# timer_sequencer

**src/rtl/timer_sequencer.sv**
```systemverilog
`default_nettype none
// +----------------------------------------------------------------------------+
// | Module   : timer_sequencer                                                 |
// | Purpose  : MM:SS BCD countdown timer with load/start/stop/clear control    |
// |            and a tick-timed alarm window after expiry.                     |
// |            Optional door interlock: define TIMER_DOOR_INTERLOCK_EN.        |
// | Revision : 1.0 - initial release                                           |
// +----------------------------------------------------------------------------+
module timer_sequencer #(
  parameter int ALARM_TICKS = 3
) (
  input  logic        clk,
  input  logic        rst,
  input  logic        tick_1hz,
  input  logic        load,
  input  logic [15:0] load_bcd,
  input  logic        start,
  input  logic        stop,
  input  logic        clear,
`ifdef TIMER_DOOR_INTERLOCK_EN
  input  logic        door_open,
`endif
  output logic [15:0] time_bcd,
  output logic        running,
  output logic        done,
  output logic        alarm,
  output logic [2:0]  state_o
);

  typedef enum logic [2:0] {
    ST_IDLE  = 3'd0,
    ST_READY = 3'd1,
    ST_RUN   = 3'd2,
    ST_PAUSE = 3'd3,
    ST_ALARM = 3'd4
  } state_t;

  localparam logic [3:0] c_alarm_last = 4'(ALARM_TICKS - 1);

  state_t      state_q, state_d;
  logic [15:0] time_q, time_d;
  logic [3:0]  alarm_cnt_q, alarm_cnt_d;
  logic        done_q, done_d;
  logic        running_q;
  logic        alarm_q;

  logic        w_door;
  logic        w_sel_load;
  logic        w_sel_stop;
  logic        w_sel_start;
  logic [15:0] w_load_clamped;
  logic [15:0] w_time_dec;

`ifdef TIMER_DOOR_INTERLOCK_EN
  assign w_door = door_open;
`else
  assign w_door = 1'b0;
`endif

  // Only the highest-priority asserted command is evaluated; clear is handled first.
  assign w_sel_load  = ~clear & load;
  assign w_sel_stop  = ~clear & ~load & stop;
  assign w_sel_start = ~clear & ~load & ~stop & start & ~w_door;

  function automatic logic [3:0] clamp_digit(input logic [3:0] d);
    return (d > 4'd9) ? 4'd9 : d;
  endfunction

  // Each seconds digit borrows independently, so 60..99 seconds count down naturally.
  function automatic logic [15:0] bcd_dec(input logic [15:0] t);
    logic [3:0] mt, mu, st, su;
    {mt, mu, st, su} = t;
    if (su != 4'd0) begin
      su = su - 4'd1;
    end else if (st != 4'd0) begin
      st = st - 4'd1;
      su = 4'd9;
    end else begin
      if (mu != 4'd0) begin
        mu = mu - 4'd1;
      end else begin
        mt = mt - 4'd1;
        mu = 4'd9;
      end
      st = 4'd5;
      su = 4'd9;
    end
    return {mt, mu, st, su};
  endfunction

  assign w_load_clamped = {clamp_digit(load_bcd[15:12]), clamp_digit(load_bcd[11:8]),
                           clamp_digit(load_bcd[7:4]),   clamp_digit(load_bcd[3:0])};
  assign w_time_dec     = bcd_dec(time_q);

  always_comb begin
    state_d     = state_q;
    time_d      = time_q;
    alarm_cnt_d = alarm_cnt_q;
    done_d      = 1'b0;

    if (clear) begin
      state_d     = ST_IDLE;
      time_d      = 16'h0000;
      alarm_cnt_d = 4'd0;
    end else begin
      case (state_q)
        ST_IDLE: begin
          if (w_sel_load) begin
            time_d  = w_load_clamped;
            state_d = (w_load_clamped != 16'h0000) ? ST_READY : ST_IDLE;
          end
        end

        ST_READY, ST_PAUSE: begin
          if (w_sel_load) begin
            time_d  = w_load_clamped;
            state_d = (w_load_clamped != 16'h0000) ? ST_READY : ST_IDLE;
          end else if (w_sel_start) begin
            state_d = ST_RUN;
          end
        end

        ST_RUN: begin
          if (w_door || w_sel_stop) begin
            state_d = ST_PAUSE;
          end else if (tick_1hz) begin
            // A zero time here cannot arise normally; treat it as expiry rather than wrap.
            if (time_q == 16'h0001 || time_q == 16'h0000) begin
              time_d      = 16'h0000;
              state_d     = ST_ALARM;
              alarm_cnt_d = 4'd0;
              done_d      = 1'b1;
            end else begin
              time_d = w_time_dec;
            end
          end
        end

        ST_ALARM: begin
          if (w_sel_start) begin
            state_d     = ST_IDLE;
            alarm_cnt_d = 4'd0;
          end else if (tick_1hz) begin
            if (alarm_cnt_q >= c_alarm_last) begin
              state_d     = ST_IDLE;
              alarm_cnt_d = 4'd0;
            end else begin
              alarm_cnt_d = alarm_cnt_q + 4'd1;
            end
          end
        end

        default: begin
          state_d     = ST_IDLE;
          alarm_cnt_d = 4'd0;
        end
      endcase
    end
  end

  always_ff @(posedge clk) begin
    if (!rst) begin
      state_q     <= ST_IDLE;
      time_q      <= 16'h0000;
      alarm_cnt_q <= 4'd0;
      done_q      <= 1'b0;
      running_q   <= 1'b0;
      alarm_q     <= 1'b0;
    end else begin
      state_q     <= state_d;
      time_q      <= time_d;
      alarm_cnt_q <= alarm_cnt_d;
      done_q      <= done_d;
      running_q   <= (state_d == ST_RUN);
      alarm_q     <= (state_d == ST_ALARM);
    end
  end

  assign time_bcd = time_q;
  assign running  = running_q;
  assign done     = done_q;
  assign alarm    = alarm_q;
  assign state_o  = state_q;

endmodule
`default_nettype wire

```
**config.mk**
```make
export PLATFORM = sky130hd
export DESIGN_NAME = timer_sequencer
export DESIGN_NICKNAME = d
export VERILOG_FILES = /design/src/rtl/timer_sequencer.sv
export SDC_FILE = /design/constraint.sdc
export NUM_CORES = 1
export LEC_CHECK = 0
export ABC_AREA = 1
export CELL_PAD_IN_SITES_DETAIL_PLACEMENT = 0
export CELL_PAD_IN_SITES_GLOBAL_PLACEMENT = 1
export CORE_MARGIN = 2
export CORE_UTILIZATION = 31
export DETAILED_ROUTE_END_ITERATION = 16
export HOLD_SLACK_MARGIN = 0.06
export PLACE_DENSITY_LB_ADDON = 0.1
export SKIP_CTS_REPAIR_TIMING = 1
export SYNTH_ARGS = -nofsm -noshare
export SYNTH_HDL_FRONTEND = slang
export SYNTH_SLANG_ARGS = --single-unit
```
**constraint.sdc**
```tcl
create_clock -name clk -period 1.7 [get_ports clk]
set_clock_uncertainty 0.15 [all_clocks]
set_input_delay 0.51 -clock clk [delete_from_list [all_inputs] [get_ports clk]]
set_output_delay 0.51 -clock clk [all_outputs]
set_load 0.05 [all_outputs]
```
### Cells colored by class, timer_sequencer

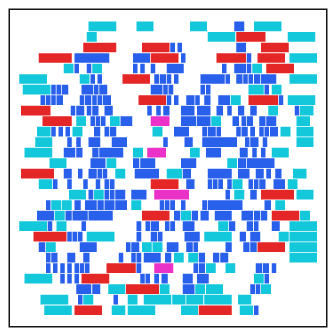
Red stands for flip-flops, cells 26, share of their area 17%. Cyan stands for other buffers and delay cells, cells 93, share of their area 34%. Magenta stands for clock drivers and dummy loads, cells 4, share of their area 2.1%. Blue stands for all other logic, cells 256, share of their area 47%.
Final Util: 56.0%
# rows: 28
Seq area share: 16.8%

==> notes.md <==
yosys + openroad results -> Area after DPL 3020 µm², Top area cell types dfxtp_1 (28%), nor2_1 (11%), nand2_1 (9.6%), met3 Resource Use GR 2.42%, Power Sequential 629 µW, area fraction in mux cells 0%, DRT Wirelength 5340 µm, synth cell count leaders nor2_1 (56), nand2_1 (48), inv_1 (35), Hold Vio Cnt, Final 0, clock buf count 4, most used logic cell in the final layout nor2_1, hold endpoint alarm_cnt_q[3], fin crit share 98.1%, Max Freq 600 MHz, cell-internal power 1130 µW, Largest register FFs 16, status finished, final reports clean, final std cells w/o fill 454, Tightest Pin Transition 312 ps
### Pin placement, timer_sequencer

Pins as bars across the die edge, other pins in gray.
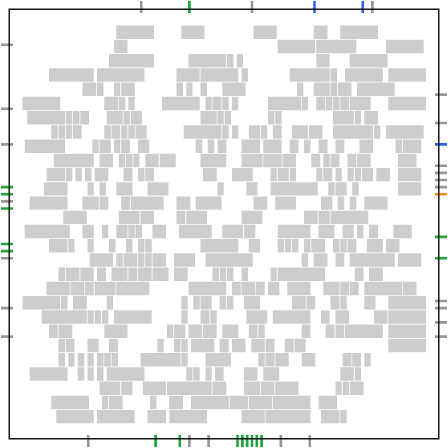
Orange stands for stop, pins 1, direction input, edge right. Blue stands for state_o, pins 3, direction output, edge 2 top, 1 right. Green stands for load_bcd, pins 16, direction input, edge 8 bottom, 5 left, 2 right, 1 top.
All pins by edge: 14 right, 13 bottom, 12 left, 6 top.
PortBufs: 44
die width: 81.8 µm
Die Y: 81.8 µm


# fetch_unit

### Congestion heat map, fetch_unit

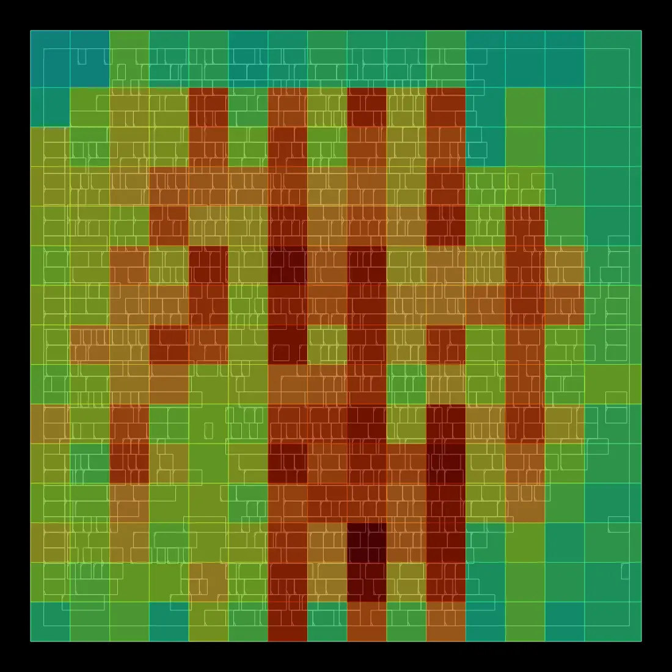
### Pin placement, fetch_unit

Pins as bars across the die edge, other pins in gray.
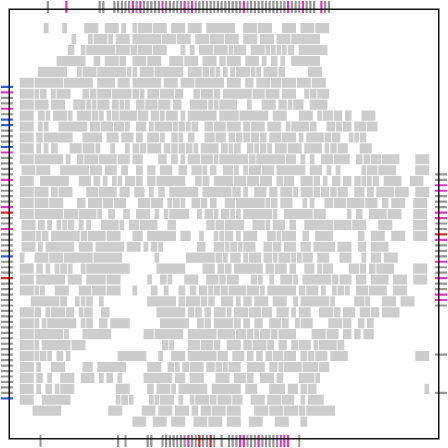
--- src/rtl/fetch_unit.sv ---
// Instruction-fetch and next-PC sequencer: owns the PC, fetches over a req/ack
// handshake and slices the instruction word. Optional counters: FETCH_PERF_CNT_EN.
module fetch_unit #(
    parameter int                ADDR_W   = 32,
    parameter logic [ADDR_W-1:0] PC_RESET = 32'h0000_0000
) (
    input  logic              clk,
    input  logic              rst,
    output logic              imem_req,
    output logic [ADDR_W-1:0] imem_addr,
    input  logic              imem_ack,
    input  logic [31:0]       imem_rdata,
    output logic              instr_valid,
    output logic [5:0]        opcode,
    output logic [5:0]        funct,
    output logic [4:0]        rs,
    output logic [4:0]        rt,
    output logic [4:0]        rd,
    output logic [4:0]        shamt,
    output logic [15:0]       imm,
    output logic [ADDR_W-1:0] pc,
    output logic [ADDR_W-1:0] pc_plus4,
`ifdef FETCH_PERF_CNT_EN
    output logic [31:0]       retired_cnt,
    output logic [31:0]       taken_cnt,
`endif
    input  logic              stall,
    input  logic              Branch,
    input  logic              BNE,
    input  logic              Jump,
    input  logic              zero
);

    typedef enum logic [1:0] {
        ST_BOOT  = 2'd0,
        ST_FETCH = 2'd1,
        ST_EXEC  = 2'd2
    } state_t;

    state_t              state_r;
    state_t              state_nxt_s;
    logic [ADDR_W-1:0]   pc_r;
    logic [31:0]         instr_r;
    logic [ADDR_W-1:0]   pc_plus4_s;
    logic [ADDR_W-1:0]   next_pc_s;
    logic                taken_s;
    logic                exec_adv_s;
    logic                fetch_done_s;
    logic                imem_req_s;
    logic                instr_valid_s;

    // Redirect target: jump beats branch; offsets are sign-extended word counts.
    function automatic logic [ADDR_W-1:0] calc_next_pc(
        input logic [ADDR_W-1:0] seq_pc,
        input logic [31:0]       instr,
        input logic              jump_sel,
        input logic              branch_sel
    );
        logic [ADDR_W-1:0] target;
        if (jump_sel) begin
            target = {seq_pc[ADDR_W-1:28], instr[25:0], 2'b00};
        end else if (branch_sel) begin
            target = seq_pc + {{(ADDR_W-18){instr[15]}}, instr[15:0], 2'b00};
        end else begin
            target = seq_pc;
        end
        return target;
    endfunction

    // Sequential PC, redirect decision and handshake qualifiers.
    always_comb begin
        pc_plus4_s   = pc_r + {{(ADDR_W-3){1'b0}}, 3'd4};
        taken_s      = Jump | (Branch & (zero ^ BNE));
        next_pc_s    = calc_next_pc(pc_plus4_s, instr_r, Jump, Branch & (zero ^ BNE));
        exec_adv_s   = (state_r == ST_EXEC) & ~stall;
        fetch_done_s = (state_r == ST_FETCH) & imem_ack;
    end

    // State register.
    always_ff @(posedge clk) begin
        if (rst) begin
            state_r <= ST_BOOT;
        end else begin
            state_r <= state_nxt_s;
        end
    end

    // Next-state logic.
    always_comb begin
        state_nxt_s = state_r;
        case (state_r)
            ST_BOOT: begin
                state_nxt_s = ST_FETCH;
            end
            ST_FETCH: begin
                if (imem_ack) begin
                    state_nxt_s = ST_EXEC;
                end else begin
                    state_nxt_s = ST_FETCH;
                end
            end
            ST_EXEC: begin
                if (stall) begin
                    state_nxt_s = ST_EXEC;
                end else begin
                    state_nxt_s = ST_FETCH;
                end
            end
            default: begin
                state_nxt_s = ST_BOOT;
            end
        endcase
    end

    // Output decode from the registered state.
    always_comb begin
        imem_req_s    = 1'b0;
        instr_valid_s = 1'b0;
        case (state_r)
            ST_BOOT: begin
                imem_req_s    = 1'b0;
                instr_valid_s = 1'b0;
            end
            ST_FETCH: begin
                imem_req_s    = 1'b1;
                instr_valid_s = 1'b0;
            end
            ST_EXEC: begin
                imem_req_s    = 1'b0;
                instr_valid_s = 1'b1;
            end
            default: begin
                imem_req_s    = 1'b0;
                instr_valid_s = 1'b0;
            end
        endcase
    end

    // PC and instruction register; reset overrides a same-cycle ack.
    always_ff @(posedge clk) begin
        if (rst) begin
            pc_r    <= PC_RESET;
            instr_r <= 32'h0000_0000;
        end else begin
            if (exec_adv_s) begin
                pc_r <= next_pc_s;
            end else begin
                pc_r <= pc_r;
            end
            if (fetch_done_s) begin
                instr_r <= imem_rdata;
            end else begin
                instr_r <= instr_r;
            end
        end
    end

`ifdef FETCH_PERF_CNT_EN
    logic [31:0] retired_cnt_r;
    logic [31:0] taken_cnt_r;

    // Retirement and redirect counters, free-running modulo 2^32.
    always_ff @(posedge clk) begin
        if (rst) begin
            retired_cnt_r <= 32'd0;
            taken_cnt_r   <= 32'd0;
        end else begin
            if (exec_adv_s) begin
                retired_cnt_r <= retired_cnt_r + 32'd1;
            end else begin
                retired_cnt_r <= retired_cnt_r;
            end
            if (exec_adv_s && taken_s) begin
                taken_cnt_r <= taken_cnt_r + 32'd1;
            end else begin
                taken_cnt_r <= taken_cnt_r;
            end
        end
    end

    assign retired_cnt = retired_cnt_r;
    assign taken_cnt   = taken_cnt_r;
`else
    logic unused_taken_s;
    assign unused_taken_s = taken_s;
`endif

    assign imem_req    = imem_req_s;
    assign imem_addr   = pc_r;
    assign instr_valid = instr_valid_s;
    assign pc          = pc_r;
    assign pc_plus4    = pc_plus4_s;
    assign opcode      = instr_r[31:26];
    assign rs          = instr_r[25:21];
    assign rt          = instr_r[20:16];
    assign rd          = instr_r[15:11];
    assign shamt       = instr_r[10:6];
    assign funct       = instr_r[5:0];
    assign imm         = instr_r[15:0];

endmodule
--- config.mk ---
export PLATFORM = sky130hd
export DESIGN_NAME = fetch_unit
export DESIGN_NICKNAME = d
export VERILOG_FILES = /design/src/rtl/fetch_unit.sv
export SDC_FILE = /design/constraint.sdc
export NUM_CORES = 1
export LEC_CHECK = 0
export CAP_MARGIN = 15
export CORE_MARGIN = 2
export CORE_UTILIZATION = 50
export CTS_CLUSTER_SIZE = 20
export DETAILED_ROUTE_END_ITERATION = 10
export GPL_ROUTABILITY_DRIVEN = 0
export PLACE_DENSITY = 0.94
export SLEW_MARGIN = 5
export SYNTH_ARGS = -nofsm -noshare
export SYNTH_HDL_FRONTEND = slang
export SYNTH_SLANG_ARGS = --single-unit
--- constraint.sdc ---
create_clock -name clk -period 5.7 [get_ports clk]
set_input_delay 0.855 -clock clk [delete_from_list [all_inputs] [get_ports clk]]
set_output_delay 0.855 -clock clk [all_outputs]
set_load 0.02 [all_outputs]
==> notes.md <==
yosys + openroad results -> R2R depth 17, CP Max Fanout 9, Tightest Pin Transition 1030 ps, Setup crit end kind flop, final std cells w/o fill 970, dominant class by area logic gates, dpl cells 954, Synth cell types 70, total gr overflow 0, PnR Total Power 1130 µW, DR iter-0 viols 578, DIE AREA 11300 µm², crit path DAT 4840 ps, Hold Vio Cnt, Final 0, CTS Sinks 64, dpl hpwl 12500 µm, Post-Syn Area 5260 µm², first-pass GRT wire length 26800 µm, status finished, final reports clean, Total GRT Usage 29.4%, Largest register FFs 32, hold endpoint instr_r[27], clk_skew 12.3 ps, clock buf count 9, r2r endpoint imem_addr[31], logic area 3430 µm², metal2 WL 8010 µm, YS chip area 5260 µm², initial antenna violation count 0, number of logic inverters in the finished layout 10, Mean Syn Cell Area 7.38 µm², Top pwr grp registers, Area leader share 24.4%, DRT Wirelength 16900 µm, worst skew pair latency 360 ps, Synth Area in Compound Gates 23.7%, CTS Buf Count 9, leading area contributor after synthesis dfxtp_1, Clk pin slew, worst setup/hold paths 80 ps, hold buffer count at CTS 0, synth-to-layout area growth 32.1%, CTS tree done, Met3 Wirelength 1750 µm, RSZ-0062 raised after global routing false, Clock Power Share 35.6%, tap cells 136, crit start category flop, H-tree Lvls 3, fp_density 51.1%, vias 5721, Die Y 107 µm, Tool Warnings 32, Max Cap Viol 0, main flop type dfxtp_1, WL per Instance 17.5 µm, vias per cell 5.90, logic share of the area 49.5%, Synth Area in XOR/XNOR 8.67%, die width 107 µm, ClkCell Share 2.83%, Seq cells post-synth 64, Sw Ratio 31.7%, fin crit share 79.9%
Notes on 'Congestion heat map' of fetch_unit above:
gr busiest metal: met2
Final Util: 67.6%
met1 usage: 35.9%
grt met2 use: 50.0%

Notes on 'Pin placement' of fetch_unit above:
Red stands for rt, pins 5, direction output, edge 2 left, 2 bottom, 1 right. Blue stands for funct, pins 6, direction output, edge left. Magenta stands for pc_plus4, pins 32, direction output, edge 10 top, 9 right, 7 bottom, 6 left.
All pins by edge: 62 top, 58 left, 39 bottom, 27 right.


# rename_freelist_flat

### Cells colored by class, rename_freelist_flat

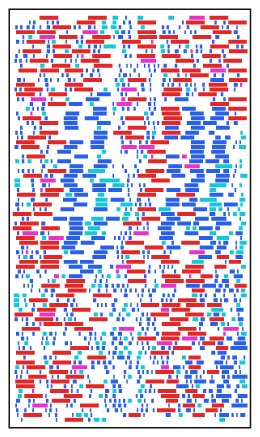
==> src/rtl/rename_pkg.sv <==
// Shared constants and types for the rename-stage physical register free list.
package rename_pkg;

    localparam int unsigned PREG_NUM = 64;
    localparam int unsigned LREG_NUM = 32;
    localparam int unsigned WIDTH    = 2;
    localparam int unsigned PREG_W   = 6;
    localparam int unsigned FL_DEPTH = PREG_NUM - LREG_NUM;
    localparam int unsigned IDX_W    = PREG_W - 1;
    localparam int unsigned CNT_W    = $clog2(WIDTH + 1);

    typedef logic [PREG_W-1:0] preg_t;
    // Free-list pointer: {wrap bit, IDX_W-bit index}; kept as a flat vector so
    // plain modulo-2*DEPTH arithmetic works on it directly.
    typedef logic [PREG_W-1:0] fl_ptr_t;
    typedef logic [CNT_W-1:0]  cnt_t;

    // Buffer index of the entry 'off' places past pointer 'base' (wraps mod DEPTH).
    function automatic logic [IDX_W-1:0] slot_idx(fl_ptr_t base, cnt_t off);
        return base[IDX_W-1:0] + IDX_W'(off);
    endfunction

endpackage

==> src/rtl/rename_freelist_if.sv <==
// Alloc / commit / flush signal bundle between rename and the free list.
interface rename_freelist_if;
    import rename_pkg::*;

    logic [WIDTH-1:0]        alloc_req;
    logic                    alloc_ready;
    logic [WIDTH*PREG_W-1:0] alloc_pdst;
    logic [WIDTH-1:0]        commit_valid;
    logic [WIDTH*PREG_W-1:0] commit_old_pdst;
    logic                    flush;
    logic [PREG_W-1:0]       free_count;

    // Rename / commit side
    modport master (
        output alloc_req, commit_valid, commit_old_pdst, flush,
        input  alloc_ready, alloc_pdst, free_count
    );

    // Free-list side
    modport slave (
        input  alloc_req, commit_valid, commit_old_pdst, flush,
        output alloc_ready, alloc_pdst, free_count
    );

endinterface

==> src/rtl/fl_compact.sv <==
// Converts a per-slot valid mask into compacted per-slot offsets and a popcount.
module fl_compact
    import rename_pkg::*;
(
    input  logic [WIDTH-1:0]       i_mask,
    output cnt_t [WIDTH-1:0]       o_off,
    output cnt_t                   o_cnt
);

    cnt_t w_acc;

    // Each slot's offset is the number of valid slots below it.
    always_comb begin
        w_acc = '0;
        o_off = '0;
        for (int unsigned i = 0; i < WIDTH; i++) begin
            o_off[i] = w_acc;
            w_acc    = w_acc + cnt_t'(i_mask[i]);
        end
        o_cnt = w_acc;
    end

endmodule

==> src/rtl/rename_freelist.sv <==
// Physical register free list: circular buffer with speculative head,
// committed head and tail pointers for a WIDTH-wide rename stage.
module rename_freelist
    import rename_pkg::*;
(
    input  logic              clock,
    input  logic              reset,
    rename_freelist_if.slave  fl
);

    preg_t   r_entry [FL_DEPTH];
    fl_ptr_t r_spec_head;
    fl_ptr_t r_commit_head;
    fl_ptr_t r_tail;

    cnt_t [WIDTH-1:0] w_alloc_off;
    cnt_t [WIDTH-1:0] w_commit_off;
    cnt_t             w_alloc_cnt;
    cnt_t             w_commit_cnt;
    fl_ptr_t          w_free_cnt;
    logic             w_ready;
    logic             w_fire;

    fl_compact u_alloc_cmp (
        .i_mask (fl.alloc_req),
        .o_off  (w_alloc_off),
        .o_cnt  (w_alloc_cnt)
    );

    fl_compact u_commit_cmp (
        .i_mask (fl.commit_valid),
        .o_off  (w_commit_off),
        .o_cnt  (w_commit_cnt)
    );

    assign w_free_cnt     = r_tail - r_spec_head;
    assign w_ready        = fl_ptr_t'(w_alloc_cnt) <= w_free_cnt;
    assign w_fire         = (|fl.alloc_req) & w_ready & ~fl.flush;
    assign fl.alloc_ready = w_ready;
    assign fl.free_count  = w_free_cnt;

    // Grant compacted entries from the speculative head; idle slots read zero.
    always_comb begin
        fl.alloc_pdst = '0;
        for (int unsigned i = 0; i < WIDTH; i++) begin
            if (fl.alloc_req[i]) begin
                fl.alloc_pdst[i*PREG_W +: PREG_W] = r_entry[slot_idx(r_spec_head, w_alloc_off[i])];
            end
        end
    end

    // Buffer storage: initial free registers on reset, reclaimed registers at the tail on commit.
    always_ff @(posedge clock) begin
        if (reset) begin
            for (int unsigned k = 0; k < FL_DEPTH; k++) begin
                r_entry[k] <= preg_t'(LREG_NUM + k);
            end
        end else begin
            for (int unsigned i = 0; i < WIDTH; i++) begin
                if (fl.commit_valid[i]) begin
                    r_entry[slot_idx(r_tail, w_commit_off[i])] <= fl.commit_old_pdst[i*PREG_W +: PREG_W];
                end
            end
        end
    end

    // Pointer update; a flush rewinds the speculative head to the post-commit head.
    always_ff @(posedge clock) begin
        if (reset) begin
            r_spec_head   <= '0;
            r_commit_head <= '0;
            r_tail        <= fl_ptr_t'(FL_DEPTH);
        end else begin
            r_tail        <= r_tail + fl_ptr_t'(w_commit_cnt);
            r_commit_head <= r_commit_head + fl_ptr_t'(w_commit_cnt);
            if (fl.flush) begin
                r_spec_head <= r_commit_head + fl_ptr_t'(w_commit_cnt);
            end else if (w_fire) begin
                r_spec_head <= r_spec_head + fl_ptr_t'(w_alloc_cnt);
            end
        end
    end

    // Occupancy and commit-ordering sanity checks.
    always_ff @(posedge clock) begin
        if (!reset) begin
            assert ((r_tail - r_commit_head) <= fl_ptr_t'(FL_DEPTH))
                else $error("free list holds more than DEPTH entries");
            assert (!((|fl.commit_valid) && (r_commit_head == r_spec_head)))
                else $error("commit with no outstanding allocation");
        end
    end

endmodule

==> src/flat_wrapper.sv <==
// flat-port wrapper written by rule: the top's interface ports become plain ports
module rename_freelist_flat import rename_pkg::*;
  (clock, reset, fl_alloc_req, fl_commit_valid, fl_commit_old_pdst, fl_flush, fl_alloc_ready, fl_alloc_pdst, fl_free_count);
  rename_freelist_if fl_i ();
  input  logic clock;
  input  logic reset;
  input wire logic [$bits(fl_i.alloc_req)-1:0] fl_alloc_req;
  input wire logic [$bits(fl_i.commit_valid)-1:0] fl_commit_valid;
  input wire logic [$bits(fl_i.commit_old_pdst)-1:0] fl_commit_old_pdst;
  input wire logic [$bits(fl_i.flush)-1:0] fl_flush;
  output wire logic [$bits(fl_i.alloc_ready)-1:0] fl_alloc_ready;
  output wire logic [$bits(fl_i.alloc_pdst)-1:0] fl_alloc_pdst;
  output wire logic [$bits(fl_i.free_count)-1:0] fl_free_count;
  assign fl_i.alloc_req = fl_alloc_req;
  assign fl_i.commit_valid = fl_commit_valid;
  assign fl_i.commit_old_pdst = fl_commit_old_pdst;
  assign fl_i.flush = fl_flush;
  assign fl_alloc_ready = fl_i.alloc_ready;
  assign fl_alloc_pdst = fl_i.alloc_pdst;
  assign fl_free_count = fl_i.free_count;
  rename_freelist u_core (.clock(clock), .reset(reset), .fl(fl_i));
endmodule
==> config.mk <==
export PLATFORM = sky130hd
export DESIGN_NAME = rename_freelist_flat
export DESIGN_NICKNAME = d
export VERILOG_FILES = /design/src/rtl/rename_pkg.sv /design/src/rtl/rename_freelist_if.sv /design/src/rtl/fl_compact.sv /design/src/rtl/rename_freelist.sv /design/src/flat_wrapper.sv
export SDC_FILE = /design/constraint.sdc
export NUM_CORES = 1
export LEC_CHECK = 0
export CAP_MARGIN = 10
export CELL_PAD_IN_SITES_DETAIL_PLACEMENT = 1
export CELL_PAD_IN_SITES_GLOBAL_PLACEMENT = 2
export CORE_ASPECT_RATIO = 1.75
export CORE_UTILIZATION = 43
export DETAILED_ROUTE_END_ITERATION = 8
export PLACE_DENSITY_LB_ADDON = 0.1
export SLEW_MARGIN = 20
export SYNTH_ARGS = -nofsm -noshare
export SYNTH_HDL_FRONTEND = slang
export SYNTH_SLANG_ARGS = --single-unit
==> constraint.sdc <==
create_clock -name clock -period 3.4 [get_ports clock]
set_input_delay 0.51 -clock clock [delete_from_list [all_inputs] [get_ports clock]]
set_output_delay 0.51 -clock clock [all_outputs]
set_load 0.005 [all_outputs]
==> notes.md <==
yosys + openroad results -> status finished, violations left, failing checks negative setup slack, CTS Sinks 215, worst-path cell chain ha_4, buf_6, buf_6, buf_16, mux4_2, mux4_2, mux2i_2, nor2_1, buf_2, metal2 WL 30700 µm, worst hold path type input port to flop, tap cells 391, buffers outside the clock class 185, final setup vio count 7, PortBufs 37, first-pass GRT wire length 84700 µm, sequential element share of the synthesized area 45.9%, Gate power share 28.4%, Post-Syn Area 13600 µm², Highest Signal Layer met4, Pleak 0.00524 µW, Hold Path Stages 3, number of global-route vias before repair 11700, Clk. pwr 2530 µW, CTS Buf Count 24, Top non-seq family multiplexers, leading area contributor after synthesis edfxtp_1, Final TNS setup -218 ps, Max Freq 289 MHz, most frequent cells in the layout edfxtp_1 (192), nor2_1 (160), nand2_1 (133), Total GRT Usage 38.5%, clk_skew 14.4 ps, cell-internal power 5470 µW, dpl hpwl 44100 µm, asr flop ratio synth 0%, Bufs on Longest Clock Path 3, Adder-Cell Fraction of Synth Area 2.43%, sw power 2370 µW, vias 11500, P per Cell Area 482 nW/µm², Final WS setup -56.3 ps, min-delay src reset, fin crit share 102%, number of logic inverters in the finished layout 33, Mean Syn Cell Area 11.0 µm², most used logic cell in the final layout edfxtp_1
About 'Cells colored by class' of rename_freelist_flat:
Cyan stands for other buffers and delay cells, cells 185, share of their area 11%. Magenta stands for clock drivers and dummy loads, cells 44, share of their area 4.7%. Red stands for flip-flops, cells 215, share of their area 40%. Blue stands for all other logic, cells 914, share of their area 45%.
Design Area, Final: 16200 µm²
Final Util: 52.5%
Seq area share: 38.4%
Std-Cell Core Area: 30900 µm²
# rows: 85


# lsu

===== src/rtl/lsu_pkg.sv =====
// Shared funct3 codes, FSM state encoding and legality helpers for the RV32I load/store unit.
package lsu_pkg;

  localparam logic [2:0] F3_LB  = 3'd0;
  localparam logic [2:0] F3_LH  = 3'd1;
  localparam logic [2:0] F3_LW  = 3'd2;
  localparam logic [2:0] F3_LBU = 3'd4;
  localparam logic [2:0] F3_LHU = 3'd5;
  localparam logic [2:0] F3_SB  = 3'd0;
  localparam logic [2:0] F3_SH  = 3'd1;
  localparam logic [2:0] F3_SW  = 3'd2;

  typedef enum logic [1:0] {
    ST_IDLE = 2'd0,
    ST_REQ  = 2'd1,
    ST_RESP = 2'd2
  } lsu_state_e;

  function automatic logic f3_illegal(input logic is_store, input logic [2:0] f3);
    logic bad;
    if (is_store) bad = (f3 > F3_SW);
    else          bad = (f3 == 3'd3) || (f3 == 3'd6) || (f3 == 3'd7);
    return bad;
  endfunction

  // Only meaningful for legal funct3; the low two bits encode the access size.
  function automatic logic f3_misaligned(input logic [2:0] f3, input logic [1:0] lo);
    logic bad;
    case (f3[1:0])
      2'b01:   bad = lo[0];
      2'b10:   bad = (lo != 2'b00);
      default: bad = 1'b0;
    endcase
    return bad;
  endfunction

endpackage


===== src/rtl/lsu_align.sv =====
// Combinational lane steering: store strobes/data replication and load byte/half extract with extension.
module lsu_align
  import lsu_pkg::*;
(
  input  logic        is_store,
  input  logic [2:0]  funct3,
  input  logic [1:0]  addr_lo,
  input  logic [31:0] store_data,
  input  logic [31:0] rdata,
  output logic [3:0]  wstrb,
  output logic [31:0] wdata,
  output logic [31:0] load_data
);

  logic [7:0]  byte_sel;
  logic [15:0] half_sel;

  always_comb begin
    case (addr_lo)
      2'd0:    byte_sel = rdata[7:0];
      2'd1:    byte_sel = rdata[15:8];
      2'd2:    byte_sel = rdata[23:16];
      default: byte_sel = rdata[31:24];
    endcase
    half_sel = addr_lo[1] ? rdata[31:16] : rdata[15:0];

    wstrb     = '0;
    wdata     = '0;
    load_data = '0;
    if (is_store) begin
      case (funct3)
        F3_SB: begin
          wstrb = 4'b0001 << addr_lo;
          wdata = {4{store_data[7:0]}};
        end
        F3_SH: begin
          wstrb = addr_lo[1] ? 4'b1100 : 4'b0011;
          wdata = {2{store_data[15:0]}};
        end
        F3_SW: begin
          wstrb = 4'b1111;
          wdata = store_data;
        end
        default: begin
          wstrb = '0;
          wdata = '0;
        end
      endcase
    end else begin
      case (funct3)
        F3_LB:   load_data = {{24{byte_sel[7]}}, byte_sel};
        F3_LH:   load_data = {{16{half_sel[15]}}, half_sel};
        F3_LW:   load_data = rdata;
        F3_LBU:  load_data = {24'd0, byte_sel};
        F3_LHU:  load_data = {16'd0, half_sel};
        default: load_data = '0;
      endcase
    end
  end

endmodule


===== src/rtl/lsu.sv =====
// RV32I load/store unit: IDLE/REQ/RESP sequencer with capture registers in front of a valid/ready data memory.
// Handshakes: an op moves on a cycle where valid and ready are both high at the rising clock edge; dmem_resp_valid is a one-cycle pulse.
module lsu
  import lsu_pkg::*;
#(
  parameter int ADDR_WIDTH = 32,
  parameter int DATA_WIDTH = 32
) (
  input  logic                  clk,
  input  logic                  rst,
  input  logic                  req_valid,
  output logic                  req_ready,
  input  logic                  is_store,
  input  logic [2:0]            funct3,
  input  logic [ADDR_WIDTH-1:0] addr,
  input  logic [DATA_WIDTH-1:0] store_data,
  input  logic [4:0]            rd_addr,
  output logic                  dmem_req_valid,
  input  logic                  dmem_req_ready,
  output logic                  dmem_we,
  output logic [ADDR_WIDTH-1:0] dmem_addr,
  output logic [3:0]            dmem_wstrb,
  output logic [DATA_WIDTH-1:0] dmem_wdata,
  input  logic                  dmem_resp_valid,
  input  logic [DATA_WIDTH-1:0] dmem_rdata,
  output logic                  wb_valid,
  output logic [4:0]            wb_rd,
  output logic [DATA_WIDTH-1:0] wb_data,
  output logic                  fault_valid,
  output logic                  fault_misalign,
  output logic [1:0]            dbg_state
);

  lsu_state_e            state_q, state_d;
  logic                  is_store_q, is_store_d;
  logic [2:0]            funct3_q, funct3_d;
  logic [ADDR_WIDTH-1:0] addr_q, addr_d;
  logic [DATA_WIDTH-1:0] store_data_q, store_data_d;
  logic [4:0]            rd_q, rd_d;
  logic                  wb_valid_q, wb_valid_d;
  logic [4:0]            wb_rd_q, wb_rd_d;
  logic [DATA_WIDTH-1:0] wb_data_q, wb_data_d;
  logic                  fault_valid_q, fault_valid_d;
  logic                  fault_misalign_q, fault_misalign_d;

  logic [3:0]            lane_wstrb;
  logic [DATA_WIDTH-1:0] lane_wdata;
  logic [DATA_WIDTH-1:0] load_data;

  lsu_align u_align (
    .is_store   (is_store_q),
    .funct3     (funct3_q),
    .addr_lo    (addr_q[1:0]),
    .store_data (store_data_q),
    .rdata      (dmem_rdata),
    .wstrb      (lane_wstrb),
    .wdata      (lane_wdata),
    .load_data  (load_data)
  );

  always_comb begin
    state_d          = state_q;
    is_store_d       = is_store_q;
    funct3_d         = funct3_q;
    addr_d           = addr_q;
    store_data_d     = store_data_q;
    rd_d             = rd_q;
    wb_valid_d       = 1'b0;
    wb_rd_d          = wb_rd_q;
    wb_data_d        = wb_data_q;
    fault_valid_d    = 1'b0;
    fault_misalign_d = fault_misalign_q;
    case (state_q)
      ST_IDLE: begin
        if (req_valid) begin
          is_store_d   = is_store;
          funct3_d     = funct3;
          addr_d       = addr;
          store_data_d = store_data;
          rd_d         = rd_addr;
          // Rejected ops report a fault and never touch memory.
          if (f3_illegal(is_store, funct3)) begin
            fault_valid_d    = 1'b1;
            fault_misalign_d = 1'b0;
          end else if (f3_misaligned(funct3, addr[1:0])) begin
            fault_valid_d    = 1'b1;
            fault_misalign_d = 1'b1;
          end else begin
            state_d = ST_REQ;
          end
        end
      end
      ST_REQ: begin
        if (dmem_req_ready) state_d = ST_RESP;
      end
      ST_RESP: begin
        if (dmem_resp_valid) begin
          state_d = ST_IDLE;
          if (!is_store_q) begin
            wb_valid_d = 1'b1;
            wb_rd_d    = rd_q;
            wb_data_d  = load_data;
          end
        end
      end
      default: state_d = ST_IDLE;
    endcase
  end

  always_ff @(posedge clk or posedge rst) begin
    if (rst) begin
      state_q          <= ST_IDLE;
      is_store_q       <= 1'b0;
      funct3_q         <= '0;
      addr_q           <= '0;
      store_data_q     <= '0;
      rd_q             <= '0;
      wb_valid_q       <= 1'b0;
      wb_rd_q          <= '0;
      wb_data_q        <= '0;
      fault_valid_q    <= 1'b0;
      fault_misalign_q <= 1'b0;
    end else begin
      state_q          <= state_d;
      is_store_q       <= is_store_d;
      funct3_q         <= funct3_d;
      addr_q           <= addr_d;
      store_data_q     <= store_data_d;
      rd_q             <= rd_d;
      wb_valid_q       <= wb_valid_d;
      wb_rd_q          <= wb_rd_d;
      wb_data_q        <= wb_data_d;
      fault_valid_q    <= fault_valid_d;
      fault_misalign_q <= fault_misalign_d;
    end
  end

  assign req_ready      = (state_q == ST_IDLE);
  assign dmem_req_valid = (state_q == ST_REQ);
  assign dmem_we        = is_store_q;
  assign dmem_addr      = {addr_q[ADDR_WIDTH-1:2], 2'b00};
  assign dmem_wstrb     = lane_wstrb;
  assign dmem_wdata     = lane_wdata;
  assign wb_valid       = wb_valid_q;
  assign wb_rd          = wb_rd_q;
  assign wb_data        = wb_data_q;
  assign fault_valid    = fault_valid_q;
  assign fault_misalign = fault_misalign_q;
  assign dbg_state      = state_q;

endmodule

===== config.mk =====
export PLATFORM = sky130hd
export DESIGN_NAME = lsu
export DESIGN_NICKNAME = d
export VERILOG_FILES = /design/src/rtl/lsu_pkg.sv /design/src/rtl/lsu_align.sv /design/src/rtl/lsu.sv
export SDC_FILE = /design/constraint.sdc
export NUM_CORES = 1
export LEC_CHECK = 0
export CAP_MARGIN = 5
export CELL_PAD_IN_SITES_DETAIL_PLACEMENT = 0
export CELL_PAD_IN_SITES_GLOBAL_PLACEMENT = 2
export CORE_ASPECT_RATIO = 0.75
export CORE_UTILIZATION = 30
export DETAILED_ROUTE_END_ITERATION = 8
export DONT_BUFFER_PORTS = 1
export GPL_TIMING_DRIVEN = 1
export PLACE_DENSITY = 0.68
export SYNTH_ARGS = -nofsm -noshare
export SYNTH_HDL_FRONTEND = slang
export SYNTH_SLANG_ARGS = --single-unit

===== constraint.sdc =====
create_clock -name clk -period 10.7 [get_ports clk]
set_input_delay 1.605 -clock clk [delete_from_list [all_inputs] [get_ports clk]]
set_output_delay 1.605 -clock clk [all_outputs]
set_load 0.005 [all_outputs]

==> notes.md <==
yosys + openroad results -> min-delay src rd_q[4], WP data required 9100 ps, cell family with most CP delay AND-OR/OR-AND gates, DRC Markers 0, Setup crit end kind output pin, fin crit share 40.7%, PnR Total Power 1810 µW, Max Cap Viol 0, most frequent cells in the layout dfrtp_1 (114), mux2_2 (68), nand2_1 (55), synth-to-layout area growth 9.07%, Critical Path Sink dmem_wdata[7], status finished, final reports clean, Bufs on Longest Clock Path 2, Final TNS setup 0 ps, vias per cell 5.12, and+or+nand+nor area frac 11.3%, final setup vio count 0, Synth Area in Compound Gates 13.4%, leading area contributor after synthesis dfrtp_1, ClkCell Share 9.81%, Setup Fix Bufs, Post-CTS 0, Design Area, Final 6200 µm², sequential element share of the synthesized area 50.6%, Seq cells post-synth 115, worst-path cell chain nand2b_1, a21oi_1, and2_1
### Clock distribution, lsu

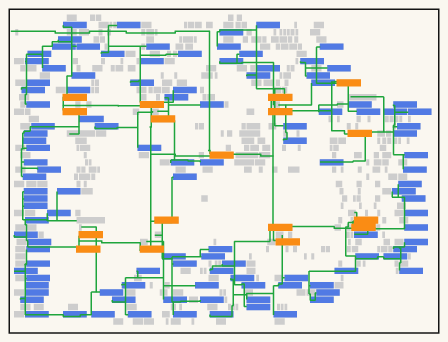
Green stands for clock wires, length 1760 µm. Blue stands for flip-flops, count 115. Orange stands for cells driving clock nets, count 17.
Position of the flops: all over the die. There are 18 routed clock nets.

### Congestion heat map, lsu

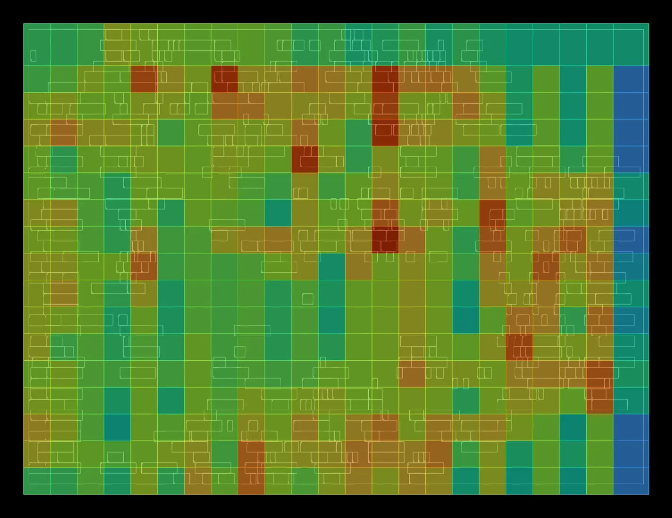
WL per Instance: 20.4 µm
Final Util: 33.5%
met1 usage: 19.7%
met3 Resource Use GR: 6.77%
grt met2 use: 23.3%


# adder_rr_sched

### Congestion heat map, adder_rr_sched

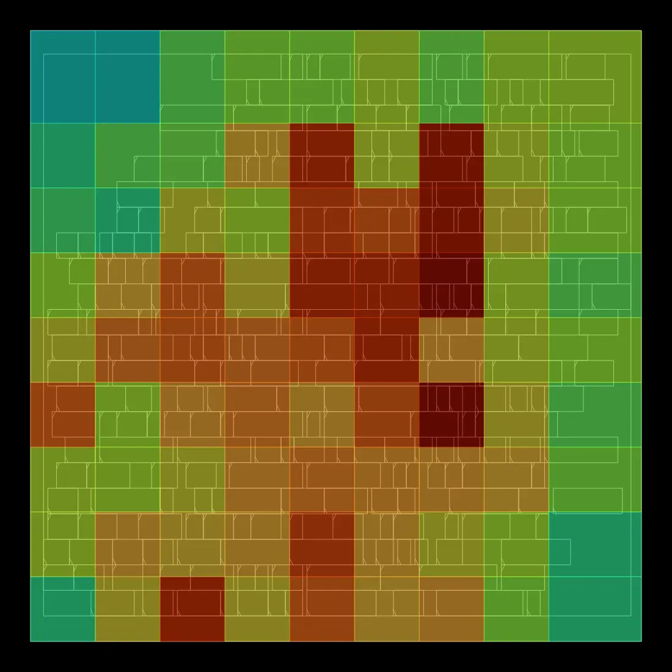
### Clock distribution, adder_rr_sched

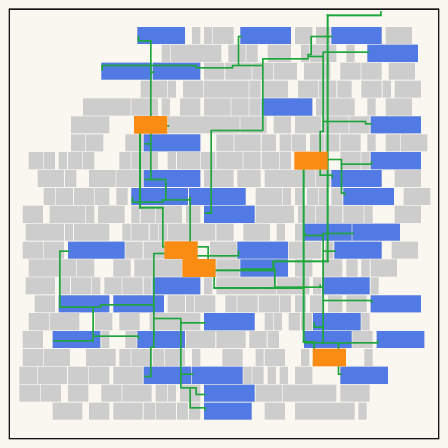
<file path="config.mk">
export PLATFORM = sky130hd
export DESIGN_NAME = adder_rr_sched
export DESIGN_NICKNAME = d
export VERILOG_FILES = /design/src/rtl/adder_sched_pkg.sv /design/src/rtl/adder.sv /design/src/rtl/rr_arbiter.sv /design/src/rtl/adder_rr_sched.sv
export SDC_FILE = /design/constraint.sdc
export NUM_CORES = 1
export LEC_CHECK = 0
export CAP_MARGIN = 20
export CORE_UTILIZATION = 50
export DETAILED_ROUTE_END_ITERATION = 8
export DONT_BUFFER_PORTS = 1
export HOLD_SLACK_MARGIN = 0.02
export PLACE_DENSITY = 0.77
export SETUP_SLACK_MARGIN = 0.4
export SYNTH_ARGS = -nofsm -noshare
export SYNTH_HDL_FRONTEND = slang
export SYNTH_SLANG_ARGS = --single-unit
</file>
<file path="constraint.sdc">
create_clock -name I_sys_clk -period 1.68 [get_ports I_sys_clk]
set_clock_uncertainty 0.2 [all_clocks]
set_input_delay 0.336 -clock I_sys_clk [delete_from_list [all_inputs] [get_ports I_sys_clk]]
set_output_delay 0.336 -clock I_sys_clk [all_outputs]
set_load 0.01 [all_outputs]
</file>
<file path="src/rtl/adder_sched_pkg.sv">
// Shared definitions for the round-robin adder scheduler: FSM encoding and
// the width of the completed-transaction counter.
package adder_sched_pkg;

  typedef enum logic [1:0] {
    ST_IDLE = 2'd0,
    ST_EXEC = 2'd1,
    ST_RESP = 2'd2
  } state_e;

  localparam int TXN_CNT_W = 16;

endpackage

</file>
<file path="src/rtl/adder.sv">
// Unsigned adder with carry-out in the result MSB, so no overflow is possible.
module adder #(
  parameter int C_DATA_WIDTH = 4
) (
  input  logic [C_DATA_WIDTH-1:0] I_a,
  input  logic [C_DATA_WIDTH-1:0] I_b,
  output logic [C_DATA_WIDTH:0]   O_sum
);

  assign O_sum = {1'b0, I_a} + {1'b0, I_b};

endmodule

</file>
<file path="src/rtl/rr_arbiter.sv">
// Round-robin winner search: the first asserted request at or after the
// pointer (wrapping) receives a one-hot grant.
module rr_arbiter #(
  parameter int C_REQ_NUM  = 4,
  parameter int C_ID_WIDTH = 2
) (
  input  logic [C_REQ_NUM-1:0]  I_req,
  input  logic [C_ID_WIDTH-1:0] I_ptr,
  output logic [C_REQ_NUM-1:0]  O_grant
);

  logic [2*C_REQ_NUM-1:0] dbl_req;
  logic [2*C_REQ_NUM-1:0] dbl_grant;
  logic [C_REQ_NUM-1:0]   rot_req;
  logic [C_REQ_NUM-1:0]   rot_grant;

  // Rotate so the pointer position becomes bit 0, isolate the lowest set bit,
  // then rotate the grant back into requester order.
  assign dbl_req   = {I_req, I_req} >> I_ptr;
  assign rot_req   = dbl_req[C_REQ_NUM-1:0];
  assign rot_grant = rot_req & (~rot_req + C_REQ_NUM'(1));
  assign dbl_grant = {rot_grant, rot_grant} << I_ptr;
  assign O_grant   = dbl_grant[2*C_REQ_NUM-1:C_REQ_NUM];

endmodule

</file>
<file path="src/rtl/adder_rr_sched.sv">
// Shares one adder among C_REQ_NUM requesters: round-robin accept in IDLE,
// registered sum in EXEC, response held in RESP until the downstream takes it.
module adder_rr_sched
  import adder_sched_pkg::*;
#(
  parameter int C_DATA_WIDTH = 4,
  parameter int C_REQ_NUM    = 4,
  parameter int C_ID_WIDTH   = 2
) (
  input  logic                            I_sys_clk,
  input  logic                            I_rst,
  input  logic [C_REQ_NUM-1:0]            I_req_valid,
  output logic [C_REQ_NUM-1:0]            O_req_ready,
  input  logic [C_REQ_NUM*C_DATA_WIDTH-1:0] I_req_a,
  input  logic [C_REQ_NUM*C_DATA_WIDTH-1:0] I_req_b,
  output logic                            O_rsp_valid,
  input  logic                            I_rsp_ready,
  output logic [C_DATA_WIDTH:0]           O_rsp_sum,
  output logic [C_ID_WIDTH-1:0]           O_rsp_id,
  output logic                            O_busy,
  output logic [TXN_CNT_W-1:0]            O_txn_cnt
);

  localparam int W = C_DATA_WIDTH;

  state_e                state_q, state_d;
  logic [C_ID_WIDTH-1:0] ptr_q, ptr_d;
  logic [C_ID_WIDTH-1:0] cap_id_q, cap_id_d;
  logic [W-1:0]          cap_a_q, cap_a_d;
  logic [W-1:0]          cap_b_q, cap_b_d;
  logic [W:0]            sum_q, sum_d;
  logic [C_ID_WIDTH-1:0] rsp_id_q, rsp_id_d;
  logic                  rsp_valid_q, rsp_valid_d;
  logic [TXN_CNT_W-1:0]  txn_cnt_q, txn_cnt_d;

  logic [C_REQ_NUM-1:0]  grant;
  logic [C_ID_WIDTH-1:0] win_id;
  logic [W-1:0]          win_a;
  logic [W-1:0]          win_b;
  logic [W:0]            add_sum;
  logic                  accept;

  rr_arbiter #(
    .C_REQ_NUM  (C_REQ_NUM),
    .C_ID_WIDTH (C_ID_WIDTH)
  ) u_arb (
    .I_req   (I_req_valid),
    .I_ptr   (ptr_q),
    .O_grant (grant)
  );

  adder #(
    .C_DATA_WIDTH (C_DATA_WIDTH)
  ) u_add (
    .I_a   (cap_a_q),
    .I_b   (cap_b_q),
    .O_sum (add_sum)
  );

  // NOTE: every always_comb output gets a default first, so no path leaves
  // a signal unassigned and no latch is inferred.
  always_comb begin
    win_id = '0;
    win_a  = '0;
    win_b  = '0;
    for (int i = 0; i < C_REQ_NUM; i++) begin
      if (grant[i]) begin
        win_id = C_ID_WIDTH'(i);
        win_a  = I_req_a[i*W +: W];
        win_b  = I_req_b[i*W +: W];
      end
    end
  end

  // Ready is suppressed while reset is asserted so nothing is offered then.
  assign accept      = (state_q == ST_IDLE) && !I_rst && (|grant);
  assign O_req_ready = accept ? grant : '0;

  always_comb begin
    state_d     = state_q;
    ptr_d       = ptr_q;
    cap_id_d    = cap_id_q;
    cap_a_d     = cap_a_q;
    cap_b_d     = cap_b_q;
    sum_d       = sum_q;
    rsp_id_d    = rsp_id_q;
    rsp_valid_d = rsp_valid_q;
    txn_cnt_d   = txn_cnt_q;

    unique case (state_q)
      ST_IDLE: begin
        if (accept) begin
          state_d  = ST_EXEC;
          cap_id_d = win_id;
          cap_a_d  = win_a;
          cap_b_d  = win_b;
          ptr_d    = (win_id == C_ID_WIDTH'(C_REQ_NUM - 1)) ? '0
                                                             : win_id + C_ID_WIDTH'(1);
        end
      end
      ST_EXEC: begin
        state_d     = ST_RESP;
        sum_d       = add_sum;
        rsp_id_d    = cap_id_q;
        rsp_valid_d = 1'b1;
      end
      ST_RESP: begin
        if (I_rsp_ready) begin
          state_d     = ST_IDLE;
          rsp_valid_d = 1'b0;
          txn_cnt_d   = txn_cnt_q + TXN_CNT_W'(1);
        end
      end
      default: state_d = ST_IDLE;
    endcase
  end

  // NOTE: sequential state uses non-blocking assignments only, so every flop
  // samples pre-edge values regardless of block ordering.
  always_ff @(posedge I_sys_clk) begin
    if (I_rst) begin
      state_q     <= ST_IDLE;
      ptr_q       <= '0;
      cap_id_q    <= '0;
      cap_a_q     <= '0;
      cap_b_q     <= '0;
      sum_q       <= '0;
      rsp_id_q    <= '0;
      rsp_valid_q <= 1'b0;
      txn_cnt_q   <= '0;
    end else begin
      state_q     <= state_d;
      ptr_q       <= ptr_d;
      cap_id_q    <= cap_id_d;
      cap_a_q     <= cap_a_d;
      cap_b_q     <= cap_b_d;
      sum_q       <= sum_d;
      rsp_id_q    <= rsp_id_d;
      rsp_valid_q <= rsp_valid_d;
      txn_cnt_q   <= txn_cnt_d;
    end
  end

  assign O_rsp_valid = rsp_valid_q;
  assign O_rsp_sum   = sum_q;
  assign O_rsp_id    = rsp_id_q;
  assign O_busy      = (state_q != ST_IDLE);
  assign O_txn_cnt   = txn_cnt_q;

endmodule

</file>
==> notes.md <==
yosys + openroad results -> sequential power share 43.7%, net count after synthesis 277, buffers outside the clock class 49, Adder-Cell Fraction of Synth Area 4.15%, logic area 1360 µm², Hold Vio Cnt, Final 35, most used logic cell in the final layout buf_6, dpl ws -217 ps, Final TNS setup -2200 ps, Final WS setup -238 ps, crit path buf inv count 2, DRC Markers 0, worst hold slack -102 ps, dpl hpwl 3260 µm, vias per cell 6.06, fin nets 320, sequential element share of the synthesized area 38.3%, Die Y 65.1 µm, met3 Resource Use GR 9.68%, largest net degree at the start of global routing 39, Tool Warnings 31, flop count 38, DR iter-0 viols 139, Sw Ratio 28.1%, gr busiest metal met2, status finished, violations left, Largest register FFs 16, Synth cell types 44, Highest Signal Layer met4, H-tree Lvls 2, fin crit period 1920 ps, Worst Setup SP ptr_q[0], logic share of the area 47.0%, worst skew pair latency 300 ps, Top non-seq family AND-OR/OR-AND gates, cell total in the yosys stat output 232, Seq cells post-synth 38, Power Sequential 1030 µW, Tightest Pin Transition 319 ps, Design Area, Final 2900 µm², final setup vio count 24, dominant class by area logic gates, synth cell count leaders dfxtp_1 (38), o21ai_0 (21), nor2_1 (19), CP Max Fanout 8, Ports 68, Seq area share 27.6%, number of logic inverters in the finished layout 17, r2r endpoint cap_a_q[1], Routed Antenna Nets 0, CTS Buf Count 5, synth-to-layout area growth 45.8%, PortBufs 0, gpl congestion 0.800, hold endpoint O_txn_cnt[13], max incr delay on CP 360 ps, Bufs on Longest Clock Path 2, initial antenna violation count 0, Comb. pwr 561 µW, Clk. pwr 772 µW, Reg2Reg Setup Slack -240 ps, YS chip area 1990 µm², cell with the most instances after synthesis dfxtp_1, cell-internal power 1700 µW, Hold Path Stages 1, Setup Fix Bufs, Post-CTS 16, worst-path cell chain buf_4, o2bb2ai_2, a32o_2, buf_12, a22o_1, a211oi_2, o32ai_1, failing checks negative hold slack, negative setup slack, die width 65.1 µm, asr flop ratio synth 0%, fillcell total 252
## Picture notes: 'Congestion heat map' of adder_rr_sched
grt met2 use: 47.1%
WL per Instance: 18.7 µm
met1 usage: 33.8%
Final Util: 77.4%
Total GRT Usage: 28.4%

## Picture notes: 'Clock distribution' of adder_rr_sched
Orange stands for cells driving clock nets, count 5. Green stands for clock wires, length 509 µm. Blue stands for flip-flops, count 38.
Position of the flops: all over the die. There are 6 routed clock nets.


# mem

### Cells colored by class, mem

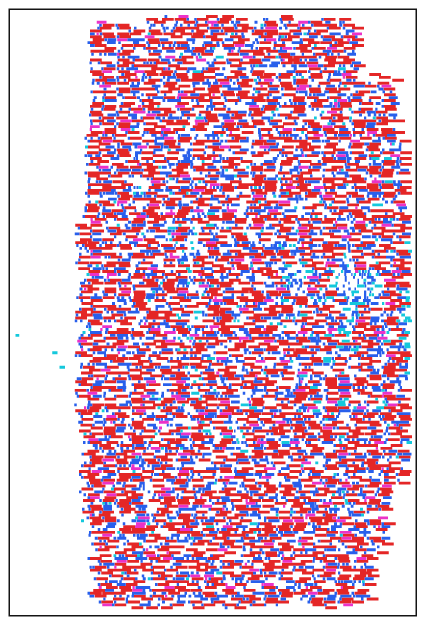
$ cat src/rtl/mem.sv
// Single-port word-addressed RAM: synchronous write and clear, combinational read.
// Used as the generic storage primitive for register files, small lookup
// tables and scratch buffers. Depth is 2**ADDR words of WORD bits each.
module mem #(
    parameter int ADDR = 8,
    parameter int WORD = 8
) (
    input  logic            clk,
    input  logic            rst,
    input  logic [ADDR-1:0] addr,
    input  logic [WORD-1:0] data_in,
    input  logic            wr,
    output logic [WORD-1:0] data_out
);

    localparam int DEPTH = 2 ** ADDR;

    // Storage array; contents are undefined until the first reset edge.
    logic [WORD-1:0] mem_r [DEPTH];

    // Reset clears every word and takes priority over a write on the same
    // edge; otherwise a write stores data_in as-is (no X/Z sanitising).
    always_ff @(posedge clk) begin
        if (rst) begin
            for (int i = 0; i < DEPTH; i++) begin
                mem_r[i[ADDR-1:0]] <= '0;
            end
        end else if (wr) begin
            mem_r[addr] <= data_in;
        end
    end

    // Read is purely combinational so data_out tracks addr within the cycle
    // and shows newly written data right after the capturing edge.
    assign data_out = mem_r[addr];

endmodule

$ cat config.mk
export PLATFORM = sky130hd
export DESIGN_NAME = mem
export DESIGN_NICKNAME = d
export VERILOG_FILES = /design/src/rtl/mem.sv
export SDC_FILE = /design/constraint.sdc
export NUM_CORES = 2
export LEC_CHECK = 0
export CAP_MARGIN = 10
export CORE_ASPECT_RATIO = 1.5
export CORE_MARGIN = 3
export CORE_UTILIZATION = 45
export DETAILED_ROUTE_END_ITERATION = 16
export RECOVER_POWER = 25
export SLEW_MARGIN = 10
export SYNTH_ARGS = -nofsm -noshare
export SYNTH_HDL_FRONTEND = slang
export SYNTH_SLANG_ARGS = --single-unit
$ cat constraint.sdc
create_clock -name clk -period 6.45 [get_ports clk]
set_clock_uncertainty 0.05 [all_clocks]
set_input_delay 1.29 -clock clk [delete_from_list [all_inputs] [get_ports clk]]
set_output_delay 1.29 -clock clk [all_outputs]
set_load 0.005 [all_outputs]
==> notes.md <==
yosys + openroad results -> Die Y 568 µm, CP max stage cell o41ai_1, Power Sequential 15400 µW, crit path buf inv count 4, largest net degree at the start of global routing 145, Largest register FFs 2048, failing checks max-capacitance violations, max-slew violations, Routed Antenna Nets 0, Max Cap Viol 24, critical path depth 9, Clk. pwr 11000 µW, cell total in the yosys stat output 6267, tap cells 2794, leading area contributor after synthesis edfxtp_1, synth-to-layout area growth 9.62%, final std cells w/o fill 8830, Synth Warn # 0, Adder-Cell Fraction of Synth Area 0%, number of logic gates 3328, diode count 5, CP Max Fanout 25, Bufs on Longest Clock Path 4, Clk pin slew, worst setup/hold paths 60 ps, status finished, violations left, dpl hpwl 154000 µm, Highest Signal Layer met4, CTS Sinks 2048, met1 usage 30.1%, Setup crit end kind output pin, Post-Syn Area 94700 µm², Slew Limit Fails 2431, Area after DPL 98300 µm², top flop regs mem_r (2048), logic area 29900 µm², max incr delay on CP 650 ps, Critical Path Sink data_out[3], total gr overflow 0, logic share of the area 28.8%, Worst Setup SP addr[3], share of cells above drive strength 1 18.4%, crit start category input port, Total GRT Usage 23.8%, sequential power share 53.8%, Sw Ratio 22.7%, Final WS setup 44.5 ps, crit path DAT 5070 ps, worst hold slack 1200 ps, Slew Limit Headroom -219%, first-pass GRT wire length 387000 µm, hold endpoint mem_r[48][7], DRT Wirelength 260000 µm, most used logic cell in the final layout edfxtp_1, Hold Vio Cnt, Final 0, fin crit share 99.3%, P per Cell Area 277 nW/µm², CTS root buf clkbuf_16, Top pwr grp registers
Notes on 'Cells colored by class' of mem above:
Magenta stands for clock drivers and dummy loads, cells 335, share of their area 5.9%. Red stands for flip-flops, cells 2048, share of their area 61%. Cyan stands for other buffers and delay cells, cells 320, share of their area 3.0%. Blue stands for all other logic, cells 3328, share of their area 30%.
# rows: 205
Std-Cell Core Area: 209000 µm²
Final Util: 49.8%
Seq area share: 59.3%
Design Area, Final: 104000 µm²


# bcd_timer

[config.mk]
export PLATFORM = sky130hd
export DESIGN_NAME = bcd_timer
export DESIGN_NICKNAME = d
export VERILOG_FILES = /design/src/rtl/bcd_timer_pkg.sv /design/src/rtl/bcd_timer_lap_fifo.sv /design/src/rtl/bcd_timer.sv
export SDC_FILE = /design/constraint.sdc
export NUM_CORES = 1
export LEC_CHECK = 0
export ABC_AREA = 1
export ABC_CLOCK_PERIOD_IN_PS = 2500
export CAP_MARGIN = 5
export CORE_MARGIN = 4
export CORE_UTILIZATION = 45
export CTS_CLUSTER_SIZE = 40
export DETAILED_ROUTE_END_ITERATION = 10
export GPL_ROUTABILITY_DRIVEN = 0
export PLACE_DENSITY = 0.7
export REMOVE_ABC_BUFFERS = 1
export SETUP_SLACK_MARGIN = 0.5
export SYNTH_ARGS = -nofsm -noshare
export SYNTH_HDL_FRONTEND = slang
export SYNTH_HIERARCHICAL = 1
export SYNTH_SLANG_ARGS = --single-unit
[constraint.sdc]
create_clock -name clk -period 2.5 [get_ports clk]
set_input_delay 0.375 -clock clk [delete_from_list [all_inputs] [get_ports clk]]
set_output_delay 0.375 -clock clk [all_outputs]
set_load 0.02 [all_outputs]
[src/rtl/bcd_timer_pkg.sv]
// Shared types and BCD step helpers for the bcd_timer block.
// Digits are stored tens/units pairs; BCD ordering matches numeric ordering.
package bcd_timer_pkg;

    typedef enum logic [1:0] {
        IDLE  = 2'd0,
        RUN   = 2'd1,
        PAUSE = 2'd2,
        DONE  = 2'd3
    } state_t;

    typedef logic [3:0] bcd_t;

    typedef struct packed {
        bcd_t h1;
        bcd_t h0;
        bcd_t m1;
        bcd_t m0;
        bcd_t s1;
        bcd_t s0;
    } time_t;

    localparam bcd_t       BCD_NINE = 4'd9;
    localparam bcd_t       BCD_FIVE = 4'd5;
    localparam logic [7:0] BCD_59   = 8'h59;

    // Two-digit increment; wraps {tens_lim,9} to 00, carry is left to the caller.
    function automatic logic [7:0] inc_pair(input logic [7:0] p, input bcd_t tens_lim);
        logic [7:0] r;
        if (p[3:0] >= BCD_NINE) begin
            r[3:0] = 4'd0;
            r[7:4] = (p[7:4] >= tens_lim) ? 4'd0 : p[7:4] + 4'd1;
        end else begin
            r[3:0] = p[3:0] + 4'd1;
            r[7:4] = p[7:4];
        end
        return r;
    endfunction

    function automatic logic [7:0] dec_pair(input logic [7:0] p, input bcd_t tens_lim);
        logic [7:0] r;
        if (p[3:0] == 4'd0) begin
            r[3:0] = BCD_NINE;
            r[7:4] = (p[7:4] == 4'd0) ? tens_lim : p[7:4] - 4'd1;
        end else begin
            r[3:0] = p[3:0] - 4'd1;
            r[7:4] = p[7:4];
        end
        return r;
    endfunction

    function automatic logic [7:0] inc_hours(input logic [7:0] h, input logic [7:0] max_hr);
        return (h >= max_hr) ? 8'h00 : inc_pair(h, BCD_NINE);
    endfunction

    // One-second step; hours stop at 00 when counting down.
    function automatic time_t step_time(input time_t t, input logic down, input logic [7:0] max_hr);
        time_t      r;
        logic [7:0] s, m, h;
        s = {t.s1, t.s0};
        m = {t.m1, t.m0};
        h = {t.h1, t.h0};
        r = t;
        if (!down) begin
            {r.s1, r.s0} = inc_pair(s, BCD_FIVE);
            if (s == BCD_59) begin
                {r.m1, r.m0} = inc_pair(m, BCD_FIVE);
                if (m == BCD_59) {r.h1, r.h0} = inc_hours(h, max_hr);
            end
        end else begin
            {r.s1, r.s0} = dec_pair(s, BCD_FIVE);
            if (s == 8'h00) begin
                {r.m1, r.m0} = dec_pair(m, BCD_FIVE);
                if (m == 8'h00 && h != 8'h00) {r.h1, r.h0} = dec_pair(h, BCD_NINE);
            end
        end
        return r;
    endfunction

endpackage

[src/rtl/bcd_timer_lap_fifo.sv]
// Lap FIFO: power-of-two ring buffer with a registered head (0 when empty).
// flush empties it; a push while full only lands if a pop frees a slot that cycle.
module lap_fifo
    import bcd_timer_pkg::*;
#(
    parameter int DEPTH = 4
) (
    input  logic  clk,
    input  logic  rst_n,
    input  logic  flush,
    input  logic  push,
    input  logic  pop,
    input  time_t wdata,
    output time_t head,
    output logic  valid,
    output logic  full
);
    localparam int AW = (DEPTH > 1) ? $clog2(DEPTH) : 1;

    time_t         mem [DEPTH];
    logic [AW-1:0] rd_ptr, wr_ptr, rd_inc;
    logic [AW:0]   cnt, cnt_next;
    logic          do_push, do_pop;

    assign do_pop   = pop && (cnt != '0);
    assign do_push  = push && ((cnt != (AW+1)'(DEPTH)) || do_pop);
    assign cnt_next = cnt + (AW+1)'(do_push) - (AW+1)'(do_pop);
    assign rd_inc   = rd_ptr + 1'b1;
    assign valid    = (cnt != '0);
    assign full     = (cnt == (AW+1)'(DEPTH));

    always_ff @(posedge clk) begin
        if (do_push && !flush) mem[wr_ptr] <= wdata;
    end

    always_ff @(posedge clk or negedge rst_n) begin
        if (!rst_n) begin
            rd_ptr <= '0;
            wr_ptr <= '0;
            cnt    <= '0;
            head   <= '0;
        end else if (flush) begin
            rd_ptr <= '0;
            wr_ptr <= '0;
            cnt    <= '0;
            head   <= '0;
        end else begin
            if (do_push) wr_ptr <= wr_ptr + 1'b1;
            if (do_pop)  rd_ptr <= rd_inc;
            cnt <= cnt_next;
            // Head follows the next oldest entry; a lone entry popped alongside a push hands over to wdata.
            if (do_pop) begin
                if (cnt == (AW+1)'(1)) head <= do_push ? wdata : '0;
                else                   head <= mem[rd_inc];
            end else if (do_push && cnt == '0) begin
                head <= wdata;
            end
        end
    end

endmodule

[src/rtl/bcd_timer.sv]
// BCD stopwatch/countdown timer stepped by a 1 Hz tick, with an optional lap FIFO.
// Define BCD_TIMER_LAP_EN to build the lap FIFO; otherwise lap outputs read 0.
module bcd_timer
    import bcd_timer_pkg::*;
#(
    parameter int MAX_HOURS = 99,
    parameter int LAP_DEPTH = 4
) (
    input  logic        clk,
    input  logic        rst_n,
    input  logic        tick,
    input  logic        mode,
    input  logic        start_stop,
    input  logic        lap,
    input  logic        clear,
    input  logic        set_hr,
    input  logic        set_min,
    input  logic        lap_rd,
    output logic [23:0] count,
    output logic [23:0] lap_data,
    output logic        lap_valid,
    output logic        lap_full,
    output logic [1:0]  state,
    output logic        done
);
    localparam logic [7:0] MAX_HR_BCD = {4'(MAX_HOURS / 10), 4'(MAX_HOURS % 10)};

    state_t cur_state, state_next;
    time_t  cnt_q, count_next, stepped;
    logic   mode_q, mode_next, done_next, push;

    assign stepped = step_time(cnt_q, mode_q, MAX_HR_BCD);
    assign count   = cnt_q;
    assign state   = cur_state;

    always_ff @(posedge clk or negedge rst_n) begin
        if (!rst_n) begin
            cur_state <= IDLE;
            cnt_q     <= '0;
            mode_q    <= 1'b0;
            done      <= 1'b0;
        end else begin
            cur_state <= state_next;
            cnt_q     <= count_next;
            mode_q    <= mode_next;
            done      <= done_next;
        end
    end

    always_comb begin
        state_next = cur_state;
        if (clear) begin
            state_next = IDLE;
        end else begin
            case (cur_state)
                IDLE:    if (start_stop && !(mode && cnt_q == '0)) state_next = RUN;
                RUN:     if (start_stop)                         state_next = PAUSE;
                         else if (tick && mode_q && stepped == '0) state_next = DONE;
                PAUSE:   if (start_stop) state_next = RUN;
                DONE:    if (start_stop) state_next = IDLE;
                default: state_next = IDLE;
            endcase
        end
    end

    always_comb begin
        count_next = cnt_q;
        mode_next  = mode_q;
        done_next  = 1'b0;
        push       = 1'b0;
        if (clear) begin
            count_next = '0;
        end else begin
            case (cur_state)
                IDLE: begin
                    if (state_next == RUN) begin
                        mode_next = mode;
                    end else if (mode) begin
                        if (set_hr)  {count_next.h1, count_next.h0} = inc_hours({cnt_q.h1, cnt_q.h0}, MAX_HR_BCD);
                        if (set_min) {count_next.m1, count_next.m0} = inc_pair({cnt_q.m1, cnt_q.m0}, BCD_FIVE);
                    end
                end
                RUN: begin
                    if (!start_stop && tick) count_next = stepped;
                    done_next = (state_next == DONE);
                    // Lap samples the pre-tick register and is lost on any transition.
                    push      = lap && (state_next == RUN);
                end
                default: ;
            endcase
        end
    end

`ifdef BCD_TIMER_LAP_EN
    time_t head;

    lap_fifo #(.DEPTH(LAP_DEPTH)) u_lap_fifo (
        .clk   (clk),
        .rst_n (rst_n),
        .flush (clear),
        .push  (push),
        .pop   (lap_rd),
        .wdata (cnt_q),
        .head  (head),
        .valid (lap_valid),
        .full  (lap_full)
    );

    assign lap_data = head;
`else
    logic unused_lap;
    assign unused_lap = ^{push, lap_rd};
    assign lap_data   = '0;
    assign lap_valid  = 1'b0;
    assign lap_full   = 1'b0;
`endif

endmodule

### Congestion heat map, bcd_timer

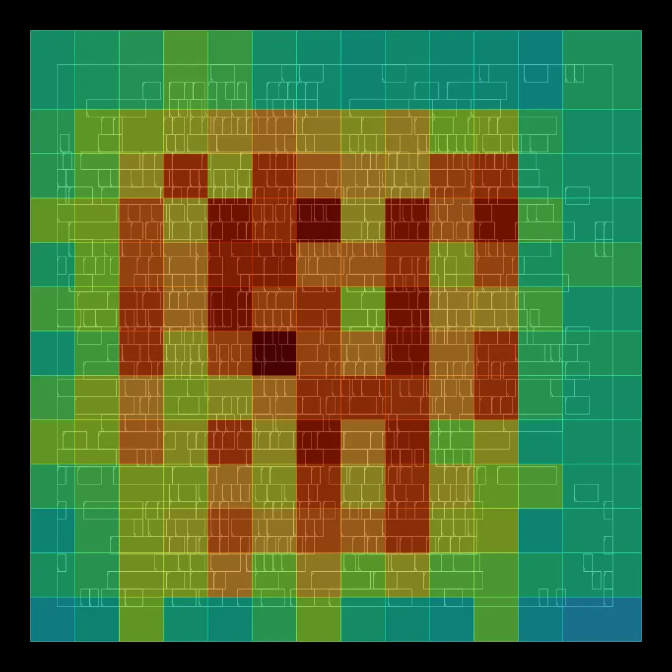
met3 Resource Use GR: 2.68%
WL per Instance: 15.2 µm
gr busiest metal: met2
grt met2 use: 36.6%
Total GRT Usage: 23.1%

### Clock distribution, bcd_timer

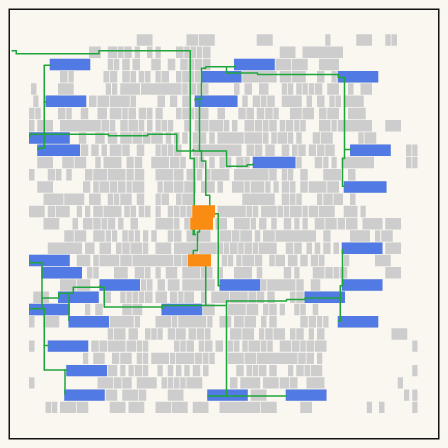
Orange stands for cells driving clock nets, count 3. Green stands for clock wires, length 490 µm. Blue stands for flip-flops, count 28.
Position of the flops: all over the die. There are 4 routed clock nets.

==> notes.md <==
yosys + openroad results -> Synth cell types 37, leading area contributor after synthesis dfrtp_1, final setup vio count 0, initial antenna violation count 0, CTS Buf Count 3, crit path buf inv count 1, Design Area, Final 4630 µm², most frequent CP cell nand2_1, count of library flops with an enable pin 0, max incr delay on CP 480 ps, sw power 2690 µW, sequential element share of the synthesized area 20.5%, Seq area share 15.2%, status finished, final reports clean, critical path depth 15, Area after DPL 3910 µm², CTS root buf clkbuf_8, Final WS setup 137 ps, dpl ws 42.9 ps, dominant class by area logic gates, CP Max Fanout 6, fp_density 46.8%, Setup crit end kind flop, Seq cells post-synth 28, # rows 31, metal2 WL 5160 µm, Adder-Cell Fraction of Synth Area 6.60%, Area leader share 20.5%, worst skew pair latency 290 ps, Final Util 63.5%, Comb. pwr 3940 µW, Slew Limit Fails 0
### Routed metal, one color a layer, bcd_timer

Only two layers are drawn.
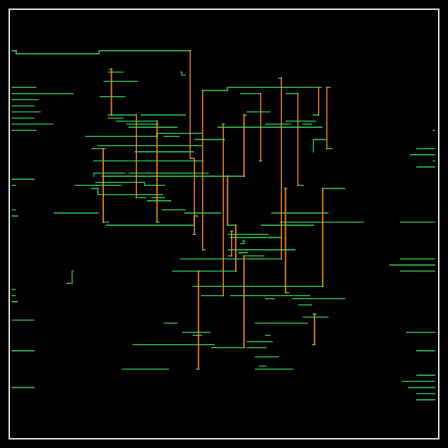
Orange stands for met4, wire length 412 µm. Green stands for met3, wire length 895 µm.
vias: 4049
DRT Wirelength: 11200 µm


# aes256_ctr_axis_framer_flat

==> src/rtl/aes_defines.svh <==
// Shared AES size constants: key and block lengths in bits.
`ifndef AES_DEFINES_SVH
`define AES_DEFINES_SVH

`define AES256_KEY_LENGTH 256
`define AES_BLOCK_SIZE    128

`endif

==> src/rtl/aes_axis_pkg.sv <==
// Types and helpers shared by the AES-256 CTR AXI-Stream framer.
package aes_axis_pkg;

`include "aes_defines.svh"

    localparam int KEY_BITS   = `AES256_KEY_LENGTH;
    localparam int BLOCK_BITS = `AES_BLOCK_SIZE;
    localparam int KEEP_MAX_W = BLOCK_BITS / 8;

    typedef enum logic [3:0] {
        ST_IDLE    = 4'b0001,
        ST_KEY     = 4'b0010,
        ST_IV      = 4'b0100,
        ST_PAYLOAD = 4'b1000
    } framer_state_t;

    // True when keep is a low-order run of ones (all zeros included).
    function automatic logic keep_contiguous(input logic [KEEP_MAX_W-1:0] keep);
        logic [KEEP_MAX_W-1:0] inc_v;
        inc_v = keep + {{(KEEP_MAX_W-1){1'b0}}, 1'b1};
        return ((keep & inc_v) == {KEEP_MAX_W{1'b0}});
    endfunction

endpackage

==> src/rtl/axis_if.sv <==
// Minimal AXI-Stream bundle with tuser carrying the encrypt/decrypt mode.
interface axis_if #(
    parameter int WIDTH = 8
) ();
    logic [WIDTH-1:0]   tdata;
    logic [WIDTH/8-1:0] tkeep;
    logic               tlast;
    logic               tuser;
    logic               tvalid;
    logic               tready;

    modport master (output tdata, output tkeep, output tlast, output tuser,
                    output tvalid, input tready);
    modport slave  (input tdata, input tkeep, input tlast, input tuser,
                    input tvalid, output tready);
endinterface

==> src/rtl/aes_field_serializer.sv <==
// Holds one wide field (key or IV) and presents the AXIS-sized word selected by idx.
module aes_field_serializer #(
    parameter int FIELD_WIDTH = 256,
    parameter int AXIS_WIDTH  = 8,
    localparam int WORDS      = FIELD_WIDTH / AXIS_WIDTH,
    localparam int IDX_W      = (WORDS > 1) ? $clog2(WORDS) : 1
) (
    input  logic                   Clk,
    input  logic                   Rst,
    input  logic                   load,
    input  logic [FIELD_WIDTH-1:0] field,
    input  logic [IDX_W-1:0]       idx,
    output logic [AXIS_WIDTH-1:0]  word
);

    logic [WORDS-1:0][AXIS_WIDTH-1:0] field_r;

    // Capture the field when a new message is accepted.
    always_ff @(posedge Clk) begin
        if (Rst) begin
            field_r <= '0;
        end else if (load) begin
            field_r <= field;
        end else begin
            field_r <= field_r;
        end
    end

    assign word = field_r[idx];

endmodule

==> src/rtl/aes256_ctr_axis_framer.sv <==
// Frames key words, IV words and the payload into one AXIS message for the AES-256 CTR core.
// Optional tkeep checker: define AES_FRAMER_KEEP_CHECK_EN to drive Error.
module aes256_ctr_axis_framer
    import aes_axis_pkg::*;
#(
    parameter int AXIS_WIDTH = 8
) (
    input  logic                  Clk,
    input  logic                  Rst,
    input  logic                  Start,
    input  logic [KEY_BITS-1:0]   Key,
    input  logic [BLOCK_BITS-1:0] Iv,
    input  logic                  Encrypt,
    output logic                  Idle,
    output logic                  Error,
    axis_if.slave                 S_axis,
    axis_if.master                M_axis
);

    localparam int KEEP_W    = AXIS_WIDTH / 8;
    localparam int KEY_WORDS = KEY_BITS / AXIS_WIDTH;
    localparam int IV_WORDS  = BLOCK_BITS / AXIS_WIDTH;
    localparam int KEY_IDX_W = (KEY_WORDS > 1) ? $clog2(KEY_WORDS) : 1;
    localparam int IV_IDX_W  = (IV_WORDS > 1) ? $clog2(IV_WORDS) : 1;
    localparam int CNT_W     = KEY_IDX_W;

    localparam logic [CNT_W-1:0] KEY_LAST = CNT_W'(KEY_WORDS - 1);
    localparam logic [CNT_W-1:0] IV_LAST  = CNT_W'(IV_WORDS - 1);
    localparam logic [CNT_W-1:0] CNT_ONE  = CNT_W'(1);

    framer_state_t           state_r, state_s;
    logic [CNT_W-1:0]        cnt_r, cnt_s;
    logic                    encrypt_r;
    logic                    load_s;
    logic [AXIS_WIDTH-1:0]   key_word_s, iv_word_s;
    logic                    m_tvalid_s, m_tlast_s, s_tready_s;
    logic [AXIS_WIDTH-1:0]   m_tdata_s;
    logic [KEEP_W-1:0]       m_tkeep_s;

    aes_field_serializer #(
        .FIELD_WIDTH (KEY_BITS),
        .AXIS_WIDTH  (AXIS_WIDTH)
    ) u_key_ser (
        .Clk   (Clk),
        .Rst   (Rst),
        .load  (load_s),
        .field (Key),
        .idx   (cnt_r[KEY_IDX_W-1:0]),
        .word  (key_word_s)
    );

    aes_field_serializer #(
        .FIELD_WIDTH (BLOCK_BITS),
        .AXIS_WIDTH  (AXIS_WIDTH)
    ) u_iv_ser (
        .Clk   (Clk),
        .Rst   (Rst),
        .load  (load_s),
        .field (Iv),
        .idx   (cnt_r[IV_IDX_W-1:0]),
        .word  (iv_word_s)
    );

    // State, word counter and captured mode bit.
    always_ff @(posedge Clk) begin
        if (Rst) begin
            state_r   <= ST_IDLE;
            cnt_r     <= '0;
            encrypt_r <= 1'b0;
        end else begin
            state_r   <= state_s;
            cnt_r     <= cnt_s;
            encrypt_r <= load_s ? Encrypt : encrypt_r;
        end
    end

    // Next state and stream outputs; the counter only moves on an M handshake.
    always_comb begin
        state_s    = state_r;
        cnt_s      = cnt_r;
        load_s     = 1'b0;
        m_tvalid_s = 1'b0;
        m_tdata_s  = '0;
        m_tkeep_s  = '0;
        m_tlast_s  = 1'b0;
        s_tready_s = 1'b0;
        case (state_r)
            ST_IDLE: begin
                if (Start) begin
                    load_s  = 1'b1;
                    cnt_s   = '0;
                    state_s = ST_KEY;
                end else begin
                    state_s = ST_IDLE;
                end
            end
            ST_KEY: begin
                m_tvalid_s = 1'b1;
                m_tdata_s  = key_word_s;
                m_tkeep_s  = '1;
                if (M_axis.tready) begin
                    if (cnt_r == KEY_LAST) begin
                        cnt_s   = '0;
                        state_s = ST_IV;
                    end else begin
                        cnt_s = cnt_r + CNT_ONE;
                    end
                end else begin
                    cnt_s = cnt_r;
                end
            end
            ST_IV: begin
                m_tvalid_s = 1'b1;
                m_tdata_s  = iv_word_s;
                m_tkeep_s  = '1;
                if (M_axis.tready) begin
                    if (cnt_r == IV_LAST) begin
                        cnt_s   = '0;
                        state_s = ST_PAYLOAD;
                    end else begin
                        cnt_s = cnt_r + CNT_ONE;
                    end
                end else begin
                    cnt_s = cnt_r;
                end
            end
            ST_PAYLOAD: begin
                m_tvalid_s = S_axis.tvalid;
                m_tdata_s  = S_axis.tdata;
                m_tkeep_s  = S_axis.tkeep;
                m_tlast_s  = S_axis.tlast;
                s_tready_s = M_axis.tready;
                if (S_axis.tvalid && M_axis.tready && S_axis.tlast) begin
                    state_s = ST_IDLE;
                end else begin
                    state_s = ST_PAYLOAD;
                end
            end
            default: begin
                state_s = ST_IDLE;
                cnt_s   = '0;
            end
        endcase
    end

    assign M_axis.tvalid = m_tvalid_s;
    assign M_axis.tdata  = m_tdata_s;
    assign M_axis.tkeep  = m_tkeep_s;
    assign M_axis.tlast  = m_tlast_s;
    assign M_axis.tuser  = encrypt_r;
    assign S_axis.tready = s_tready_s;
    assign Idle          = (state_r == ST_IDLE);

`ifdef AES_FRAMER_KEEP_CHECK_EN
    logic error_r;
    logic keep_bad_s;

    // Flag payload beats whose tkeep cannot be a legal AES input beat.
    always_comb begin
        keep_bad_s = 1'b0;
        if ((state_r == ST_PAYLOAD) && S_axis.tvalid && M_axis.tready) begin
            if (S_axis.tlast) begin
                keep_bad_s = !keep_contiguous(KEEP_MAX_W'(S_axis.tkeep));
            end else begin
                keep_bad_s = (S_axis.tkeep != {KEEP_W{1'b1}});
            end
        end else begin
            keep_bad_s = 1'b0;
        end
    end

    // Sticky error, cleared only by reset.
    always_ff @(posedge Clk) begin
        if (Rst) begin
            error_r <= 1'b0;
        end else if (keep_bad_s) begin
            error_r <= 1'b1;
        end else begin
            error_r <= error_r;
        end
    end

    assign Error = error_r;
`else
    assign Error = 1'b0;
`endif

endmodule

==> src/flat_wrapper.sv <==
// flat-port wrapper written by rule: the top's interface ports become plain ports
module aes256_ctr_axis_framer_flat import aes_axis_pkg::*;
#(
    parameter int AXIS_WIDTH = 8
)
  (Clk, Rst, Start, Key, Iv, Encrypt, Idle, Error, S_axis_tdata, S_axis_tkeep, S_axis_tlast, S_axis_tuser, S_axis_tvalid, S_axis_tready, M_axis_tdata, M_axis_tkeep, M_axis_tlast, M_axis_tuser, M_axis_tvalid, M_axis_tready);
  axis_if #(.WIDTH(8)) S_axis_i ();
  axis_if #(.WIDTH(8)) M_axis_i ();
  input  logic Clk;
  input  logic Rst;
  input  logic Start;
  input  logic [KEY_BITS-1:0] Key;
  input  logic [BLOCK_BITS-1:0] Iv;
  input  logic Encrypt;
  output logic Idle;
  output logic Error;
  input wire logic [$bits(S_axis_i.tdata)-1:0] S_axis_tdata;
  input wire logic [$bits(S_axis_i.tkeep)-1:0] S_axis_tkeep;
  input wire logic [$bits(S_axis_i.tlast)-1:0] S_axis_tlast;
  input wire logic [$bits(S_axis_i.tuser)-1:0] S_axis_tuser;
  input wire logic [$bits(S_axis_i.tvalid)-1:0] S_axis_tvalid;
  output wire logic [$bits(S_axis_i.tready)-1:0] S_axis_tready;
  output wire logic [$bits(M_axis_i.tdata)-1:0] M_axis_tdata;
  output wire logic [$bits(M_axis_i.tkeep)-1:0] M_axis_tkeep;
  output wire logic [$bits(M_axis_i.tlast)-1:0] M_axis_tlast;
  output wire logic [$bits(M_axis_i.tuser)-1:0] M_axis_tuser;
  output wire logic [$bits(M_axis_i.tvalid)-1:0] M_axis_tvalid;
  input wire logic [$bits(M_axis_i.tready)-1:0] M_axis_tready;
  assign S_axis_i.tdata = S_axis_tdata;
  assign S_axis_i.tkeep = S_axis_tkeep;
  assign S_axis_i.tlast = S_axis_tlast;
  assign S_axis_i.tuser = S_axis_tuser;
  assign S_axis_i.tvalid = S_axis_tvalid;
  assign S_axis_tready = S_axis_i.tready;
  assign M_axis_tdata = M_axis_i.tdata;
  assign M_axis_tkeep = M_axis_i.tkeep;
  assign M_axis_tlast = M_axis_i.tlast;
  assign M_axis_tuser = M_axis_i.tuser;
  assign M_axis_tvalid = M_axis_i.tvalid;
  assign M_axis_i.tready = M_axis_tready;
  aes256_ctr_axis_framer #(.AXIS_WIDTH(AXIS_WIDTH)) u_core (.Clk(Clk), .Rst(Rst), .Start(Start), .Key(Key), .Iv(Iv), .Encrypt(Encrypt), .Idle(Idle), .Error(Error), .S_axis(S_axis_i), .M_axis(M_axis_i));
endmodule
==> config.mk <==
export PLATFORM = sky130hd
export DESIGN_NAME = aes256_ctr_axis_framer_flat
export DESIGN_NICKNAME = d
export VERILOG_FILES = /design/src/rtl/aes_axis_pkg.sv /design/src/rtl/axis_if.sv /design/src/rtl/aes_field_serializer.sv /design/src/rtl/aes256_ctr_axis_framer.sv /design/src/flat_wrapper.sv
export VERILOG_INCLUDE_DIRS = /design/src /design/src/rtl
export SDC_FILE = /design/constraint.sdc
export NUM_CORES = 1
export LEC_CHECK = 0
export ABC_AREA = 1
export CAP_MARGIN = 20
export CELL_PAD_IN_SITES_DETAIL_PLACEMENT = 2
export CELL_PAD_IN_SITES_GLOBAL_PLACEMENT = 2
export CORE_MARGIN = 2
export CORE_UTILIZATION = 27
export DETAILED_ROUTE_END_ITERATION = 8
export PLACE_DENSITY = 0.84
export SYNTH_ARGS = -nofsm -noshare
export SYNTH_HDL_FRONTEND = slang
export SYNTH_SLANG_ARGS = --single-unit
==> constraint.sdc <==
create_clock -name Clk -period 2.2 [get_ports Clk]
set_input_delay 0.44 -clock Clk [delete_from_list [all_inputs] [get_ports Clk]]
set_output_delay 0.44 -clock Clk [all_outputs]
set_load 0.005 [all_outputs]
### Cells colored by class, aes256_ctr_axis_framer_flat

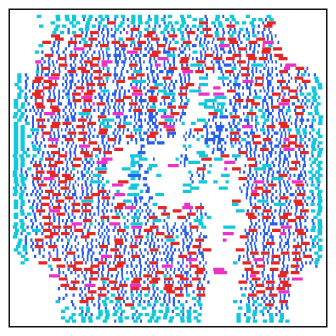
Red stands for flip-flops, cells 394, share of their area 31%. Cyan stands for other buffers and delay cells, cells 555, share of their area 24%. Blue stands for all other logic, cells 2041, share of their area 39%. Magenta stands for clock drivers and dummy loads, cells 82, share of their area 5.9%.

### Routed metal, one color a layer, aes256_ctr_axis_framer_flat

Only two layers are drawn.
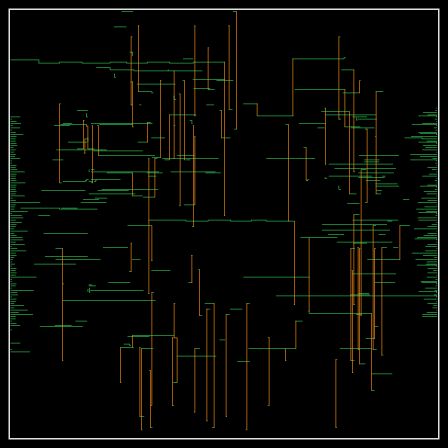
Green stands for met3, wire length 3700 µm. Orange stands for met4, wire length 3210 µm.

### Clock distribution, aes256_ctr_axis_framer_flat

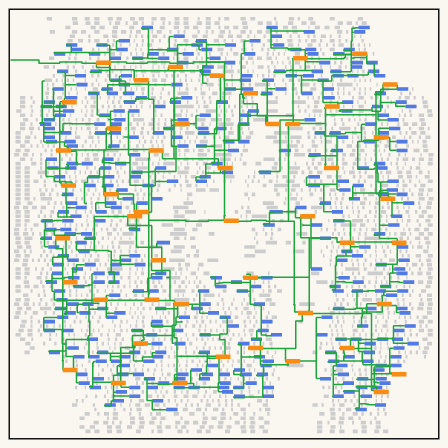
Blue stands for flip-flops, count 394. Green stands for clock wires, length 6370 µm. Orange stands for cells driving clock nets, count 47.
There are 48 routed clock nets. Position of the flops: all over the die.
Clk. pwr: 7950 µW
clk_skew: 27.0 ps
worst skew pair latency: 600 ps
Clock Power Share: 29.3%

==> notes.md <==
yosys + openroad results -> Sw Ratio 37.7%, Max VDD drop 0.000576 V, leading area contributor after synthesis dfxtp_1, number of logic gates 1891, Bufs on Longest Clock Path 3, final setup vio count 8, Setup Fix Bufs, Post-CTS 28, Slew Limit Headroom 51.1%, WL per Instance 23.5 µm, most frequent CP cell nand3_2, DRC Markers 0, Adder-Cell Fraction of Synth Area 0.272%, critical path depth 13, Largest register FFs 256, Worst Setup SP u_core.cnt_r[0], sequential power share 33.3%, cell family with most CP delay simple AND/OR/NAND/NOR gates, initial antenna violation count 2, top flop regs u_core.u_key_ser.field_r (256), u_core.u_iv_ser.field_r (128), u_core.cnt_r (5), CTS tree done, and+or+nand+nor area frac 31.8%, Post-CTS Resized 224, failing checks negative setup slack, metal2 WL 47100 µm, diode count 1, hold buffer count at CTS 0, crit start category flop, R2R depth 13, logic share of the area 35.4%, clock buf count 75, Std-Cell Core Area 67400 µm², Area leader share 42.8%, synth-to-layout area growth 46.2%, # rows 95, max incr delay on CP 370 ps, Final WS setup -660 ps, Hold Vio Cnt, Final 0, first-pass GRT wire length 138000 µm, r2r endpoint u_core.state_r[2], most used logic cell in the final layout nand2_1, tap cells 873, status finished, violations left, Critical Path Sink M_axis_tdata[6]

# skid_stall_pipe

### Congestion heat map, skid_stall_pipe

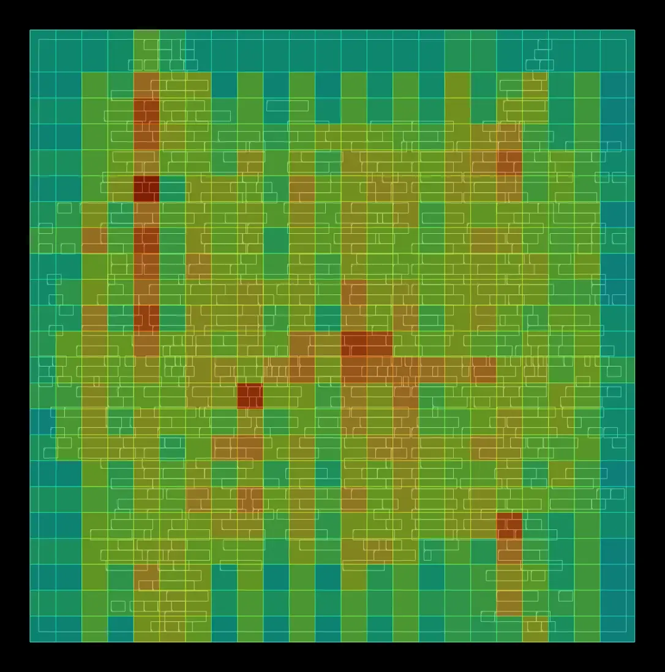
### Pin placement, skid_stall_pipe

Pins as bars across the die edge, other pins in gray.
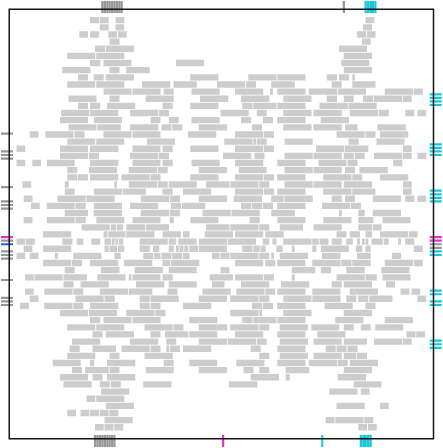
--- src/rtl/skid_stall_pipe_pkg.sv ---
// Shared types and sizing helpers for the registered-backpressure stall pipeline.
package skid_stall_pipe_pkg;

    localparam int DEFAULT_W = 32;

    typedef struct packed {
        logic                 vld;
        logic [DEFAULT_W-1:0] data;
    } stage_t;

    // Occupancy ranges over 0..2N inclusive.
    function automatic int OCC_W(input int n);
        return $clog2(2 * n + 1);
    endfunction

endpackage

--- src/rtl/skid_stall_pipe_skid_stage.sv ---
// One pipeline stage: a main entry plus a one-entry skid buffer, ready is a flop.
// Valid/ready: a beat moves when valid and ready are both high at a clock edge.
module skid_stage #(
    parameter int W = 32
) (
    input  logic         clk,
    input  logic         rst,
    input  logic         up_vld,
    input  logic [W-1:0] up_data,
    output logic         up_rdy,
    input  logic         stall,
    input  logic         dn_rdy,
    output logic         dn_vld,
    output logic [W-1:0] dn_data
);

    logic         main_vld;
    logic         skid_vld;
    logic [W-1:0] main_data;
    logic [W-1:0] skid_data;
    logic         xi;
    logic         xo;

    assign up_rdy  = ~skid_vld;
    assign dn_vld  = main_vld & ~stall;
    assign dn_data = main_data;
    assign xi      = up_vld & ~skid_vld;
    assign xo      = dn_vld & dn_rdy;

    always_ff @(posedge clk) begin
        if (rst) begin
            main_vld <= 1'b0;
            skid_vld <= 1'b0;
        end else if (skid_vld) begin
            if (xo) skid_vld <= 1'b0;
        end else if (xi && main_vld && !xo) begin
            skid_vld <= 1'b1;
        end else if (xi) begin
            main_vld <= 1'b1;
        end else if (xo) begin
            main_vld <= 1'b0;
        end
    end

    // Data registers carry no reset; the valid bits qualify them.
    always_ff @(posedge clk) begin
        if (skid_vld) begin
            if (xo) main_data <= skid_data;
        end else if (xi && main_vld && !xo) begin
            skid_data <= up_data;
        end else if (xi) begin
            main_data <= up_data;
        end
    end

    a_skid_implies_main : assert property (@(posedge clk) disable iff (rst) skid_vld |-> main_vld);

endmodule

--- src/rtl/skid_stall_pipe.sv ---
// N-stage skid-buffered pipeline with per-stage stalls and registered backpressure.
// Optional occupancy output occ_r is enabled by defining SKID_STALL_PIPE_OCC_EN.
module skid_stall_pipe
    import skid_stall_pipe_pkg::*;
#(
    parameter int N = 4,
    parameter int W = DEFAULT_W
) (
    input  logic         clk,
    input  logic         rst,
    input  logic [W-1:0] in,
    input  logic         in_vld,
    output logic         in_accept,
    output logic [W-1:0] out,
    output logic         out_vld,
    input  logic         out_accept,
    input  logic [N-1:0] stall_req
`ifdef SKID_STALL_PIPE_OCC_EN
    ,
    output logic [OCC_W(N)-1:0] occ_r
`endif
);

    // Link k sits between stage k-1 and stage k; link 0 is the input, link N the output.
    logic         link_vld  [N+1];
    logic         link_rdy  [N+1];
    logic [W-1:0] link_data [N+1];

    assign link_vld[0]  = in_vld;
    assign link_data[0] = in;
    assign link_rdy[N]  = out_accept;

    for (genvar i = 0; i < N; i++) begin : g_stage
        skid_stage #(.W(W)) u_stage (
            .clk     (clk),
            .rst     (rst),
            .up_vld  (link_vld[i]),
            .up_data (link_data[i]),
            .up_rdy  (link_rdy[i]),
            .stall   (stall_req[i]),
            .dn_rdy  (link_rdy[i+1]),
            .dn_vld  (link_vld[i+1]),
            .dn_data (link_data[i+1])
        );
    end

    assign in_accept = link_rdy[0];
    assign out       = link_data[N];
    assign out_vld   = link_vld[N];

`ifdef SKID_STALL_PIPE_OCC_EN
    localparam int OW = OCC_W(N);
    localparam logic [OW-1:0] OCC_ONE = OW'(1);

    logic in_xfer;
    logic out_xfer;

    assign in_xfer  = in_vld & in_accept;
    assign out_xfer = out_vld & out_accept;

    always_ff @(posedge clk) begin
        if (rst) begin
            occ_r <= '0;
        end else if (in_xfer && !out_xfer) begin
            occ_r <= occ_r + OCC_ONE;
        end else if (out_xfer && !in_xfer) begin
            occ_r <= occ_r - OCC_ONE;
        end
    end
`endif

endmodule
--- config.mk ---
export PLATFORM = sky130hd
export DESIGN_NAME = skid_stall_pipe
export DESIGN_NICKNAME = d
export VERILOG_FILES = /design/src/rtl/skid_stall_pipe_pkg.sv /design/src/rtl/skid_stall_pipe_skid_stage.sv /design/src/rtl/skid_stall_pipe.sv
export SDC_FILE = /design/constraint.sdc
export NUM_CORES = 1
export LEC_CHECK = 0
export CAP_MARGIN = 15
export CORE_AREA = 2 2 159 161
export DETAILED_ROUTE_END_ITERATION = 7
export DIE_AREA = 0 0 161 163
export SYNTH_ARGS = -nofsm -noshare
export SYNTH_HDL_FRONTEND = slang
export SYNTH_SLANG_ARGS = --single-unit
--- constraint.sdc ---
create_clock -name clk -period 3.3 [get_ports clk]
set_input_delay 0.33 -clock clk [delete_from_list [all_inputs] [get_ports clk]]
set_output_delay 0.33 -clock clk [all_outputs]
set_load 0.02 [all_outputs]
==> notes.md <==
yosys + openroad results -> fin crit period 2350 ps, Synth Warn # 0, CTS Buf Count 27, Syn Inst Count 452, met1 usage 16.0%, cell total in the yosys stat output 452, Bufs on Longest Clock Path 3, worst-path cell chain inv_1, clkdlybuf4s50_1, CTS Sinks 264, metal2 WL 6150 µm, Sw Ratio 18.4%, net count after synthesis 492, Highest Signal Layer met4, dpl cells 850, Ports 74, DIE AREA 26200 µm², synth cell count leaders edfxtp_1 (256), mux2_1 (82), mux2_2 (46), Gate power share 3.2%, crit path DAT 2020 ps, Synth Area in Compound Gates 1.36%, Routed Antenna Nets 0, CTS root buf clkbuf_16, cell with the most instances after synthesis edfxtp_1, Seq cells post-synth 264, CTS tree done, Area leader share 79.0%, number of detailed-routing iterations run before antenna repair 4, PnR Total Power 7000 µW, Critical Path Sink in_accept, sequential element share of the synthesized area 80.6%, clock buf count 38, r2r endpoint g_stage[3].u_stage.dn_data[1], Top non-seq family multiplexers, area fraction in mux cells 14.8%, asr flop ratio synth 0%, most used logic cell in the final layout edfxtp_1, Die Y 163 µm, final setup vio count 0, Post-Syn Area 9730 µm², dpl ws 1110 ps, Mean Syn Cell Area 21.5 µm², first-pass GRT wire length 23200 µm, number of global-route vias before repair 4278, Synth cell types 32, R2R depth 4, DRT Wirelength 14000 µm, final std cells w/o fill 898, P per Cell Area 597 nW/µm², Max Cap Viol 0, flop count 264, status finished, final reports clean, synth-to-layout area growth 20.6%, Max VDD drop 0.000258 V, clk_skew 12.5 ps, worst hold path type input port to flop, Slew Limit Headroom 48.0%, H-tree Lvls 1, Hold Path Stages 1, Worst Setup SP g_stage[0].u_stage.skid_vld, vias per cell 4.57, Final TNS setup 0 ps, total gr overflow 0, crit start category flop, ClkCell Share 7.55%, Std-Cell Core Area 24700 µm², Slew Limit Fails 0, crit path buf inv count 2, Met3 Wirelength 648 µm
## Picture notes: 'Congestion heat map' of skid_stall_pipe
grt met2 use: 16.4%
gr busiest metal: met2
WL per Instance: 15.6 µm
met3 Resource Use GR: 2.34%

## Picture notes: 'Pin placement' of skid_stall_pipe
Magenta stands for stall_req, pins 4, direction input, edge 2 right, 1 left, 1 bottom. Blue stands for in_vld, pins 1, direction input, edge left. Cyan stands for out, pins 32, direction output, edge 21 right, 6 bottom, 5 top.
All pins by edge: 25 right, 18 left, 16 bottom, 15 top.


# calc_seq

[config.mk]
export PLATFORM = sky130hd
export DESIGN_NAME = calc_seq
export DESIGN_NICKNAME = d
export VERILOG_FILES = /design/src/rtl/calc_pkg.sv /design/src/rtl/calc_iter_unit.sv /design/src/rtl/calc_seq.sv
export SDC_FILE = /design/constraint.sdc
export NUM_CORES = 1
export LEC_CHECK = 0
export CAP_MARGIN = 20
export CORE_UTILIZATION = 55
export DETAILED_ROUTE_END_ITERATION = 12
export PLACE_DENSITY = 0.86
export SLEW_MARGIN = 20
export SYNTH_ARGS = -nofsm -noshare
export SYNTH_HDL_FRONTEND = slang
export SYNTH_SLANG_ARGS = --single-unit
[constraint.sdc]
create_clock -name clock_i -period 4.2 [get_ports clock_i]
set_clock_uncertainty 0.05 [all_clocks]
set_input_delay 1.26 -clock clock_i [delete_from_list [all_inputs] [get_ports clock_i]]
set_output_delay 1.26 -clock clock_i [all_outputs]
set_load 0.1 [all_outputs]
[src/rtl/calc_pkg.sv]
// calc_pkg: shared operator/state enums for the calc_seq sequencer.
// Build option: CALC_SEQ_DIV_EN enables the iterative divider.
package calc_pkg;

  typedef enum logic [1:0] {
    ADD = 2'd0,
    SUB = 2'd1,
    MUL = 2'd2,
    DIV = 2'd3
  } op_t;

  typedef enum logic [1:0] {
    IDLE  = 2'd0,
    LOAD  = 2'd1,
    EXEC  = 2'd2,
    WRITE = 2'd3
  } state_t;

  // True when the operator runs WIDTH shift/subtract steps in EXEC.
  function automatic logic is_iter(input op_t op);
`ifdef CALC_SEQ_DIV_EN
    return (op == MUL) || (op == DIV);
`else
    return (op == MUL);
`endif
  endfunction

endpackage

[src/rtl/calc_iter_unit.sv]
// calc_iter_unit: WIDTH-step shift-add multiplier / restoring divider.
// Build option: CALC_SEQ_DIV_EN adds the divide step.
module calc_iter_unit #(
  parameter int WIDTH = 8
) (
  input  logic             clock_i,
  input  logic             reset_i,
  input  logic             start_i,
  input  logic             step_i,
  input  logic             is_div_i,
  input  logic [WIDTH-1:0] a_i,
  input  logic [WIDTH-1:0] b_i,
  output logic             done_o,
  output logic [WIDTH-1:0] hi_o,
  output logic [WIDTH-1:0] lo_o
);

  localparam int CW = (WIDTH > 1) ? $clog2(WIDTH) : 1;

  logic [CW-1:0]    cnt_q, cnt_d;
  logic [WIDTH-1:0] hi_q, hi_d;
  logic [WIDTH-1:0] lo_q, lo_d;
  logic [WIDTH:0]   sum;
  logic [WIDTH-1:0] step_hi, step_lo;
`ifdef CALC_SEQ_DIV_EN
  logic [WIDTH:0]   rem_sh;
  logic [WIDTH:0]   rem_sub;
`endif

  // One iteration: hi:lo is the product (MUL) or remainder:quotient (DIV).
  always_comb begin
    sum     = {1'b0, hi_q} + (lo_q[0] ? {1'b0, a_i} : '0);
    step_hi = sum[WIDTH:1];
    step_lo = {sum[0], lo_q[WIDTH-1:1]};
`ifdef CALC_SEQ_DIV_EN
    rem_sh  = {hi_q, lo_q[WIDTH-1]};
    rem_sub = rem_sh - {1'b0, b_i};
    if (is_div_i) begin
      if (!rem_sub[WIDTH]) begin
        step_hi = rem_sub[WIDTH-1:0];
        step_lo = {lo_q[WIDTH-2:0], 1'b1};
      end else begin
        step_hi = rem_sh[WIDTH-1:0];
        step_lo = {lo_q[WIDTH-2:0], 1'b0};
      end
    end
`endif
  end

  // Load on start, advance one step per enabled cycle.
  always_comb begin
    cnt_d = cnt_q;
    hi_d  = hi_q;
    lo_d  = lo_q;
    if (start_i) begin
      cnt_d = '0;
      hi_d  = '0;
      lo_d  = is_div_i ? a_i : b_i;
    end else if (step_i) begin
      cnt_d = cnt_q + 1'b1;
      hi_d  = step_hi;
      lo_d  = step_lo;
    end
  end

  // Iteration state registers.
  always_ff @(posedge clock_i or negedge reset_i) begin
    if (!reset_i) begin
      cnt_q <= '0;
      hi_q  <= '0;
      lo_q  <= '0;
    end else begin
      cnt_q <= cnt_d;
      hi_q  <= hi_d;
      lo_q  <= lo_d;
    end
  end

  assign done_o = step_i && (cnt_q == CW'(WIDTH - 1));
  assign hi_o   = hi_q;
  assign lo_o   = lo_q;

endmodule

[src/rtl/calc_seq.sv]
// calc_seq: IDLE/LOAD/EXEC/WRITE arithmetic sequencer (ADD/SUB/MUL/DIV).
// Build option: CALC_SEQ_DIV_EN; undefined makes DIV a fast error.
module calc_seq
  import calc_pkg::*;
#(
  parameter int WIDTH = 8
) (
  input  logic             clock_i,
  input  logic             reset_i,
  input  logic             start_i,
  input  logic [1:0]       op_i,
  input  logic [WIDTH-1:0] a_i,
  input  logic [WIDTH-1:0] b_i,
  output logic             busy_o,
  output logic             done_o,
  output logic [WIDTH-1:0] result_o,
  output logic             ovf_o,
  output logic             err_o
);

  state_t           state_q, state_d;
  op_t              op_q, op_d;
  logic [WIDTH-1:0] a_q, a_d;
  logic [WIDTH-1:0] b_q, b_d;
  logic [WIDTH-1:0] res_q, res_d;
  logic             ovf_q, ovf_d;
  logic             err_q, err_d;
  logic             done_q, done_d;

  logic             iter_start, iter_step, iter_done;
  logic [WIDTH-1:0] iter_hi, iter_lo;
  logic [WIDTH:0]   add_sum, sub_dif;

  assign iter_start = (state_q == LOAD) && is_iter(op_q);
  assign iter_step  = (state_q == EXEC) && is_iter(op_q);

  calc_iter_unit #(.WIDTH(WIDTH)) u_iter (
    .clock_i  (clock_i),
    .reset_i  (reset_i),
    .start_i  (iter_start),
    .step_i   (iter_step),
    .is_div_i (op_q == DIV),
    .a_i      (a_q),
    .b_i      (b_q),
    .done_o   (iter_done),
    .hi_o     (iter_hi),
    .lo_o     (iter_lo)
  );

  // Next state, operand capture and WRITE-time result selection.
  always_comb begin
    state_d = state_q;
    op_d    = op_q;
    a_d     = a_q;
    b_d     = b_q;
    res_d   = res_q;
    ovf_d   = ovf_q;
    err_d   = err_q;
    done_d  = 1'b0;
    add_sum = {1'b0, a_q} + {1'b0, b_q};
    sub_dif = {1'b0, a_q} - {1'b0, b_q};
    unique case (state_q)
      IDLE: begin
        if (start_i) begin
          op_d    = op_t'(op_i);
          a_d     = a_i;
          b_d     = b_i;
          state_d = LOAD;
        end
      end
      LOAD: state_d = EXEC;
      EXEC: begin
        if (!is_iter(op_q) || iter_done) state_d = WRITE;
      end
      WRITE: begin
        state_d = IDLE;
        done_d  = 1'b1;
        ovf_d   = 1'b0;
        err_d   = 1'b0;
        unique case (op_q)
          ADD: {ovf_d, res_d} = add_sum;
          SUB: begin
            res_d = sub_dif[WIDTH-1:0];
            ovf_d = sub_dif[WIDTH];
          end
          MUL: begin
            res_d = iter_lo;
            ovf_d = |iter_hi;
          end
          DIV: begin
`ifdef CALC_SEQ_DIV_EN
            err_d = (b_q == '0);
            res_d = err_d ? '0 : iter_lo;
`else
            err_d = 1'b1;
            res_d = '0;
`endif
          end
        endcase
      end
    endcase
  end

  // Sequencer state, operand and result registers.
  always_ff @(posedge clock_i or negedge reset_i) begin
    if (!reset_i) begin
      state_q <= IDLE;
      op_q    <= ADD;
      a_q     <= '0;
      b_q     <= '0;
      res_q   <= '0;
      ovf_q   <= 1'b0;
      err_q   <= 1'b0;
      done_q  <= 1'b0;
    end else begin
      state_q <= state_d;
      op_q    <= op_d;
      a_q     <= a_d;
      b_q     <= b_d;
      res_q   <= res_d;
      ovf_q   <= ovf_d;
      err_q   <= err_d;
      done_q  <= done_d;
    end
  end

  assign busy_o   = (state_q != IDLE);
  assign done_o   = done_q;
  assign result_o = res_q;
  assign ovf_o    = ovf_q;
  assign err_o    = err_q;

endmodule

### Congestion heat map, calc_seq

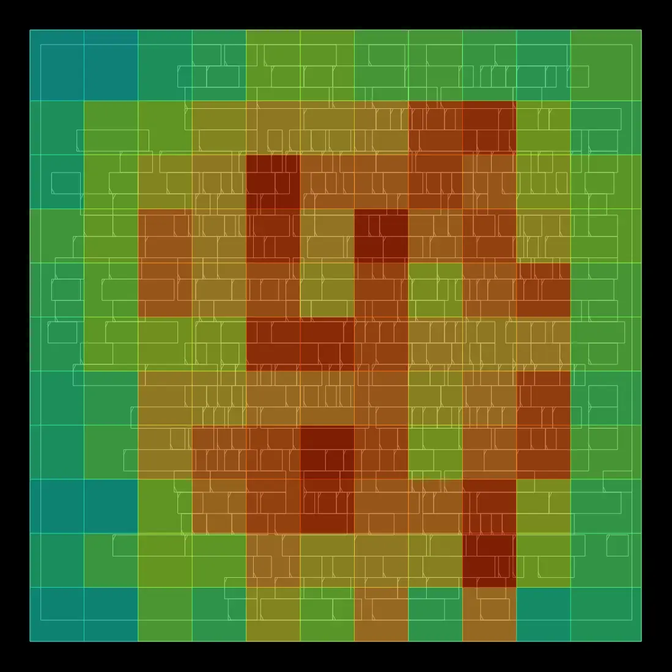
Total GRT Usage: 24.5%
Final Util: 65.9%
met3 Resource Use GR: 3.37%

### Clock distribution, calc_seq

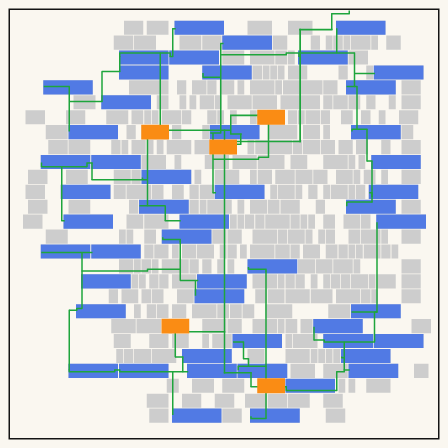
Blue stands for flip-flops, count 50. Orange stands for cells driving clock nets, count 5. Green stands for clock wires, length 621 µm.
There are 6 routed clock nets.
worst skew pair latency: 310 ps

### Cells colored by class, calc_seq

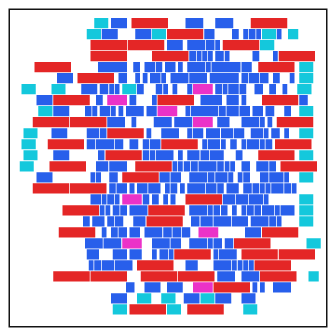
Magenta stands for clock drivers and dummy loads, cells 8, share of their area 3.1%. Red stands for flip-flops, cells 50, share of their area 35%. Blue stands for all other logic, cells 267, share of their area 53%. Cyan stands for other buffers and delay cells, cells 32, share of their area 8.9%.

==> notes.md <==
yosys + openroad results -> fin crit period 3150 ps, final setup vio count 0, DR iter-0 viols 222, CP Class flop to output pin, PortBufs 32, buffers outside the clock class 32, Reg2Reg Setup Slack 1570 ps, Highest Signal Layer met4, and+or+nand+nor area frac 11.3%, number of logic inverters in the finished layout 29, fin crit share 75.0%, Slew Limit Headroom 35.5%, fp_density 57.4%, Post-CTS Resized 0, Setup crit end kind output pin, share of cells above drive strength 1 10.1%, Worst Setup SP ovf_o, dominant class by area logic gates, sequential element share of the synthesized area 39.4%, Routed Antenna Nets 0, dpl hpwl 5100 µm, Adder-Cell Fraction of Synth Area 14.1%, RSZ-0062 raised after global routing false, Signal buf overhead 8.64%, CTS root buf clkbuf_8, net count after synthesis 381, number of logic gates 238, Hold Vio Cnt, Final 0, worst hold path type flop to flop, Synth Warn # 0, main flop type dfrtp_1, Met3 Wirelength 282 µm, Area after DPL 3540 µm², Seq cells post-synth 50, clock buf count 8, Max Freq 317 MHz, number of global-route vias before repair 2483, die width 78.0 µm, logic area 1770 µm², Seq area share 34.3%, CTS Buf Count 5, DRC Markers 0, status finished, final reports clean, Post-Syn Area 3180 µm², fin nets 411, final std cells w/o fill 429, Std-Cell Core Area 5540 µm², flop count 50, R2R depth 10, vias per cell 5.88, synth cell count leaders dfrtp_1 (50), ha_1 (31), nand2_1 (30)

# vote_logic_pipe

### Pin placement, vote_logic_pipe

Pins as bars across the die edge, other pins in gray.
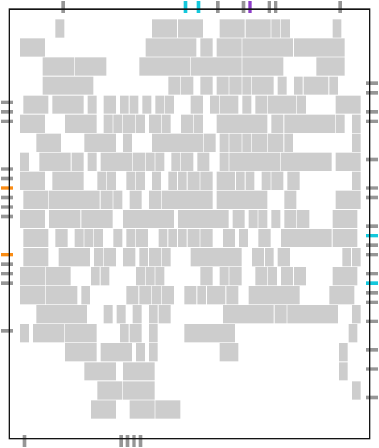
### Routed metal, one color a layer, vote_logic_pipe

Only two layers are drawn.
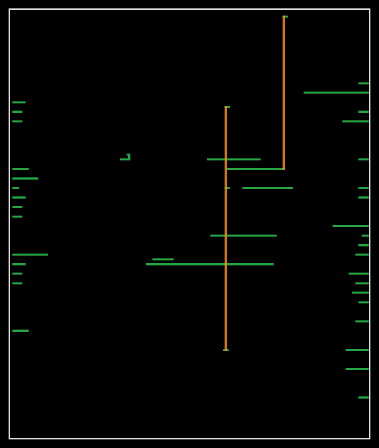
### Congestion heat map, vote_logic_pipe

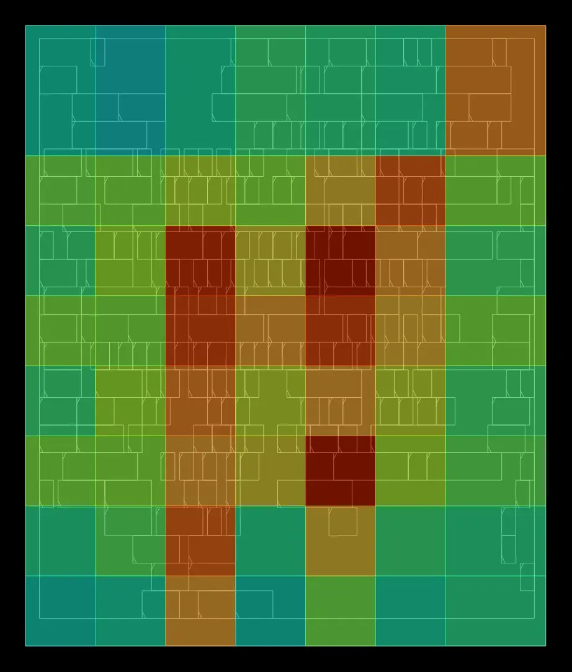
==> src/rtl/vote_logic_pkg.sv <==
// Purpose: shared vote-mode encoding and popcount helper for vote_logic_pipe.
// Latency: n/a (types, constants and a combinational function only).
// Backpressure: n/a.
package vote_logic_pkg;

    localparam logic [1:0] MODE_MAJ = 2'b00;
    localparam logic [1:0] MODE_ANY = 2'b01;
    localparam logic [1:0] MODE_ALL = 2'b10;
    localparam logic [1:0] MODE_THR = 2'b11;

    typedef enum logic [1:0] {
        MAJ = MODE_MAJ,
        ANY = MODE_ANY,
        ALL = MODE_ALL,
        THR = MODE_THR
    } vote_mode_e;

    // Widest supported channel; narrower channels are zero-extended by the caller.
    localparam int POP_MAX_W = 15;

    function automatic logic [3:0] popcount(input logic [POP_MAX_W-1:0] bits);
        logic [3:0] n;
        n = '0;
        for (int i = 0; i < POP_MAX_W; i++) begin
            n = n + {3'b000, bits[i]};
        end
        return n;
    endfunction

endpackage

==> src/rtl/vote_logic_chan.sv <==
// Purpose: per-channel popcount, mode-selected vote, OR and disagreement flag.
// Latency: combinational.
// Backpressure: none; evaluated every cycle, the parent decides when to capture.
// Ports: bits_i (channel inputs), mode_i, thresh_i -> vote_o, any_o,
//        dis_o (inputs neither all-0 nor all-1).
module vote_logic_chan
    import vote_logic_pkg::*;
#(
    parameter int N_IN = 3
) (
    input  logic [N_IN-1:0]            bits_i,
    input  vote_mode_e                 mode_i,
    input  logic [$clog2(N_IN+1)-1:0]  thresh_i,
    output logic                       vote_o,
    output logic                       any_o,
    output logic                       dis_o
);

    logic [3:0] pc;
    logic [3:0] th;

    assign pc = popcount(POP_MAX_W'(bits_i));
    // Threshold above N_IN naturally yields 0 since pc never exceeds N_IN.
    assign th = 4'(thresh_i);

    always_comb begin
        vote_o = 1'b0;
        case (mode_i)
            MAJ:     vote_o = (pc > 4'(N_IN / 2));
            ANY:     vote_o = (pc != 4'd0);
            ALL:     vote_o = (pc == 4'(N_IN));
            default: vote_o = (pc >= th);
        endcase
    end

    assign any_o = (pc != 4'd0);
    assign dis_o = (pc != 4'd0) && (pc != 4'(N_IN));

endmodule

==> src/rtl/vote_logic_pipe.sv <==
// Purpose: pipelined per-channel vote/OR over a valid/ready stream, optional disagreement stats.
// Latency: 1 cycle accept-to-out_valid; 1 beat/cycle sustained with out_ready high.
// Backpressure: 2-entry OUT+SKID buffer, in_ready registered; one extra beat absorbed on stall.
// Ports: clk_i, reset_i (sync, active-high); in_valid_i/in_ready_o/in_bits_i/mode_i/thresh_i
//        input beat; out_valid_o/out_ready_i/out_vote_o/out_any_o result; clear_cnt_i and
//        disagree_cnt_o stats, active only when VOTE_LOGIC_STATS_EN is defined.
module vote_logic_pipe
    import vote_logic_pkg::*;
#(
    parameter int N_IN  = 3,
    parameter int N_CH  = 4,
    parameter int CNT_W = 16
) (
    input  logic                       clk_i,
    input  logic                       reset_i,
    input  logic                       in_valid_i,
    output logic                       in_ready_o,
    input  logic [N_CH*N_IN-1:0]       in_bits_i,
    input  logic [1:0]                 mode_i,
    input  logic [$clog2(N_IN+1)-1:0]  thresh_i,
    output logic                       out_valid_o,
    input  logic                       out_ready_i,
    output logic [N_CH-1:0]            out_vote_o,
    output logic [N_CH-1:0]            out_any_o,
    input  logic                       clear_cnt_i,
    output logic [CNT_W-1:0]           disagree_cnt_o
);

    logic [N_CH-1:0] vote_c, any_c, dis_c;

    for (genvar c = 0; c < N_CH; c++) begin : g_chan
        vote_logic_chan #(.N_IN(N_IN)) u_chan (
            .bits_i   (in_bits_i[c*N_IN +: N_IN]),
            .mode_i   (vote_mode_e'(mode_i)),
            .thresh_i (thresh_i),
            .vote_o   (vote_c[c]),
            .any_o    (any_c[c]),
            .dis_o    (dis_c[c])
        );
    end

    logic            in_ready_q,   in_ready_d;
    logic            out_valid_q,  out_valid_d;
    logic [N_CH-1:0] out_vote_q,   out_vote_d;
    logic [N_CH-1:0] out_any_q,    out_any_d;
    logic            skid_valid_q, skid_valid_d;
    logic [N_CH-1:0] skid_vote_q,  skid_vote_d;
    logic [N_CH-1:0] skid_any_q,   skid_any_d;

    logic accept;
    logic out_free;

    assign accept   = in_valid_i && in_ready_q;
    assign out_free = !out_valid_q || out_ready_i;

    // in_ready_q mirrors "SKID empty", so an accept never coincides with a full SKID.
    always_comb begin
        out_valid_d  = out_valid_q;
        out_vote_d   = out_vote_q;
        out_any_d    = out_any_q;
        skid_valid_d = skid_valid_q;
        skid_vote_d  = skid_vote_q;
        skid_any_d   = skid_any_q;
        if (out_free) begin
            if (skid_valid_q) begin
                out_valid_d  = 1'b1;
                out_vote_d   = skid_vote_q;
                out_any_d    = skid_any_q;
                skid_valid_d = 1'b0;
            end else if (accept) begin
                out_valid_d = 1'b1;
                out_vote_d  = vote_c;
                out_any_d   = any_c;
            end else begin
                out_valid_d = 1'b0;
            end
        end else if (accept) begin
            skid_valid_d = 1'b1;
            skid_vote_d  = vote_c;
            skid_any_d   = any_c;
        end
        in_ready_d = !skid_valid_d;
    end

    always_ff @(posedge clk_i) begin
        if (reset_i) begin
            in_ready_q   <= 1'b0;
            out_valid_q  <= 1'b0;
            out_vote_q   <= '0;
            out_any_q    <= '0;
            skid_valid_q <= 1'b0;
            skid_vote_q  <= '0;
            skid_any_q   <= '0;
        end else begin
            in_ready_q   <= in_ready_d;
            out_valid_q  <= out_valid_d;
            out_vote_q   <= out_vote_d;
            out_any_q    <= out_any_d;
            skid_valid_q <= skid_valid_d;
            skid_vote_q  <= skid_vote_d;
            skid_any_q   <= skid_any_d;
        end
    end

    assign in_ready_o  = in_ready_q;
    assign out_valid_o = out_valid_q;
    assign out_vote_o  = out_vote_q;
    assign out_any_o   = out_any_q;

`ifdef VOTE_LOGIC_STATS_EN
    localparam int DW = $clog2(N_CH + 1);
    localparam int SW = CNT_W + DW;

    logic [CNT_W-1:0] cnt_q, cnt_d;
    logic [DW-1:0]    ndis;
    logic [SW-1:0]    sum;

    always_comb begin
        ndis = '0;
        for (int c = 0; c < N_CH; c++) begin
            ndis = ndis + DW'(dis_c[c]);
        end
    end

    // Sum carries DW extra bits so overflow is detected before saturating.
    assign sum = SW'(cnt_q) + SW'(ndis);

    always_comb begin
        cnt_d = cnt_q;
        if (clear_cnt_i) begin
            cnt_d = '0;
        end else if (accept) begin
            cnt_d = (sum > SW'({CNT_W{1'b1}})) ? {CNT_W{1'b1}} : sum[CNT_W-1:0];
        end
    end

    always_ff @(posedge clk_i) begin
        if (reset_i) begin
            cnt_q <= '0;
        end else begin
            cnt_q <= cnt_d;
        end
    end

    assign disagree_cnt_o = cnt_q;
`else
    logic unused_stats;
    assign unused_stats   = clear_cnt_i ^ (^dis_c);
    assign disagree_cnt_o = '0;
`endif

endmodule
==> config.mk <==
export PLATFORM = sky130hd
export DESIGN_NAME = vote_logic_pipe
export DESIGN_NICKNAME = d
export VERILOG_FILES = /design/src/rtl/vote_logic_pkg.sv /design/src/rtl/vote_logic_chan.sv /design/src/rtl/vote_logic_pipe.sv
export SDC_FILE = /design/constraint.sdc
export NUM_CORES = 1
export LEC_CHECK = 0
export ABC_AREA = 1
export CAP_MARGIN = 20
export CORE_ASPECT_RATIO = 1.2
export CORE_MARGIN = 1
export CORE_UTILIZATION = 50
export DETAILED_ROUTE_END_ITERATION = 10
export PLACE_DENSITY = 0.95
export SLEW_MARGIN = 20
export SYNTH_ARGS = -nofsm -noshare
export SYNTH_HDL_FRONTEND = slang
export SYNTH_SLANG_ARGS = --single-unit
==> constraint.sdc <==
create_clock -name clk_i -period 3.2 [get_ports clk_i]
set_input_delay 0.96 -clock clk_i [delete_from_list [all_inputs] [get_ports clk_i]]
set_output_delay 0.96 -clock clk_i [all_outputs]
set_load 0.02 [all_outputs]
==> notes.md <==
yosys + openroad results -> number of global-route vias before repair 1169, fin crit period 2660 ps, Critical Path Sink skid_vote_q[3], CP max stage cell fa_1, Comb. pwr 190 µW, and+or+nand+nor area frac 18.5%, Clock Power Share 21.3%, Post-CTS Resized 0, final std cells w/o fill 258, Final TNS setup 0 ps, Top pwr grp registers, sw power 190 µW, CTS Sinks 19, dpl hpwl 2120 µm, Worst Setup SP in_bits_i[9], YS chip area 1460 µm², status finished, final reports clean, Synth Area in Compound Gates 16.2%, crit start category input port
Notes on 'Pin placement' of vote_logic_pipe above:
Cyan stands for out_any_o, pins 4, direction output, edge 2 right, 2 top. Purple stands for in_valid_i, pins 1, direction input, edge top. Orange stands for thresh_i, pins 2, direction input, edge left.

Notes on 'Routed metal, one color a layer' of vote_logic_pipe above:
Green stands for met3, wire length 123 µm. Orange stands for met4, wire length 56.4 µm.

Notes on 'Congestion heat map' of vote_logic_pipe above:
met1 usage: 21.8%
met3 Resource Use GR: 0.988%
WL per Instance: 10.4 µm
Final Util: 61.9%


# ram_arbiter

### Routed metal, one color a layer, ram_arbiter

Only two layers are drawn.
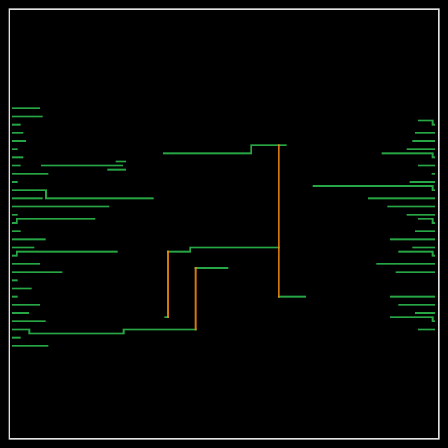
==> src/rtl/ram_arb_pkg.sv <==
// Shared widths, FSM encoding and port indices for the
// two-port RAM arbiter.
package ram_arb_pkg;

    localparam int ADDR_W = 3;
    localparam int DATA_W = 8;

    localparam logic PORT_A = 1'b0;
    localparam logic PORT_B = 1'b1;

    typedef enum logic [1:0] {
        IDLE    = 2'd0,
        ISSUE   = 2'd1,
        CAPTURE = 2'd2
    } state_t;

    typedef struct packed {
        logic              we;
        logic [ADDR_W-1:0] adr;
        logic [DATA_W-1:0] wdata;
    } acc_t;

endpackage

==> src/rtl/rr_arb2.sv <==
// Two-request round-robin picker; remembers the last port
// granted so the other one wins the next tie.
module rr_arb2
    import ram_arb_pkg::*;
(
    input  logic       clk,
    input  logic       rst,
    input  logic [1:0] req,
    input  logic       take,
    output logic       any,
    output logic       pick
);

    logic last;

    always_comb begin
        any  = |req;
        pick = PORT_A;
        unique case (1'b1)
            (req == 2'b01): pick = PORT_A;
            (req == 2'b10): pick = PORT_B;
            (req == 2'b11): pick = (last == PORT_A) ? PORT_B : PORT_A;
            default:        pick = PORT_A;
        endcase
    end

    // Reset to B so that A wins the first tie.
    always_ff @(posedge clk) begin
        if (!rst) begin
            last <= PORT_B;
        end else if (take && any) begin
            last <= pick;
        end
    end

endmodule

==> src/rtl/ram_arbiter.sv <==
// Serializes two request ports onto one synchronous RAM:
// IDLE picks a winner, ISSUE drives the RAM, CAPTURE returns read data.
module ram_arbiter
    import ram_arb_pkg::*;
(
    input  logic              clk,
    input  logic              rst,
    input  logic              a_req,
    input  logic              a_we,
    input  logic [ADDR_W-1:0] a_adr,
    input  logic [DATA_W-1:0] a_wdata,
    output logic              a_gnt,
    output logic              a_rvalid,
    output logic [DATA_W-1:0] a_rdata,
    input  logic              b_req,
    input  logic              b_we,
    input  logic [ADDR_W-1:0] b_adr,
    input  logic [DATA_W-1:0] b_wdata,
    output logic              b_gnt,
    output logic              b_rvalid,
    output logic [DATA_W-1:0] b_rdata,
    output logic              ram_w,
    output logic [ADDR_W-1:0] ram_adr,
    output logic [DATA_W-1:0] ram_din,
    input  logic [DATA_W-1:0] ram_dout,
    output logic              busy
);

    state_t state;
    state_t nstate;
    logic   take;
    logic   any;
    logic   pick;
    logic   owner;
    logic   lat_we;
    logic   issue;
    acc_t   sel;

    rr_arb2 u_rr (
        .clk  (clk),
        .rst  (rst),
        .req  ({b_req, a_req}),
        .take (take),
        .any  (any),
        .pick (pick)
    );

    always_comb begin
        if (pick == PORT_B) begin
            sel = '{we: b_we, adr: b_adr, wdata: b_wdata};
        end else begin
            sel = '{we: a_we, adr: a_adr, wdata: a_wdata};
        end
    end

    always_comb begin
        nstate = state;
        take   = 1'b0;
        unique case (state)
            IDLE: begin
                if (any) begin
                    take   = 1'b1;
                    nstate = ISSUE;
                end
            end
            ISSUE:   nstate = lat_we ? IDLE : CAPTURE;
            CAPTURE: nstate = IDLE;
            default: nstate = IDLE;
        endcase
    end

    // ram_adr/ram_din double as the latched address and data.
    always_ff @(posedge clk) begin
        if (!rst) begin
            state    <= IDLE;
            owner    <= PORT_A;
            lat_we   <= 1'b0;
            ram_adr  <= '0;
            ram_din  <= '0;
            a_rdata  <= '0;
            b_rdata  <= '0;
            a_rvalid <= 1'b0;
            b_rvalid <= 1'b0;
        end else begin
            state    <= nstate;
            a_rvalid <= 1'b0;
            b_rvalid <= 1'b0;
            if (take) begin
                owner   <= pick;
                lat_we  <= sel.we;
                ram_adr <= sel.adr;
                ram_din <= sel.wdata;
            end
            if (state == CAPTURE) begin
                if (owner == PORT_A) begin
                    a_rdata  <= ram_dout;
                    a_rvalid <= 1'b1;
                end else begin
                    b_rdata  <= ram_dout;
                    b_rvalid <= 1'b1;
                end
            end
        end
    end

    // Gated by rst so an access caught by reset never writes.
    assign issue = (state == ISSUE) && rst;
    assign a_gnt = issue && (owner == PORT_A);
    assign b_gnt = issue && (owner == PORT_B);
    assign ram_w = issue && lat_we;
    assign busy  = (state != IDLE) && rst;

endmodule

==> config.mk <==
export PLATFORM = sky130hd
export DESIGN_NAME = ram_arbiter
export DESIGN_NICKNAME = d
export VERILOG_FILES = /design/src/rtl/ram_arb_pkg.sv /design/src/rtl/rr_arb2.sv /design/src/rtl/ram_arbiter.sv
export SDC_FILE = /design/constraint.sdc
export NUM_CORES = 1
export LEC_CHECK = 0
export ABC_AREA = 0
export CORE_UTILIZATION = 30
export DETAILED_ROUTE_END_ITERATION = 8
export RECOVER_POWER = 100
export SLEW_MARGIN = 10
export SYNTH_ARGS = -nofsm -noshare
export SYNTH_HDL_FRONTEND = slang
export SYNTH_SLANG_ARGS = --single-unit
==> constraint.sdc <==
create_clock -name clk -period 1 [get_ports clk]
set_input_delay 0.2 -clock clk [delete_from_list [all_inputs] [get_ports clk]]
set_output_delay 0.2 -clock clk [all_outputs]
set_load 0.02 [all_outputs]
==> notes.md <==
yosys + openroad results -> count of library flops with an enable pin 0, failing checks design-rule violations, negative setup slack, sequential element share of the synthesized area 47.6%, gpl congestion 0.753, number of logic inverters in the finished layout 3, largest net degree at the start of global routing 30, Setup crit end kind output pin, Final WS setup -342 ps, number of global-route vias before repair 1454, cell with the most instances after synthesis dfxtp_1, logic share of the area 30.0%, Pleak 0.00111 µW, logic area 756 µm², met1 usage 20.8%, Die Y 71.0 µm, Synth Area in Compound Gates 19.0%, die width 71.0 µm, status finished, violations left, hold buffer count at CTS 0, cell-internal power 3020 µW, Tightest Pin Transition 371 ps, vias per cell 4.74, final setup vio count 38, crit start category flop, DRC Markers 6, Slew Limit Fails 0, synth-to-layout area growth 76.1%
Notes on 'Routed metal, one color a layer' of ram_arbiter above:
Green stands for met3, wire length 386 µm. Orange stands for met4, wire length 46.2 µm.


# pipe_hazard_ctrl

### Clock distribution, pipe_hazard_ctrl

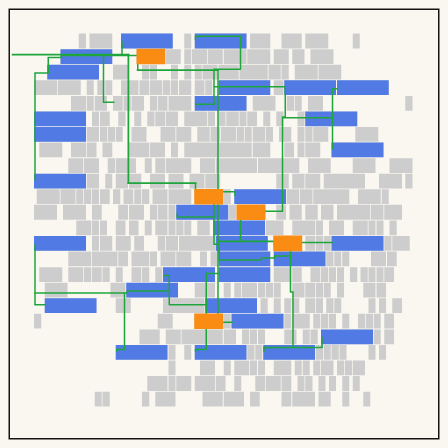
### Routed metal, one color a layer, pipe_hazard_ctrl

Only two layers are drawn.
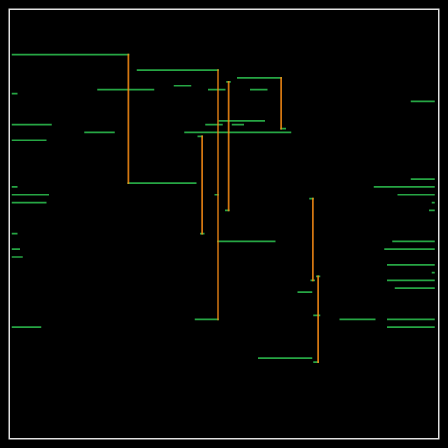
--- config.mk ---
export PLATFORM = sky130hd
export DESIGN_NAME = pipe_hazard_ctrl
export DESIGN_NICKNAME = d
export VERILOG_FILES = /design/src/rtl/pipe_hazard_ctrl.sv
export SDC_FILE = /design/constraint.sdc
export NUM_CORES = 1
export LEC_CHECK = 0
export ABC_AREA = 1
export CAP_MARGIN = 20
export CORE_MARGIN = 4
export CORE_UTILIZATION = 44
export DETAILED_ROUTE_END_ITERATION = 8
export PLACE_DENSITY = 0.76
export SLEW_MARGIN = 5
export SYNTH_ARGS = -nofsm -noshare
export SYNTH_HDL_FRONTEND = slang
export SYNTH_SLANG_ARGS = --single-unit
--- constraint.sdc ---
create_clock -name Clk -period 1.4 [get_ports Clk]
set_input_delay 0.21 -clock Clk [delete_from_list [all_inputs] [get_ports Clk]]
set_output_delay 0.21 -clock Clk [all_outputs]
set_load 0.02 [all_outputs]
--- src/rtl/pipe_hazard_ctrl.sv ---
// Scoreboard-based hazard control: load-use / RAW stall, operand forwarding select, branch flush.
// Define PIPE_HAZARD_FWD_EN to enable forwarding; otherwise hazards stall until the write-through WB.
module pipe_hazard_ctrl #(
  parameter int unsigned REG_AW   = 5,
  parameter int unsigned DEPTH    = 3,
  parameter int unsigned LOAD_LAT = 1
) (
  input  logic              Clk,
  input  logic              reset,
  input  logic              id_valid,
  input  logic [REG_AW-1:0] id_rs1,
  input  logic [REG_AW-1:0] id_rs2,
  input  logic              id_use_rs1,
  input  logic              id_use_rs2,
  input  logic [REG_AW-1:0] id_rd,
  input  logic              id_regwrite,
  input  logic              id_memread,
  input  logic              branch_taken,
  output logic              stall,
  output logic              flush,
  output logic [3:0]        fwd_a,
  output logic [3:0]        fwd_b,
  output logic [DEPTH-1:0]  stage_valid,
  output logic [15:0]       stall_cnt
);

`ifdef PIPE_HAZARD_FWD_EN
  localparam bit FWD_EN = 1'b1;
`else
  localparam bit FWD_EN = 1'b0;
`endif

  // Without forwarding every producer blocks until it reaches WB (write-through register file).
  localparam int unsigned HAZ_DEPTH = FWD_EN ? LOAD_LAT : DEPTH - 1;

  typedef struct packed {
    logic              v;
    logic [REG_AW-1:0] rd;
    logic              wr;
    logic              ld;
  } entry_t;

  entry_t [DEPTH-1:0] sb_q, sb_d;
  logic [15:0]        stall_cnt_q, stall_cnt_d;
  logic [DEPTH-1:0]   hit_a, hit_b;
  logic               hazard;
  logic               accept;

  always_comb begin : match_logic
    hit_a  = '0;
    hit_b  = '0;
    hazard = 1'b0;
    for (int unsigned k = 0; k < DEPTH; k++) begin
      hit_a[k] = id_use_rs1 && (id_rs1 != '0) && sb_q[k].v && sb_q[k].wr && (sb_q[k].rd == id_rs1);
      hit_b[k] = id_use_rs2 && (id_rs2 != '0) && sb_q[k].v && sb_q[k].wr && (sb_q[k].rd == id_rs2);
      if ((k < HAZ_DEPTH) && (sb_q[k].ld || !FWD_EN) && (hit_a[k] || hit_b[k]))
        hazard = 1'b1;
    end
  end

  assign flush  = branch_taken && sb_q[0].v;
  assign stall  = id_valid && hazard && !flush;
  assign accept = id_valid && !stall && !flush;

  // Scanning oldest to youngest lets the youngest matching producer win.
  always_comb begin : fwd_select
    fwd_a = '0;
    fwd_b = '0;
    if (FWD_EN && id_valid && !stall) begin
      for (int unsigned k = DEPTH; k > 0; k--) begin
        if (hit_a[k-1]) fwd_a = 4'(k);
        if (hit_b[k-1]) fwd_b = 4'(k);
      end
    end
  end

  always_comb begin : next_state
    sb_d = '0;
    for (int unsigned k = 1; k < DEPTH; k++) begin
      sb_d[k] = sb_q[k-1];
    end
    if (accept) begin
      sb_d[0].v  = 1'b1;
      sb_d[0].rd = id_rd;
      sb_d[0].wr = id_regwrite && (id_rd != '0);
      sb_d[0].ld = id_memread;
    end
    stall_cnt_d = stall_cnt_q;
    if (stall && (stall_cnt_q != '1))
      stall_cnt_d = stall_cnt_q + 16'd1;
  end

  always_ff @(negedge Clk or posedge reset) begin
    if (reset) begin
      sb_q        <= '0;
      stall_cnt_q <= '0;
    end else begin
      sb_q        <= sb_d;
      stall_cnt_q <= stall_cnt_d;
    end
  end

  always_comb begin : valid_out
    stage_valid = '0;
    for (int unsigned k = 0; k < DEPTH; k++) begin
      stage_valid[k] = sb_q[k].v;
    end
  end

  assign stall_cnt = stall_cnt_q;

endmodule

==> notes.md <==
yosys + openroad results -> Worst Setup SP sb_d[11], and+or+nand+nor area frac 40.3%, Top non-seq family simple AND/OR/NAND/NOR gates, number of logic gates 192, Gate power share 18.9%, failing checks negative setup slack, cell total in the yosys stat output 280, Final WS setup -1110 ps, met3 Resource Use GR 4.01%, WP data required 1190 ps, Area after DPL 2720 µm², final setup vio count 44, CP Max Fanout 4, area fraction in mux cells 0%, status finished, violations left, total gr overflow 0, R2R depth 10, dominant class by area logic gates, cell family with most CP delay simple AND/OR/NAND/NOR gates, grt met2 use 32.9%, initial antenna violation count 0, hold endpoint sb_d[17], Seq cells post-synth 31
Notes on 'Clock distribution' of pipe_hazard_ctrl above:
Green stands for clock wires, length 436 µm. Orange stands for cells driving clock nets, count 5. Blue stands for flip-flops, count 31.
Position of the flops: all over the die.
worst skew pair latency: 290 ps
clk_skew: 7.37 ps
Clock Power Share: 34.3%
Clk. pwr: 708 µW

Notes on 'Routed metal, one color a layer' of pipe_hazard_ctrl above:
Orange stands for met4, wire length 144 µm. Green stands for met3, wire length 257 µm.


# mem_arbiter

### Routed metal, one color a layer, mem_arbiter

Only two layers are drawn.
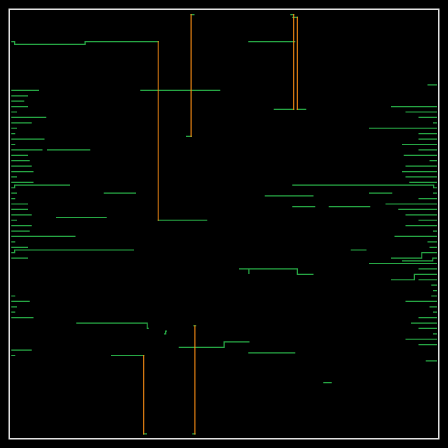
### Congestion heat map, mem_arbiter

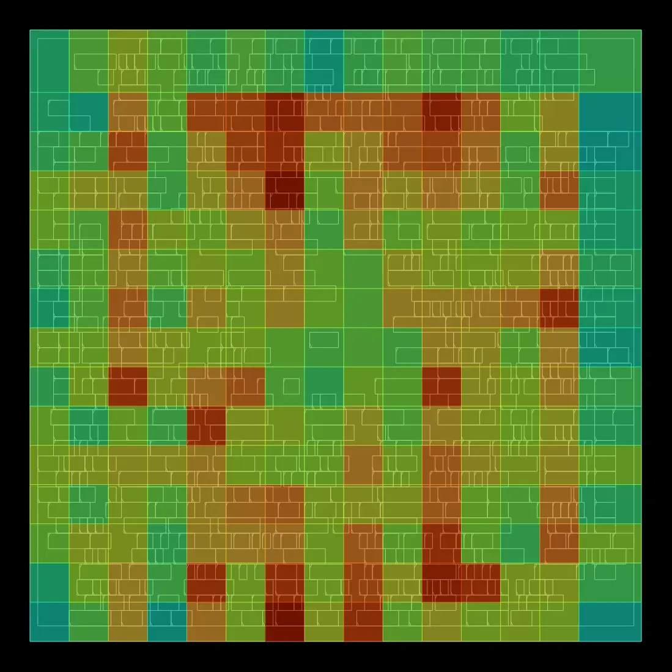
<file path="config.mk">
export PLATFORM = sky130hd
export DESIGN_NAME = mem_arbiter
export DESIGN_NICKNAME = d
export VERILOG_FILES = /design/src/rtl/mem_arbiter.sv
export SDC_FILE = /design/constraint.sdc
export NUM_CORES = 1
export LEC_CHECK = 0
export ABC_CLOCK_PERIOD_IN_PS = 3700
export CAP_MARGIN = 20
export CORE_UTILIZATION = 40
export DETAILED_ROUTE_END_ITERATION = 10
export PLACE_DENSITY_LB_ADDON = 0.2
export SLEW_MARGIN = 25
export SYNTH_ARGS = -nofsm -noshare
export SYNTH_HDL_FRONTEND = slang
export SYNTH_SLANG_ARGS = --single-unit
</file>
<file path="constraint.sdc">
create_clock -name clk -period 3.7 [get_ports clk]
set_input_delay 0.74 -clock clk [delete_from_list [all_inputs] [get_ports clk]]
set_output_delay 0.74 -clock clk [all_outputs]
set_load 0.1 [all_outputs]
</file>
<file path="src/rtl/mem_arbiter.sv">
// Round-robin arbiter sharing one fixed-latency single-port memory between the
// instruction-fetch and data requesters, with a simple req/ack handshake on each side.
module mem_arbiter #(
  parameter int unsigned AW      = 10,
  parameter int unsigned DW      = 32,
  parameter int unsigned MEM_LAT = 2
) (
  input  logic          clk,
  input  logic          rst_n,
  input  logic          if_req,
  input  logic [AW-1:0] if_addr,
  output logic          if_ack,
  output logic [DW-1:0] if_rdata,
  output logic          if_err,
  input  logic          d_req,
  input  logic          d_we,
  input  logic [AW-1:0] d_addr,
  input  logic [DW-1:0] d_wdata,
  output logic          d_ack,
  output logic [DW-1:0] d_rdata,
  output logic          d_err,
  output logic          mem_en,
  output logic          mem_we,
  output logic [AW-3:0] mem_addr,
  output logic [DW-1:0] mem_wdata,
  input  logic [DW-1:0] mem_rdata
);

  localparam int unsigned CW = $clog2(MEM_LAT + 1);

  typedef enum logic [1:0] {StIdle, StIssue, StWait, StAck} state_e;

  state_e        state_q, state_d;
  logic          last_grant_q, last_grant_d;  // 1 = data port; also the active grant
  logic [CW-1:0] cnt_q, cnt_d;

  logic          if_ack_q, if_ack_d;
  logic          if_err_q, if_err_d;
  logic [DW-1:0] if_rdata_q, if_rdata_d;
  logic          d_ack_q, d_ack_d;
  logic          d_err_q, d_err_d;
  logic [DW-1:0] d_rdata_q, d_rdata_d;
  logic          mem_en_q, mem_en_d;
  logic          mem_we_q, mem_we_d;
  logic [AW-3:0] mem_addr_q, mem_addr_d;
  logic [DW-1:0] mem_wdata_q, mem_wdata_d;

  logic          grant_data;
  logic [AW-1:0] sel_addr;

  always_comb begin
    state_d      = state_q;
    last_grant_d = last_grant_q;
    cnt_d        = cnt_q;
    if_ack_d     = 1'b0;
    if_err_d     = 1'b0;
    if_rdata_d   = if_rdata_q;
    d_ack_d      = 1'b0;
    d_err_d      = 1'b0;
    d_rdata_d    = d_rdata_q;
    mem_en_d     = 1'b0;
    mem_we_d     = mem_we_q;
    mem_addr_d   = mem_addr_q;
    mem_wdata_d  = mem_wdata_q;
    // With both pending, the port that did not win last time gets the grant.
    grant_data   = d_req && (!if_req || !last_grant_q);
    sel_addr     = grant_data ? d_addr : if_addr;

    unique case (state_q)
      StIdle: begin
        if (if_req || d_req) begin
          last_grant_d = grant_data;
          if (sel_addr[1:0] != 2'b00) begin
            state_d  = StAck;
            if_ack_d = !grant_data;
            if_err_d = !grant_data;
            d_ack_d  = grant_data;
            d_err_d  = grant_data;
          end else begin
            state_d    = StIssue;
            mem_en_d   = 1'b1;
            mem_addr_d = sel_addr[AW-1:2];
            mem_we_d   = grant_data && d_we;
            if (grant_data) mem_wdata_d = d_wdata;
          end
        end
      end
      StIssue: begin
        cnt_d   = CW'(MEM_LAT);
        state_d = StWait;
      end
      StWait: begin
        cnt_d = cnt_q - CW'(1);
        if (cnt_q == CW'(1)) begin
          state_d = StAck;
          if (last_grant_q) begin
            d_ack_d = 1'b1;
            if (!mem_we_q) d_rdata_d = mem_rdata;
          end else begin
            if_ack_d   = 1'b1;
            if_rdata_d = mem_rdata;
          end
        end
      end
      StAck: state_d = StIdle;
      default: state_d = StIdle;
    endcase
  end

  always_ff @(posedge clk) begin
    if (!rst_n) begin
      state_q      <= StIdle;
      last_grant_q <= 1'b1;
      cnt_q        <= '0;
      if_ack_q     <= 1'b0;
      if_err_q     <= 1'b0;
      if_rdata_q   <= '0;
      d_ack_q      <= 1'b0;
      d_err_q      <= 1'b0;
      d_rdata_q    <= '0;
      mem_en_q     <= 1'b0;
      mem_we_q     <= 1'b0;
      mem_addr_q   <= '0;
      mem_wdata_q  <= '0;
    end else begin
      state_q      <= state_d;
      last_grant_q <= last_grant_d;
      cnt_q        <= cnt_d;
      if_ack_q     <= if_ack_d;
      if_err_q     <= if_err_d;
      if_rdata_q   <= if_rdata_d;
      d_ack_q      <= d_ack_d;
      d_err_q      <= d_err_d;
      d_rdata_q    <= d_rdata_d;
      mem_en_q     <= mem_en_d;
      mem_we_q     <= mem_we_d;
      mem_addr_q   <= mem_addr_d;
      mem_wdata_q  <= mem_wdata_d;
    end
  end

  assign if_ack    = if_ack_q;
  assign if_err    = if_err_q;
  assign if_rdata  = if_rdata_q;
  assign d_ack     = d_ack_q;
  assign d_err     = d_err_q;
  assign d_rdata   = d_rdata_q;
  assign mem_en    = mem_en_q;
  assign mem_we    = mem_we_q;
  assign mem_addr  = mem_addr_q;
  assign mem_wdata = mem_wdata_q;

endmodule

</file>
==> notes.md <==
yosys + openroad results -> synth cell count leaders nand2_1 (195), dfxtp_1 (115), a21boi_0 (93), vias per cell 4.76, Slew Limit Fails 0, H-tree Lvls 4, FF/Latch Area 2300 µm², Final Util 65.2%, asr flop ratio synth 0%, CP max stage cell clkdlybuf4s50_1, routed length on met1 5080 µm, Slew Limit Headroom 32.1%, Sw Ratio 30.1%, Area leader share 51.6%, number of detailed-routing iterations run before antenna repair 5, number of logic inverters in the finished layout 4, fin nets 789, leading area contributor after synthesis dfxtp_1, r2r endpoint d_rdata[26], most used logic cell in the final layout clkdlybuf4s50_1, Seq cells post-synth 115, cell-internal power 2750 µW, Tool Warnings 27, metal2 WL 5980 µm, dpl ws 974 ps, count of library flops with an enable pin 0, Post-CTS Resized 0, fillcell total 933, diode count 0, Met3 Wirelength 736 µm, P per Cell Area 556 nW/µm², YS chip area 4460 µm², final std cells w/o fill 850, share of cells above drive strength 1 6.20%, Top area cell types dfxtp_1 (52%), nand2_1 (16%), a21boi_0 (16%), Area after DPL 6450 µm², Hold Path Stages 2, min-delay src mem_wdata[20], status finished, final reports clean, PnR Total Power 3930 µW, dpl hpwl 8310 µm
## Picture notes: 'Routed metal, one color a layer' of mem_arbiter
Green stands for met3, wire length 737 µm. Orange stands for met4, wire length 169 µm.
Total GRT Usage: 21.3%
WL per Instance: 14.1 µm

## Picture notes: 'Congestion heat map' of mem_arbiter
met3 Resource Use GR: 6.78%
grt met2 use: 35.2%


# bcd_updown_timer

### Congestion heat map, bcd_updown_timer

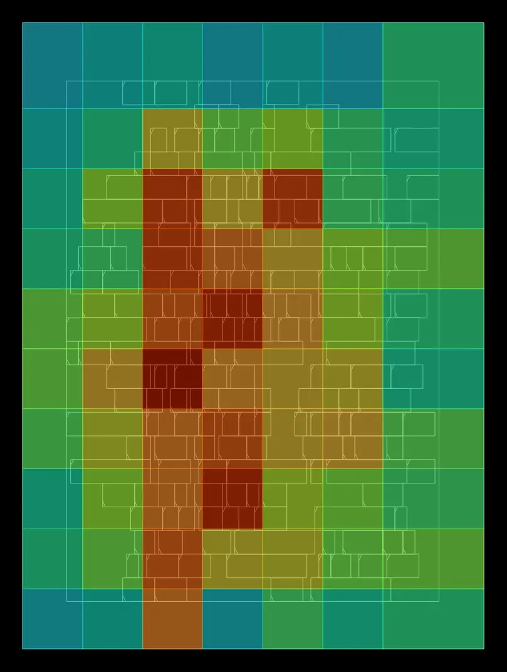
### config.mk
export PLATFORM = sky130hd
export DESIGN_NAME = bcd_updown_timer
export DESIGN_NICKNAME = d
export VERILOG_FILES = /design/src/rtl/bcd_timer_pkg.sv /design/src/rtl/bcd_digit.sv /design/src/rtl/bcd_updown_timer.sv
export SDC_FILE = /design/constraint.sdc
export NUM_CORES = 1
export LEC_CHECK = 0
export CAP_MARGIN = 10
export CORE_AREA = 5 5 48 67
export CTS_CLUSTER_DIAMETER = 50
export CTS_CLUSTER_SIZE = 30
export DETAILED_ROUTE_END_ITERATION = 10
export DIE_AREA = 0 0 53 72
export GPL_TIMING_DRIVEN = 0
export PLACE_DENSITY = 0.82
export SLEW_MARGIN = 20
export SYNTH_ARGS = -nofsm -noshare
export SYNTH_HDL_FRONTEND = slang
export SYNTH_SLANG_ARGS = --single-unit
### constraint.sdc
create_clock -name clk -period 3.37 [get_ports clk]
set_input_delay 0.337 -clock clk [delete_from_list [all_inputs] [get_ports clk]]
set_output_delay 0.337 -clock clk [all_outputs]
set_load 0.1 [all_outputs]
### src/rtl/bcd_timer_pkg.sv
// bcd_timer_pkg: shared state type, BCD digit limit and binary width helper for the BCD timer.
package bcd_timer_pkg;
    typedef enum logic {STOPPED, RUNNING} state_t;
    localparam logic [3:0] DIGIT_MAX = 4'd9;
    function automatic int cw(input int digits);
        int p = 1;
        for (int i = 0; i < digits; i++) p *= 10;
        return $clog2(p);
    endfunction
endpackage

### src/rtl/bcd_digit.sv
// bcd_digit: one BCD decade with up/down step, ripple carry/borrow and clamped load.
//   clk, rst (async, active-high), load/load_val (preset, >9 clamps to 9),
//   inc/dec (step direction enables), cin (step this decade), cout (ripple to next), digit (value).
module bcd_digit
    import bcd_timer_pkg::*;
(
    input  logic       clk,
    input  logic       rst,
    input  logic       load,
    input  logic [3:0] load_val,
    input  logic       inc,
    input  logic       dec,
    input  logic       cin,
    output logic       cout,
    output logic [3:0] digit
);
    assign cout = cin & (inc ? (digit == DIGIT_MAX) : (dec & (digit == 4'd0)));
    always_ff @(posedge clk or posedge rst)
        if (rst)
            digit <= 4'd0;
        else if (load)
            digit <= (load_val > DIGIT_MAX) ? DIGIT_MAX : load_val;
        else if (cin & inc)
            digit <= (digit == DIGIT_MAX) ? 4'd0 : digit + 4'd1;
        else if (cin & dec)
            digit <= (digit == 4'd0) ? DIGIT_MAX : digit - 4'd1;
endmodule

### src/rtl/bcd_updown_timer.sv
// bcd_updown_timer: prescaled BCD up/down timer with wrap or saturate, terminal pulse and buzzer.
//   clk, rst_n (async reset, active-HIGH despite the name), up_down (1 = up), start/stop/load (levels,
//   priority load > stop > start), load_val (BCD preset), bcd/count (value in BCD and binary),
//   running (RUNNING state), tc (one-cycle terminal pulse), buzzer (BUZZ_CYCLES pulse after tc).
module bcd_updown_timer
    import bcd_timer_pkg::*;
#(
    parameter int DIGITS = 2,
    parameter int PRESCALE = 1,
    parameter int WRAP = 1,
    parameter int BUZZ_CYCLES = 4,
    localparam int CW = cw(DIGITS)
) (
    input  logic                clk,
    input  logic                rst_n,
    input  logic                up_down,
    input  logic                start,
    input  logic                stop,
    input  logic                load,
    input  logic [4*DIGITS-1:0] load_val,
    output logic [4*DIGITS-1:0] bcd,
    output logic [CW-1:0]       count,
    output logic                running,
    output logic                tc,
    output logic                buzzer
);
    localparam int PW = (PRESCALE > 1) ? $clog2(PRESCALE) : 1;
    localparam int BW = $clog2(BUZZ_CYCLES + 1);
    localparam logic [CW-1:0] MAX = CW'(10 ** DIGITS - 1);

    state_t        state;
    logic [PW-1:0] presc;
    logic [BW-1:0] bcnt;
    logic [DIGITS:0] cy;
    logic          last, term, near, step, inc, dec;

    assign last = (state == RUNNING) && (presc == PW'(PRESCALE - 1));
    assign term = up_down ? (count == MAX) : (count == '0);
    // one step away from terminal: saturating mode stops on the step that lands there
    assign near = up_down ? (count == MAX - CW'(1)) : (count == CW'(1));
    // saturating mode never steps off the terminal; the step edge only re-pulses tc
    assign step = last & ~load & ~stop & ((WRAP != 0) | ~term);
    assign inc = step & up_down;
    assign dec = step & ~up_down;
    assign cy[0] = 1'b1;
    assign running = (state == RUNNING);
    assign buzzer = (bcnt != '0);

    always_comb begin
        count = '0;
        for (int i = DIGITS - 1; i >= 0; i--) count = count * CW'(10) + CW'(bcd[4*i +: 4]);
    end

    for (genvar i = 0; i < DIGITS; i++) begin : g_digit
        bcd_digit u_digit (
            .clk(clk), .rst(rst_n), .load(load), .load_val(load_val[4*i +: 4]),
            .inc(inc), .dec(dec), .cin(cy[i]), .cout(cy[i+1]), .digit(bcd[4*i +: 4])
        );
    end

    always_ff @(posedge clk or posedge rst_n)
        if (rst_n) begin
            state <= STOPPED;
            presc <= '0;
            tc <= 1'b0;
            bcnt <= '0;
        end else begin
            // a fresh tc reloads the full pulse; load/stop/start never touch it
            bcnt <= tc ? BW'(BUZZ_CYCLES) : bcnt - BW'(bcnt != '0);
            tc <= 1'b0;
            if (load || stop) begin
                state <= STOPPED;
                presc <= '0;
            end else if (state == STOPPED) begin
                state <= start ? RUNNING : STOPPED;
                presc <= '0;
            end else begin
                presc <= last ? '0 : presc + PW'(1);
                if (last) begin
                    // in wrap mode the carry out of the top decade marks the wrap
                    tc <= (WRAP != 0) ? cy[DIGITS] : (term | near);
                    if (WRAP == 0 && (term || near)) state <= STOPPED;
                end
            end
        end
endmodule

==> notes.md <==
yosys + openroad results -> FF/Latch Area 350 µm², diode count 0, Clock Power Share 11.9%, number of logic gates 107, fin crit share 96.8%, clk_skew 1.40 ps, gpl congestion 0.850, DIE AREA 3820 µm², Hold Vio Cnt, Final 0, critical path depth 6, r2r endpoint g_digit[1].u_digit.digit[2], largest net degree at the start of global routing 15, Max Freq 306 MHz, Std-Cell Core Area 2560 µm², crit path DAT 2930 ps, Seq area share 20.4%, fin nets 201, leading area contributor after synthesis dfrtp_1, Gate power share 66.2%, R2R depth 5, WP data required 3030 ps, Mean Syn Cell Area 9.13 µm², main flop type dfrtp_1, Syn Inst Count 141, area fraction in mux cells 3.98%, RSZ-0062 raised after global routing false, vias 1190, fp_density 50.3%, Synth Area in Compound Gates 19.8%, Tightest Pin Transition 979 ps, dominant class by area logic gates, flop count 14, share of cells above drive strength 1 13.6%, Seq cells post-synth 14, Top pwr grp combinational cells, logic share of the area 50.4%, sw power 571 µW, met3 Resource Use GR 1.64%, Tool Warnings 27, total gr overflow 0, Highest Signal Layer met4, cell-internal power 466 µW, Pleak 0.000686 µW, Die Y 72 µm, YS chip area 1290 µm², synth-to-layout area growth 33.5%, Setup crit end kind output pin, register bank with the most flops g_digit.u_digit.digit, cell total in the yosys stat output 141, met1 usage 22.9%, # rows 22, PortBufs 31, most frequent cells in the layout clkdlybuf4s50_1 (28), dfrtp_1 (14), a21oi_1 (12), ClkCell Share 2.11%, tap cells 36, Total GRT Usage 19.0%, status finished, final reports clean, Max Cap Viol 0, CTS Buf Count 3, fin crit period 3260 ps, sequential power share 21.9%, Slew Limit Headroom 34.5%, Final Util 67.2%, Critical Path Sink count[5], Clk pin slew, worst setup/hold paths 90 ps, metal2 WL 1730 µm, Area leader share 27.2%, routed length on met1 1210 µm
About 'Congestion heat map' of bcd_updown_timer:
WL per Instance: 15.0 µm
grt met2 use: 33.0%
gr busiest metal: met2


# evo_response_meter

### Pin placement, evo_response_meter

Pins as bars across the die edge, other pins in gray.
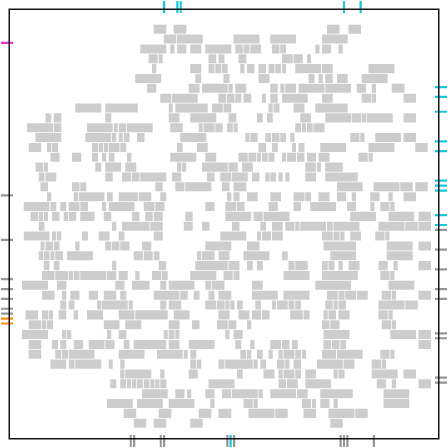
### src/rtl/evo_meter_pkg.sv
// Shared types and constants for the evolved-circuit response meter.
// Latency: n/a (declarations only).
// Backpressure: n/a.
package evo_meter_pkg;

    typedef enum logic [1:0] {
        IDLE,
        SETTLE,
        MEASURE,
        REPORT
    } state_t;

    localparam int NUM_VECTORS = 4;
    localparam int VEC_W       = 2;

endpackage

### src/rtl/bit_synchronizer.sv
// Multi-flop synchronizer bringing an asynchronous bit into the clk domain.
// Latency: STAGES clk cycles from d to q.
// Backpressure: none; samples every cycle.
module bit_synchronizer #(
    parameter int STAGES = 2
) (
    input  logic clk,
    input  logic rst,
    input  logic d,
    output logic q
);

    logic [STAGES-1:0] chain;

    // Shift the asynchronous input through the flop chain; cleared on reset.
    always_ff @(posedge clk) begin
        if (rst) begin
            chain <= '0;
        end else begin
            chain <= {chain[STAGES-2:0], d};
        end
    end

    assign q = chain[STAGES-1];

endmodule

### src/rtl/evo_response_meter.sv
// Sweeps a 2-bit stimulus over 0..3 and measures edges/high-time/level of the response.
// Latency: SETTLE_CYCLES + WINDOW_CYCLES + 1 cycles per vector with res_ready held high.
// Backpressure: res_ready low holds the result and stalls the sweep; dut_in stays put.
module evo_response_meter
    import evo_meter_pkg::*;
#(
    parameter int SETTLE_CYCLES = 16,
    parameter int WINDOW_CYCLES = 1024,
    parameter int CNT_W         = 16,
    parameter int SYNC_STAGES   = 2
) (
    input  logic             clk,
    input  logic             rst,
    input  logic             start,
    output logic             busy,
    output logic             done,
    output logic [VEC_W-1:0] dut_in,
    input  logic             dut_out,
    output logic             res_valid,
    input  logic             res_ready,
    output logic [VEC_W-1:0] res_vector,
    output logic [CNT_W-1:0] res_edges,
    output logic [CNT_W-1:0] res_high,
    output logic             res_level
);

    // One phase counter serves both the settle and the window intervals.
    localparam int PH_MAX = (SETTLE_CYCLES > WINDOW_CYCLES) ? SETTLE_CYCLES : WINDOW_CYCLES;
    localparam int PH_W   = $clog2(PH_MAX) + 1;

    localparam logic [PH_W-1:0]  SETTLE_LAST = PH_W'(SETTLE_CYCLES - 1);
    localparam logic [PH_W-1:0]  WIN_LAST    = PH_W'(WINDOW_CYCLES - 1);
    localparam logic [VEC_W-1:0] LAST_VEC    = VEC_W'(NUM_VECTORS - 1);

    state_t            state_q;
    state_t            state_d;
    logic [PH_W-1:0]   ph_cnt;
    logic [VEC_W-1:0]  vec_q;
    logic              sample;
    logic              prev_sample;
    logic [CNT_W-1:0]  edges_q;
    logic [CNT_W-1:0]  high_q;
    logic [CNT_W-1:0]  edges_nx;
    logic [CNT_W-1:0]  high_nx;
    logic              settle_end;
    logic              win_end;
    logic              busy_q;
    logic              done_q;

    bit_synchronizer #(
        .STAGES (SYNC_STAGES)
    ) u_sync (
        .clk (clk),
        .rst (rst),
        .d   (dut_out),
        .q   (sample)
    );

    assign settle_end = (state_q == SETTLE)  && (ph_cnt == SETTLE_LAST);
    assign win_end    = (state_q == MEASURE) && (ph_cnt == WIN_LAST);

    // Saturating next values of the window counters for the current sample.
    always_comb begin
        edges_nx = edges_q;
        high_nx  = high_q;
        if (!prev_sample && sample && (edges_q != '1)) begin
            edges_nx = edges_q + CNT_W'(1);
        end
        if (sample && (high_q != '1)) begin
            high_nx = high_q + CNT_W'(1);
        end
    end

    // Next-state decode for the sweep sequencer.
    always_comb begin
        state_d = state_q;
        case (state_q)
            IDLE:    if (start)      state_d = SETTLE;
            SETTLE:  if (settle_end) state_d = MEASURE;
            MEASURE: if (win_end)    state_d = REPORT;
            REPORT:  if (res_ready)  state_d = (vec_q == LAST_VEC) ? IDLE : SETTLE;
            default: state_d = IDLE;
        endcase
    end

    // State register.
    always_ff @(posedge clk) begin
        if (rst) begin
            state_q <= IDLE;
        end else begin
            state_q <= state_d;
        end
    end

    // Sweep datapath: vector, phase counter, window counters and the result register.
    always_ff @(posedge clk) begin
        if (rst) begin
            ph_cnt      <= '0;
            vec_q       <= '0;
            prev_sample <= 1'b0;
            edges_q     <= '0;
            high_q      <= '0;
            busy_q      <= 1'b0;
            done_q      <= 1'b0;
            res_valid   <= 1'b0;
            res_vector  <= '0;
            res_edges   <= '0;
            res_high    <= '0;
            res_level   <= 1'b0;
        end else begin
            done_q <= 1'b0;
            case (state_q)
                IDLE: begin
                    if (start) begin
                        vec_q  <= '0;
                        busy_q <= 1'b1;
                        ph_cnt <= '0;
                    end
                end
                SETTLE: begin
                    ph_cnt <= settle_end ? '0 : ph_cnt + PH_W'(1);
                    if (settle_end) begin
                        prev_sample <= sample;
                        edges_q     <= '0;
                        high_q      <= '0;
                    end
                end
                MEASURE: begin
                    edges_q     <= edges_nx;
                    high_q      <= high_nx;
                    prev_sample <= sample;
                    ph_cnt      <= win_end ? '0 : ph_cnt + PH_W'(1);
                    if (win_end) begin
                        res_valid  <= 1'b1;
                        res_vector <= vec_q;
                        res_edges  <= edges_nx;
                        res_high   <= high_nx;
                        res_level  <= sample;
                    end
                end
                REPORT: begin
                    if (res_ready) begin
                        res_valid <= 1'b0;
                        ph_cnt    <= '0;
                        if (vec_q == LAST_VEC) begin
                            vec_q  <= '0;
                            busy_q <= 1'b0;
                            done_q <= 1'b1;
                        end else begin
                            vec_q <= vec_q + VEC_W'(1);
                        end
                    end
                end
                default: ;
            endcase
        end
    end

    assign dut_in = vec_q;
    assign busy   = busy_q;
    assign done   = done_q;

endmodule

### config.mk
export PLATFORM = sky130hd
export DESIGN_NAME = evo_response_meter
export DESIGN_NICKNAME = d
export VERILOG_FILES = /design/src/rtl/evo_meter_pkg.sv /design/src/rtl/bit_synchronizer.sv /design/src/rtl/evo_response_meter.sv
export SDC_FILE = /design/constraint.sdc
export NUM_CORES = 1
export LEC_CHECK = 0
export CAP_MARGIN = 20
export CORE_MARGIN = 1.5
export CORE_UTILIZATION = 35
export DETAILED_ROUTE_END_ITERATION = 8
export PLACE_DENSITY = 0.52
export RECOVER_POWER = 25
export SYNTH_ARGS = -nofsm -noshare
export SYNTH_HDL_FRONTEND = slang
export SYNTH_SLANG_ARGS = --single-unit
### constraint.sdc
create_clock -name clk -period 2.8 [get_ports clk]
set_input_delay 0.42 -clock clk [delete_from_list [all_inputs] [get_ports clk]]
set_output_delay 0.42 -clock clk [all_outputs]
set_load 0.02 [all_outputs]
==> notes.md <==
yosys + openroad results -> Tightest Pin Transition 1690 ps, Max Cap Viol 1, number of logic gates 423, tap cells 172, Synth Area in Compound Gates 22.7%, Slew Limit Fails 41, diode count 0, Top pwr grp registers, flop count 88, PortBufs 44, critical path depth 5, # rows 41, status finished, violations left, synth cell count leaders dfxtp_1 (88), nand2_1 (57), nor2_1 (52), Power Sequential 1310 µW, Area leader share 37.9%, dominant class by area logic gates, fin crit period 2350 ps, Gate power share 23.9%, worst-path cell chain or4_4, o31ai_4, o21a_1, buf_4, o311ai_0, fillcell total 1259, net count after synthesis 575, first-pass GRT wire length 19000 µm, H-tree Lvls 3, asr flop ratio synth 0%, failing checks max-capacitance violations, max-slew violations
## Picture notes: 'Pin placement' of evo_response_meter
Cyan stands for res_edges, pins 16, direction output, edge 10 right, 5 top, 1 bottom. Magenta stands for clk, pins 1, direction input, edge left. Orange stands for dut_in, pins 2, direction output, edge left.
All pins by edge: 19 right, 11 bottom, 10 left, 5 top.


# freq_gate_sequencer

### Cells colored by class, freq_gate_sequencer

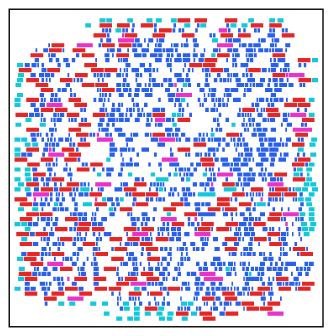
<file path="config.mk">
export PLATFORM = sky130hd
export DESIGN_NAME = freq_gate_sequencer
export DESIGN_NICKNAME = d
export VERILOG_FILES = /design/src/rtl/freq_meter_pkg.sv /design/src/rtl/freq_gate_sequencer_edge_sync.sv /design/src/rtl/freq_gate_sequencer.sv
export SDC_FILE = /design/constraint.sdc
export NUM_CORES = 1
export LEC_CHECK = 0
export CAP_MARGIN = 40
export CORE_AREA = 2 2 169 171
export DETAILED_ROUTE_END_ITERATION = 10
export DIE_AREA = 0 0 171 173
export GPL_TIMING_DRIVEN = 1
export REMOVE_ABC_BUFFERS = 1
export SLEW_MARGIN = 5
export SYNTH_ARGS = -nofsm -noshare
export SYNTH_HDL_FRONTEND = slang
export SYNTH_SLANG_ARGS = --single-unit
</file>
<file path="constraint.sdc">
create_clock -name sysClk -period 5.75 [get_ports sysClk]
set_input_delay 1.15 -clock sysClk [delete_from_list [all_inputs] [get_ports sysClk]]
set_output_delay 1.15 -clock sysClk [all_outputs]
set_load 0.005 [all_outputs]
</file>
<file path="src/rtl/freq_meter_pkg.sv">
// ============================================================================
// Module : freq_meter_pkg
// Brief  : Shared state encoding and default counter width for the meter.
// Rev    : 1.0
// ============================================================================
`timescale 1ns/1ps
`default_nettype none

package freq_meter_pkg;

  localparam int c_cntWDefault = 32;

  typedef enum logic [2:0] {
    IDLE  = 3'd0,
    ARM   = 3'd1,
    GATE  = 3'd2,
    CLOSE = 3'd3,
    HOLD  = 3'd4
  } state_t;

endpackage

`default_nettype wire

</file>
<file path="src/rtl/freq_gate_sequencer_edge_sync.sv">
// ============================================================================
// Module : edge_sync
// Brief  : Multi-flop synchronizer with a one-cycle rising-edge pulse output.
// Rev    : 1.0
// ============================================================================
`timescale 1ns/1ps
`default_nettype none

module edge_sync #(
  parameter int SYNC_STAGES = 2
) (
  input  logic sysClk,
  input  logic sysRst,
  input  logic signal,
  output logic edgePulse
);

  // Depths below two give no metastability protection, so clamp.
  localparam int c_stages = (SYNC_STAGES < 2) ? 2 : SYNC_STAGES;

  logic [c_stages-1:0] r_sync;
  logic                r_prev;

  always_ff @(posedge sysClk) begin
    if (sysRst) begin
      r_sync <= '0;
      r_prev <= 1'b0;
    end else begin
      r_sync <= {r_sync[c_stages-2:0], signal};
      r_prev <= r_sync[c_stages-1];
    end
  end

  assign edgePulse = r_sync[c_stages-1] & ~r_prev;

endmodule

`default_nettype wire

</file>
<file path="src/rtl/freq_gate_sequencer.sv">
// ============================================================================
// Module : freq_gate_sequencer
// Brief  : Gated reciprocal frequency meter: edge-aligned gate, result handshake.
// Rev    : 1.0
// ============================================================================
`timescale 1ns/1ps
`default_nettype none

module freq_gate_sequencer
  import freq_meter_pkg::*;
#(
  parameter int CNT_W       = c_cntWDefault,
  parameter int SYNC_STAGES = 2
) (
  input  logic             sysClk,
  input  logic             sysRst,
  input  logic             signal,
  input  logic             start,
  input  logic             continuous,
  input  logic [CNT_W-1:0] gateLen,
  output logic             busy,
  output logic             resValid,
  input  logic             resReady,
  output logic [CNT_W-1:0] refCount,
  output logic [CNT_W-1:0] sigCount,
  output logic             timeout,
  output logic             overflow
);

  localparam logic [CNT_W-1:0] c_ones = '1;

  state_t           r_state, w_nextState;
  logic [CNT_W-1:0] r_gLen, r_refBuf, r_sigBuf, r_waitCnt;
  logic [CNT_W-1:0] r_refCount, r_sigCount;
  logic             r_timeout, r_overflow, r_ovfAcc;

  logic             w_edge;
  logic [CNT_W-1:0] w_refInc, w_sigInc, w_waitInc, w_gLenNew;
  logic             w_refSat, w_sigSat;
  logic [CNT_W:0]   w_refPlus2;
  logic             w_armExpire, w_gateDone, w_closeExpire, w_arm;

  edge_sync #(.SYNC_STAGES(SYNC_STAGES)) u_edgeSync (
    .sysClk    (sysClk),
    .sysRst    (sysRst),
    .signal    (signal),
    .edgePulse (w_edge)
  );

  assign w_refSat  = (r_refBuf == c_ones);
  assign w_sigSat  = (r_sigBuf == c_ones);
  assign w_refInc  = w_refSat ? r_refBuf : r_refBuf + 1'b1;
  assign w_sigInc  = w_sigSat ? r_sigBuf : r_sigBuf + 1'b1;
  assign w_waitInc = r_waitCnt + 1'b1;
  assign w_gLenNew = (gateLen == '0) ? {{(CNT_W-1){1'b0}}, 1'b1} : gateLen;

  // Enter CLOSE one cycle early so an edge landing on count gLen can close the gate.
  assign w_refPlus2    = {1'b0, r_refBuf} + (CNT_W+1)'(2);
  assign w_gateDone    = (w_refPlus2 >= {1'b0, r_gLen});
  assign w_closeExpire = ({1'b0, w_refInc} >= {r_gLen, 1'b0});
  assign w_armExpire   = (w_waitInc == r_gLen);
  assign w_arm         = ((r_state == IDLE) && start) ||
                         ((r_state == HOLD) && resReady && continuous);

  always_ff @(posedge sysClk) begin
    if (sysRst) r_state <= IDLE;
    else        r_state <= w_nextState;
  end

  always_comb begin
    w_nextState = r_state;
    case (r_state)
      IDLE:  if (start) w_nextState = ARM;
      ARM: begin
        if (w_edge)           w_nextState = GATE;
        else if (w_armExpire) w_nextState = HOLD;
      end
      GATE:  if (w_gateDone) w_nextState = CLOSE;
      CLOSE: if (w_edge || w_closeExpire) w_nextState = HOLD;
      HOLD:  if (resReady) w_nextState = continuous ? ARM : IDLE;
      default: w_nextState = IDLE;
    endcase
  end

  always_comb begin
    busy     = (r_state != IDLE);
    resValid = (r_state == HOLD);
  end

  always_ff @(posedge sysClk) begin
    if (sysRst) begin
      r_gLen     <= '0;
      r_refBuf   <= '0;
      r_sigBuf   <= '0;
      r_waitCnt  <= '0;
      r_refCount <= '0;
      r_sigCount <= '0;
      r_timeout  <= 1'b0;
      r_overflow <= 1'b0;
      r_ovfAcc   <= 1'b0;
    end else if (w_arm) begin
      r_gLen     <= w_gLenNew;
      r_refBuf   <= '0;
      r_sigBuf   <= '0;
      r_waitCnt  <= '0;
      r_timeout  <= 1'b0;
      r_overflow <= 1'b0;
      r_ovfAcc   <= 1'b0;
    end else begin
      case (r_state)
        ARM: begin
          if (w_edge) begin
            r_refBuf <= '0;
            r_sigBuf <= '0;
          end else begin
            r_waitCnt <= w_waitInc;
            if (w_armExpire) begin
              r_refCount <= r_gLen;
              r_sigCount <= '0;
              r_timeout  <= 1'b1;
              r_overflow <= r_ovfAcc;
            end
          end
        end
        GATE: begin
          r_refBuf <= w_refInc;
          if (w_edge) r_sigBuf <= w_sigInc;
          r_ovfAcc <= r_ovfAcc | w_refSat | (w_edge & w_sigSat);
        end
        CLOSE: begin
          r_refBuf <= w_refInc;
          r_ovfAcc <= r_ovfAcc | w_refSat;
          if (w_edge) begin
            r_refCount <= w_refInc;
            r_sigCount <= w_sigInc;
            r_timeout  <= 1'b0;
            r_overflow <= r_ovfAcc | w_refSat | w_sigSat;
          end else if (w_closeExpire) begin
            r_refCount <= w_refInc;
            r_sigCount <= '0;
            r_timeout  <= 1'b1;
            r_overflow <= r_ovfAcc | w_refSat;
          end
        end
        default: ;
      endcase
    end
  end

  assign refCount = r_refCount;
  assign sigCount = r_sigCount;
  assign timeout  = r_timeout;
  assign overflow = r_overflow;

endmodule

`default_nettype wire

</file>
==> notes.md <==
yosys + openroad results -> Top area cell types dfxtp_1 (33%), ha_1 (6.8%), xnor2_1 (5.9%), hold endpoint u_edgeSync.r_sync[1], CTS tree done, PnR Total Power 3790 µW, FF/Latch Area 4020 µm², Top non-seq family simple AND/OR/NAND/NOR gates, DRT Wirelength 38100 µm, fin crit share 82.8%, status finished, final reports clean, clock buf count 33, final std cells w/o fill 2000, Reg2Reg Setup Slack 990 ps, Clk pin slew, worst setup/hold paths 60 ps, die width 171 µm, dpl hpwl 28000 µm, R2R depth 17, Design Area, Final 14400 µm², DRC Markers 0, Routed Antenna Nets 0, Post-Syn Area 12300 µm², crit path buf inv count 1, cell family with most CP delay simple AND/OR/NAND/NOR gates, ClkCell Share 5.16%, Area after DPL 13600 µm², vias per cell 5.73, Max VDD drop 0.000178 V, worst hold slack 446 ps, initial antenna violation count 0, YS chip area 12300 µm², leading area contributor after synthesis dfxtp_1, CP Class flop to flop, fin crit period 4760 ps, CTS root buf clkbuf_16, Adder-Cell Fraction of Synth Area 6.84%, Synth Area in Compound Gates 20.3%, critical path depth 17, Pleak 0.00522 µW, Clock Power Share 39.1%, total gr overflow 0, Setup crit end kind flop, cell total in the yosys stat output 1559, most frequent cells in the layout dfxtp_1 (201), nand2_1 (158), nor2_1 (152), sw power 1210 µW, CP Max Fanout 34, Top pwr grp registers, cell with the most instances after synthesis dfxtp_1, asr flop ratio synth 0%, fp_density 44.3%, max incr delay on CP 500 ps, Synth Warn # 0, PortBufs 105
About 'Cells colored by class' of freq_gate_sequencer:
Cyan stands for other buffers and delay cells, cells 134, share of their area 9.6%. Magenta stands for clock drivers and dummy loads, cells 40, share of their area 5.3%. Red stands for flip-flops, cells 201, share of their area 29%. Blue stands for all other logic, cells 1247, share of their area 56%.


# uart_rx_async

### Pin placement, uart_rx_async

Pins as bars across the die edge, other pins in gray.
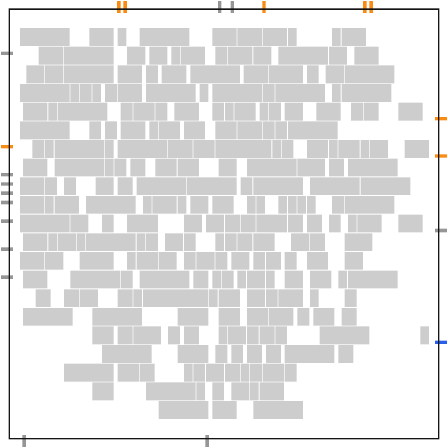
### Routed metal, one color a layer, uart_rx_async

Only two layers are drawn.
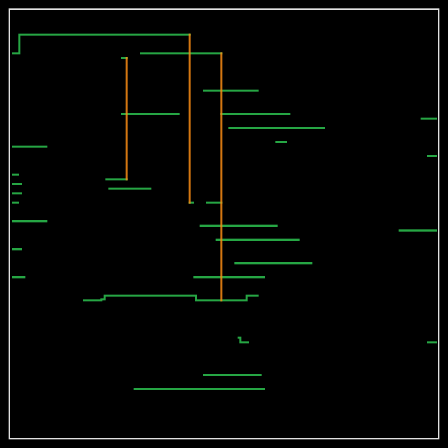
**config.mk**
```make
export PLATFORM = sky130hd
export DESIGN_NAME = uart_rx_async
export DESIGN_NICKNAME = d
export VERILOG_FILES = /design/src/rtl/uart_pkg.sv /design/src/rtl/uart_rx_filter.sv /design/src/rtl/uart_rx_async.sv
export SDC_FILE = /design/constraint.sdc
export NUM_CORES = 1
export LEC_CHECK = 0
export CAP_MARGIN = 20
export CORE_MARGIN = 1
export CORE_UTILIZATION = 56
export CTS_CLUSTER_DIAMETER = 60
export DETAILED_ROUTE_END_ITERATION = 10
export PLACE_DENSITY = 0.91
export SYNTH_ARGS = -nofsm -noshare
export SYNTH_HDL_FRONTEND = slang
export SYNTH_SLANG_ARGS = --single-unit
```
**constraint.sdc**
```tcl
create_clock -name clk -period 2.4 [get_ports clk]
set_clock_uncertainty 0.2 [all_clocks]
set_input_delay 0.24 -clock clk [delete_from_list [all_inputs] [get_ports clk]]
set_output_delay 0.24 -clock clk [all_outputs]
set_load 0.01 [all_outputs]
```
**src/rtl/uart_pkg.sv**
```systemverilog
// Shared UART definitions: receiver state encoding, oversampling ratio and
// character widths used by both the receive and transmit datapaths.
package uart_pkg;

  localparam int OVERSAMPLE   = 16;
  localparam int CNT_W        = $clog2(OVERSAMPLE);
  localparam int DATA_W       = 8;
  localparam int DATA_W_SHORT = 7;

  typedef enum logic [2:0] {
    IDLE,
    START,
    DATA,
    PARITY,
    STOP,
    WAIT_HIGH
  } rx_state_e;

  function automatic logic majority3(input logic [2:0] v);
    return (v[0] & v[1]) | (v[0] & v[2]) | (v[1] & v[2]);
  endfunction

endpackage

```
**src/rtl/uart_rx_filter.sv**
```systemverilog
// Two-flop synchroniser followed by a 3-tap majority vote clocked by the
// oversampling tick; usable for any slow asynchronous input such as CTS.
module uart_rx_filter
  import uart_pkg::*;
(
  input  logic clk_i,
  input  logic rst_i,
  input  logic tick_i,
  input  logic din_i,
  output logic filt_o
);

  logic [1:0] sync_q;
  logic [2:0] taps_q;

  always_ff @(posedge clk_i) begin
    if (rst_i) begin
      sync_q <= 2'b11;
      taps_q <= 3'b111;
    end else begin
      sync_q <= {sync_q[0], din_i};
      if (tick_i) taps_q <= {taps_q[1:0], sync_q[1]};
    end
  end

  assign filt_o = majority3(taps_q);

endmodule

```
**src/rtl/uart_rx_async.sv**
```systemverilog
// UART receiver: start detection, mid-bit sampling on a 16x tick, parity and
// stop checks, and delivery to a holding register or an external FIFO.
module uart_rx_async
  import uart_pkg::*;
#(
  parameter int RX_FIFO      = 0,
  parameter int SAMPLE_POINT = 8
) (
  input  logic              clk,
  input  logic              reset,
  input  logic              baud_clock,
  input  logic              rx,
  input  logic              bit8,
  input  logic              parity_en,
  input  logic              odd_n_even,
  input  logic              read_rx_byte,
  input  logic              fifo_full,
  output logic [DATA_W-1:0] rx_byte,
  output logic              rx_rdy,
  output logic              rx_wr_en,
  output logic              parity_err,
  output logic              framing_err,
  output logic              overflow
);

  localparam logic [CNT_W-1:0] SAMPLE_CNT = CNT_W'(SAMPLE_POINT);
  localparam logic [CNT_W-1:0] LAST_CNT   = CNT_W'(OVERSAMPLE - 1);

  logic              filt;
  rx_state_e         state_q;
  logic [CNT_W-1:0]  cnt_q;
  logic [2:0]        bitcnt_q;
  logic [DATA_W-1:0] shift_q;
  logic              bit8_q, par_en_q, odd_q;
  logic              frame_perr_q, frame_ferr_q;
  logic              deliver_q;
  logic [DATA_W-1:0] frame_byte_d;
  logic [2:0]        last_bit_d;
  logic              wrap_d;

  uart_rx_filter u_filt (
    .clk_i  (clk),
    .rst_i  (reset),
    .tick_i (baud_clock),
    .din_i  (rx),
    .filt_o (filt)
  );

  // In 7-bit frames the character lands in the upper seven shift positions.
  assign frame_byte_d = bit8_q ? shift_q : {1'b0, shift_q[DATA_W-1:1]};
  assign last_bit_d   = bit8_q ? 3'(DATA_W - 1) : 3'(DATA_W_SHORT - 1);
  assign wrap_d       = (cnt_q == LAST_CNT);

  always_ff @(posedge clk) begin
    if (reset) begin
      state_q      <= IDLE;
      cnt_q        <= '0;
      bitcnt_q     <= '0;
      shift_q      <= '0;
      bit8_q       <= 1'b0;
      par_en_q     <= 1'b0;
      odd_q        <= 1'b0;
      frame_perr_q <= 1'b0;
      frame_ferr_q <= 1'b0;
      deliver_q    <= 1'b0;
    end else begin
      deliver_q <= 1'b0;
      if (baud_clock) begin
        case (state_q)
          IDLE: begin
            if (!filt) begin
              cnt_q   <= '0;
              state_q <= START;
            end
          end
          START: begin
            if (cnt_q == SAMPLE_CNT) begin
              if (filt) begin
                state_q <= IDLE;
              end else begin
                cnt_q        <= '0;
                bitcnt_q     <= '0;
                frame_perr_q <= 1'b0;
                frame_ferr_q <= 1'b0;
                bit8_q       <= bit8;
                par_en_q     <= parity_en;
                odd_q        <= odd_n_even;
                state_q      <= DATA;
              end
            end else begin
              cnt_q <= cnt_q + 1'b1;
            end
          end
          // The counter wraps every OVERSAMPLE ticks, landing each sample
          // SAMPLE_POINT ticks into its bit.
          DATA: begin
            cnt_q <= cnt_q + 1'b1;
            if (wrap_d) begin
              shift_q <= {filt, shift_q[DATA_W-1:1]};
              if (bitcnt_q == last_bit_d) state_q <= par_en_q ? PARITY : STOP;
              else bitcnt_q <= bitcnt_q + 1'b1;
            end
          end
          PARITY: begin
            cnt_q <= cnt_q + 1'b1;
            if (wrap_d) begin
              frame_perr_q <= ((^frame_byte_d) ^ filt) != odd_q;
              state_q      <= STOP;
            end
          end
          STOP: begin
            cnt_q <= cnt_q + 1'b1;
            if (wrap_d) begin
              frame_ferr_q <= !filt;
              deliver_q    <= 1'b1;
              state_q      <= filt ? IDLE : WAIT_HIGH;
            end
          end
          WAIT_HIGH: begin
            if (filt) state_q <= IDLE;
          end
          default: state_q <= IDLE;
        endcase
      end
    end
  end

  // A delivery coinciding with a host read wins: flags then describe only
  // the new character.
  always_ff @(posedge clk) begin
    if (reset) begin
      rx_byte     <= '0;
      rx_rdy      <= 1'b0;
      rx_wr_en    <= 1'b0;
      parity_err  <= 1'b0;
      framing_err <= 1'b0;
      overflow    <= 1'b0;
    end else begin
      rx_wr_en <= 1'b0;
      if (deliver_q) begin
        rx_byte     <= frame_byte_d;
        parity_err  <= frame_perr_q | (parity_err & !read_rx_byte);
        framing_err <= frame_ferr_q | (framing_err & !read_rx_byte);
        if (RX_FIFO != 0) begin
          rx_wr_en <= !fifo_full;
          overflow <= fifo_full | (overflow & !read_rx_byte);
        end else begin
          rx_rdy   <= 1'b1;
          overflow <= (overflow | rx_rdy) & !read_rx_byte;
        end
      end else if (read_rx_byte) begin
        rx_rdy      <= 1'b0;
        parity_err  <= 1'b0;
        framing_err <= 1'b0;
        overflow    <= 1'b0;
      end
    end
  end

endmodule

```
==> notes.md <==
yosys + openroad results -> WP data required 2500 ps, largest net degree at the start of global routing 43, Met3 Wirelength 219 µm, P per Cell Area 673 nW/µm², Power Sequential 738 µW, Bufs on Longest Clock Path 2, Setup crit end kind flop, Adder-Cell Fraction of Synth Area 2.39%, worst hold path type flop to flop, number of logic gates 173, # rows 21, CP Class flop to flop, CP Max Fanout 5, sequential power share 46.4%, gr busiest metal met2, synth-to-layout area growth 15.6%, Comb. pwr 446 µW, clock buf count 7, routed length on met1 1920 µm, Top area cell types dfxtp_1 (40%), mux2i_1 (7.3%), a21oi_1 (4.7%), cell family with most CP delay AND-OR/OR-AND gates, Final WS setup 263 ps, Slew Limit Headroom 56.2%, CTS Buf Count 5, R2R depth 6, Signal buf overhead 10.9%, ClkCell Share 3.12%, main flop type dfxtp_1, Max Freq 468 MHz, Reg2Reg Setup Slack 260 ps, final setup vio count 0, top flop regs rx_byte (8), shift_q (8), cnt_q (4), status finished, final reports clean, Post-Syn Area 2040 µm², and+or+nand+nor area frac 20.3%, Mean Syn Cell Area 8.70 µm², Final TNS setup 0 ps, gpl congestion 0.903, Final Util 69.2%, critical path depth 6, Max VDD drop 0.000472 V, Worst Setup SP cnt_q[0], Design Area, Final 2360 µm², grt met2 use 38.0%, asr flop ratio synth 0%
Notes on 'Pin placement' of uart_rx_async above:
Blue stands for rx_wr_en, pins 1, direction output, edge right. Orange stands for rx_byte, pins 8, direction output, edge 5 top, 2 right, 1 left.
All pins by edge: 9 left, 7 top, 4 right, 2 bottom.
Die Y: 62.4 µm
die width: 62.4 µm

Notes on 'Routed metal, one color a layer' of uart_rx_async above:
Orange stands for met4, wire length 78.2 µm. Green stands for met3, wire length 220 µm.
DRT Wirelength: 4170 µm
WL per Instance: 13.9 µm
vias: 1726
Total GRT Usage: 23.4%


# clk_div_ctrl

### Cells colored by class, clk_div_ctrl

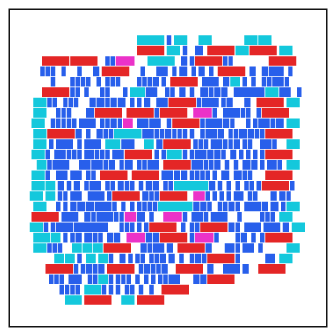
### Pin placement, clk_div_ctrl

Pins as bars across the die edge, other pins in gray.
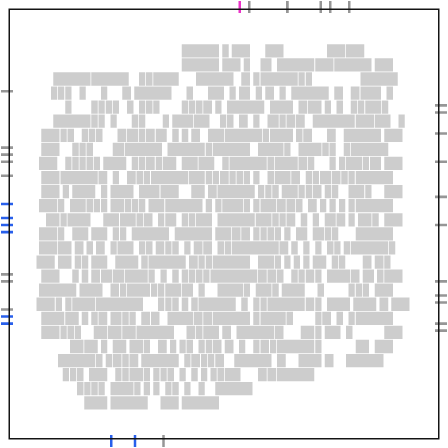
### Congestion heat map, clk_div_ctrl

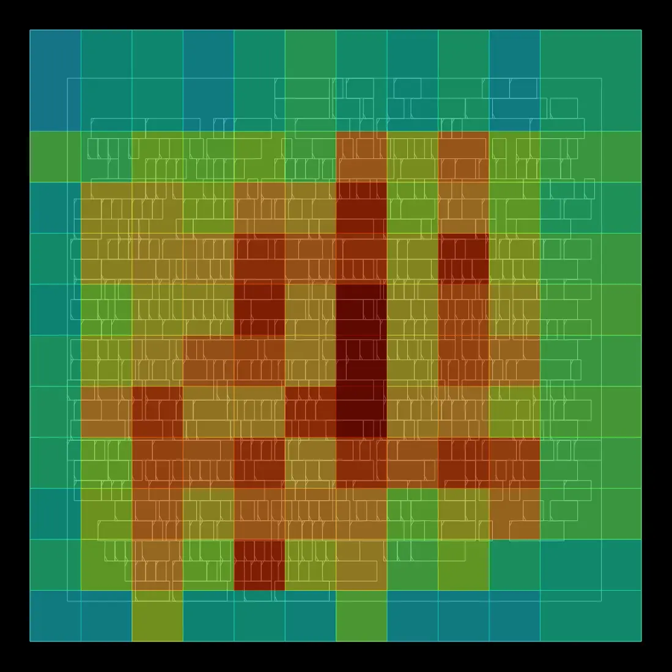
**src/rtl/clk_div_pkg.sv**
```systemverilog
// Shared types and helpers for the clk_div_ctrl divider controller.
package clk_div_pkg;

   typedef enum logic [1:0] {
      StIdle,
      StRun,
      StDrain
   } state_e;

   localparam int unsigned MIN_DIV = 2;

   // A config is usable only if both the high and the low phase last at least one cycle.
   function automatic logic cfg_ok(input int unsigned div, input int unsigned high);
      return (div >= MIN_DIV) && (high >= 1) && (high <= div - 1);
   endfunction

endpackage

```
**src/rtl/div_counter_core.sv**
```systemverilog
// Phase counter and registered divided-clock output; free-runs only while en is high.
module div_counter_core #(
   parameter int unsigned CNT_W = 8
) (
   input  logic             clk,
   input  logic             rst,
   input  logic             en,
   input  logic [CNT_W-1:0] div,
   input  logic [CNT_W-1:0] high,
   output logic [CNT_W-1:0] count,
   output logic             clk_div,
   output logic             wrap
);

   assign wrap = en && (count == div - CNT_W'(1));

   // Holding count at 0 while disabled lets a start begin a full period immediately.
   always_ff @(posedge clk) begin
      if (rst || !en) begin
         count   <= '0;
         clk_div <= 1'b0;
      end else begin
         clk_div <= (count < high);
         count   <= wrap ? '0 : count + CNT_W'(1);
      end
   end

endmodule

```
**src/rtl/clk_div_ctrl.sv**
```systemverilog
// Run control, config handshake and glitch-free config application for the clock divider.
module clk_div_ctrl
   import clk_div_pkg::*;
#(
   parameter int unsigned CNT_W        = 8,
   parameter int unsigned DEFAULT_DIV  = 10,
   parameter int unsigned DEFAULT_HIGH = 5
) (
   input  logic             clk,
   input  logic             rst,
   input  logic             start,
   input  logic             stop,
   input  logic             cfg_valid,
   output logic             cfg_ready,
   input  logic [CNT_W-1:0] cfg_div,
   input  logic [CNT_W-1:0] cfg_high,
   output logic             cfg_err,
   output logic             clk_div,
   output logic [CNT_W-1:0] count,
   output logic             period_done,
   output logic             busy
);

   state_e           state_q, state_d;
   logic [CNT_W-1:0] div_r, high_r;
   logic [CNT_W-1:0] shd_div, shd_high;
   logic             pend_vld;
   logic             wrap;
   logic             xfer;
   logic             cfg_good;

   assign cfg_ready = !pend_vld;
   assign xfer      = cfg_valid && cfg_ready;
   assign cfg_good  = cfg_ok(32'(cfg_div), 32'(cfg_high));
   assign busy      = (state_q != StIdle);

   div_counter_core #(
      .CNT_W (CNT_W)
   ) u_core (
      .clk     (clk),
      .rst     (rst),
      .en      (busy),
      .div     (div_r),
      .high    (high_r),
      .count   (count),
      .clk_div (clk_div),
      .wrap    (wrap)
   );

   always_comb begin
      state_d = state_q;
      unique case (state_q)
         StIdle:  if (start && !stop) state_d = StRun;
         StRun:   if (stop) state_d = StDrain;
         StDrain: if (wrap) state_d = StIdle;
         default: state_d = StIdle;
      endcase
   end

   always_ff @(posedge clk) begin
      if (rst) begin
         state_q     <= StIdle;
         div_r       <= CNT_W'(DEFAULT_DIV);
         high_r      <= CNT_W'(DEFAULT_HIGH);
         shd_div     <= '0;
         shd_high    <= '0;
         pend_vld    <= 1'b0;
         cfg_err     <= 1'b0;
         period_done <= 1'b0;
      end else begin
         state_q     <= state_d;
         cfg_err     <= xfer && !cfg_good;
         period_done <= wrap;
         if (state_q == StIdle) begin
            // A transfer caught on the final drain wrap is still pending here; apply it now.
            if (pend_vld) begin
               div_r    <= shd_div;
               high_r   <= shd_high;
               pend_vld <= 1'b0;
            end else if (xfer && cfg_good) begin
               div_r  <= cfg_div;
               high_r <= cfg_high;
            end
         end else begin
            if (wrap && pend_vld) begin
               div_r    <= shd_div;
               high_r   <= shd_high;
               pend_vld <= 1'b0;
            end
            // xfer implies pend_vld was clear, so this never collides with the apply above.
            if (xfer && cfg_good) begin
               shd_div  <= cfg_div;
               shd_high <= cfg_high;
               pend_vld <= 1'b1;
            end
         end
      end
   end

endmodule

```
**config.mk**
```make
export PLATFORM = sky130hd
export DESIGN_NAME = clk_div_ctrl
export DESIGN_NICKNAME = d
export VERILOG_FILES = /design/src/rtl/clk_div_pkg.sv /design/src/rtl/div_counter_core.sv /design/src/rtl/clk_div_ctrl.sv
export SDC_FILE = /design/constraint.sdc
export NUM_CORES = 1
export LEC_CHECK = 0
export ABC_AREA = 1
export CAP_MARGIN = 30
export CORE_MARGIN = 5
export CORE_UTILIZATION = 56
export CTS_CLUSTER_SIZE = 24
export DETAILED_ROUTE_END_ITERATION = 7
export PLACE_DENSITY = 0.89
export SLEW_MARGIN = 20
export SYNTH_ARGS = -nofsm -noshare
export SYNTH_HDL_FRONTEND = slang
export SYNTH_SLANG_ARGS = --single-unit
```
**constraint.sdc**
```tcl
create_clock -name clk -period 2.59 [get_ports clk]
set_input_delay 0.259 -clock clk [delete_from_list [all_inputs] [get_ports clk]]
set_output_delay 0.259 -clock clk [all_outputs]
set_load 0.05 [all_outputs]
```
==> notes.md <==
yosys + openroad results -> status finished, final reports clean, Synth Warn # 0, Clk pin slew, worst setup/hold paths 90 ps, Tool Warnings 27, Gate power share 29.2%, PnR Total Power 1770 µW, Sw Ratio 34.0%, worst hold path type input port to flop, r2r startpoint div_r[0], net count after synthesis 504, r2r endpoint high_r[5], routed length on met1 3110 µm, CTS Buf Count 5, min-delay src cfg_div[0], initial antenna violation count 0, Top non-seq family simple AND/OR/NAND/NOR gates, Worst Setup SP cfg_div[3], dpl ws -334 ps, largest net degree at the start of global routing 34, Met3 Wirelength 490 µm, H-tree Lvls 2, first-pass GRT wire length 11900 µm, dpl hpwl 5270 µm, CTS tree done, PortBufs 33, YS chip area 2960 µm², most frequent cells in the layout nand2_1 (120), nor2_1 (72), inv_1 (61), count of library flops with an enable pin 0, Max VDD drop 0.000301 V, dominant class by area logic gates, Hold Path Stages 3, buffers outside the clock class 55, Bufs on Longest Clock Path 2, Top pwr grp registers, Area leader share 31.1%, CTS Sinks 46, tap cells 70, Signal buf overhead 15.8%, worst hold slack 291 ps, vias 3058, cell family with most CP delay buffers and inverters, CTS root buf clkbuf_8, R2R depth 13, Syn Inst Count 464, Critical Path Sink div_r[2], worst skew pair latency 310 ps, diode count 0, Routed Antenna Nets 0, Slew Limit Fails 0, crit start category input port, leading area contributor after synthesis dfxtp_1, number of global-route vias before repair 2715, FF/Latch Area 921 µm², DRC Markers 0, number of logic inverters in the finished layout 67, Post-Syn Area 2960 µm², Die Y 82.7 µm, fillcell total 426, Setup Fix Bufs, Post-CTS 0, Clock Power Share 26.5%, Power Sequential 783 µW, cell with the most instances after synthesis nand2_1, Design Area, Final 3700 µm², Max Freq 401 MHz
## Picture notes: 'Cells colored by class' of clk_div_ctrl
Magenta stands for clock drivers and dummy loads, cells 8, share of their area 2.6%. Blue stands for all other logic, cells 402, share of their area 56%. Red stands for flip-flops, cells 46, share of their area 25%. Cyan stands for other buffers and delay cells, cells 55, share of their area 16%.

## Picture notes: 'Pin placement' of clk_div_ctrl
Blue stands for cfg_div, pins 8, direction input, edge 6 left, 2 bottom. Magenta stands for cfg_ready, pins 1, direction output, edge top.
All pins by edge: 14 left, 11 right, 6 top, 3 bottom.

## Picture notes: 'Congestion heat map' of clk_div_ctrl
grt met2 use: 39.3%
Final Util: 72.5%
met1 usage: 27.7%
Total GRT Usage: 22.4%


# fetch_stage

### Pin placement, fetch_stage

Pins as bars across the die edge, other pins in gray.
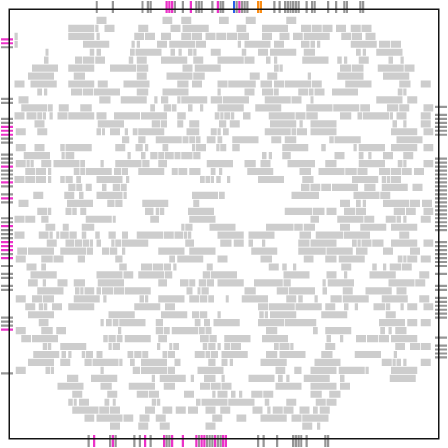
### Clock distribution, fetch_stage

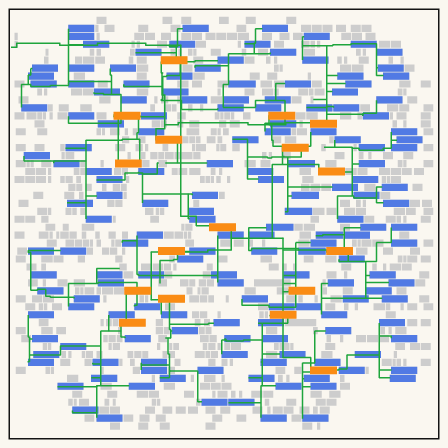
### Cells colored by class, fetch_stage

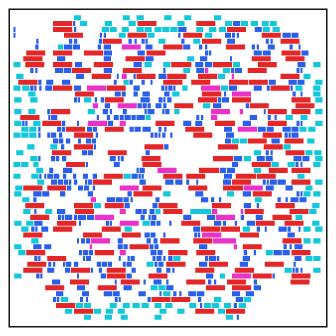
$ cat src/rtl/riscv_pkg.sv
// Shared definitions for the RV32I pipeline: word width, the bubble
// instruction, reset PC and the fetch FSM state encoding.
package riscv_pkg;

  localparam int XLEN = 32;

  // addi x0,x0,0 - the canonical NOP used to fill bubbles
  localparam logic [XLEN-1:0] NOP_INSTR_DEFAULT = 32'h0000_0013;
  localparam logic [XLEN-1:0] RESET_PC_DEFAULT  = 32'h0000_0000;

  // REQ : request outstanding, waiting for the response
  // HOLD: response parked in the one-entry buffer while IF/ID is stalled
  // DROP: a redirect orphaned an outstanding request; swallow its response
  typedef enum logic [1:0] {
    FETCH_REQ  = 2'd0,
    FETCH_HOLD = 2'd1,
    FETCH_DROP = 2'd2
  } fetch_state_e;

  // Force an address onto a 4-byte boundary
  function automatic logic [XLEN-1:0] align_word(input logic [XLEN-1:0] addr);
    return {addr[XLEN-1:2], 2'b00};
  endfunction

endpackage

$ cat src/rtl/if_id_reg.sv
// IF/ID pipeline register: PC, instruction and valid bit. A flush loads a
// bubble (PC 0, NOP, valid 0) and takes priority over a normal write.
module if_id_reg
  import riscv_pkg::*;
#(
  parameter logic [XLEN-1:0] NOP_INSTR = NOP_INSTR_DEFAULT
) (
  input  logic            clk,
  input  logic            reset,
  input  logic            we,
  input  logic            flush,
  input  logic [XLEN-1:0] pc_in,
  input  logic [XLEN-1:0] instr_in,
  output logic [XLEN-1:0] pc_out,
  output logic [XLEN-1:0] instr_out,
  output logic            valid_out
);

  logic [XLEN-1:0] pc_q, pc_d;
  logic [XLEN-1:0] instr_q, instr_d;
  logic            valid_q, valid_d;

  // Next-value selection: flush beats write, otherwise hold
  always_comb begin
    pc_d    = pc_q;
    instr_d = instr_q;
    valid_d = valid_q;
    if (flush) begin
      pc_d    = '0;
      instr_d = NOP_INSTR;
      valid_d = 1'b0;
    end else if (we) begin
      pc_d    = pc_in;
      instr_d = instr_in;
      valid_d = 1'b1;
    end
  end

  // Register update with asynchronous reset to a bubble
  always_ff @(posedge clk or posedge reset) begin
    if (reset) begin
      pc_q    <= '0;
      instr_q <= NOP_INSTR;
      valid_q <= 1'b0;
    end else begin
      pc_q    <= pc_d;
      instr_q <= instr_d;
      valid_q <= valid_d;
    end
  end

  assign pc_out    = pc_q;
  assign instr_out = instr_q;
  assign valid_out = valid_q;

endmodule

$ cat src/rtl/fetch_stage.sv
// IF stage: owns the PC, issues one instruction-memory request at a time,
// parks a response when decode is stalled and discards responses that a
// branch redirect has made stale.
module fetch_stage
  import riscv_pkg::*;
#(
  parameter logic [XLEN-1:0] RESET_PC  = RESET_PC_DEFAULT,
  parameter logic [XLEN-1:0] NOP_INSTR = NOP_INSTR_DEFAULT
) (
  input  logic            clk,
  input  logic            reset,
  input  logic            PCWrite,
  input  logic            IF_ID_Write,
  input  logic            branch_taken_ID,
  input  logic [XLEN-1:0] branch_target,
  output logic            imem_req,
  output logic [XLEN-1:0] imem_addr,
  input  logic            imem_rvalid,
  input  logic [XLEN-1:0] imem_rdata,
  output logic [XLEN-1:0] IF_ID_PC,
  output logic [XLEN-1:0] IF_ID_Instr,
  output logic            IF_ID_Valid,
  output logic            misalign_err,
  output logic [1:0]      dbg_state
);

  // Memory handshake: imem_req high means a request for imem_addr is
  // outstanding; imem_addr is frozen until imem_rvalid returns, which may
  // happen in the same cycle req rises. Exactly one request is in flight,
  // and a response owed to a request abandoned by a redirect (DROP) still
  // arrives while imem_req is low and is thrown away.

  fetch_state_e    state_q, state_d;
  logic [XLEN-1:0] pc_q, pc_d;
  logic            req_q, req_d;
  logic [XLEN-1:0] buf_pc_q, buf_pc_d;
  logic [XLEN-1:0] buf_instr_q, buf_instr_d;
  logic            buf_valid_q, buf_valid_d;
  logic            misalign_q, misalign_d;

  logic            ifid_we;
  logic            ifid_flush;
  logic [XLEN-1:0] ifid_pc_in;
  logic [XLEN-1:0] ifid_instr_in;

  logic [XLEN-1:0] pc_plus4;
  assign pc_plus4 = pc_q + 32'd4;  // wraps modulo 2^32

  // Next-state, PC, buffer and IF/ID control: redirect > stall > delivery
  always_comb begin
    state_d       = state_q;
    pc_d          = pc_q;
    buf_pc_d      = buf_pc_q;
    buf_instr_d   = buf_instr_q;
    buf_valid_d   = buf_valid_q;
    misalign_d    = 1'b0;
    ifid_we       = 1'b0;
    ifid_flush    = 1'b0;
    ifid_pc_in    = pc_q;
    ifid_instr_in = imem_rdata;

    if (branch_taken_ID) begin
      pc_d        = align_word(branch_target);
      ifid_flush  = 1'b1;
      buf_valid_d = 1'b0;
      misalign_d  = |branch_target[1:0];
      unique case (state_q)
        FETCH_REQ:  state_d = imem_rvalid ? FETCH_REQ : FETCH_DROP;
        FETCH_HOLD: state_d = FETCH_REQ;
        FETCH_DROP: state_d = imem_rvalid ? FETCH_REQ : FETCH_DROP;
        default:    state_d = FETCH_REQ;
      endcase
    end else begin
      unique case (state_q)
        FETCH_REQ: begin
          if (imem_rvalid) begin
            if (IF_ID_Write) begin
              ifid_we = 1'b1;
              if (PCWrite) pc_d = pc_plus4;
            end else begin
              // Decode is stalled: park the response instead of losing it
              buf_pc_d    = pc_q;
              buf_instr_d = imem_rdata;
              buf_valid_d = 1'b1;
              state_d     = FETCH_HOLD;
            end
          end else if (IF_ID_Write) begin
            ifid_flush = 1'b1;  // nothing arrived: hand decode a bubble
          end
        end
        FETCH_HOLD: begin
          if (IF_ID_Write) begin
            ifid_we       = 1'b1;
            ifid_pc_in    = buf_pc_q;
            ifid_instr_in = buf_instr_q;
            buf_valid_d   = 1'b0;
            if (PCWrite) pc_d = pc_plus4;
            state_d = FETCH_REQ;
          end
        end
        FETCH_DROP: begin
          if (imem_rvalid) state_d = FETCH_REQ;
        end
        default: state_d = FETCH_REQ;
      endcase
    end

    req_d = (state_d == FETCH_REQ);
  end

  // FSM, PC, request, buffer and error-pulse registers
  always_ff @(posedge clk or posedge reset) begin
    if (reset) begin
      state_q     <= FETCH_REQ;
      pc_q        <= RESET_PC;
      req_q       <= 1'b1;
      buf_pc_q    <= '0;
      buf_instr_q <= NOP_INSTR;
      buf_valid_q <= 1'b0;
      misalign_q  <= 1'b0;
    end else begin
      state_q     <= state_d;
      pc_q        <= pc_d;
      req_q       <= req_d;
      buf_pc_q    <= buf_pc_d;
      buf_instr_q <= buf_instr_d;
      buf_valid_q <= buf_valid_d;
      misalign_q  <= misalign_d;
    end
  end

  if_id_reg #(
    .NOP_INSTR (NOP_INSTR)
  ) u_if_id (
    .clk       (clk),
    .reset     (reset),
    .we        (ifid_we),
    .flush     (ifid_flush),
    .pc_in     (ifid_pc_in),
    .instr_in  (ifid_instr_in),
    .pc_out    (IF_ID_PC),
    .instr_out (IF_ID_Instr),
    .valid_out (IF_ID_Valid)
  );

  assign imem_req     = req_q;
  assign imem_addr    = pc_q;
  assign misalign_err = misalign_q;
  assign dbg_state    = state_q;

endmodule

$ cat config.mk
export PLATFORM = sky130hd
export DESIGN_NAME = fetch_stage
export DESIGN_NICKNAME = d
export VERILOG_FILES = /design/src/rtl/riscv_pkg.sv /design/src/rtl/if_id_reg.sv /design/src/rtl/fetch_stage.sv
export SDC_FILE = /design/constraint.sdc
export NUM_CORES = 1
export LEC_CHECK = 0
export ABC_AREA = 0
export CELL_PAD_IN_SITES_DETAIL_PLACEMENT = 0
export CELL_PAD_IN_SITES_GLOBAL_PLACEMENT = 1
export CORE_MARGIN = 1
export CORE_UTILIZATION = 35
export DETAILED_ROUTE_END_ITERATION = 6
export PLACE_DENSITY_LB_ADDON = 0.1
export SKIP_LAST_GASP = 1
export SLEW_MARGIN = 20
export SYNTH_ARGS = -nofsm -noshare
export SYNTH_HDL_FRONTEND = slang
export SYNTH_SLANG_ARGS = --single-unit
$ cat constraint.sdc
create_clock -name clk -period 12.3 [get_ports clk]
set_clock_uncertainty 0.1 [all_clocks]
set_input_delay 3.69 -clock clk [delete_from_list [all_inputs] [get_ports clk]]
set_output_delay 3.69 -clock clk [all_outputs]
set_load 0.02 [all_outputs]
==> notes.md <==
yosys + openroad results -> diode count 0, Gate power share 15.9%, final std cells w/o fill 1081, CP max stage cell nand4_1, crit path buf inv count 1, Mean Syn Cell Area 11.2 µm², synth cell count leaders dfrtp_1 (156), nand2_1 (83), o21ai_0 (69), min-delay src u_if_id.instr_out[7], most frequent cells in the layout clkdlybuf4s50_1 (168), dfrtp_1 (156), nand2_1 (83), sw power 370 µW, Clk pin slew, worst setup/hold paths 60 ps, CTS Buf Count 17, Seq cells post-synth 163, Area after DPL 9180 µm², YS chip area 7290 µm², RSZ-0062 raised after global routing false, total gr overflow 0, cell family with most CP delay simple AND/OR/NAND/NOR gates, sequential power share 48.1%, metal2 WL 8850 µm, Top non-seq family multiplexers, P per Cell Area 141 nW/µm², Synth Area in Compound Gates 9.45%, Total GRT Usage 18.6%, status finished, final reports clean, worst hold path type flop to flop, Routed Antenna Nets 0, gpl congestion 0.754, Adder-Cell Fraction of Synth Area 0.172%, H-tree Lvls 4, Design Area, Final 9760 µm²
## Picture notes: 'Pin placement' of fetch_stage
Magenta stands for imem_addr, pins 32, direction output, edge 14 left, 12 bottom, 6 top. Blue stands for imem_rvalid, pins 1, direction input, edge top. Orange stands for dbg_state, pins 2, direction output, edge top.
die width: 146 µm
PortBufs: 168
Die Y: 146 µm

## Picture notes: 'Clock distribution' of fetch_stage
Green stands for clock wires, length 2120 µm. Blue stands for flip-flops, count 163. Orange stands for cells driving clock nets, count 17.
Position of the flops: all over the die. There are 18 routed clock nets.

## Picture notes: 'Cells colored by class' of fetch_stage
Red stands for flip-flops, cells 163, share of their area 43%. Blue stands for all other logic, cells 439, share of their area 32%. Magenta stands for clock drivers and dummy loads, cells 32, share of their area 5.8%. Cyan stands for other buffers and delay cells, cells 177, share of their area 19%.


# sequential_counter_param

## src/rtl/sequential_counter_param.sv

```systemverilog
// Parametrised up/down counter with prescaler, wrap/saturate mode, preset load
// and a registered terminal-count pulse, presented on a pad-style io bus.
module sequential_counter_param #(
  parameter int unsigned     WIDTH      = 16,
  parameter longint unsigned MAX_COUNT  = (64'd1 << WIDTH) - 64'd1,
  parameter int unsigned     PRESCALE   = 1,
  parameter longint unsigned LOAD_VALUE = 0,
  parameter int unsigned     NUM_IO     = 16
) (
  input  logic              CLK,
  input  logic              resetn,
  input  logic [NUM_IO-1:0] io_in,
  output logic [NUM_IO-1:0] io_out,
  output logic [NUM_IO-1:0] io_oeb
);

  localparam int unsigned      PW     = (PRESCALE > 1) ? $clog2(PRESCALE) : 1;
  localparam int unsigned      OB     = NUM_IO - 6;
  localparam logic [WIDTH-1:0] MAX_C  = WIDTH'(MAX_COUNT);
  localparam logic [WIDTH-1:0] LOAD_C = WIDTH'(LOAD_VALUE);
  localparam logic [PW-1:0]    P_LAST = PW'(PRESCALE - 1);

  logic clr, en, dn, ld, sat;
  assign clr = io_in[0];
  assign en  = io_in[1];
  assign dn  = io_in[2];
  assign ld  = io_in[3];
  assign sat = io_in[4];

  logic [WIDTH-1:0] count;
  logic [WIDTH-1:0] count_eff;
  logic [WIDTH-1:0] count_step;
  logic [PW-1:0]    pcnt;
  logic             tc;
  logic             at_term;

  // An out-of-range count behaves exactly as if it were sitting at MAX_COUNT.
  assign count_eff = (count > MAX_C) ? MAX_C : count;
  assign at_term   = dn ? (count_eff == '0) : (count_eff == MAX_C);

  always_comb begin
    count_step = count_eff;
    if (dn) begin
      if (count_eff == '0) count_step = sat ? '0 : MAX_C;
      else                 count_step = count_eff - WIDTH'(1);
    end else begin
      if (count_eff == MAX_C) count_step = sat ? MAX_C : '0;
      else                    count_step = count_eff + WIDTH'(1);
    end
  end

  always_ff @(posedge CLK or negedge resetn) begin
    if (!resetn) begin
      count <= '0;
      pcnt  <= '0;
      tc    <= 1'b0;
    end else begin
      tc <= 1'b0;
      if (clr) begin
        count <= '0;
        pcnt  <= '0;
      end else if (ld) begin
        count <= LOAD_C;
        pcnt  <= '0;
      end else if (en) begin
        if (pcnt != P_LAST) begin
          pcnt <= pcnt + PW'(1);
        end else begin
          pcnt  <= '0;
          count <= count_step;
          tc    <= at_term;
        end
      end
    end
  end

  logic [OB-1:0] cnt_pad;
  generate
    if (WIDTH >= OB) begin : g_trunc
      assign cnt_pad = count[OB-1:0];
    end else begin : g_ext
      assign cnt_pad = {{(OB-WIDTH){1'b0}}, count};
    end
  endgenerate

  assign io_out = {cnt_pad, tc, 5'b00000};
  assign io_oeb = {{(NUM_IO-5){1'b0}}, 5'b11111};

  // Upper pad inputs carry no function.
  logic unused_io;
  assign unused_io = ^io_in[NUM_IO-1:5];

endmodule

```

## config.mk

```make
export PLATFORM = sky130hd
export DESIGN_NAME = sequential_counter_param
export DESIGN_NICKNAME = d
export VERILOG_FILES = /design/src/rtl/sequential_counter_param.sv
export SDC_FILE = /design/constraint.sdc
export NUM_CORES = 1
export LEC_CHECK = 0
export ABC_AREA = 1
export CAP_MARGIN = 10
export CORE_MARGIN = 3
export CORE_UTILIZATION = 40
export CTS_BUF_LIST = sky130_fd_sc_hd__clkbuf_2
export DETAILED_ROUTE_END_ITERATION = 6
export GPL_TIMING_DRIVEN = 0
export HOLD_SLACK_MARGIN = 0.02
export PLACE_DENSITY = 0.77
export SKIP_LAST_GASP = 1
export SYNTH_ARGS = -nofsm -noshare
export SYNTH_HDL_FRONTEND = slang
export SYNTH_SLANG_ARGS = --single-unit
```

## constraint.sdc

```tcl
create_clock -name CLK -period 2.8 [get_ports CLK]
set_input_delay 0.84 -clock CLK [delete_from_list [all_inputs] [get_ports CLK]]
set_output_delay 0.84 -clock CLK [all_outputs]
set_load 0.02 [all_outputs]
```

==> notes.md <==
yosys + openroad results -> fin crit share 89.6%, Final WS setup 290 ps, crit start category flop, status finished, final reports clean, Max Freq 398 MHz, Hold Path Stages 2, Syn Inst Count 329, ClkCell Share 0.858%, CTS Sinks 17, Comb. pwr 335 µW, critical path depth 2, hold endpoint count[14], hold buffer count at CTS 0, Top pwr grp combinational cells, Mean Syn Cell Area 6.04 µm², Top non-seq family simple AND/OR/NAND/NOR gates
### Pin placement, sequential_counter_param

Pins as bars across the die edge, other pins in gray.
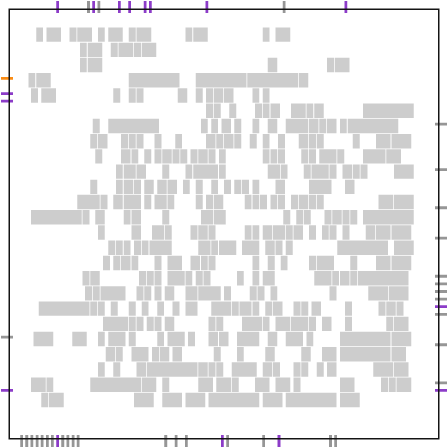
Orange stands for CLK, pins 1, direction input, edge left. Purple stands for io_oeb, pins 16, direction output, edge 8 top, 3 left, 3 bottom, 2 right.
All pins by edge: 21 bottom, 13 right, 11 top, 5 left.
die width: 76.5 µm
PortBufs: 17
Die Y: 76.5 µm

### Cells colored by class, sequential_counter_param

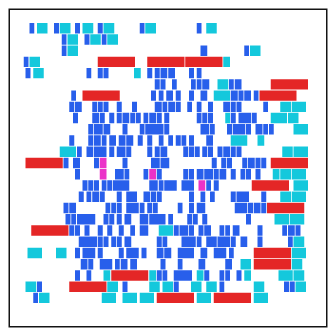
Blue stands for all other logic, cells 285, share of their area 58%. Cyan stands for other buffers and delay cells, cells 63, share of their area 23%. Red stands for flip-flops, cells 17, share of their area 19%. Magenta stands for clock drivers and dummy loads, cells 4, share of their area 0.89%.
Std-Cell Core Area: 4750 µm²
Final Util: 49.1%


# cla_seq_adder

### Congestion heat map, cla_seq_adder

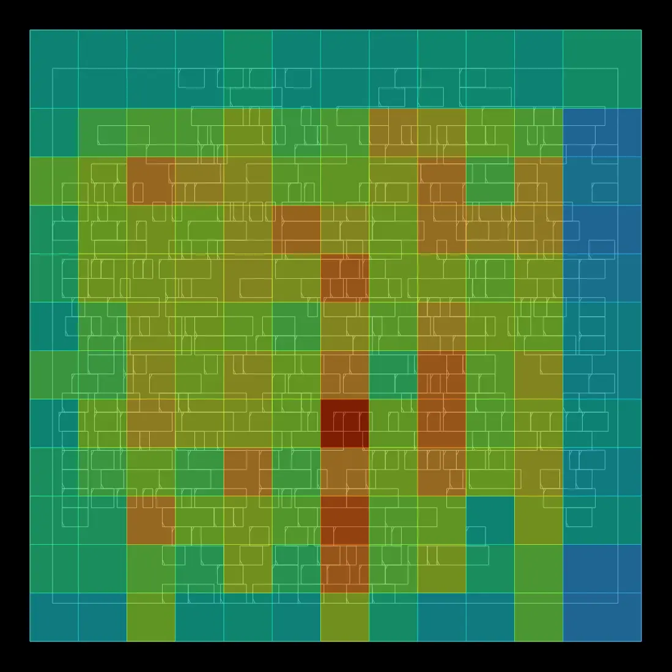
### Routed metal, one color a layer, cla_seq_adder

Only two layers are drawn.
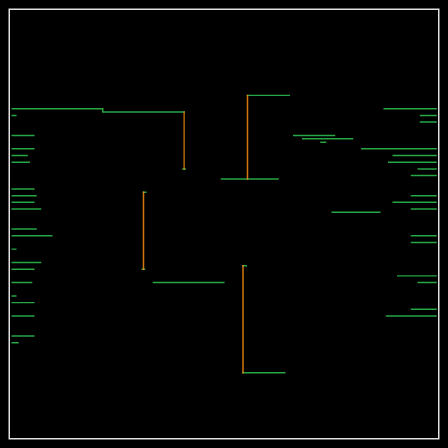
### config.mk
export PLATFORM = sky130hd
export DESIGN_NAME = cla_seq_adder
export DESIGN_NICKNAME = d
export VERILOG_FILES = /design/src/rtl/cla_seq_pkg.sv /design/src/rtl/cla_seq_adder_cla4b.sv /design/src/rtl/cla_seq_adder.sv
export SDC_FILE = /design/constraint.sdc
export NUM_CORES = 1
export LEC_CHECK = 0
export CORE_MARGIN = 3
export CORE_UTILIZATION = 40
export CTS_BUF_LIST = sky130_fd_sc_hd__clkbuf_16
export DETAILED_ROUTE_END_ITERATION = 10
export PLACE_DENSITY = 0.65
export SYNTH_ARGS = -nofsm -noshare
export SYNTH_HDL_FRONTEND = slang
export SYNTH_SLANG_ARGS = --single-unit
### constraint.sdc
create_clock -name clk -period 2.87 [get_ports clk]
set_input_delay 0.574 -clock clk [delete_from_list [all_inputs] [get_ports clk]]
set_output_delay 0.574 -clock clk [all_outputs]
set_load 0.03 [all_outputs]
### src/rtl/cla_seq_pkg.sv
// cla_seq_pkg: shared FSM state type and slice width for the sequential CLA adder.
package cla_seq_pkg;
    typedef enum logic [1:0] {IDLE, RUN, DONE} cla_seq_state_t;
    localparam int SLICE_W = 4;
endpackage

### src/rtl/cla_seq_adder_cla4b.sv
// cla_4b: 4-bit carry-lookahead slice with group propagate/generate outputs.
module cla_4b (
    input  logic [3:0] i_a,
    input  logic [3:0] i_b,
    input  logic       i_c,
    output logic [3:0] o_s,
    output logic       o_c,
    output logic       o_p_total,
    output logic       o_g_total
);
    logic [3:0] w_p, w_g;
    logic [4:0] w_c;
    assign w_p = i_a ^ i_b;
    assign w_g = i_a & i_b;
    assign w_c[0] = i_c;
    assign w_c[1] = w_g[0] | (w_p[0] & i_c);
    assign w_c[2] = w_g[1] | (w_p[1] & w_g[0]) | (w_p[1] & w_p[0] & i_c);
    assign w_c[3] = w_g[2] | (w_p[2] & w_g[1]) | (w_p[2] & w_p[1] & w_g[0])
                  | (w_p[2] & w_p[1] & w_p[0] & i_c);
    assign o_g_total = w_g[3] | (w_p[3] & w_g[2]) | (w_p[3] & w_p[2] & w_g[1])
                     | (w_p[3] & w_p[2] & w_p[1] & w_g[0]);
    assign o_p_total = &w_p;
    assign w_c[4] = o_g_total | (o_p_total & i_c);
    assign o_s = w_p ^ w_c[3:0];
    assign o_c = w_c[4];
endmodule

### src/rtl/cla_seq_adder.sv
// cla_seq_adder: W-bit add/sub reusing one 4-bit CLA slice, one chunk per cycle, LSB first.
// Define CLA_SEQ_OVF_EN to add the signed-overflow output out_ovf.
module cla_seq_adder
    import cla_seq_pkg::*;
#(
    parameter int W = 16
) (
    input  logic         clk,
    input  logic         rst,
    input  logic         in_valid,
    output logic         in_ready,
    input  logic [W-1:0] in_a,
    input  logic [W-1:0] in_b,
    input  logic         in_sub,
    output logic         out_valid,
    input  logic         out_ready,
    output logic [W-1:0] out_sum,
`ifdef CLA_SEQ_OVF_EN
    output logic         out_ovf,
`endif
    output logic         out_c
);
    localparam int NCHUNK = W / SLICE_W;
    localparam int CW = $clog2(NCHUNK);
    localparam logic [CW-1:0] LAST = CW'(NCHUNK - 1);

    cla_seq_state_t r_state, w_next;
    logic [W-1:0] r_a, r_b, r_sum;
    logic [CW-1:0] r_cnt;
    logic r_carry, r_fin, r_c;
    logic w_accept, w_step, w_last, w_co;
    logic [SLICE_W-1:0] w_ca, w_cb, w_s;
`ifdef CLA_SEQ_OVF_EN
    logic r_ovf;
    assign out_ovf = r_ovf;
`endif

    assign w_ca = r_a[r_cnt * SLICE_W +: SLICE_W];
    assign w_cb = r_b[r_cnt * SLICE_W +: SLICE_W];
    assign w_last = r_cnt == LAST;
    assign out_sum = r_sum;
    assign out_c = r_c;

    cla_4b u_slice (
        .i_a       (w_ca),
        .i_b       (w_cb),
        .i_c       (r_carry),
        .o_s       (w_s),
        .o_c       (w_co),
        .o_p_total (),
        .o_g_total ()
    );

    always_ff @(posedge clk) begin
        if (rst) r_state <= IDLE;
        else r_state <= w_next;
    end

    // r_fin marks that the top chunk is done; DONE is entered one edge later
    always_comb begin
        w_next = r_state;
        in_ready = 1'b0;
        out_valid = 1'b0;
        w_accept = 1'b0;
        w_step = 1'b0;
        unique case (r_state)
            IDLE: begin
                in_ready = 1'b1;
                w_accept = in_valid;
                w_next = in_valid ? RUN : IDLE;
            end
            RUN: begin
                w_step = !r_fin;
                w_next = r_fin ? DONE : RUN;
            end
            DONE: begin
                out_valid = 1'b1;
                w_next = out_ready ? IDLE : DONE;
            end
            default: w_next = IDLE;
        endcase
    end

    always_ff @(posedge clk) begin
        if (rst) begin
            r_a <= '0;
            r_b <= '0;
            r_sum <= '0;
            r_cnt <= '0;
            r_carry <= 1'b0;
            r_fin <= 1'b0;
            r_c <= 1'b0;
`ifdef CLA_SEQ_OVF_EN
            r_ovf <= 1'b0;
`endif
        end else if (w_accept) begin
            r_a <= in_a;
            r_b <= in_b ^ {W{in_sub}};
            r_carry <= in_sub;
            r_cnt <= '0;
            r_fin <= 1'b0;
        end else if (w_step) begin
            r_sum[r_cnt * SLICE_W +: SLICE_W] <= w_s;
            r_carry <= w_co;
            r_cnt <= r_cnt + CW'(1);
            r_fin <= w_last;
            if (w_last) r_c <= w_co;
`ifdef CLA_SEQ_OVF_EN
            if (w_last) r_ovf <= (r_a[W-1] == r_b[W-1]) && (w_s[SLICE_W-1] != r_a[W-1]);
`endif
        end
    end
endmodule

==> notes.md <==
yosys + openroad results -> status finished, final reports clean, Mean Syn Cell Area 9.52 µm², Tightest Pin Transition 758 ps, synth cell count leaders dfxtp_1 (55), nand2_1 (35), nor2_1 (32), Design Area, Final 3370 µm², WL per Instance 13.4 µm, Max Cap Viol 0, FF/Latch Area 1100 µm², Routed Antenna Nets 0, Hold Vio Cnt, Final 0, Setup crit end kind flop, CP max stage cell or4b_4, Gate power share 18.5%, logic share of the area 42.4%, R2R depth 7, Die Y 87.1 µm, Std-Cell Core Area 6130 µm², Adder-Cell Fraction of Synth Area 6.00%, Slew Limit Fails 0, P per Cell Area 511 nW/µm², net count after synthesis 325, fin nets 374, fin crit share 85.3%, DR iter-0 viols 52, worst skew pair latency 280 ps, clk_skew 2.84 ps, Ports 56, Synth cell types 40, Sw Ratio 25.6%, RSZ-0062 raised after global routing false, CTS Buf Count 5, Reg2Reg Setup Slack 420 ps, CTS root buf clkbuf_16, asr flop ratio synth 0%, Top non-seq family simple AND/OR/NAND/NOR gates, cell total in the yosys stat output 276, synth-to-layout area growth 28.1%, Pleak 0.00123 µW, Critical Path Sink out_sum[7], diode count 0, Clk pin slew, worst setup/hold paths 70 ps, Final TNS setup 0 ps
About 'Congestion heat map' of cla_seq_adder:
grt met2 use: 24.6%
gr busiest metal: met2
Total GRT Usage: 14.8%
met3 Resource Use GR: 3.22%

About 'Routed metal, one color a layer' of cla_seq_adder:
Green stands for met3, wire length 301 µm. Orange stands for met4, wire length 66.0 µm.


# muldiv

### Pin placement, muldiv

Pins as bars across the die edge, other pins in gray.
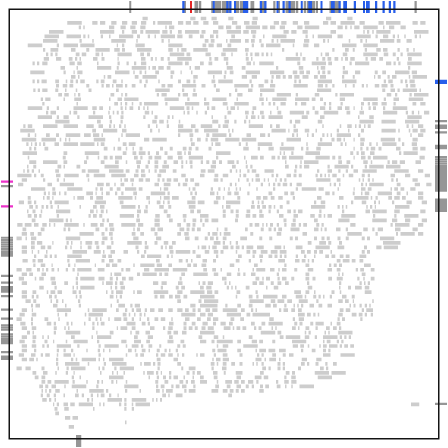
## src/rtl/muldiv_pkg.sv

```systemverilog
// Shared types and constants for the iterative multiply/divide unit.
package muldiv_pkg;

    typedef enum logic [1:0] {
        MULT  = 2'b00,
        MULTU = 2'b01,
        DIV   = 2'b10,
        DIVU  = 2'b11
    } op_t;

    typedef enum logic [1:0] {
        IDLE = 2'b00,
        CALC = 2'b01,
        FIX  = 2'b10
    } state_t;

    localparam int ITERATIONS = 32;

endpackage

```

## src/rtl/muldiv_signfix.sv

```systemverilog
// Combinational sign handling: operand magnitudes on the way in,
// product negation and quotient/remainder sign correction on the way out.
module muldiv_signfix (
    input  logic        signedOp,
    input  logic [31:0] rsIn,
    input  logic [31:0] rtIn,
    output logic [31:0] rsAbs,
    output logic [31:0] rtAbs,
    input  logic [63:0] result,
    input  logic        resultNeg,
    input  logic        remainderNeg,
    output logic [63:0] productFixed,
    output logic [31:0] quotientFixed,
    output logic [31:0] remainderFixed
);

    // The most negative value maps onto itself, which is its correct unsigned magnitude.
    assign rsAbs = (signedOp && rsIn[31]) ? -rsIn : rsIn;
    assign rtAbs = (signedOp && rtIn[31]) ? -rtIn : rtIn;

    assign productFixed   = resultNeg    ? -result        : result;
    assign quotientFixed  = resultNeg    ? -result[31:0]  : result[31:0];
    assign remainderFixed = remainderNeg ? -result[63:32] : result[63:32];

endmodule

```

## src/rtl/muldiv.sv

```systemverilog
// Iterative 32-bit multiply/divide unit owning HI/LO (MULT/MULTU/DIV/DIVU, MTHI/MTLO).
// Define MULDIV_FAST_MUL_EN to compute multiplies in a single cycle instead of 32 iterations.
module muldiv
    import muldiv_pkg::*;
(
    input  logic        Clock,
    input  logic        nReset,
    input  logic        Start,
    input  logic [1:0]  Op,
    input  logic [31:0] RsData,
    input  logic [31:0] RtData,
    input  logic        HiWrite,
    input  logic        LoWrite,
    output logic        Busy,
    output logic [31:0] Hi,
    output logic [31:0] Lo
);

    state_t      state;
    op_t         opReg;
    logic [31:0] opA;
    logic [31:0] opB;
    logic [63:0] acc;
    logic [5:0]  counter;
    logic        resultNeg;
    logic        remainderNeg;
    logic        divZero;

    logic        signedOp;
    logic        isDivide;
    logic        startDivZero;
    logic [31:0] rsAbs;
    logic [31:0] rtAbs;
    logic [63:0] productFixed;
    logic [31:0] quotientFixed;
    logic [31:0] remainderFixed;
    logic [32:0] mulSum;
    logic [32:0] divShift;
    logic [32:0] divDiff;

    assign signedOp     = (op_t'(Op) == MULT) || (op_t'(Op) == DIV);
    assign isDivide     = (opReg == DIV) || (opReg == DIVU);
    assign startDivZero = Op[1] && (RtData == 32'd0);

    muldiv_signfix signfix (
        .signedOp      (signedOp),
        .rsIn          (RsData),
        .rtIn          (RtData),
        .rsAbs         (rsAbs),
        .rtAbs         (rtAbs),
        .result        (acc),
        .resultNeg     (resultNeg),
        .remainderNeg  (remainderNeg),
        .productFixed  (productFixed),
        .quotientFixed (quotientFixed),
        .remainderFixed(remainderFixed)
    );

    // acc is {high, low}: multiply shifts the product in from the top, divide
    // holds {remainder, quotient} while the dividend bits shift out of opA.
    always_comb begin
        mulSum   = {1'b0, acc[63:32]} + (opB[0] ? {1'b0, opA} : 33'd0);
        divShift = {acc[63:32], opA[31]};
        divDiff  = divShift - {1'b0, opB};
    end

    always_ff @(posedge Clock or negedge nReset) begin
        if (!nReset) begin
            state        <= IDLE;
            opReg        <= MULT;
            opA          <= '0;
            opB          <= '0;
            acc          <= '0;
            counter      <= '0;
            resultNeg    <= 1'b0;
            remainderNeg <= 1'b0;
            divZero      <= 1'b0;
            Busy         <= 1'b0;
            Hi           <= '0;
            Lo           <= '0;
        end else begin
            case (state)
                IDLE: begin
                    if (Start) begin
                        opReg        <= op_t'(Op);
                        opA          <= startDivZero ? RsData : rsAbs;
                        opB          <= rtAbs;
                        acc          <= '0;
                        counter      <= '0;
                        resultNeg    <= signedOp && (RsData[31] ^ RtData[31]);
                        remainderNeg <= signedOp && RsData[31];
                        divZero      <= startDivZero;
                        Busy         <= 1'b1;
                        if (startDivZero) begin
                            state <= FIX;
`ifdef MULDIV_FAST_MUL_EN
                        end else if (!Op[1]) begin
                            acc   <= {32'd0, rsAbs} * {32'd0, rtAbs};
                            state <= FIX;
`endif
                        end else begin
                            state <= CALC;
                        end
                    end else begin
                        if (HiWrite) Hi <= RsData;
                        if (LoWrite) Lo <= RsData;
                    end
                end
                CALC: begin
                    counter <= counter + 6'd1;
                    if (isDivide) begin
                        acc <= {(divDiff[32] ? divShift[31:0] : divDiff[31:0]),
                                acc[30:0], ~divDiff[32]};
                        opA <= {opA[30:0], 1'b0};
                    end else begin
                        acc <= {mulSum, acc[31:1]};
                        opB <= {1'b0, opB[31:1]};
                    end
                    if (counter == 6'(ITERATIONS - 1)) state <= FIX;
                end
                FIX: begin
                    if (divZero) begin
                        Hi <= opA;
                        Lo <= 32'hFFFF_FFFF;
                    end else if (isDivide) begin
                        Hi <= remainderFixed;
                        Lo <= quotientFixed;
                    end else begin
                        Hi <= productFixed[63:32];
                        Lo <= productFixed[31:0];
                    end
                    Busy  <= 1'b0;
                    state <= IDLE;
                end
                default: state <= IDLE;
            endcase
        end
    end

endmodule

```

## config.mk

```make
export PLATFORM = sky130hd
export DESIGN_NAME = muldiv
export DESIGN_NICKNAME = d
export VERILOG_FILES = /design/src/rtl/muldiv_pkg.sv /design/src/rtl/muldiv_signfix.sv /design/src/rtl/muldiv.sv
export SDC_FILE = /design/constraint.sdc
export NUM_CORES = 1
export LEC_CHECK = 0
export ABC_AREA = 0
export ABC_CLOCK_PERIOD_IN_PS = 3850
export CAP_MARGIN = 5
export CELL_PAD_IN_SITES_DETAIL_PLACEMENT = 1
export CELL_PAD_IN_SITES_GLOBAL_PLACEMENT = 1
export CORE_MARGIN = 3
export CORE_UTILIZATION = 26
export DETAILED_ROUTE_END_ITERATION = 8
export HOLD_SLACK_MARGIN = 0.02
export PLACE_DENSITY_LB_ADDON = 0.1
export SYNTH_ARGS = -nofsm -noshare
export SYNTH_HDL_FRONTEND = slang
export SYNTH_SLANG_ARGS = --single-unit
export TNS_END_PERCENT = 30
```

## constraint.sdc

```tcl
create_clock -name Clock -period 3.85 [get_ports Clock]
set_clock_uncertainty 0.15 [all_clocks]
set_input_delay 0.77 -clock Clock [delete_from_list [all_inputs] [get_ports Clock]]
set_output_delay 0.77 -clock Clock [all_outputs]
set_load 0.01 [all_outputs]
```

==> notes.md <==
yosys + openroad results -> status finished, final reports clean, cell-internal power 9640 µW, Top non-seq family AND-OR/OR-AND gates, Post-Syn Area 16700 µm², final setup vio count 0, DR iter-0 viols 1069, first-pass GRT wire length 116000 µm, Comb. pwr 12200 µW, share of cells above drive strength 1 12.3%, main flop type dfrtp_1, final std cells w/o fill 3161, cell with the most instances after synthesis o21ai_0, Design Area, Final 21100 µm², Setup crit end kind flop, vias per cell 5.48, PnR Total Power 18900 µW, R2R depth 12, worst-path cell chain ha_1, a21oi_1, o211ai_1, a211o_1, a221o_1, and2_4, a211o_1, o32ai_4, buf_6, nor4_1, buf_4, a311o_1, Critical Path Sink acc[51], metal2 WL 33800 µm, die width 259 µm, net count after synthesis 2234, most used logic cell in the final layout o21ai_0, vias 17300, CP max stage cell dfrtp_1, initial antenna violation count 3, Pleak 0.00867 µW, Max Cap Viol 0, Area leader share 30.7%, Max Freq 268 MHz, fin nets 2438
Notes on 'Pin placement' of muldiv above:
Red stands for LoWrite, pins 1, direction input, edge top. Blue stands for Lo, pins 32, direction output, edge 30 top, 2 right. Magenta stands for Op, pins 2, direction input, edge left.


# run_controller

### Routed metal, one color a layer, run_controller

Only two layers are drawn.
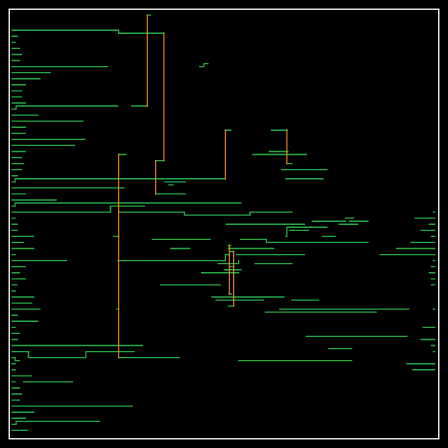
### Pin placement, run_controller

Pins as bars across the die edge, other pins in gray.
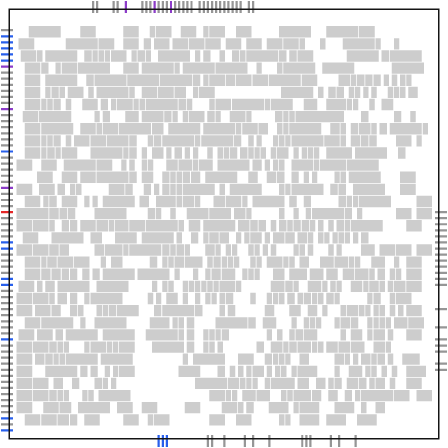
## config.mk

```make
export PLATFORM = sky130hd
export DESIGN_NAME = run_controller
export DESIGN_NICKNAME = d
export VERILOG_FILES = /design/src/rtl/run_ctrl_pkg.sv /design/src/rtl/sat_counter.sv /design/src/rtl/run_controller.sv
export SDC_FILE = /design/constraint.sdc
export NUM_CORES = 1
export LEC_CHECK = 0
export ABC_AREA = 1
export CORE_UTILIZATION = 47
export CTS_CLUSTER_SIZE = 16
export DETAILED_ROUTE_END_ITERATION = 8
export GPL_TIMING_DRIVEN = 1
export MAX_ROUTING_LAYER = met4
export PLACE_DENSITY = 0.81
export SYNTH_ARGS = -nofsm -noshare
export SYNTH_HDL_FRONTEND = slang
export SYNTH_HIERARCHICAL = 1
export SYNTH_SLANG_ARGS = --single-unit
```

## constraint.sdc

```tcl
create_clock -name clk -period 2.5 [get_ports clk]
set_input_delay 0.75 -clock clk [delete_from_list [all_inputs] [get_ports clk]]
set_output_delay 0.75 -clock clk [all_outputs]
set_load 0.01 [all_outputs]
```

## src/rtl/run_ctrl_pkg.sv

```systemverilog
// run_ctrl_pkg: shared types and constants for the run controller.
//   state_e         - session sequencer states
//   DONE_ADDR_DEF   - default completion mailbox data address
//   PASS_VALUE_DEF  - default mailbox value that means the program passed
//   HOLD_W          - width of the post-load reset-hold down-counter
package run_ctrl_pkg;

   typedef enum logic [2:0] {
      IDLE   = 3'd0,
      LOAD   = 3'd1,
      HOLD   = 3'd2,
      RUN    = 3'd3,
      FINISH = 3'd4
   } state_e;

   localparam logic [15:0] DONE_ADDR_DEF  = 16'd84;
   localparam logic [15:0] PASS_VALUE_DEF = 16'h0096;

   // Supports HOLD_CYCLES in 1..255.
   localparam int HOLD_W = 8;

endpackage

```

## src/rtl/sat_counter.sv

```systemverilog
// sat_counter: W-bit up-counter that sticks at all-ones instead of wrapping.
//   clk_i    - clock
//   reset_ni - synchronous active-low reset (count -> 0)
//   clr_i    - synchronous clear, wins over enable
//   en_i     - count enable
//   count_o  - registered count value
module sat_counter #(
   parameter int W = 16
) (
   input  logic         clk_i,
   input  logic         reset_ni,
   input  logic         clr_i,
   input  logic         en_i,
   output logic [W-1:0] count_o
);

   logic [W-1:0] count_q;
   logic [W-1:0] count_d;

   // Next count: clear, saturating increment, or hold.
   always_comb begin
      count_d = count_q;
      if (clr_i) begin
         count_d = {W{1'b0}};
      end else if (en_i && (count_q != {W{1'b1}})) begin
         count_d = count_q + W'(1);
      end else begin
         count_d = count_q;
      end
   end

   // Count register with synchronous reset.
   always_ff @(posedge clk_i) begin
      if (!reset_ni) begin
         count_q <= {W{1'b0}};
      end else begin
         count_q <= count_d;
      end
   end

   assign count_o = count_q;

endmodule

```

## src/rtl/run_controller.sv

```systemverilog
// run_controller: load/run sequencer for the 16-bit single-cycle computer.
// Streams a program into instruction memory, holds the CPU in reset for
// HOLD_CYCLES, runs it, and freezes it on the completion mailbox store.
//   clk, reset (sync, active-low), start       - control
//   load_valid/load_data/load_last/load_ready  - loader stream
//   imem_we/imem_waddr/imem_wdata              - instruction-memory write port
//   cpu_reset/cpu_en                           - CPU reset and clock enable
//   memwrite/dataadr/writedata                 - snooped CPU data-store port
//   timeout_limit                              - max RUN cycles, 0 = unlimited
//   busy/done/pass/result/cycles               - session status
//   err_timeout/err_overflow                   - error flags
module run_controller
   import run_ctrl_pkg::*;
#(
   parameter int            N           = 16,
   parameter int            IMEM_AW     = 6,
   parameter int            HOLD_CYCLES = 2,
   parameter int            TW          = 16,
   parameter logic [N-1:0]  DONE_ADDR   = N'(DONE_ADDR_DEF),
   parameter logic [N-1:0]  PASS_VALUE  = N'(PASS_VALUE_DEF)
) (
   input  logic               clk,
   input  logic               reset,
   input  logic               start,
   input  logic               load_valid,
   input  logic [N-1:0]       load_data,
   input  logic               load_last,
   output logic               load_ready,
   output logic               imem_we,
   output logic [IMEM_AW-1:0] imem_waddr,
   output logic [N-1:0]       imem_wdata,
   output logic               cpu_reset,
   output logic               cpu_en,
   input  logic               memwrite,
   input  logic [N-1:0]       dataadr,
   input  logic [N-1:0]       writedata,
   input  logic [TW-1:0]      timeout_limit,
   output logic               busy,
   output logic               done,
   output logic               pass,
   output logic [N-1:0]       result,
   output logic [TW-1:0]      cycles,
   output logic               err_timeout,
   output logic               err_overflow
);

   state_e               state_q, state_d;
   logic [IMEM_AW-1:0]   addr_q, addr_d;
   logic [HOLD_W-1:0]    hold_q, hold_d;
   logic                 imem_we_q, imem_we_d;
   logic [IMEM_AW-1:0]   imem_waddr_q, imem_waddr_d;
   logic [N-1:0]         imem_wdata_q, imem_wdata_d;
   logic                 cpu_reset_q, cpu_reset_d;
   logic                 cpu_en_q, cpu_en_d;
   logic                 busy_q, busy_d;
   logic                 done_q, done_d;
   logic                 pass_q, pass_d;
   logic [N-1:0]         result_q, result_d;
   logic                 err_timeout_q, err_timeout_d;
   logic                 err_overflow_q, err_overflow_d;
   logic [TW-1:0]        cycles_s;

   logic accept_s, addr_full_s, start_take_s, run_s, hit_s, timeout_s;

   assign load_ready   = (state_q == LOAD);
   assign accept_s     = load_valid && load_ready;
   assign addr_full_s  = (addr_q == {IMEM_AW{1'b1}});
   assign start_take_s = start && ((state_q == IDLE) || (state_q == FINISH));
   assign run_s        = (state_q == RUN);
   assign hit_s        = memwrite && (dataadr == DONE_ADDR);
   // cycles still shows the previous count here, so the last allowed cycle is limit-1.
   assign timeout_s    = (timeout_limit != {TW{1'b0}}) && (cycles_s == (timeout_limit - TW'(1)));

   sat_counter #(.W(TW)) u_cycles (
      .clk_i    (clk),
      .reset_ni (reset),
      .clr_i    (start_take_s),
      .en_i     (run_s),
      .count_o  (cycles_s)
   );

   // State register.
   always_ff @(posedge clk) begin
      if (!reset) begin
         state_q <= IDLE;
      end else begin
         state_q <= state_d;
      end
   end

   // Next-state decode.
   always_comb begin
      state_d = state_q;
      case (state_q)
         IDLE: begin
            if (start) state_d = LOAD;
            else       state_d = IDLE;
         end
         LOAD: begin
            if (accept_s && load_last)        state_d = HOLD;
            else if (accept_s && addr_full_s) state_d = FINISH;
            else                              state_d = LOAD;
         end
         HOLD: begin
            if (hold_q == {HOLD_W{1'b0}}) state_d = RUN;
            else                          state_d = HOLD;
         end
         RUN: begin
            if (hit_s || timeout_s) state_d = FINISH;
            else                    state_d = RUN;
         end
         FINISH: begin
            if (start) state_d = LOAD;
            else       state_d = FINISH;
         end
         default: state_d = IDLE;
      endcase
   end

   // Datapath and output next values; CPU controls follow the next state so they line up with it.
   always_comb begin
      addr_d         = addr_q;
      imem_we_d      = 1'b0;
      imem_waddr_d   = imem_waddr_q;
      imem_wdata_d   = imem_wdata_q;
      pass_d         = pass_q;
      result_d       = result_q;
      err_timeout_d  = err_timeout_q;
      err_overflow_d = err_overflow_q;

      if (start_take_s) begin
         addr_d         = {IMEM_AW{1'b0}};
         pass_d         = 1'b0;
         result_d       = {N{1'b0}};
         err_timeout_d  = 1'b0;
         err_overflow_d = 1'b0;
      end else if (accept_s) begin
         imem_we_d    = 1'b1;
         imem_waddr_d = addr_q;
         imem_wdata_d = load_data;
         // The counter parks at the top address; a full image without last is an overflow.
         if (!addr_full_s) addr_d = addr_q + IMEM_AW'(1);
         else              addr_d = addr_q;
         if (addr_full_s && !load_last) err_overflow_d = 1'b1;
         else                           err_overflow_d = err_overflow_q;
      end else if (run_s && hit_s) begin
         result_d      = writedata;
         pass_d        = (writedata == PASS_VALUE);
         err_timeout_d = 1'b0;
      end else if (run_s && timeout_s) begin
         err_timeout_d = 1'b1;
      end else begin
         err_timeout_d = err_timeout_q;
      end

      // Reloaded throughout LOAD so HOLD always starts from a full count.
      if (state_q == LOAD) begin
         hold_d = HOLD_W'(HOLD_CYCLES - 1);
      end else if ((state_q == HOLD) && (hold_q != {HOLD_W{1'b0}})) begin
         hold_d = hold_q - HOLD_W'(1);
      end else begin
         hold_d = hold_q;
      end

      case (state_d)
         IDLE:   begin cpu_reset_d = 1'b1; cpu_en_d = 1'b0; busy_d = 1'b0; done_d = 1'b0; end
         LOAD:   begin cpu_reset_d = 1'b1; cpu_en_d = 1'b0; busy_d = 1'b1; done_d = 1'b0; end
         HOLD:   begin cpu_reset_d = 1'b1; cpu_en_d = 1'b1; busy_d = 1'b1; done_d = 1'b0; end
         RUN:    begin cpu_reset_d = 1'b0; cpu_en_d = 1'b1; busy_d = 1'b1; done_d = 1'b0; end
         // An overflowed image never ran, so the CPU stays in reset.
         FINISH: begin cpu_reset_d = err_overflow_d; cpu_en_d = 1'b0; busy_d = 1'b0; done_d = 1'b1; end
         default: begin cpu_reset_d = 1'b1; cpu_en_d = 1'b0; busy_d = 1'b0; done_d = 1'b0; end
      endcase
   end

   // Datapath and output registers.
   always_ff @(posedge clk) begin
      if (!reset) begin
         addr_q         <= {IMEM_AW{1'b0}};
         hold_q         <= {HOLD_W{1'b0}};
         imem_we_q      <= 1'b0;
         imem_waddr_q   <= {IMEM_AW{1'b0}};
         imem_wdata_q   <= {N{1'b0}};
         cpu_reset_q    <= 1'b1;
         cpu_en_q       <= 1'b0;
         busy_q         <= 1'b0;
         done_q         <= 1'b0;
         pass_q         <= 1'b0;
         result_q       <= {N{1'b0}};
         err_timeout_q  <= 1'b0;
         err_overflow_q <= 1'b0;
      end else begin
         addr_q         <= addr_d;
         hold_q         <= hold_d;
         imem_we_q      <= imem_we_d;
         imem_waddr_q   <= imem_waddr_d;
         imem_wdata_q   <= imem_wdata_d;
         cpu_reset_q    <= cpu_reset_d;
         cpu_en_q       <= cpu_en_d;
         busy_q         <= busy_d;
         done_q         <= done_d;
         pass_q         <= pass_d;
         result_q       <= result_d;
         err_timeout_q  <= err_timeout_d;
         err_overflow_q <= err_overflow_d;
      end
   end

   assign imem_we      = imem_we_q;
   assign imem_waddr   = imem_waddr_q;
   assign imem_wdata   = imem_wdata_q;
   assign cpu_reset    = cpu_reset_q;
   assign cpu_en       = cpu_en_q;
   assign busy         = busy_q;
   assign done         = done_q;
   assign pass         = pass_q;
   assign result       = result_q;
   assign cycles       = cycles_s;
   assign err_timeout  = err_timeout_q;
   assign err_overflow = err_overflow_q;

endmodule
```

==> notes.md <==
yosys + openroad results -> clk_skew 6.78 ps, ClkCell Share 3.36%, sequential element share of the synthesized area 38.1%, status finished, final reports clean, Final TNS setup 0 ps, largest net degree at the start of global routing 29, YS chip area 4150 µm², gpl congestion 0.936, Area leader share 38.1%, worst hold slack 469 ps, final setup vio count 0, crit path DAT 1660 ps, Setup crit end kind output pin, Post-CTS Resized 2, vias per cell 5.16, Top pwr grp registers
Notes on 'Routed metal, one color a layer' of run_controller above:
Green stands for met3, wire length 1060 µm. Orange stands for met4, wire length 144 µm.

Notes on 'Pin placement' of run_controller above:
Purple stands for imem_waddr, pins 6, direction output, edge 3 left, 3 top. Red stands for pass, pins 1, direction output, edge left. Blue stands for dataadr, pins 16, direction input, edge 13 left, 3 bottom.
All pins by edge: 67 left, 31 top, 20 right, 15 bottom.


# fetch_sequencer

### Congestion heat map, fetch_sequencer

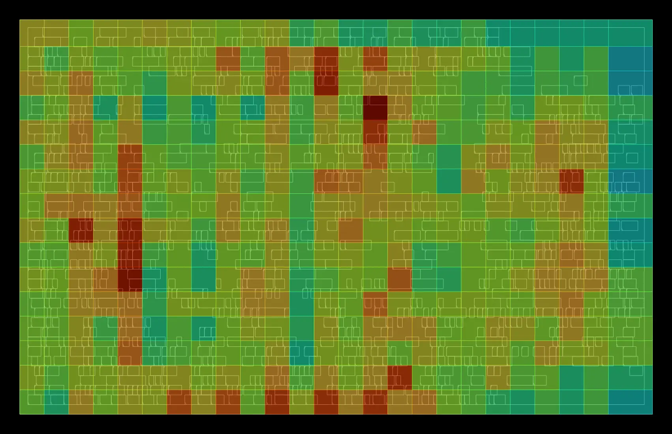
### Clock distribution, fetch_sequencer

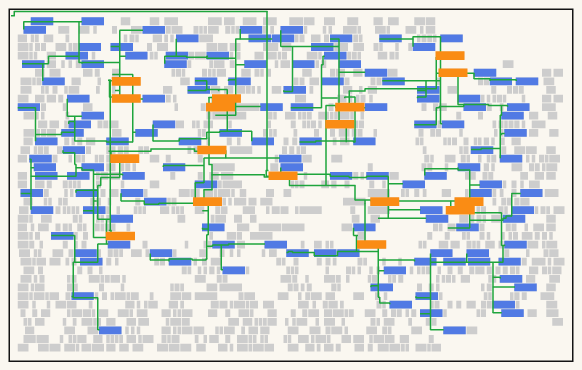
### config.mk
export PLATFORM = sky130hd
export DESIGN_NAME = fetch_sequencer
export DESIGN_NICKNAME = d
export VERILOG_FILES = /design/src/rtl/fetch_sequencer_pkg.sv /design/src/rtl/fetch_sequencer.sv
export SDC_FILE = /design/constraint.sdc
export NUM_CORES = 1
export LEC_CHECK = 0
export ABC_AREA = 1
export CAP_MARGIN = 30
export CORE_AREA = 2 2 176 109
export DETAILED_ROUTE_END_ITERATION = 8
export DIE_AREA = 0 0 178 111
export PLACE_DENSITY = 0.66
export SLEW_MARGIN = 20
export SYNTH_ARGS = -nofsm -noshare
export SYNTH_HDL_FRONTEND = slang
export SYNTH_SLANG_ARGS = --single-unit
### constraint.sdc
create_clock -name clk -period 1.7 [get_ports clk]
set_input_delay 0.34 -clock clk [delete_from_list [all_inputs] [get_ports clk]]
set_output_delay 0.34 -clock clk [all_outputs]
set_load 0.02 [all_outputs]
### src/rtl/fetch_sequencer_pkg.sv
// Shared constants for the fetch sequencer: next-PC unit op codes, reset PC
// and the fetch FSM state encoding.
package fetch_sequencer_pkg;

  localparam logic [1:0] NPC_ADD4     = 2'b00;
  localparam logic [1:0] NPC_ADD4_IMM = 2'b01;
  localparam logic [1:0] NPC_IMM      = 2'b10;

  localparam logic [31:0] RESET_PC_DEFAULT = 32'h0000_3000;

  localparam logic [1:0] ST_START  = 2'd0;
  localparam logic [1:0] ST_FETCH  = 2'd1;
  localparam logic [1:0] ST_HOLD   = 2'd2;
  localparam logic [1:0] ST_SQUASH = 2'd3;

endpackage

### src/rtl/fetch_sequencer.sv
// Instruction fetch sequencer: owns the PC, drives the external next-PC unit,
// fetches words over req/ack and hands them to decode over valid/ready.
module fetch_sequencer
  import fetch_sequencer_pkg::*;
#(
  parameter logic [31:0] RESET_PC = RESET_PC_DEFAULT
) (
  input  logic        clk,
  input  logic        reset,
  output logic        imem_req,
  output logic [31:0] imem_addr,
  input  logic        imem_ack,
  input  logic [31:0] imem_rdata,
  output logic        if_valid,
  input  logic        if_ready,
  output logic [31:0] if_instr,
  output logic [31:0] if_pc,
  input  logic        redir_valid,
  input  logic        redir_kind,
  input  logic [31:0] redir_base,
  input  logic [31:0] redir_imm,
  output logic [1:0]  npc_op,
  output logic [31:0] npc_i,
  output logic [31:0] npc_imm,
  input  logic [31:0] npc_in
);

  logic [1:0]  state;
  logic [31:0] pc;
  logic [31:0] req_addr;

  // A redirect takes over the next-PC unit; otherwise it computes pc+4.
  always_comb begin
    npc_op  = NPC_ADD4;
    npc_i   = pc;
    npc_imm = 32'd0;
    if (redir_valid) begin
      npc_op  = redir_kind ? NPC_IMM : NPC_ADD4_IMM;
      npc_i   = redir_base;
      npc_imm = redir_imm;
    end
  end

  assign imem_req  = (state == ST_FETCH) || (state == ST_SQUASH);
  assign imem_addr = req_addr;

  always_ff @(posedge clk) begin
    if (reset) begin
      state    <= ST_START;
      pc       <= RESET_PC;
      req_addr <= RESET_PC;
      if_valid <= 1'b0;
      if_instr <= 32'd0;
      if_pc    <= 32'd0;
    end else if (redir_valid) begin
      pc       <= npc_in;
      if_valid <= 1'b0;
      // An outstanding request cannot be withdrawn; wait out its ack in SQUASH.
      if (imem_req && !imem_ack) begin
        state <= ST_SQUASH;
      end else begin
        state    <= ST_FETCH;
        req_addr <= npc_in;
      end
    end else begin
      case (state)
        ST_START: begin
          state    <= ST_FETCH;
          req_addr <= pc;
        end
        ST_FETCH: begin
          if (imem_ack) begin
            if_instr <= imem_rdata;
            if_pc    <= req_addr;
            if_valid <= 1'b1;
            state    <= ST_HOLD;
          end
        end
        ST_HOLD: begin
          if (if_valid && if_ready) begin
            pc       <= npc_in;
            req_addr <= npc_in;
            if_valid <= 1'b0;
            state    <= ST_FETCH;
          end
        end
        default: begin
          // Stale response from before the redirect: drop it and fetch the target.
          if (imem_ack) begin
            req_addr <= pc;
            state    <= ST_FETCH;
          end
        end
      endcase
    end
  end

endmodule

==> notes.md <==
yosys + openroad results -> Clk pin slew, worst setup/hold paths 60 ps, Pleak 0.00486 µW, fp_density 31.1%, RSZ-0062 raised after global routing false, worst-path cell chain inv_1, o21ai_0, dlygate4sd2_1, YS chip area 5730 µm², CP Class flop to output pin, CTS Sinks 131, DRT Wirelength 19500 µm, diode count 1, Final Util 51.8%, cell total in the yosys stat output 832, Comb. pwr 2020 µW, DR iter-0 viols 285, Top non-seq family AND-OR/OR-AND gates, CP max stage cell dlygate4sd2_1, logic area 2390 µm², DRC Markers 0, gpl congestion 0.789, Synth cell types 22, sw power 2720 µW, r2r endpoint imem_addr[4], clock buf count 18, Area after DPL 9120 µm², crit path buf inv count 2, Final WS setup 70.5 ps, share of cells above drive strength 1 8.17%, min-delay src imem_addr[19], Clk. pwr 3500 µW, max incr delay on CP 360 ps, crit start category flop, Sw Ratio 30.4%, die width 178 µm, Max VDD drop 0.000542 V, Final TNS setup 0 ps, Seq cells post-synth 131, Reg2Reg Setup Slack 310 ps, Ports 298, leading area contributor after synthesis dfxtp_1, Adder-Cell Fraction of Synth Area 0%, Highest Signal Layer met5, Die Y 111 µm, number of detailed-routing iterations run before antenna repair 5, clk_skew 8.37 ps, fin crit period 1630 ps, Mean Syn Cell Area 6.88 µm², status finished, final reports clean, number of logic inverters in the finished layout 104, Setup crit end kind output pin, Worst Setup SP pc[7], Max Freq 614 MHz, metal2 WL 8560 µm, dominant class by area non-clock buffers, net count after synthesis 966, synth-to-layout area growth 66.3%, Tightest Pin Transition 298 ps, fillcell total 1861, Gate power share 22.6%, worst skew pair latency 420 ps, most used logic cell in the final layout o21ai_0, cell family with most CP delay buffers and inverters, P per Cell Area 938 nW/µm², met1 usage 24.9%, Std-Cell Core Area 18400 µm², WP data required 1360 ps, grt met2 use 31.1%, sequential power share 38.2%
About 'Congestion heat map' of fetch_sequencer:
gr busiest metal: met2
met3 Resource Use GR: 7.99%

About 'Clock distribution' of fetch_sequencer:
Orange stands for cells driving clock nets, count 17. Green stands for clock wires, length 1890 µm. Blue stands for flip-flops, count 131.
There are 18 routed clock nets.


# ab_ptc_input_enforcer

### Pin placement, ab_ptc_input_enforcer

Pins as bars across the die edge, other pins in gray.
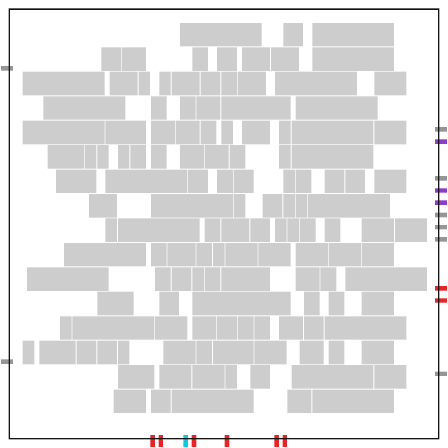
### Congestion heat map, ab_ptc_input_enforcer

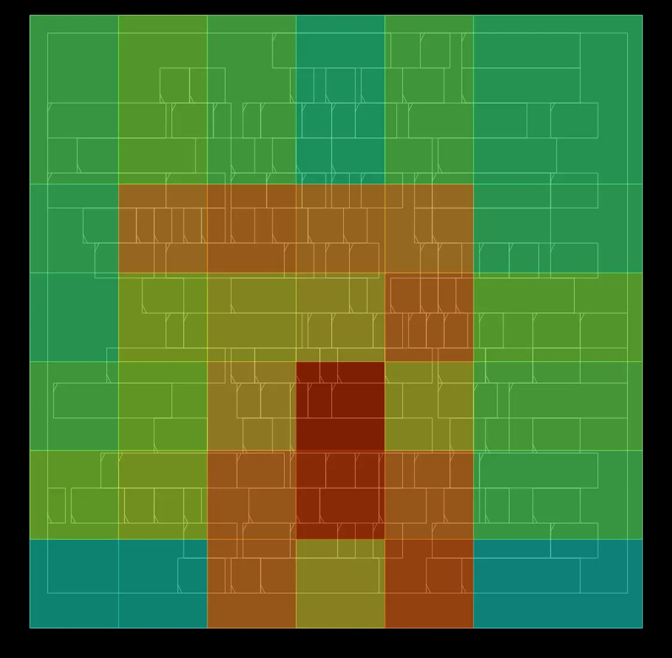
$ cat config.mk
export PLATFORM = sky130hd
export DESIGN_NAME = ab_ptc_input_enforcer
export DESIGN_NICKNAME = d
export VERILOG_FILES = /design/src/rtl/ab_ptc_input_enforcer.sv
export SDC_FILE = /design/constraint.sdc
export NUM_CORES = 1
export LEC_CHECK = 0
export CAP_MARGIN = 20
export CORE_UTILIZATION = 55
export DETAILED_ROUTE_END_ITERATION = 12
export PLACE_DENSITY = 0.83
export SYNTH_ARGS = -nofsm -noshare
export SYNTH_HDL_FRONTEND = slang
export SYNTH_SLANG_ARGS = --single-unit
$ cat constraint.sdc
create_clock -name clk -period 3.5 [get_ports clk]
set_input_delay 0.7 -clock clk [delete_from_list [all_inputs] [get_ports clk]]
set_output_delay 0.7 -clock clk [all_outputs]
set_load 0.05 [all_outputs]
$ cat src/rtl/ab_ptc_input_enforcer.sv
// Enforces the ab policy on raw plant A/B before they reach the controller.
// Latency: one cycle, every output is registered from the sampled inputs.
// Backpressure: none; raw plant events are sampled every cycle and never stalled.
module ab_ptc_input_enforcer #(
    parameter int MAX_TICKS = 5
) (
    input  logic       clk,
    input  logic       rst_n,
    input  logic       A_ptc_in,
    input  logic       B_ptc_in,
    input  logic       clear_count,
    output logic       A_ptc_out,
    output logic       B_ptc_out,
    output logic [2:0] recovery_ref,
    output logic [1:0] state_out,
    output logic [7:0] edit_count
);

    typedef enum logic [1:0] {
        IDLE = 2'd0,
        WAIT = 2'd1
    } state_t;

    localparam logic [2:0] REF_NONE     = 3'd0;
    localparam logic [2:0] REF_DROP_B   = 3'd1;
    localparam logic [2:0] REF_ORPHAN_B = 3'd2;
    localparam logic [2:0] REF_DROP_A   = 3'd3;
    localparam logic [2:0] REF_TIMEOUT  = 3'd4;

    // Last legal tick value before the missing B is synthesised.
    localparam logic [7:0] V_LAST = 8'(MAX_TICKS - 1);

    state_t     state_q, state_d;
    logic [7:0] v_q, v_d;
    logic       a_d, b_d;
    logic [2:0] ref_d;
    logic [7:0] cnt_d;

    always_ff @(posedge clk or negedge rst_n) begin
        if (!rst_n) begin
            state_q      <= IDLE;
            v_q          <= 8'd0;
            A_ptc_out    <= 1'b0;
            B_ptc_out    <= 1'b0;
            recovery_ref <= REF_NONE;
            edit_count   <= 8'd0;
        end else begin
            state_q      <= state_d;
            v_q          <= v_d;
            A_ptc_out    <= a_d;
            B_ptc_out    <= b_d;
            recovery_ref <= ref_d;
            edit_count   <= cnt_d;
        end
    end

    always_comb begin
        state_d = state_q;
        v_d     = v_q;
        a_d     = 1'b0;
        b_d     = 1'b0;
        ref_d   = REF_NONE;
        unique case (state_q)
            IDLE: begin
                if (A_ptc_in) begin
                    a_d     = 1'b1;
                    ref_d   = B_ptc_in ? REF_DROP_B : REF_NONE;
                    state_d = WAIT;
                    v_d     = 8'd0;
                end else if (B_ptc_in) begin
                    ref_d = REF_ORPHAN_B;
                end
            end
            WAIT: begin
                // A real B wins over the timeout, which wins over A suppression.
                if (B_ptc_in) begin
                    b_d     = 1'b1;
                    ref_d   = A_ptc_in ? REF_DROP_A : REF_NONE;
                    state_d = IDLE;
                    v_d     = 8'd0;
                end else if (v_q == V_LAST) begin
                    b_d     = 1'b1;
                    ref_d   = REF_TIMEOUT;
                    state_d = IDLE;
                    v_d     = 8'd0;
                end else begin
                    ref_d = A_ptc_in ? REF_DROP_A : REF_NONE;
                    v_d   = v_q + 8'd1;
                end
            end
            default: begin
                state_d = IDLE;
                v_d     = 8'd0;
            end
        endcase
    end

    always_comb begin
        cnt_d = edit_count;
        if (clear_count) begin
            cnt_d = 8'd0;
        end else if (ref_d != REF_NONE && edit_count != 8'hFF) begin
            cnt_d = edit_count + 8'd1;
        end
    end

    assign state_out = state_q;

endmodule

==> notes.md <==
yosys + openroad results -> Seq cells post-synth 22, leading area contributor after synthesis dfrtp_1, number of detailed-routing iterations run before antenna repair 4, Final TNS setup 0 ps, Tightest Pin Transition 949 ps, met3 Resource Use GR 3.77%, min-delay src v_q[2], fp_density 58.4%, clock buf count 3, routed length on met1 1090 µm, Final WS setup 1120 ps, Clk pin slew, worst setup/hold paths 120 ps, cell-internal power 428 µW, cell family with most CP delay buffers and inverters, number of logic gates 85, H-tree Lvls 1, Area after DPL 1340 µm², Sw Ratio 29.9%, # rows 16, PnR Total Power 610 µW, grt met2 use 40.8%, flop count 22, vias 975, gpl congestion 0.766, CTS Buf Count 3, Clock Power Share 32.4%, Hold Vio Cnt, Final 0, Design Area, Final 1400 µm², final setup vio count 0, Highest Signal Layer met4, hold buffer count at CTS 0, Setup crit end kind output pin, Std-Cell Core Area 1960 µm², status finished, final reports clean, fin crit period 2380 ps, initial antenna violation count 0, most frequent cells in the layout dfrtp_1 (22), clkdlybuf4s50_1 (18), o21ai_0 (9), CP Max Fanout 8, count of library flops with an enable pin 0, Max Cap Viol 0, CTS root buf clkbuf_4, cell total in the yosys stat output 115, DRC Markers 0, most used logic cell in the final layout dfrtp_1, vias per cell 6.06, Tool Warnings 27, main flop type dfrtp_1, synth-to-layout area growth 22.0%, sequential element share of the synthesized area 48.1%, worst skew pair latency 320 ps, Met3 Wirelength 120 µm, r2r endpoint edit_count[6], gr busiest metal met2, Top pwr grp registers, Synth Area in XOR/XNOR 1.53%, Pleak 0.000590 µW, dominant class by area logic gates, Max Freq 421 MHz, and+or+nand+nor area frac 21.2%, Setup Fix Bufs, Post-CTS 0, sequential power share 46.2%, Synth cell types 33, Top non-seq family simple AND/OR/NAND/NOR gates, logic area 561 µm², Area leader share 48.1%, dpl cells 157, R2R depth 4
Notes on 'Pin placement' of ab_ptc_input_enforcer above:
Purple stands for recovery_ref, pins 3, direction output, edge right. Red stands for edit_count, pins 8, direction output, edge 6 bottom, 2 right. Cyan stands for clear_count, pins 1, direction input, edge bottom.
All pins by edge: 11 right, 7 bottom, 2 left.
PortBufs: 18
Die Y: 47.6 µm
die width: 47.6 µm

Notes on 'Congestion heat map' of ab_ptc_input_enforcer above:
met1 usage: 33.3%
WL per Instance: 15.3 µm
Total GRT Usage: 25.0%


# main_slave_driver

### Cells colored by class, main_slave_driver

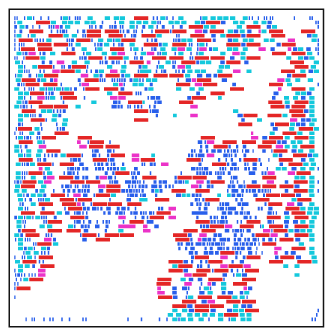
### Pin placement, main_slave_driver

Pins as bars across the die edge, other pins in gray.
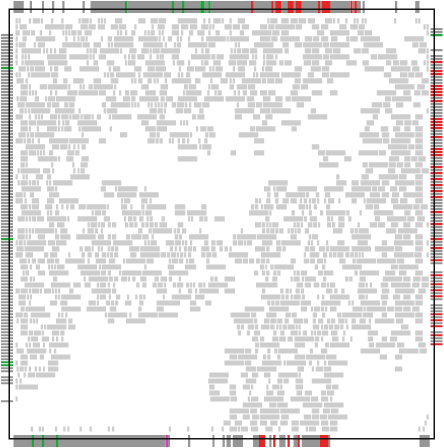
### Congestion heat map, main_slave_driver

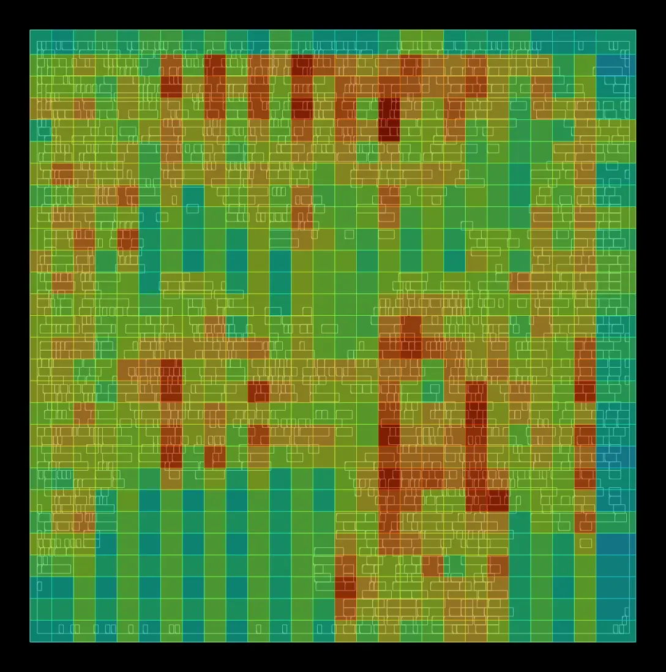
## config.mk

```make
export PLATFORM = sky130hd
export DESIGN_NAME = main_slave_driver
export DESIGN_NICKNAME = d
export VERILOG_FILES = /design/src/rtl/main_slave_driver.sv
export SDC_FILE = /design/constraint.sdc
export NUM_CORES = 1
export LEC_CHECK = 0
export CORE_AREA = 2 2 190 192
export CTS_BUF_LIST = sky130_fd_sc_hd__clkbuf_4 sky130_fd_sc_hd__clkbuf_8
export DETAILED_ROUTE_END_ITERATION = 7
export DIE_AREA = 0 0 192 194
export PLACE_DENSITY = 0.66
export RECOVER_POWER = 25
export SLEW_MARGIN = 25
export SYNTH_ARGS = -nofsm -noshare
export SYNTH_HDL_FRONTEND = slang
export SYNTH_SLANG_ARGS = --single-unit
```

## constraint.sdc

```tcl
create_clock -name clock -period 15.1 [get_ports clock]
set_input_delay 3.02 -clock clock [delete_from_list [all_inputs] [get_ports clock]]
set_output_delay 3.02 -clock clock [all_outputs]
set_load 0.01 [all_outputs]
```

## src/rtl/main_slave_driver.sv

```systemverilog
// Command-driven master for a single accelerator slave port: channel-0 memory
// writes and reads with a response timeout, plus start/done runs with a saturating cycle counter.
module main_slave_driver #(
    parameter int RUN_TIMEOUT = 200000000,
    parameter int MEM_TIMEOUT = 16
) (
    input  logic         clock,
    input  logic         reset,
    input  logic         cmd_valid,
    output logic         cmd_ready,
    input  logic [1:0]   cmd_op,
    input  logic [8:0]   cmd_addr,
    input  logic [63:0]  cmd_wdata,
    input  logic [6:0]   cmd_size,
    output logic         rsp_valid,
    input  logic         rsp_ready,
    output logic [63:0]  rsp_data,
    output logic         rsp_err,
    output logic [1:0]   S_oe_ram,
    output logic [1:0]   S_we_ram,
    output logic [17:0]  S_addr_ram,
    output logic [127:0] S_Wdata_ram,
    output logic [13:0]  S_data_ram_size,
    input  logic [127:0] Sout_Rdata_ram,
    input  logic [1:0]   Sout_DataRdy,
    output logic         start_port,
    input  logic         done_port,
    output logic [31:0]  cycle_count,
    output logic         busy
);

    localparam logic [1:0]  OP_WRITE = 2'b00;
    localparam logic [1:0]  OP_READ  = 2'b01;
    localparam logic [1:0]  OP_RUN   = 2'b10;
    localparam logic [31:0] RUN_TO   = 32'(RUN_TIMEOUT);
    localparam logic [31:0] MEM_LAST = 32'(MEM_TIMEOUT - 1);

    typedef enum logic [2:0] {IDLE, WSTB, RSTB, MWAIT, RUN, RWAIT, RSP} state_t;

    state_t      r_state;
    state_t      w_state_next;
    logic [8:0]  r_addr;
    logic [63:0] r_wdata;
    logic [6:0]  r_size;
    logic        r_is_read;
    logic [31:0] r_mcnt;
    logic [31:0] r_cnt;
    logic [31:0] r_cycle_count;
    logic [63:0] r_rsp_data;
    logic        r_rsp_err;
    logic [31:0] w_cnt_inc;
    logic        w_cmd_legal;
    logic        w_wstb;
    logic        w_rstb;
    logic        w_stb;
    logic        w_unused;

    function automatic logic f_size_ok(input logic [6:0] s);
        return (s == 7'd8) || (s == 7'd16) || (s == 7'd32) || (s == 7'd64);
    endfunction

    function automatic logic [63:0] f_mask(input logic [63:0] d, input logic [6:0] s);
        case (s)
            7'd8:    return {56'd0, d[7:0]};
            7'd16:   return {48'd0, d[15:0]};
            7'd32:   return {32'd0, d[31:0]};
            default: return d;
        endcase
    endfunction

    assign w_cmd_legal = (cmd_op == OP_RUN) ||
                         (((cmd_op == OP_WRITE) || (cmd_op == OP_READ)) && f_size_ok(cmd_size));
    // Saturating so a long run can never wrap back below the timeout.
    assign w_cnt_inc   = (r_cnt == 32'hFFFF_FFFF) ? r_cnt : r_cnt + 32'd1;

    always_ff @(posedge clock or posedge reset) begin
        if (reset) r_state <= IDLE;
        else       r_state <= w_state_next;
    end

    always_comb begin
        w_state_next = r_state;
        case (r_state)
            IDLE: begin
                if (cmd_valid) begin
                    if (!w_cmd_legal)           w_state_next = RSP;
                    else if (cmd_op == OP_WRITE) w_state_next = WSTB;
                    else if (cmd_op == OP_READ)  w_state_next = RSTB;
                    else                         w_state_next = RUN;
                end
            end
            WSTB, RSTB: w_state_next = MWAIT;
            MWAIT: begin
                if (Sout_DataRdy[0] || (r_mcnt == MEM_LAST)) w_state_next = RSP;
            end
            RUN:   w_state_next = RWAIT;
            RWAIT: begin
                if (done_port || (w_cnt_inc >= RUN_TO)) w_state_next = RSP;
            end
            RSP: begin
                if (rsp_ready) w_state_next = IDLE;
            end
            default: w_state_next = IDLE;
        endcase
    end

    always_ff @(posedge clock or posedge reset) begin
        if (reset) begin
            r_addr        <= '0;
            r_wdata       <= '0;
            r_size        <= '0;
            r_is_read     <= 1'b0;
            r_mcnt        <= '0;
            r_cnt         <= '0;
            r_cycle_count <= '0;
            r_rsp_data    <= '0;
            r_rsp_err     <= 1'b0;
        end else begin
            case (r_state)
                IDLE: begin
                    if (cmd_valid) begin
                        r_addr    <= cmd_addr;
                        r_wdata   <= cmd_wdata;
                        r_size    <= cmd_size;
                        r_is_read <= (cmd_op == OP_READ);
                        r_mcnt    <= '0;
                        r_cnt     <= 32'd1;
                        if (!w_cmd_legal) begin
                            r_rsp_data <= '0;
                            r_rsp_err  <= 1'b1;
                        end
                    end
                end
                MWAIT: begin
                    if (Sout_DataRdy[0]) begin
                        r_rsp_data <= r_is_read ? f_mask(Sout_Rdata_ram[63:0], r_size) : 64'd0;
                        r_rsp_err  <= 1'b0;
                    end else if (r_mcnt == MEM_LAST) begin
                        r_rsp_data <= '0;
                        r_rsp_err  <= 1'b1;
                    end else begin
                        r_mcnt <= r_mcnt + 32'd1;
                    end
                end
                RWAIT: begin
                    // The count presented here includes the current cycle.
                    if (done_port) begin
                        r_cycle_count <= w_cnt_inc;
                        r_rsp_data    <= {32'd0, w_cnt_inc};
                        r_rsp_err     <= 1'b0;
                    end else if (w_cnt_inc >= RUN_TO) begin
                        r_cycle_count <= RUN_TO;
                        r_rsp_data    <= '0;
                        r_rsp_err     <= 1'b1;
                    end else begin
                        r_cnt <= w_cnt_inc;
                    end
                end
                default: ;
            endcase
        end
    end

    assign w_wstb = (r_state == WSTB);
    assign w_rstb = (r_state == RSTB);
    assign w_stb  = w_wstb | w_rstb;

    assign cmd_ready       = (r_state == IDLE) && !reset;
    assign rsp_valid       = (r_state == RSP);
    assign rsp_data        = r_rsp_data;
    assign rsp_err         = r_rsp_err;
    assign start_port      = (r_state == RUN);
    assign busy            = (r_state != IDLE);
    assign cycle_count     = r_cycle_count;
    assign S_we_ram        = {1'b0, w_wstb};
    assign S_oe_ram        = {1'b0, w_rstb};
    assign S_addr_ram      = {9'd0, (w_stb ? r_addr : 9'd0)};
    assign S_Wdata_ram     = {64'd0, (w_wstb ? r_wdata : 64'd0)};
    assign S_data_ram_size = {7'd0, (w_stb ? r_size : 7'd0)};

    // Channel-1 return path is never used.
    assign w_unused = ^{Sout_Rdata_ram[127:64], Sout_DataRdy[1]};

endmodule

```

==> notes.md <==
yosys + openroad results -> Comb. pwr 835 µW, diode count 2, clk_skew 21.3 ps, WL per Instance 16.6 µm, fin crit share 62.8%, largest net degree at the start of global routing 100, crit path buf inv count 3, fillcell total 3406, worst hold path type flop to flop, H-tree Lvls 2, DRC Markers 0, Slew Limit Fails 216, metal2 WL 16200 µm, status finished, violations left, CTS Sinks 245, failing checks max-capacitance violations, max-slew violations, area fraction in mux cells 0.346%, worst hold slack 464 ps, Max Cap Viol 3, Worst Setup SP reset, R2R depth 12
About 'Cells colored by class' of main_slave_driver:
Magenta stands for clock drivers and dummy loads, cells 82, share of their area 6.5%. Red stands for flip-flops, cells 245, share of their area 39%. Blue stands for all other logic, cells 956, share of their area 33%. Cyan stands for other buffers and delay cells, cells 347, share of their area 22%.

About 'Pin placement' of main_slave_driver:
Magenta stands for clock, pins 1, direction input, edge bottom. Green stands for S_data_ram_size, pins 14, direction output, edge 6 top, 4 left, 3 bottom, 1 right. Red stands for rsp_data, pins 64, direction output, edge 36 right, 18 top, 10 bottom.
All pins by edge: 147 top, 121 bottom, 117 left, 97 right.

About 'Congestion heat map' of main_slave_driver:
Final Util: 46.6%
Total GRT Usage: 18.1%
grt met2 use: 29.2%



==> layout pictures side by side <==
Congestion heat map.
image #1
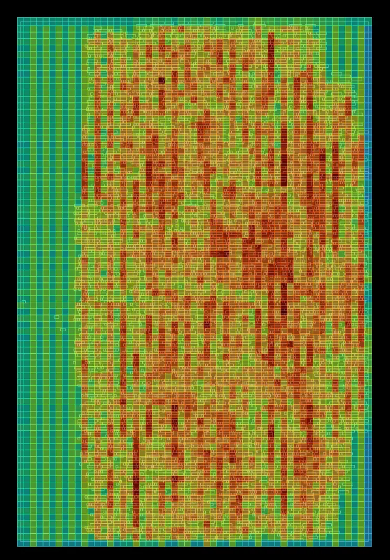
image #2
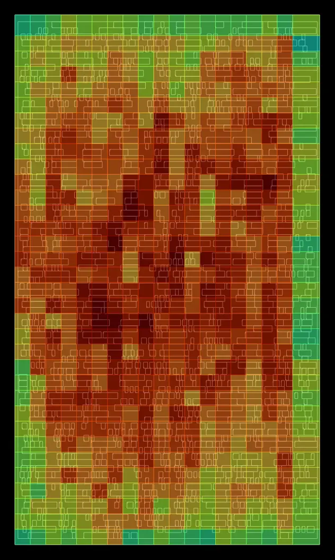
image #3
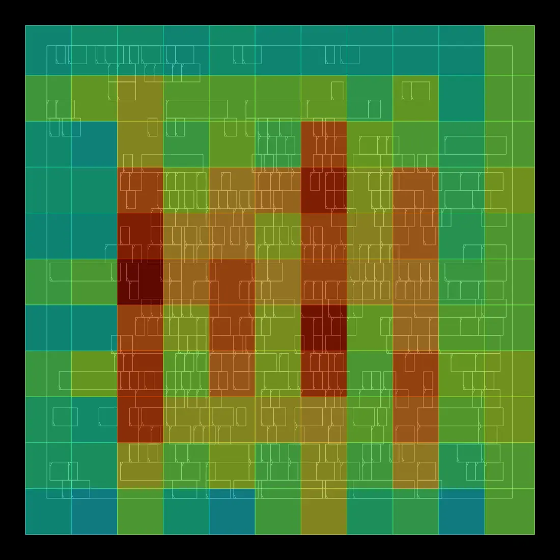
image #4
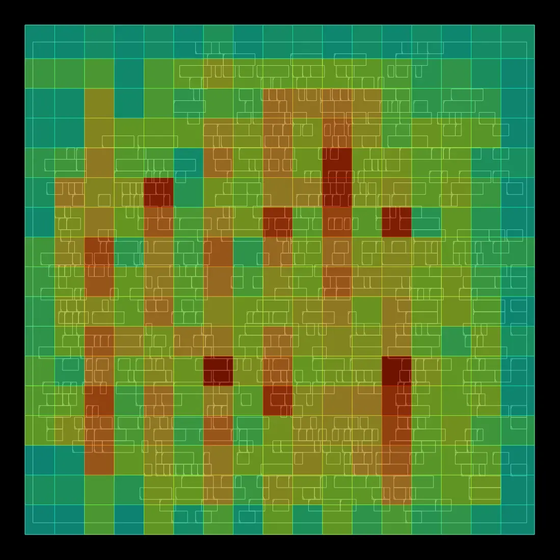
image #5
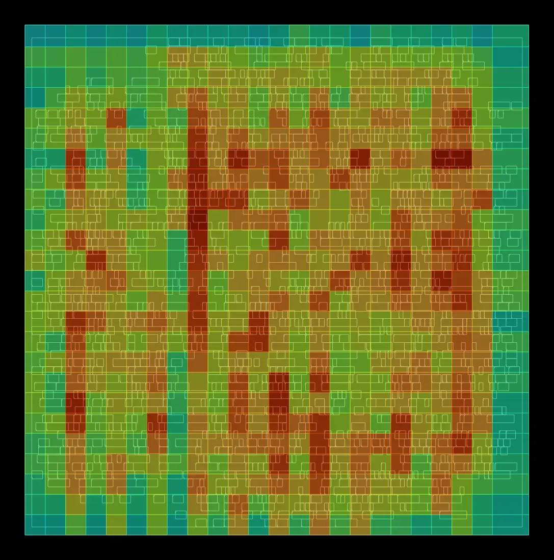
image #6
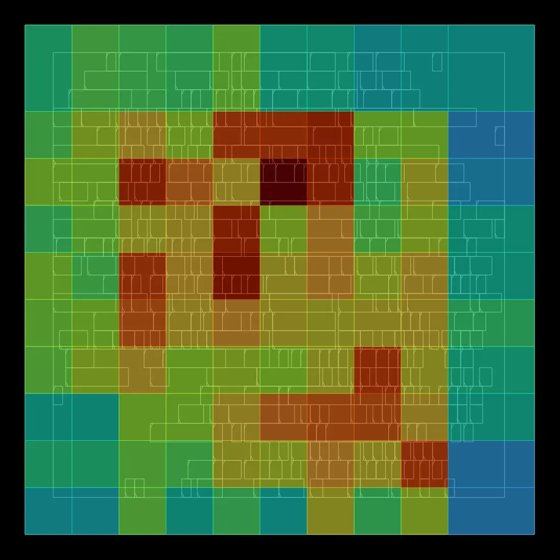
image #1: mem
image #2: rename_freelist_flat
image #6: pipe_hazard_ctrl
image #4: evo_response_meter
image #5: freq_gate_sequencer
image #3: sequential_counter_param


==> layout pictures side by side <==
Pin placement.
Pins as bars across the die edge, other pins in gray.
panel A
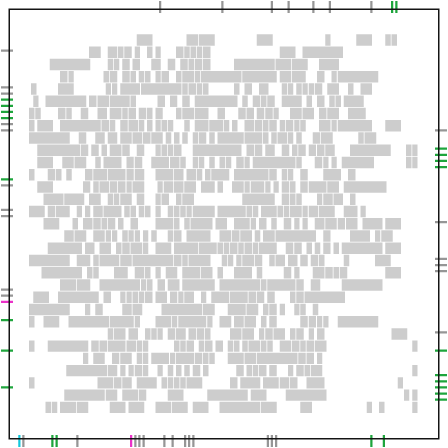
panel B
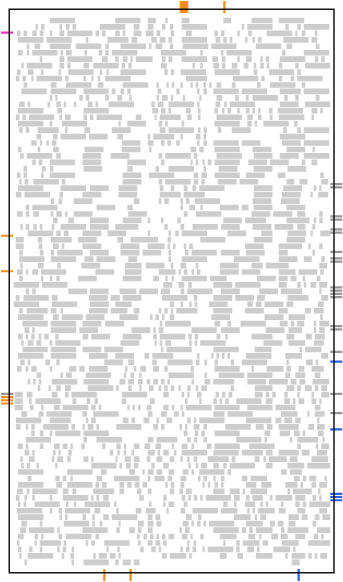
panel C
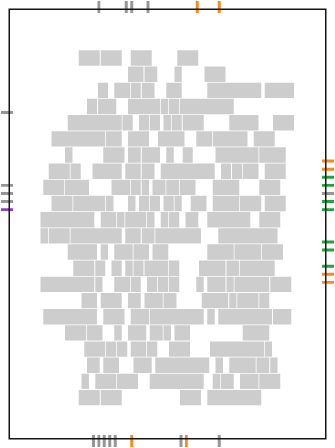
panel D
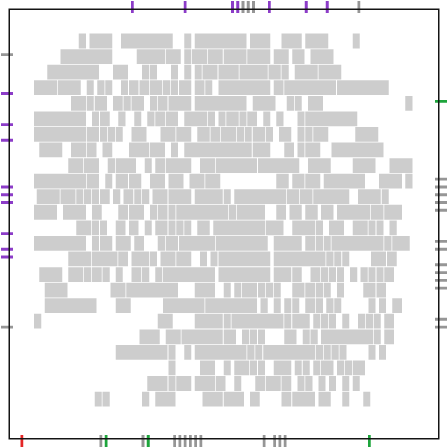
panel E
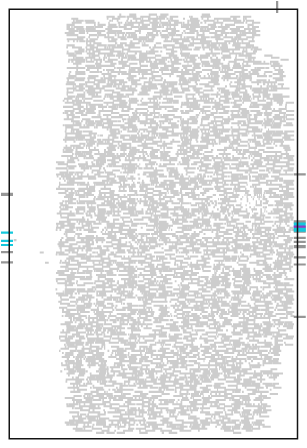
panel F
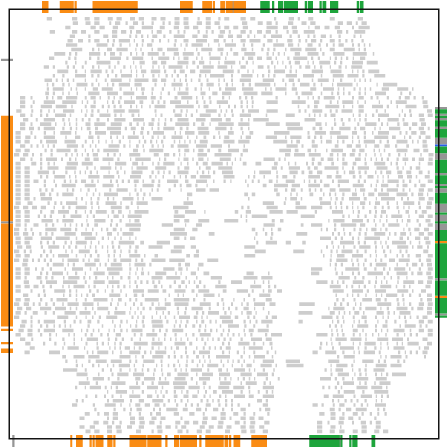
pipe_hazard_ctrl is panel D.
rename_freelist_flat is panel B.
aes256_ctr_axis_framer_flat is panel F.
bcd_updown_timer is panel C.
mem is panel E.
bcd_timer is panel A.

Key to panel F:
Green stands for Iv, pins 128, direction input, edge 67 right, 34 top, 27 bottom. Orange stands for Key, pins 256, direction input, edge 99 left, 81 bottom, 74 top, 2 right. Blue stands for S_axis_tlast, pins 1, direction input, edge right.
All pins by edge: 110 bottom, 109 top, 101 left, 96 right.

Power and IR drop assume default switching activity.
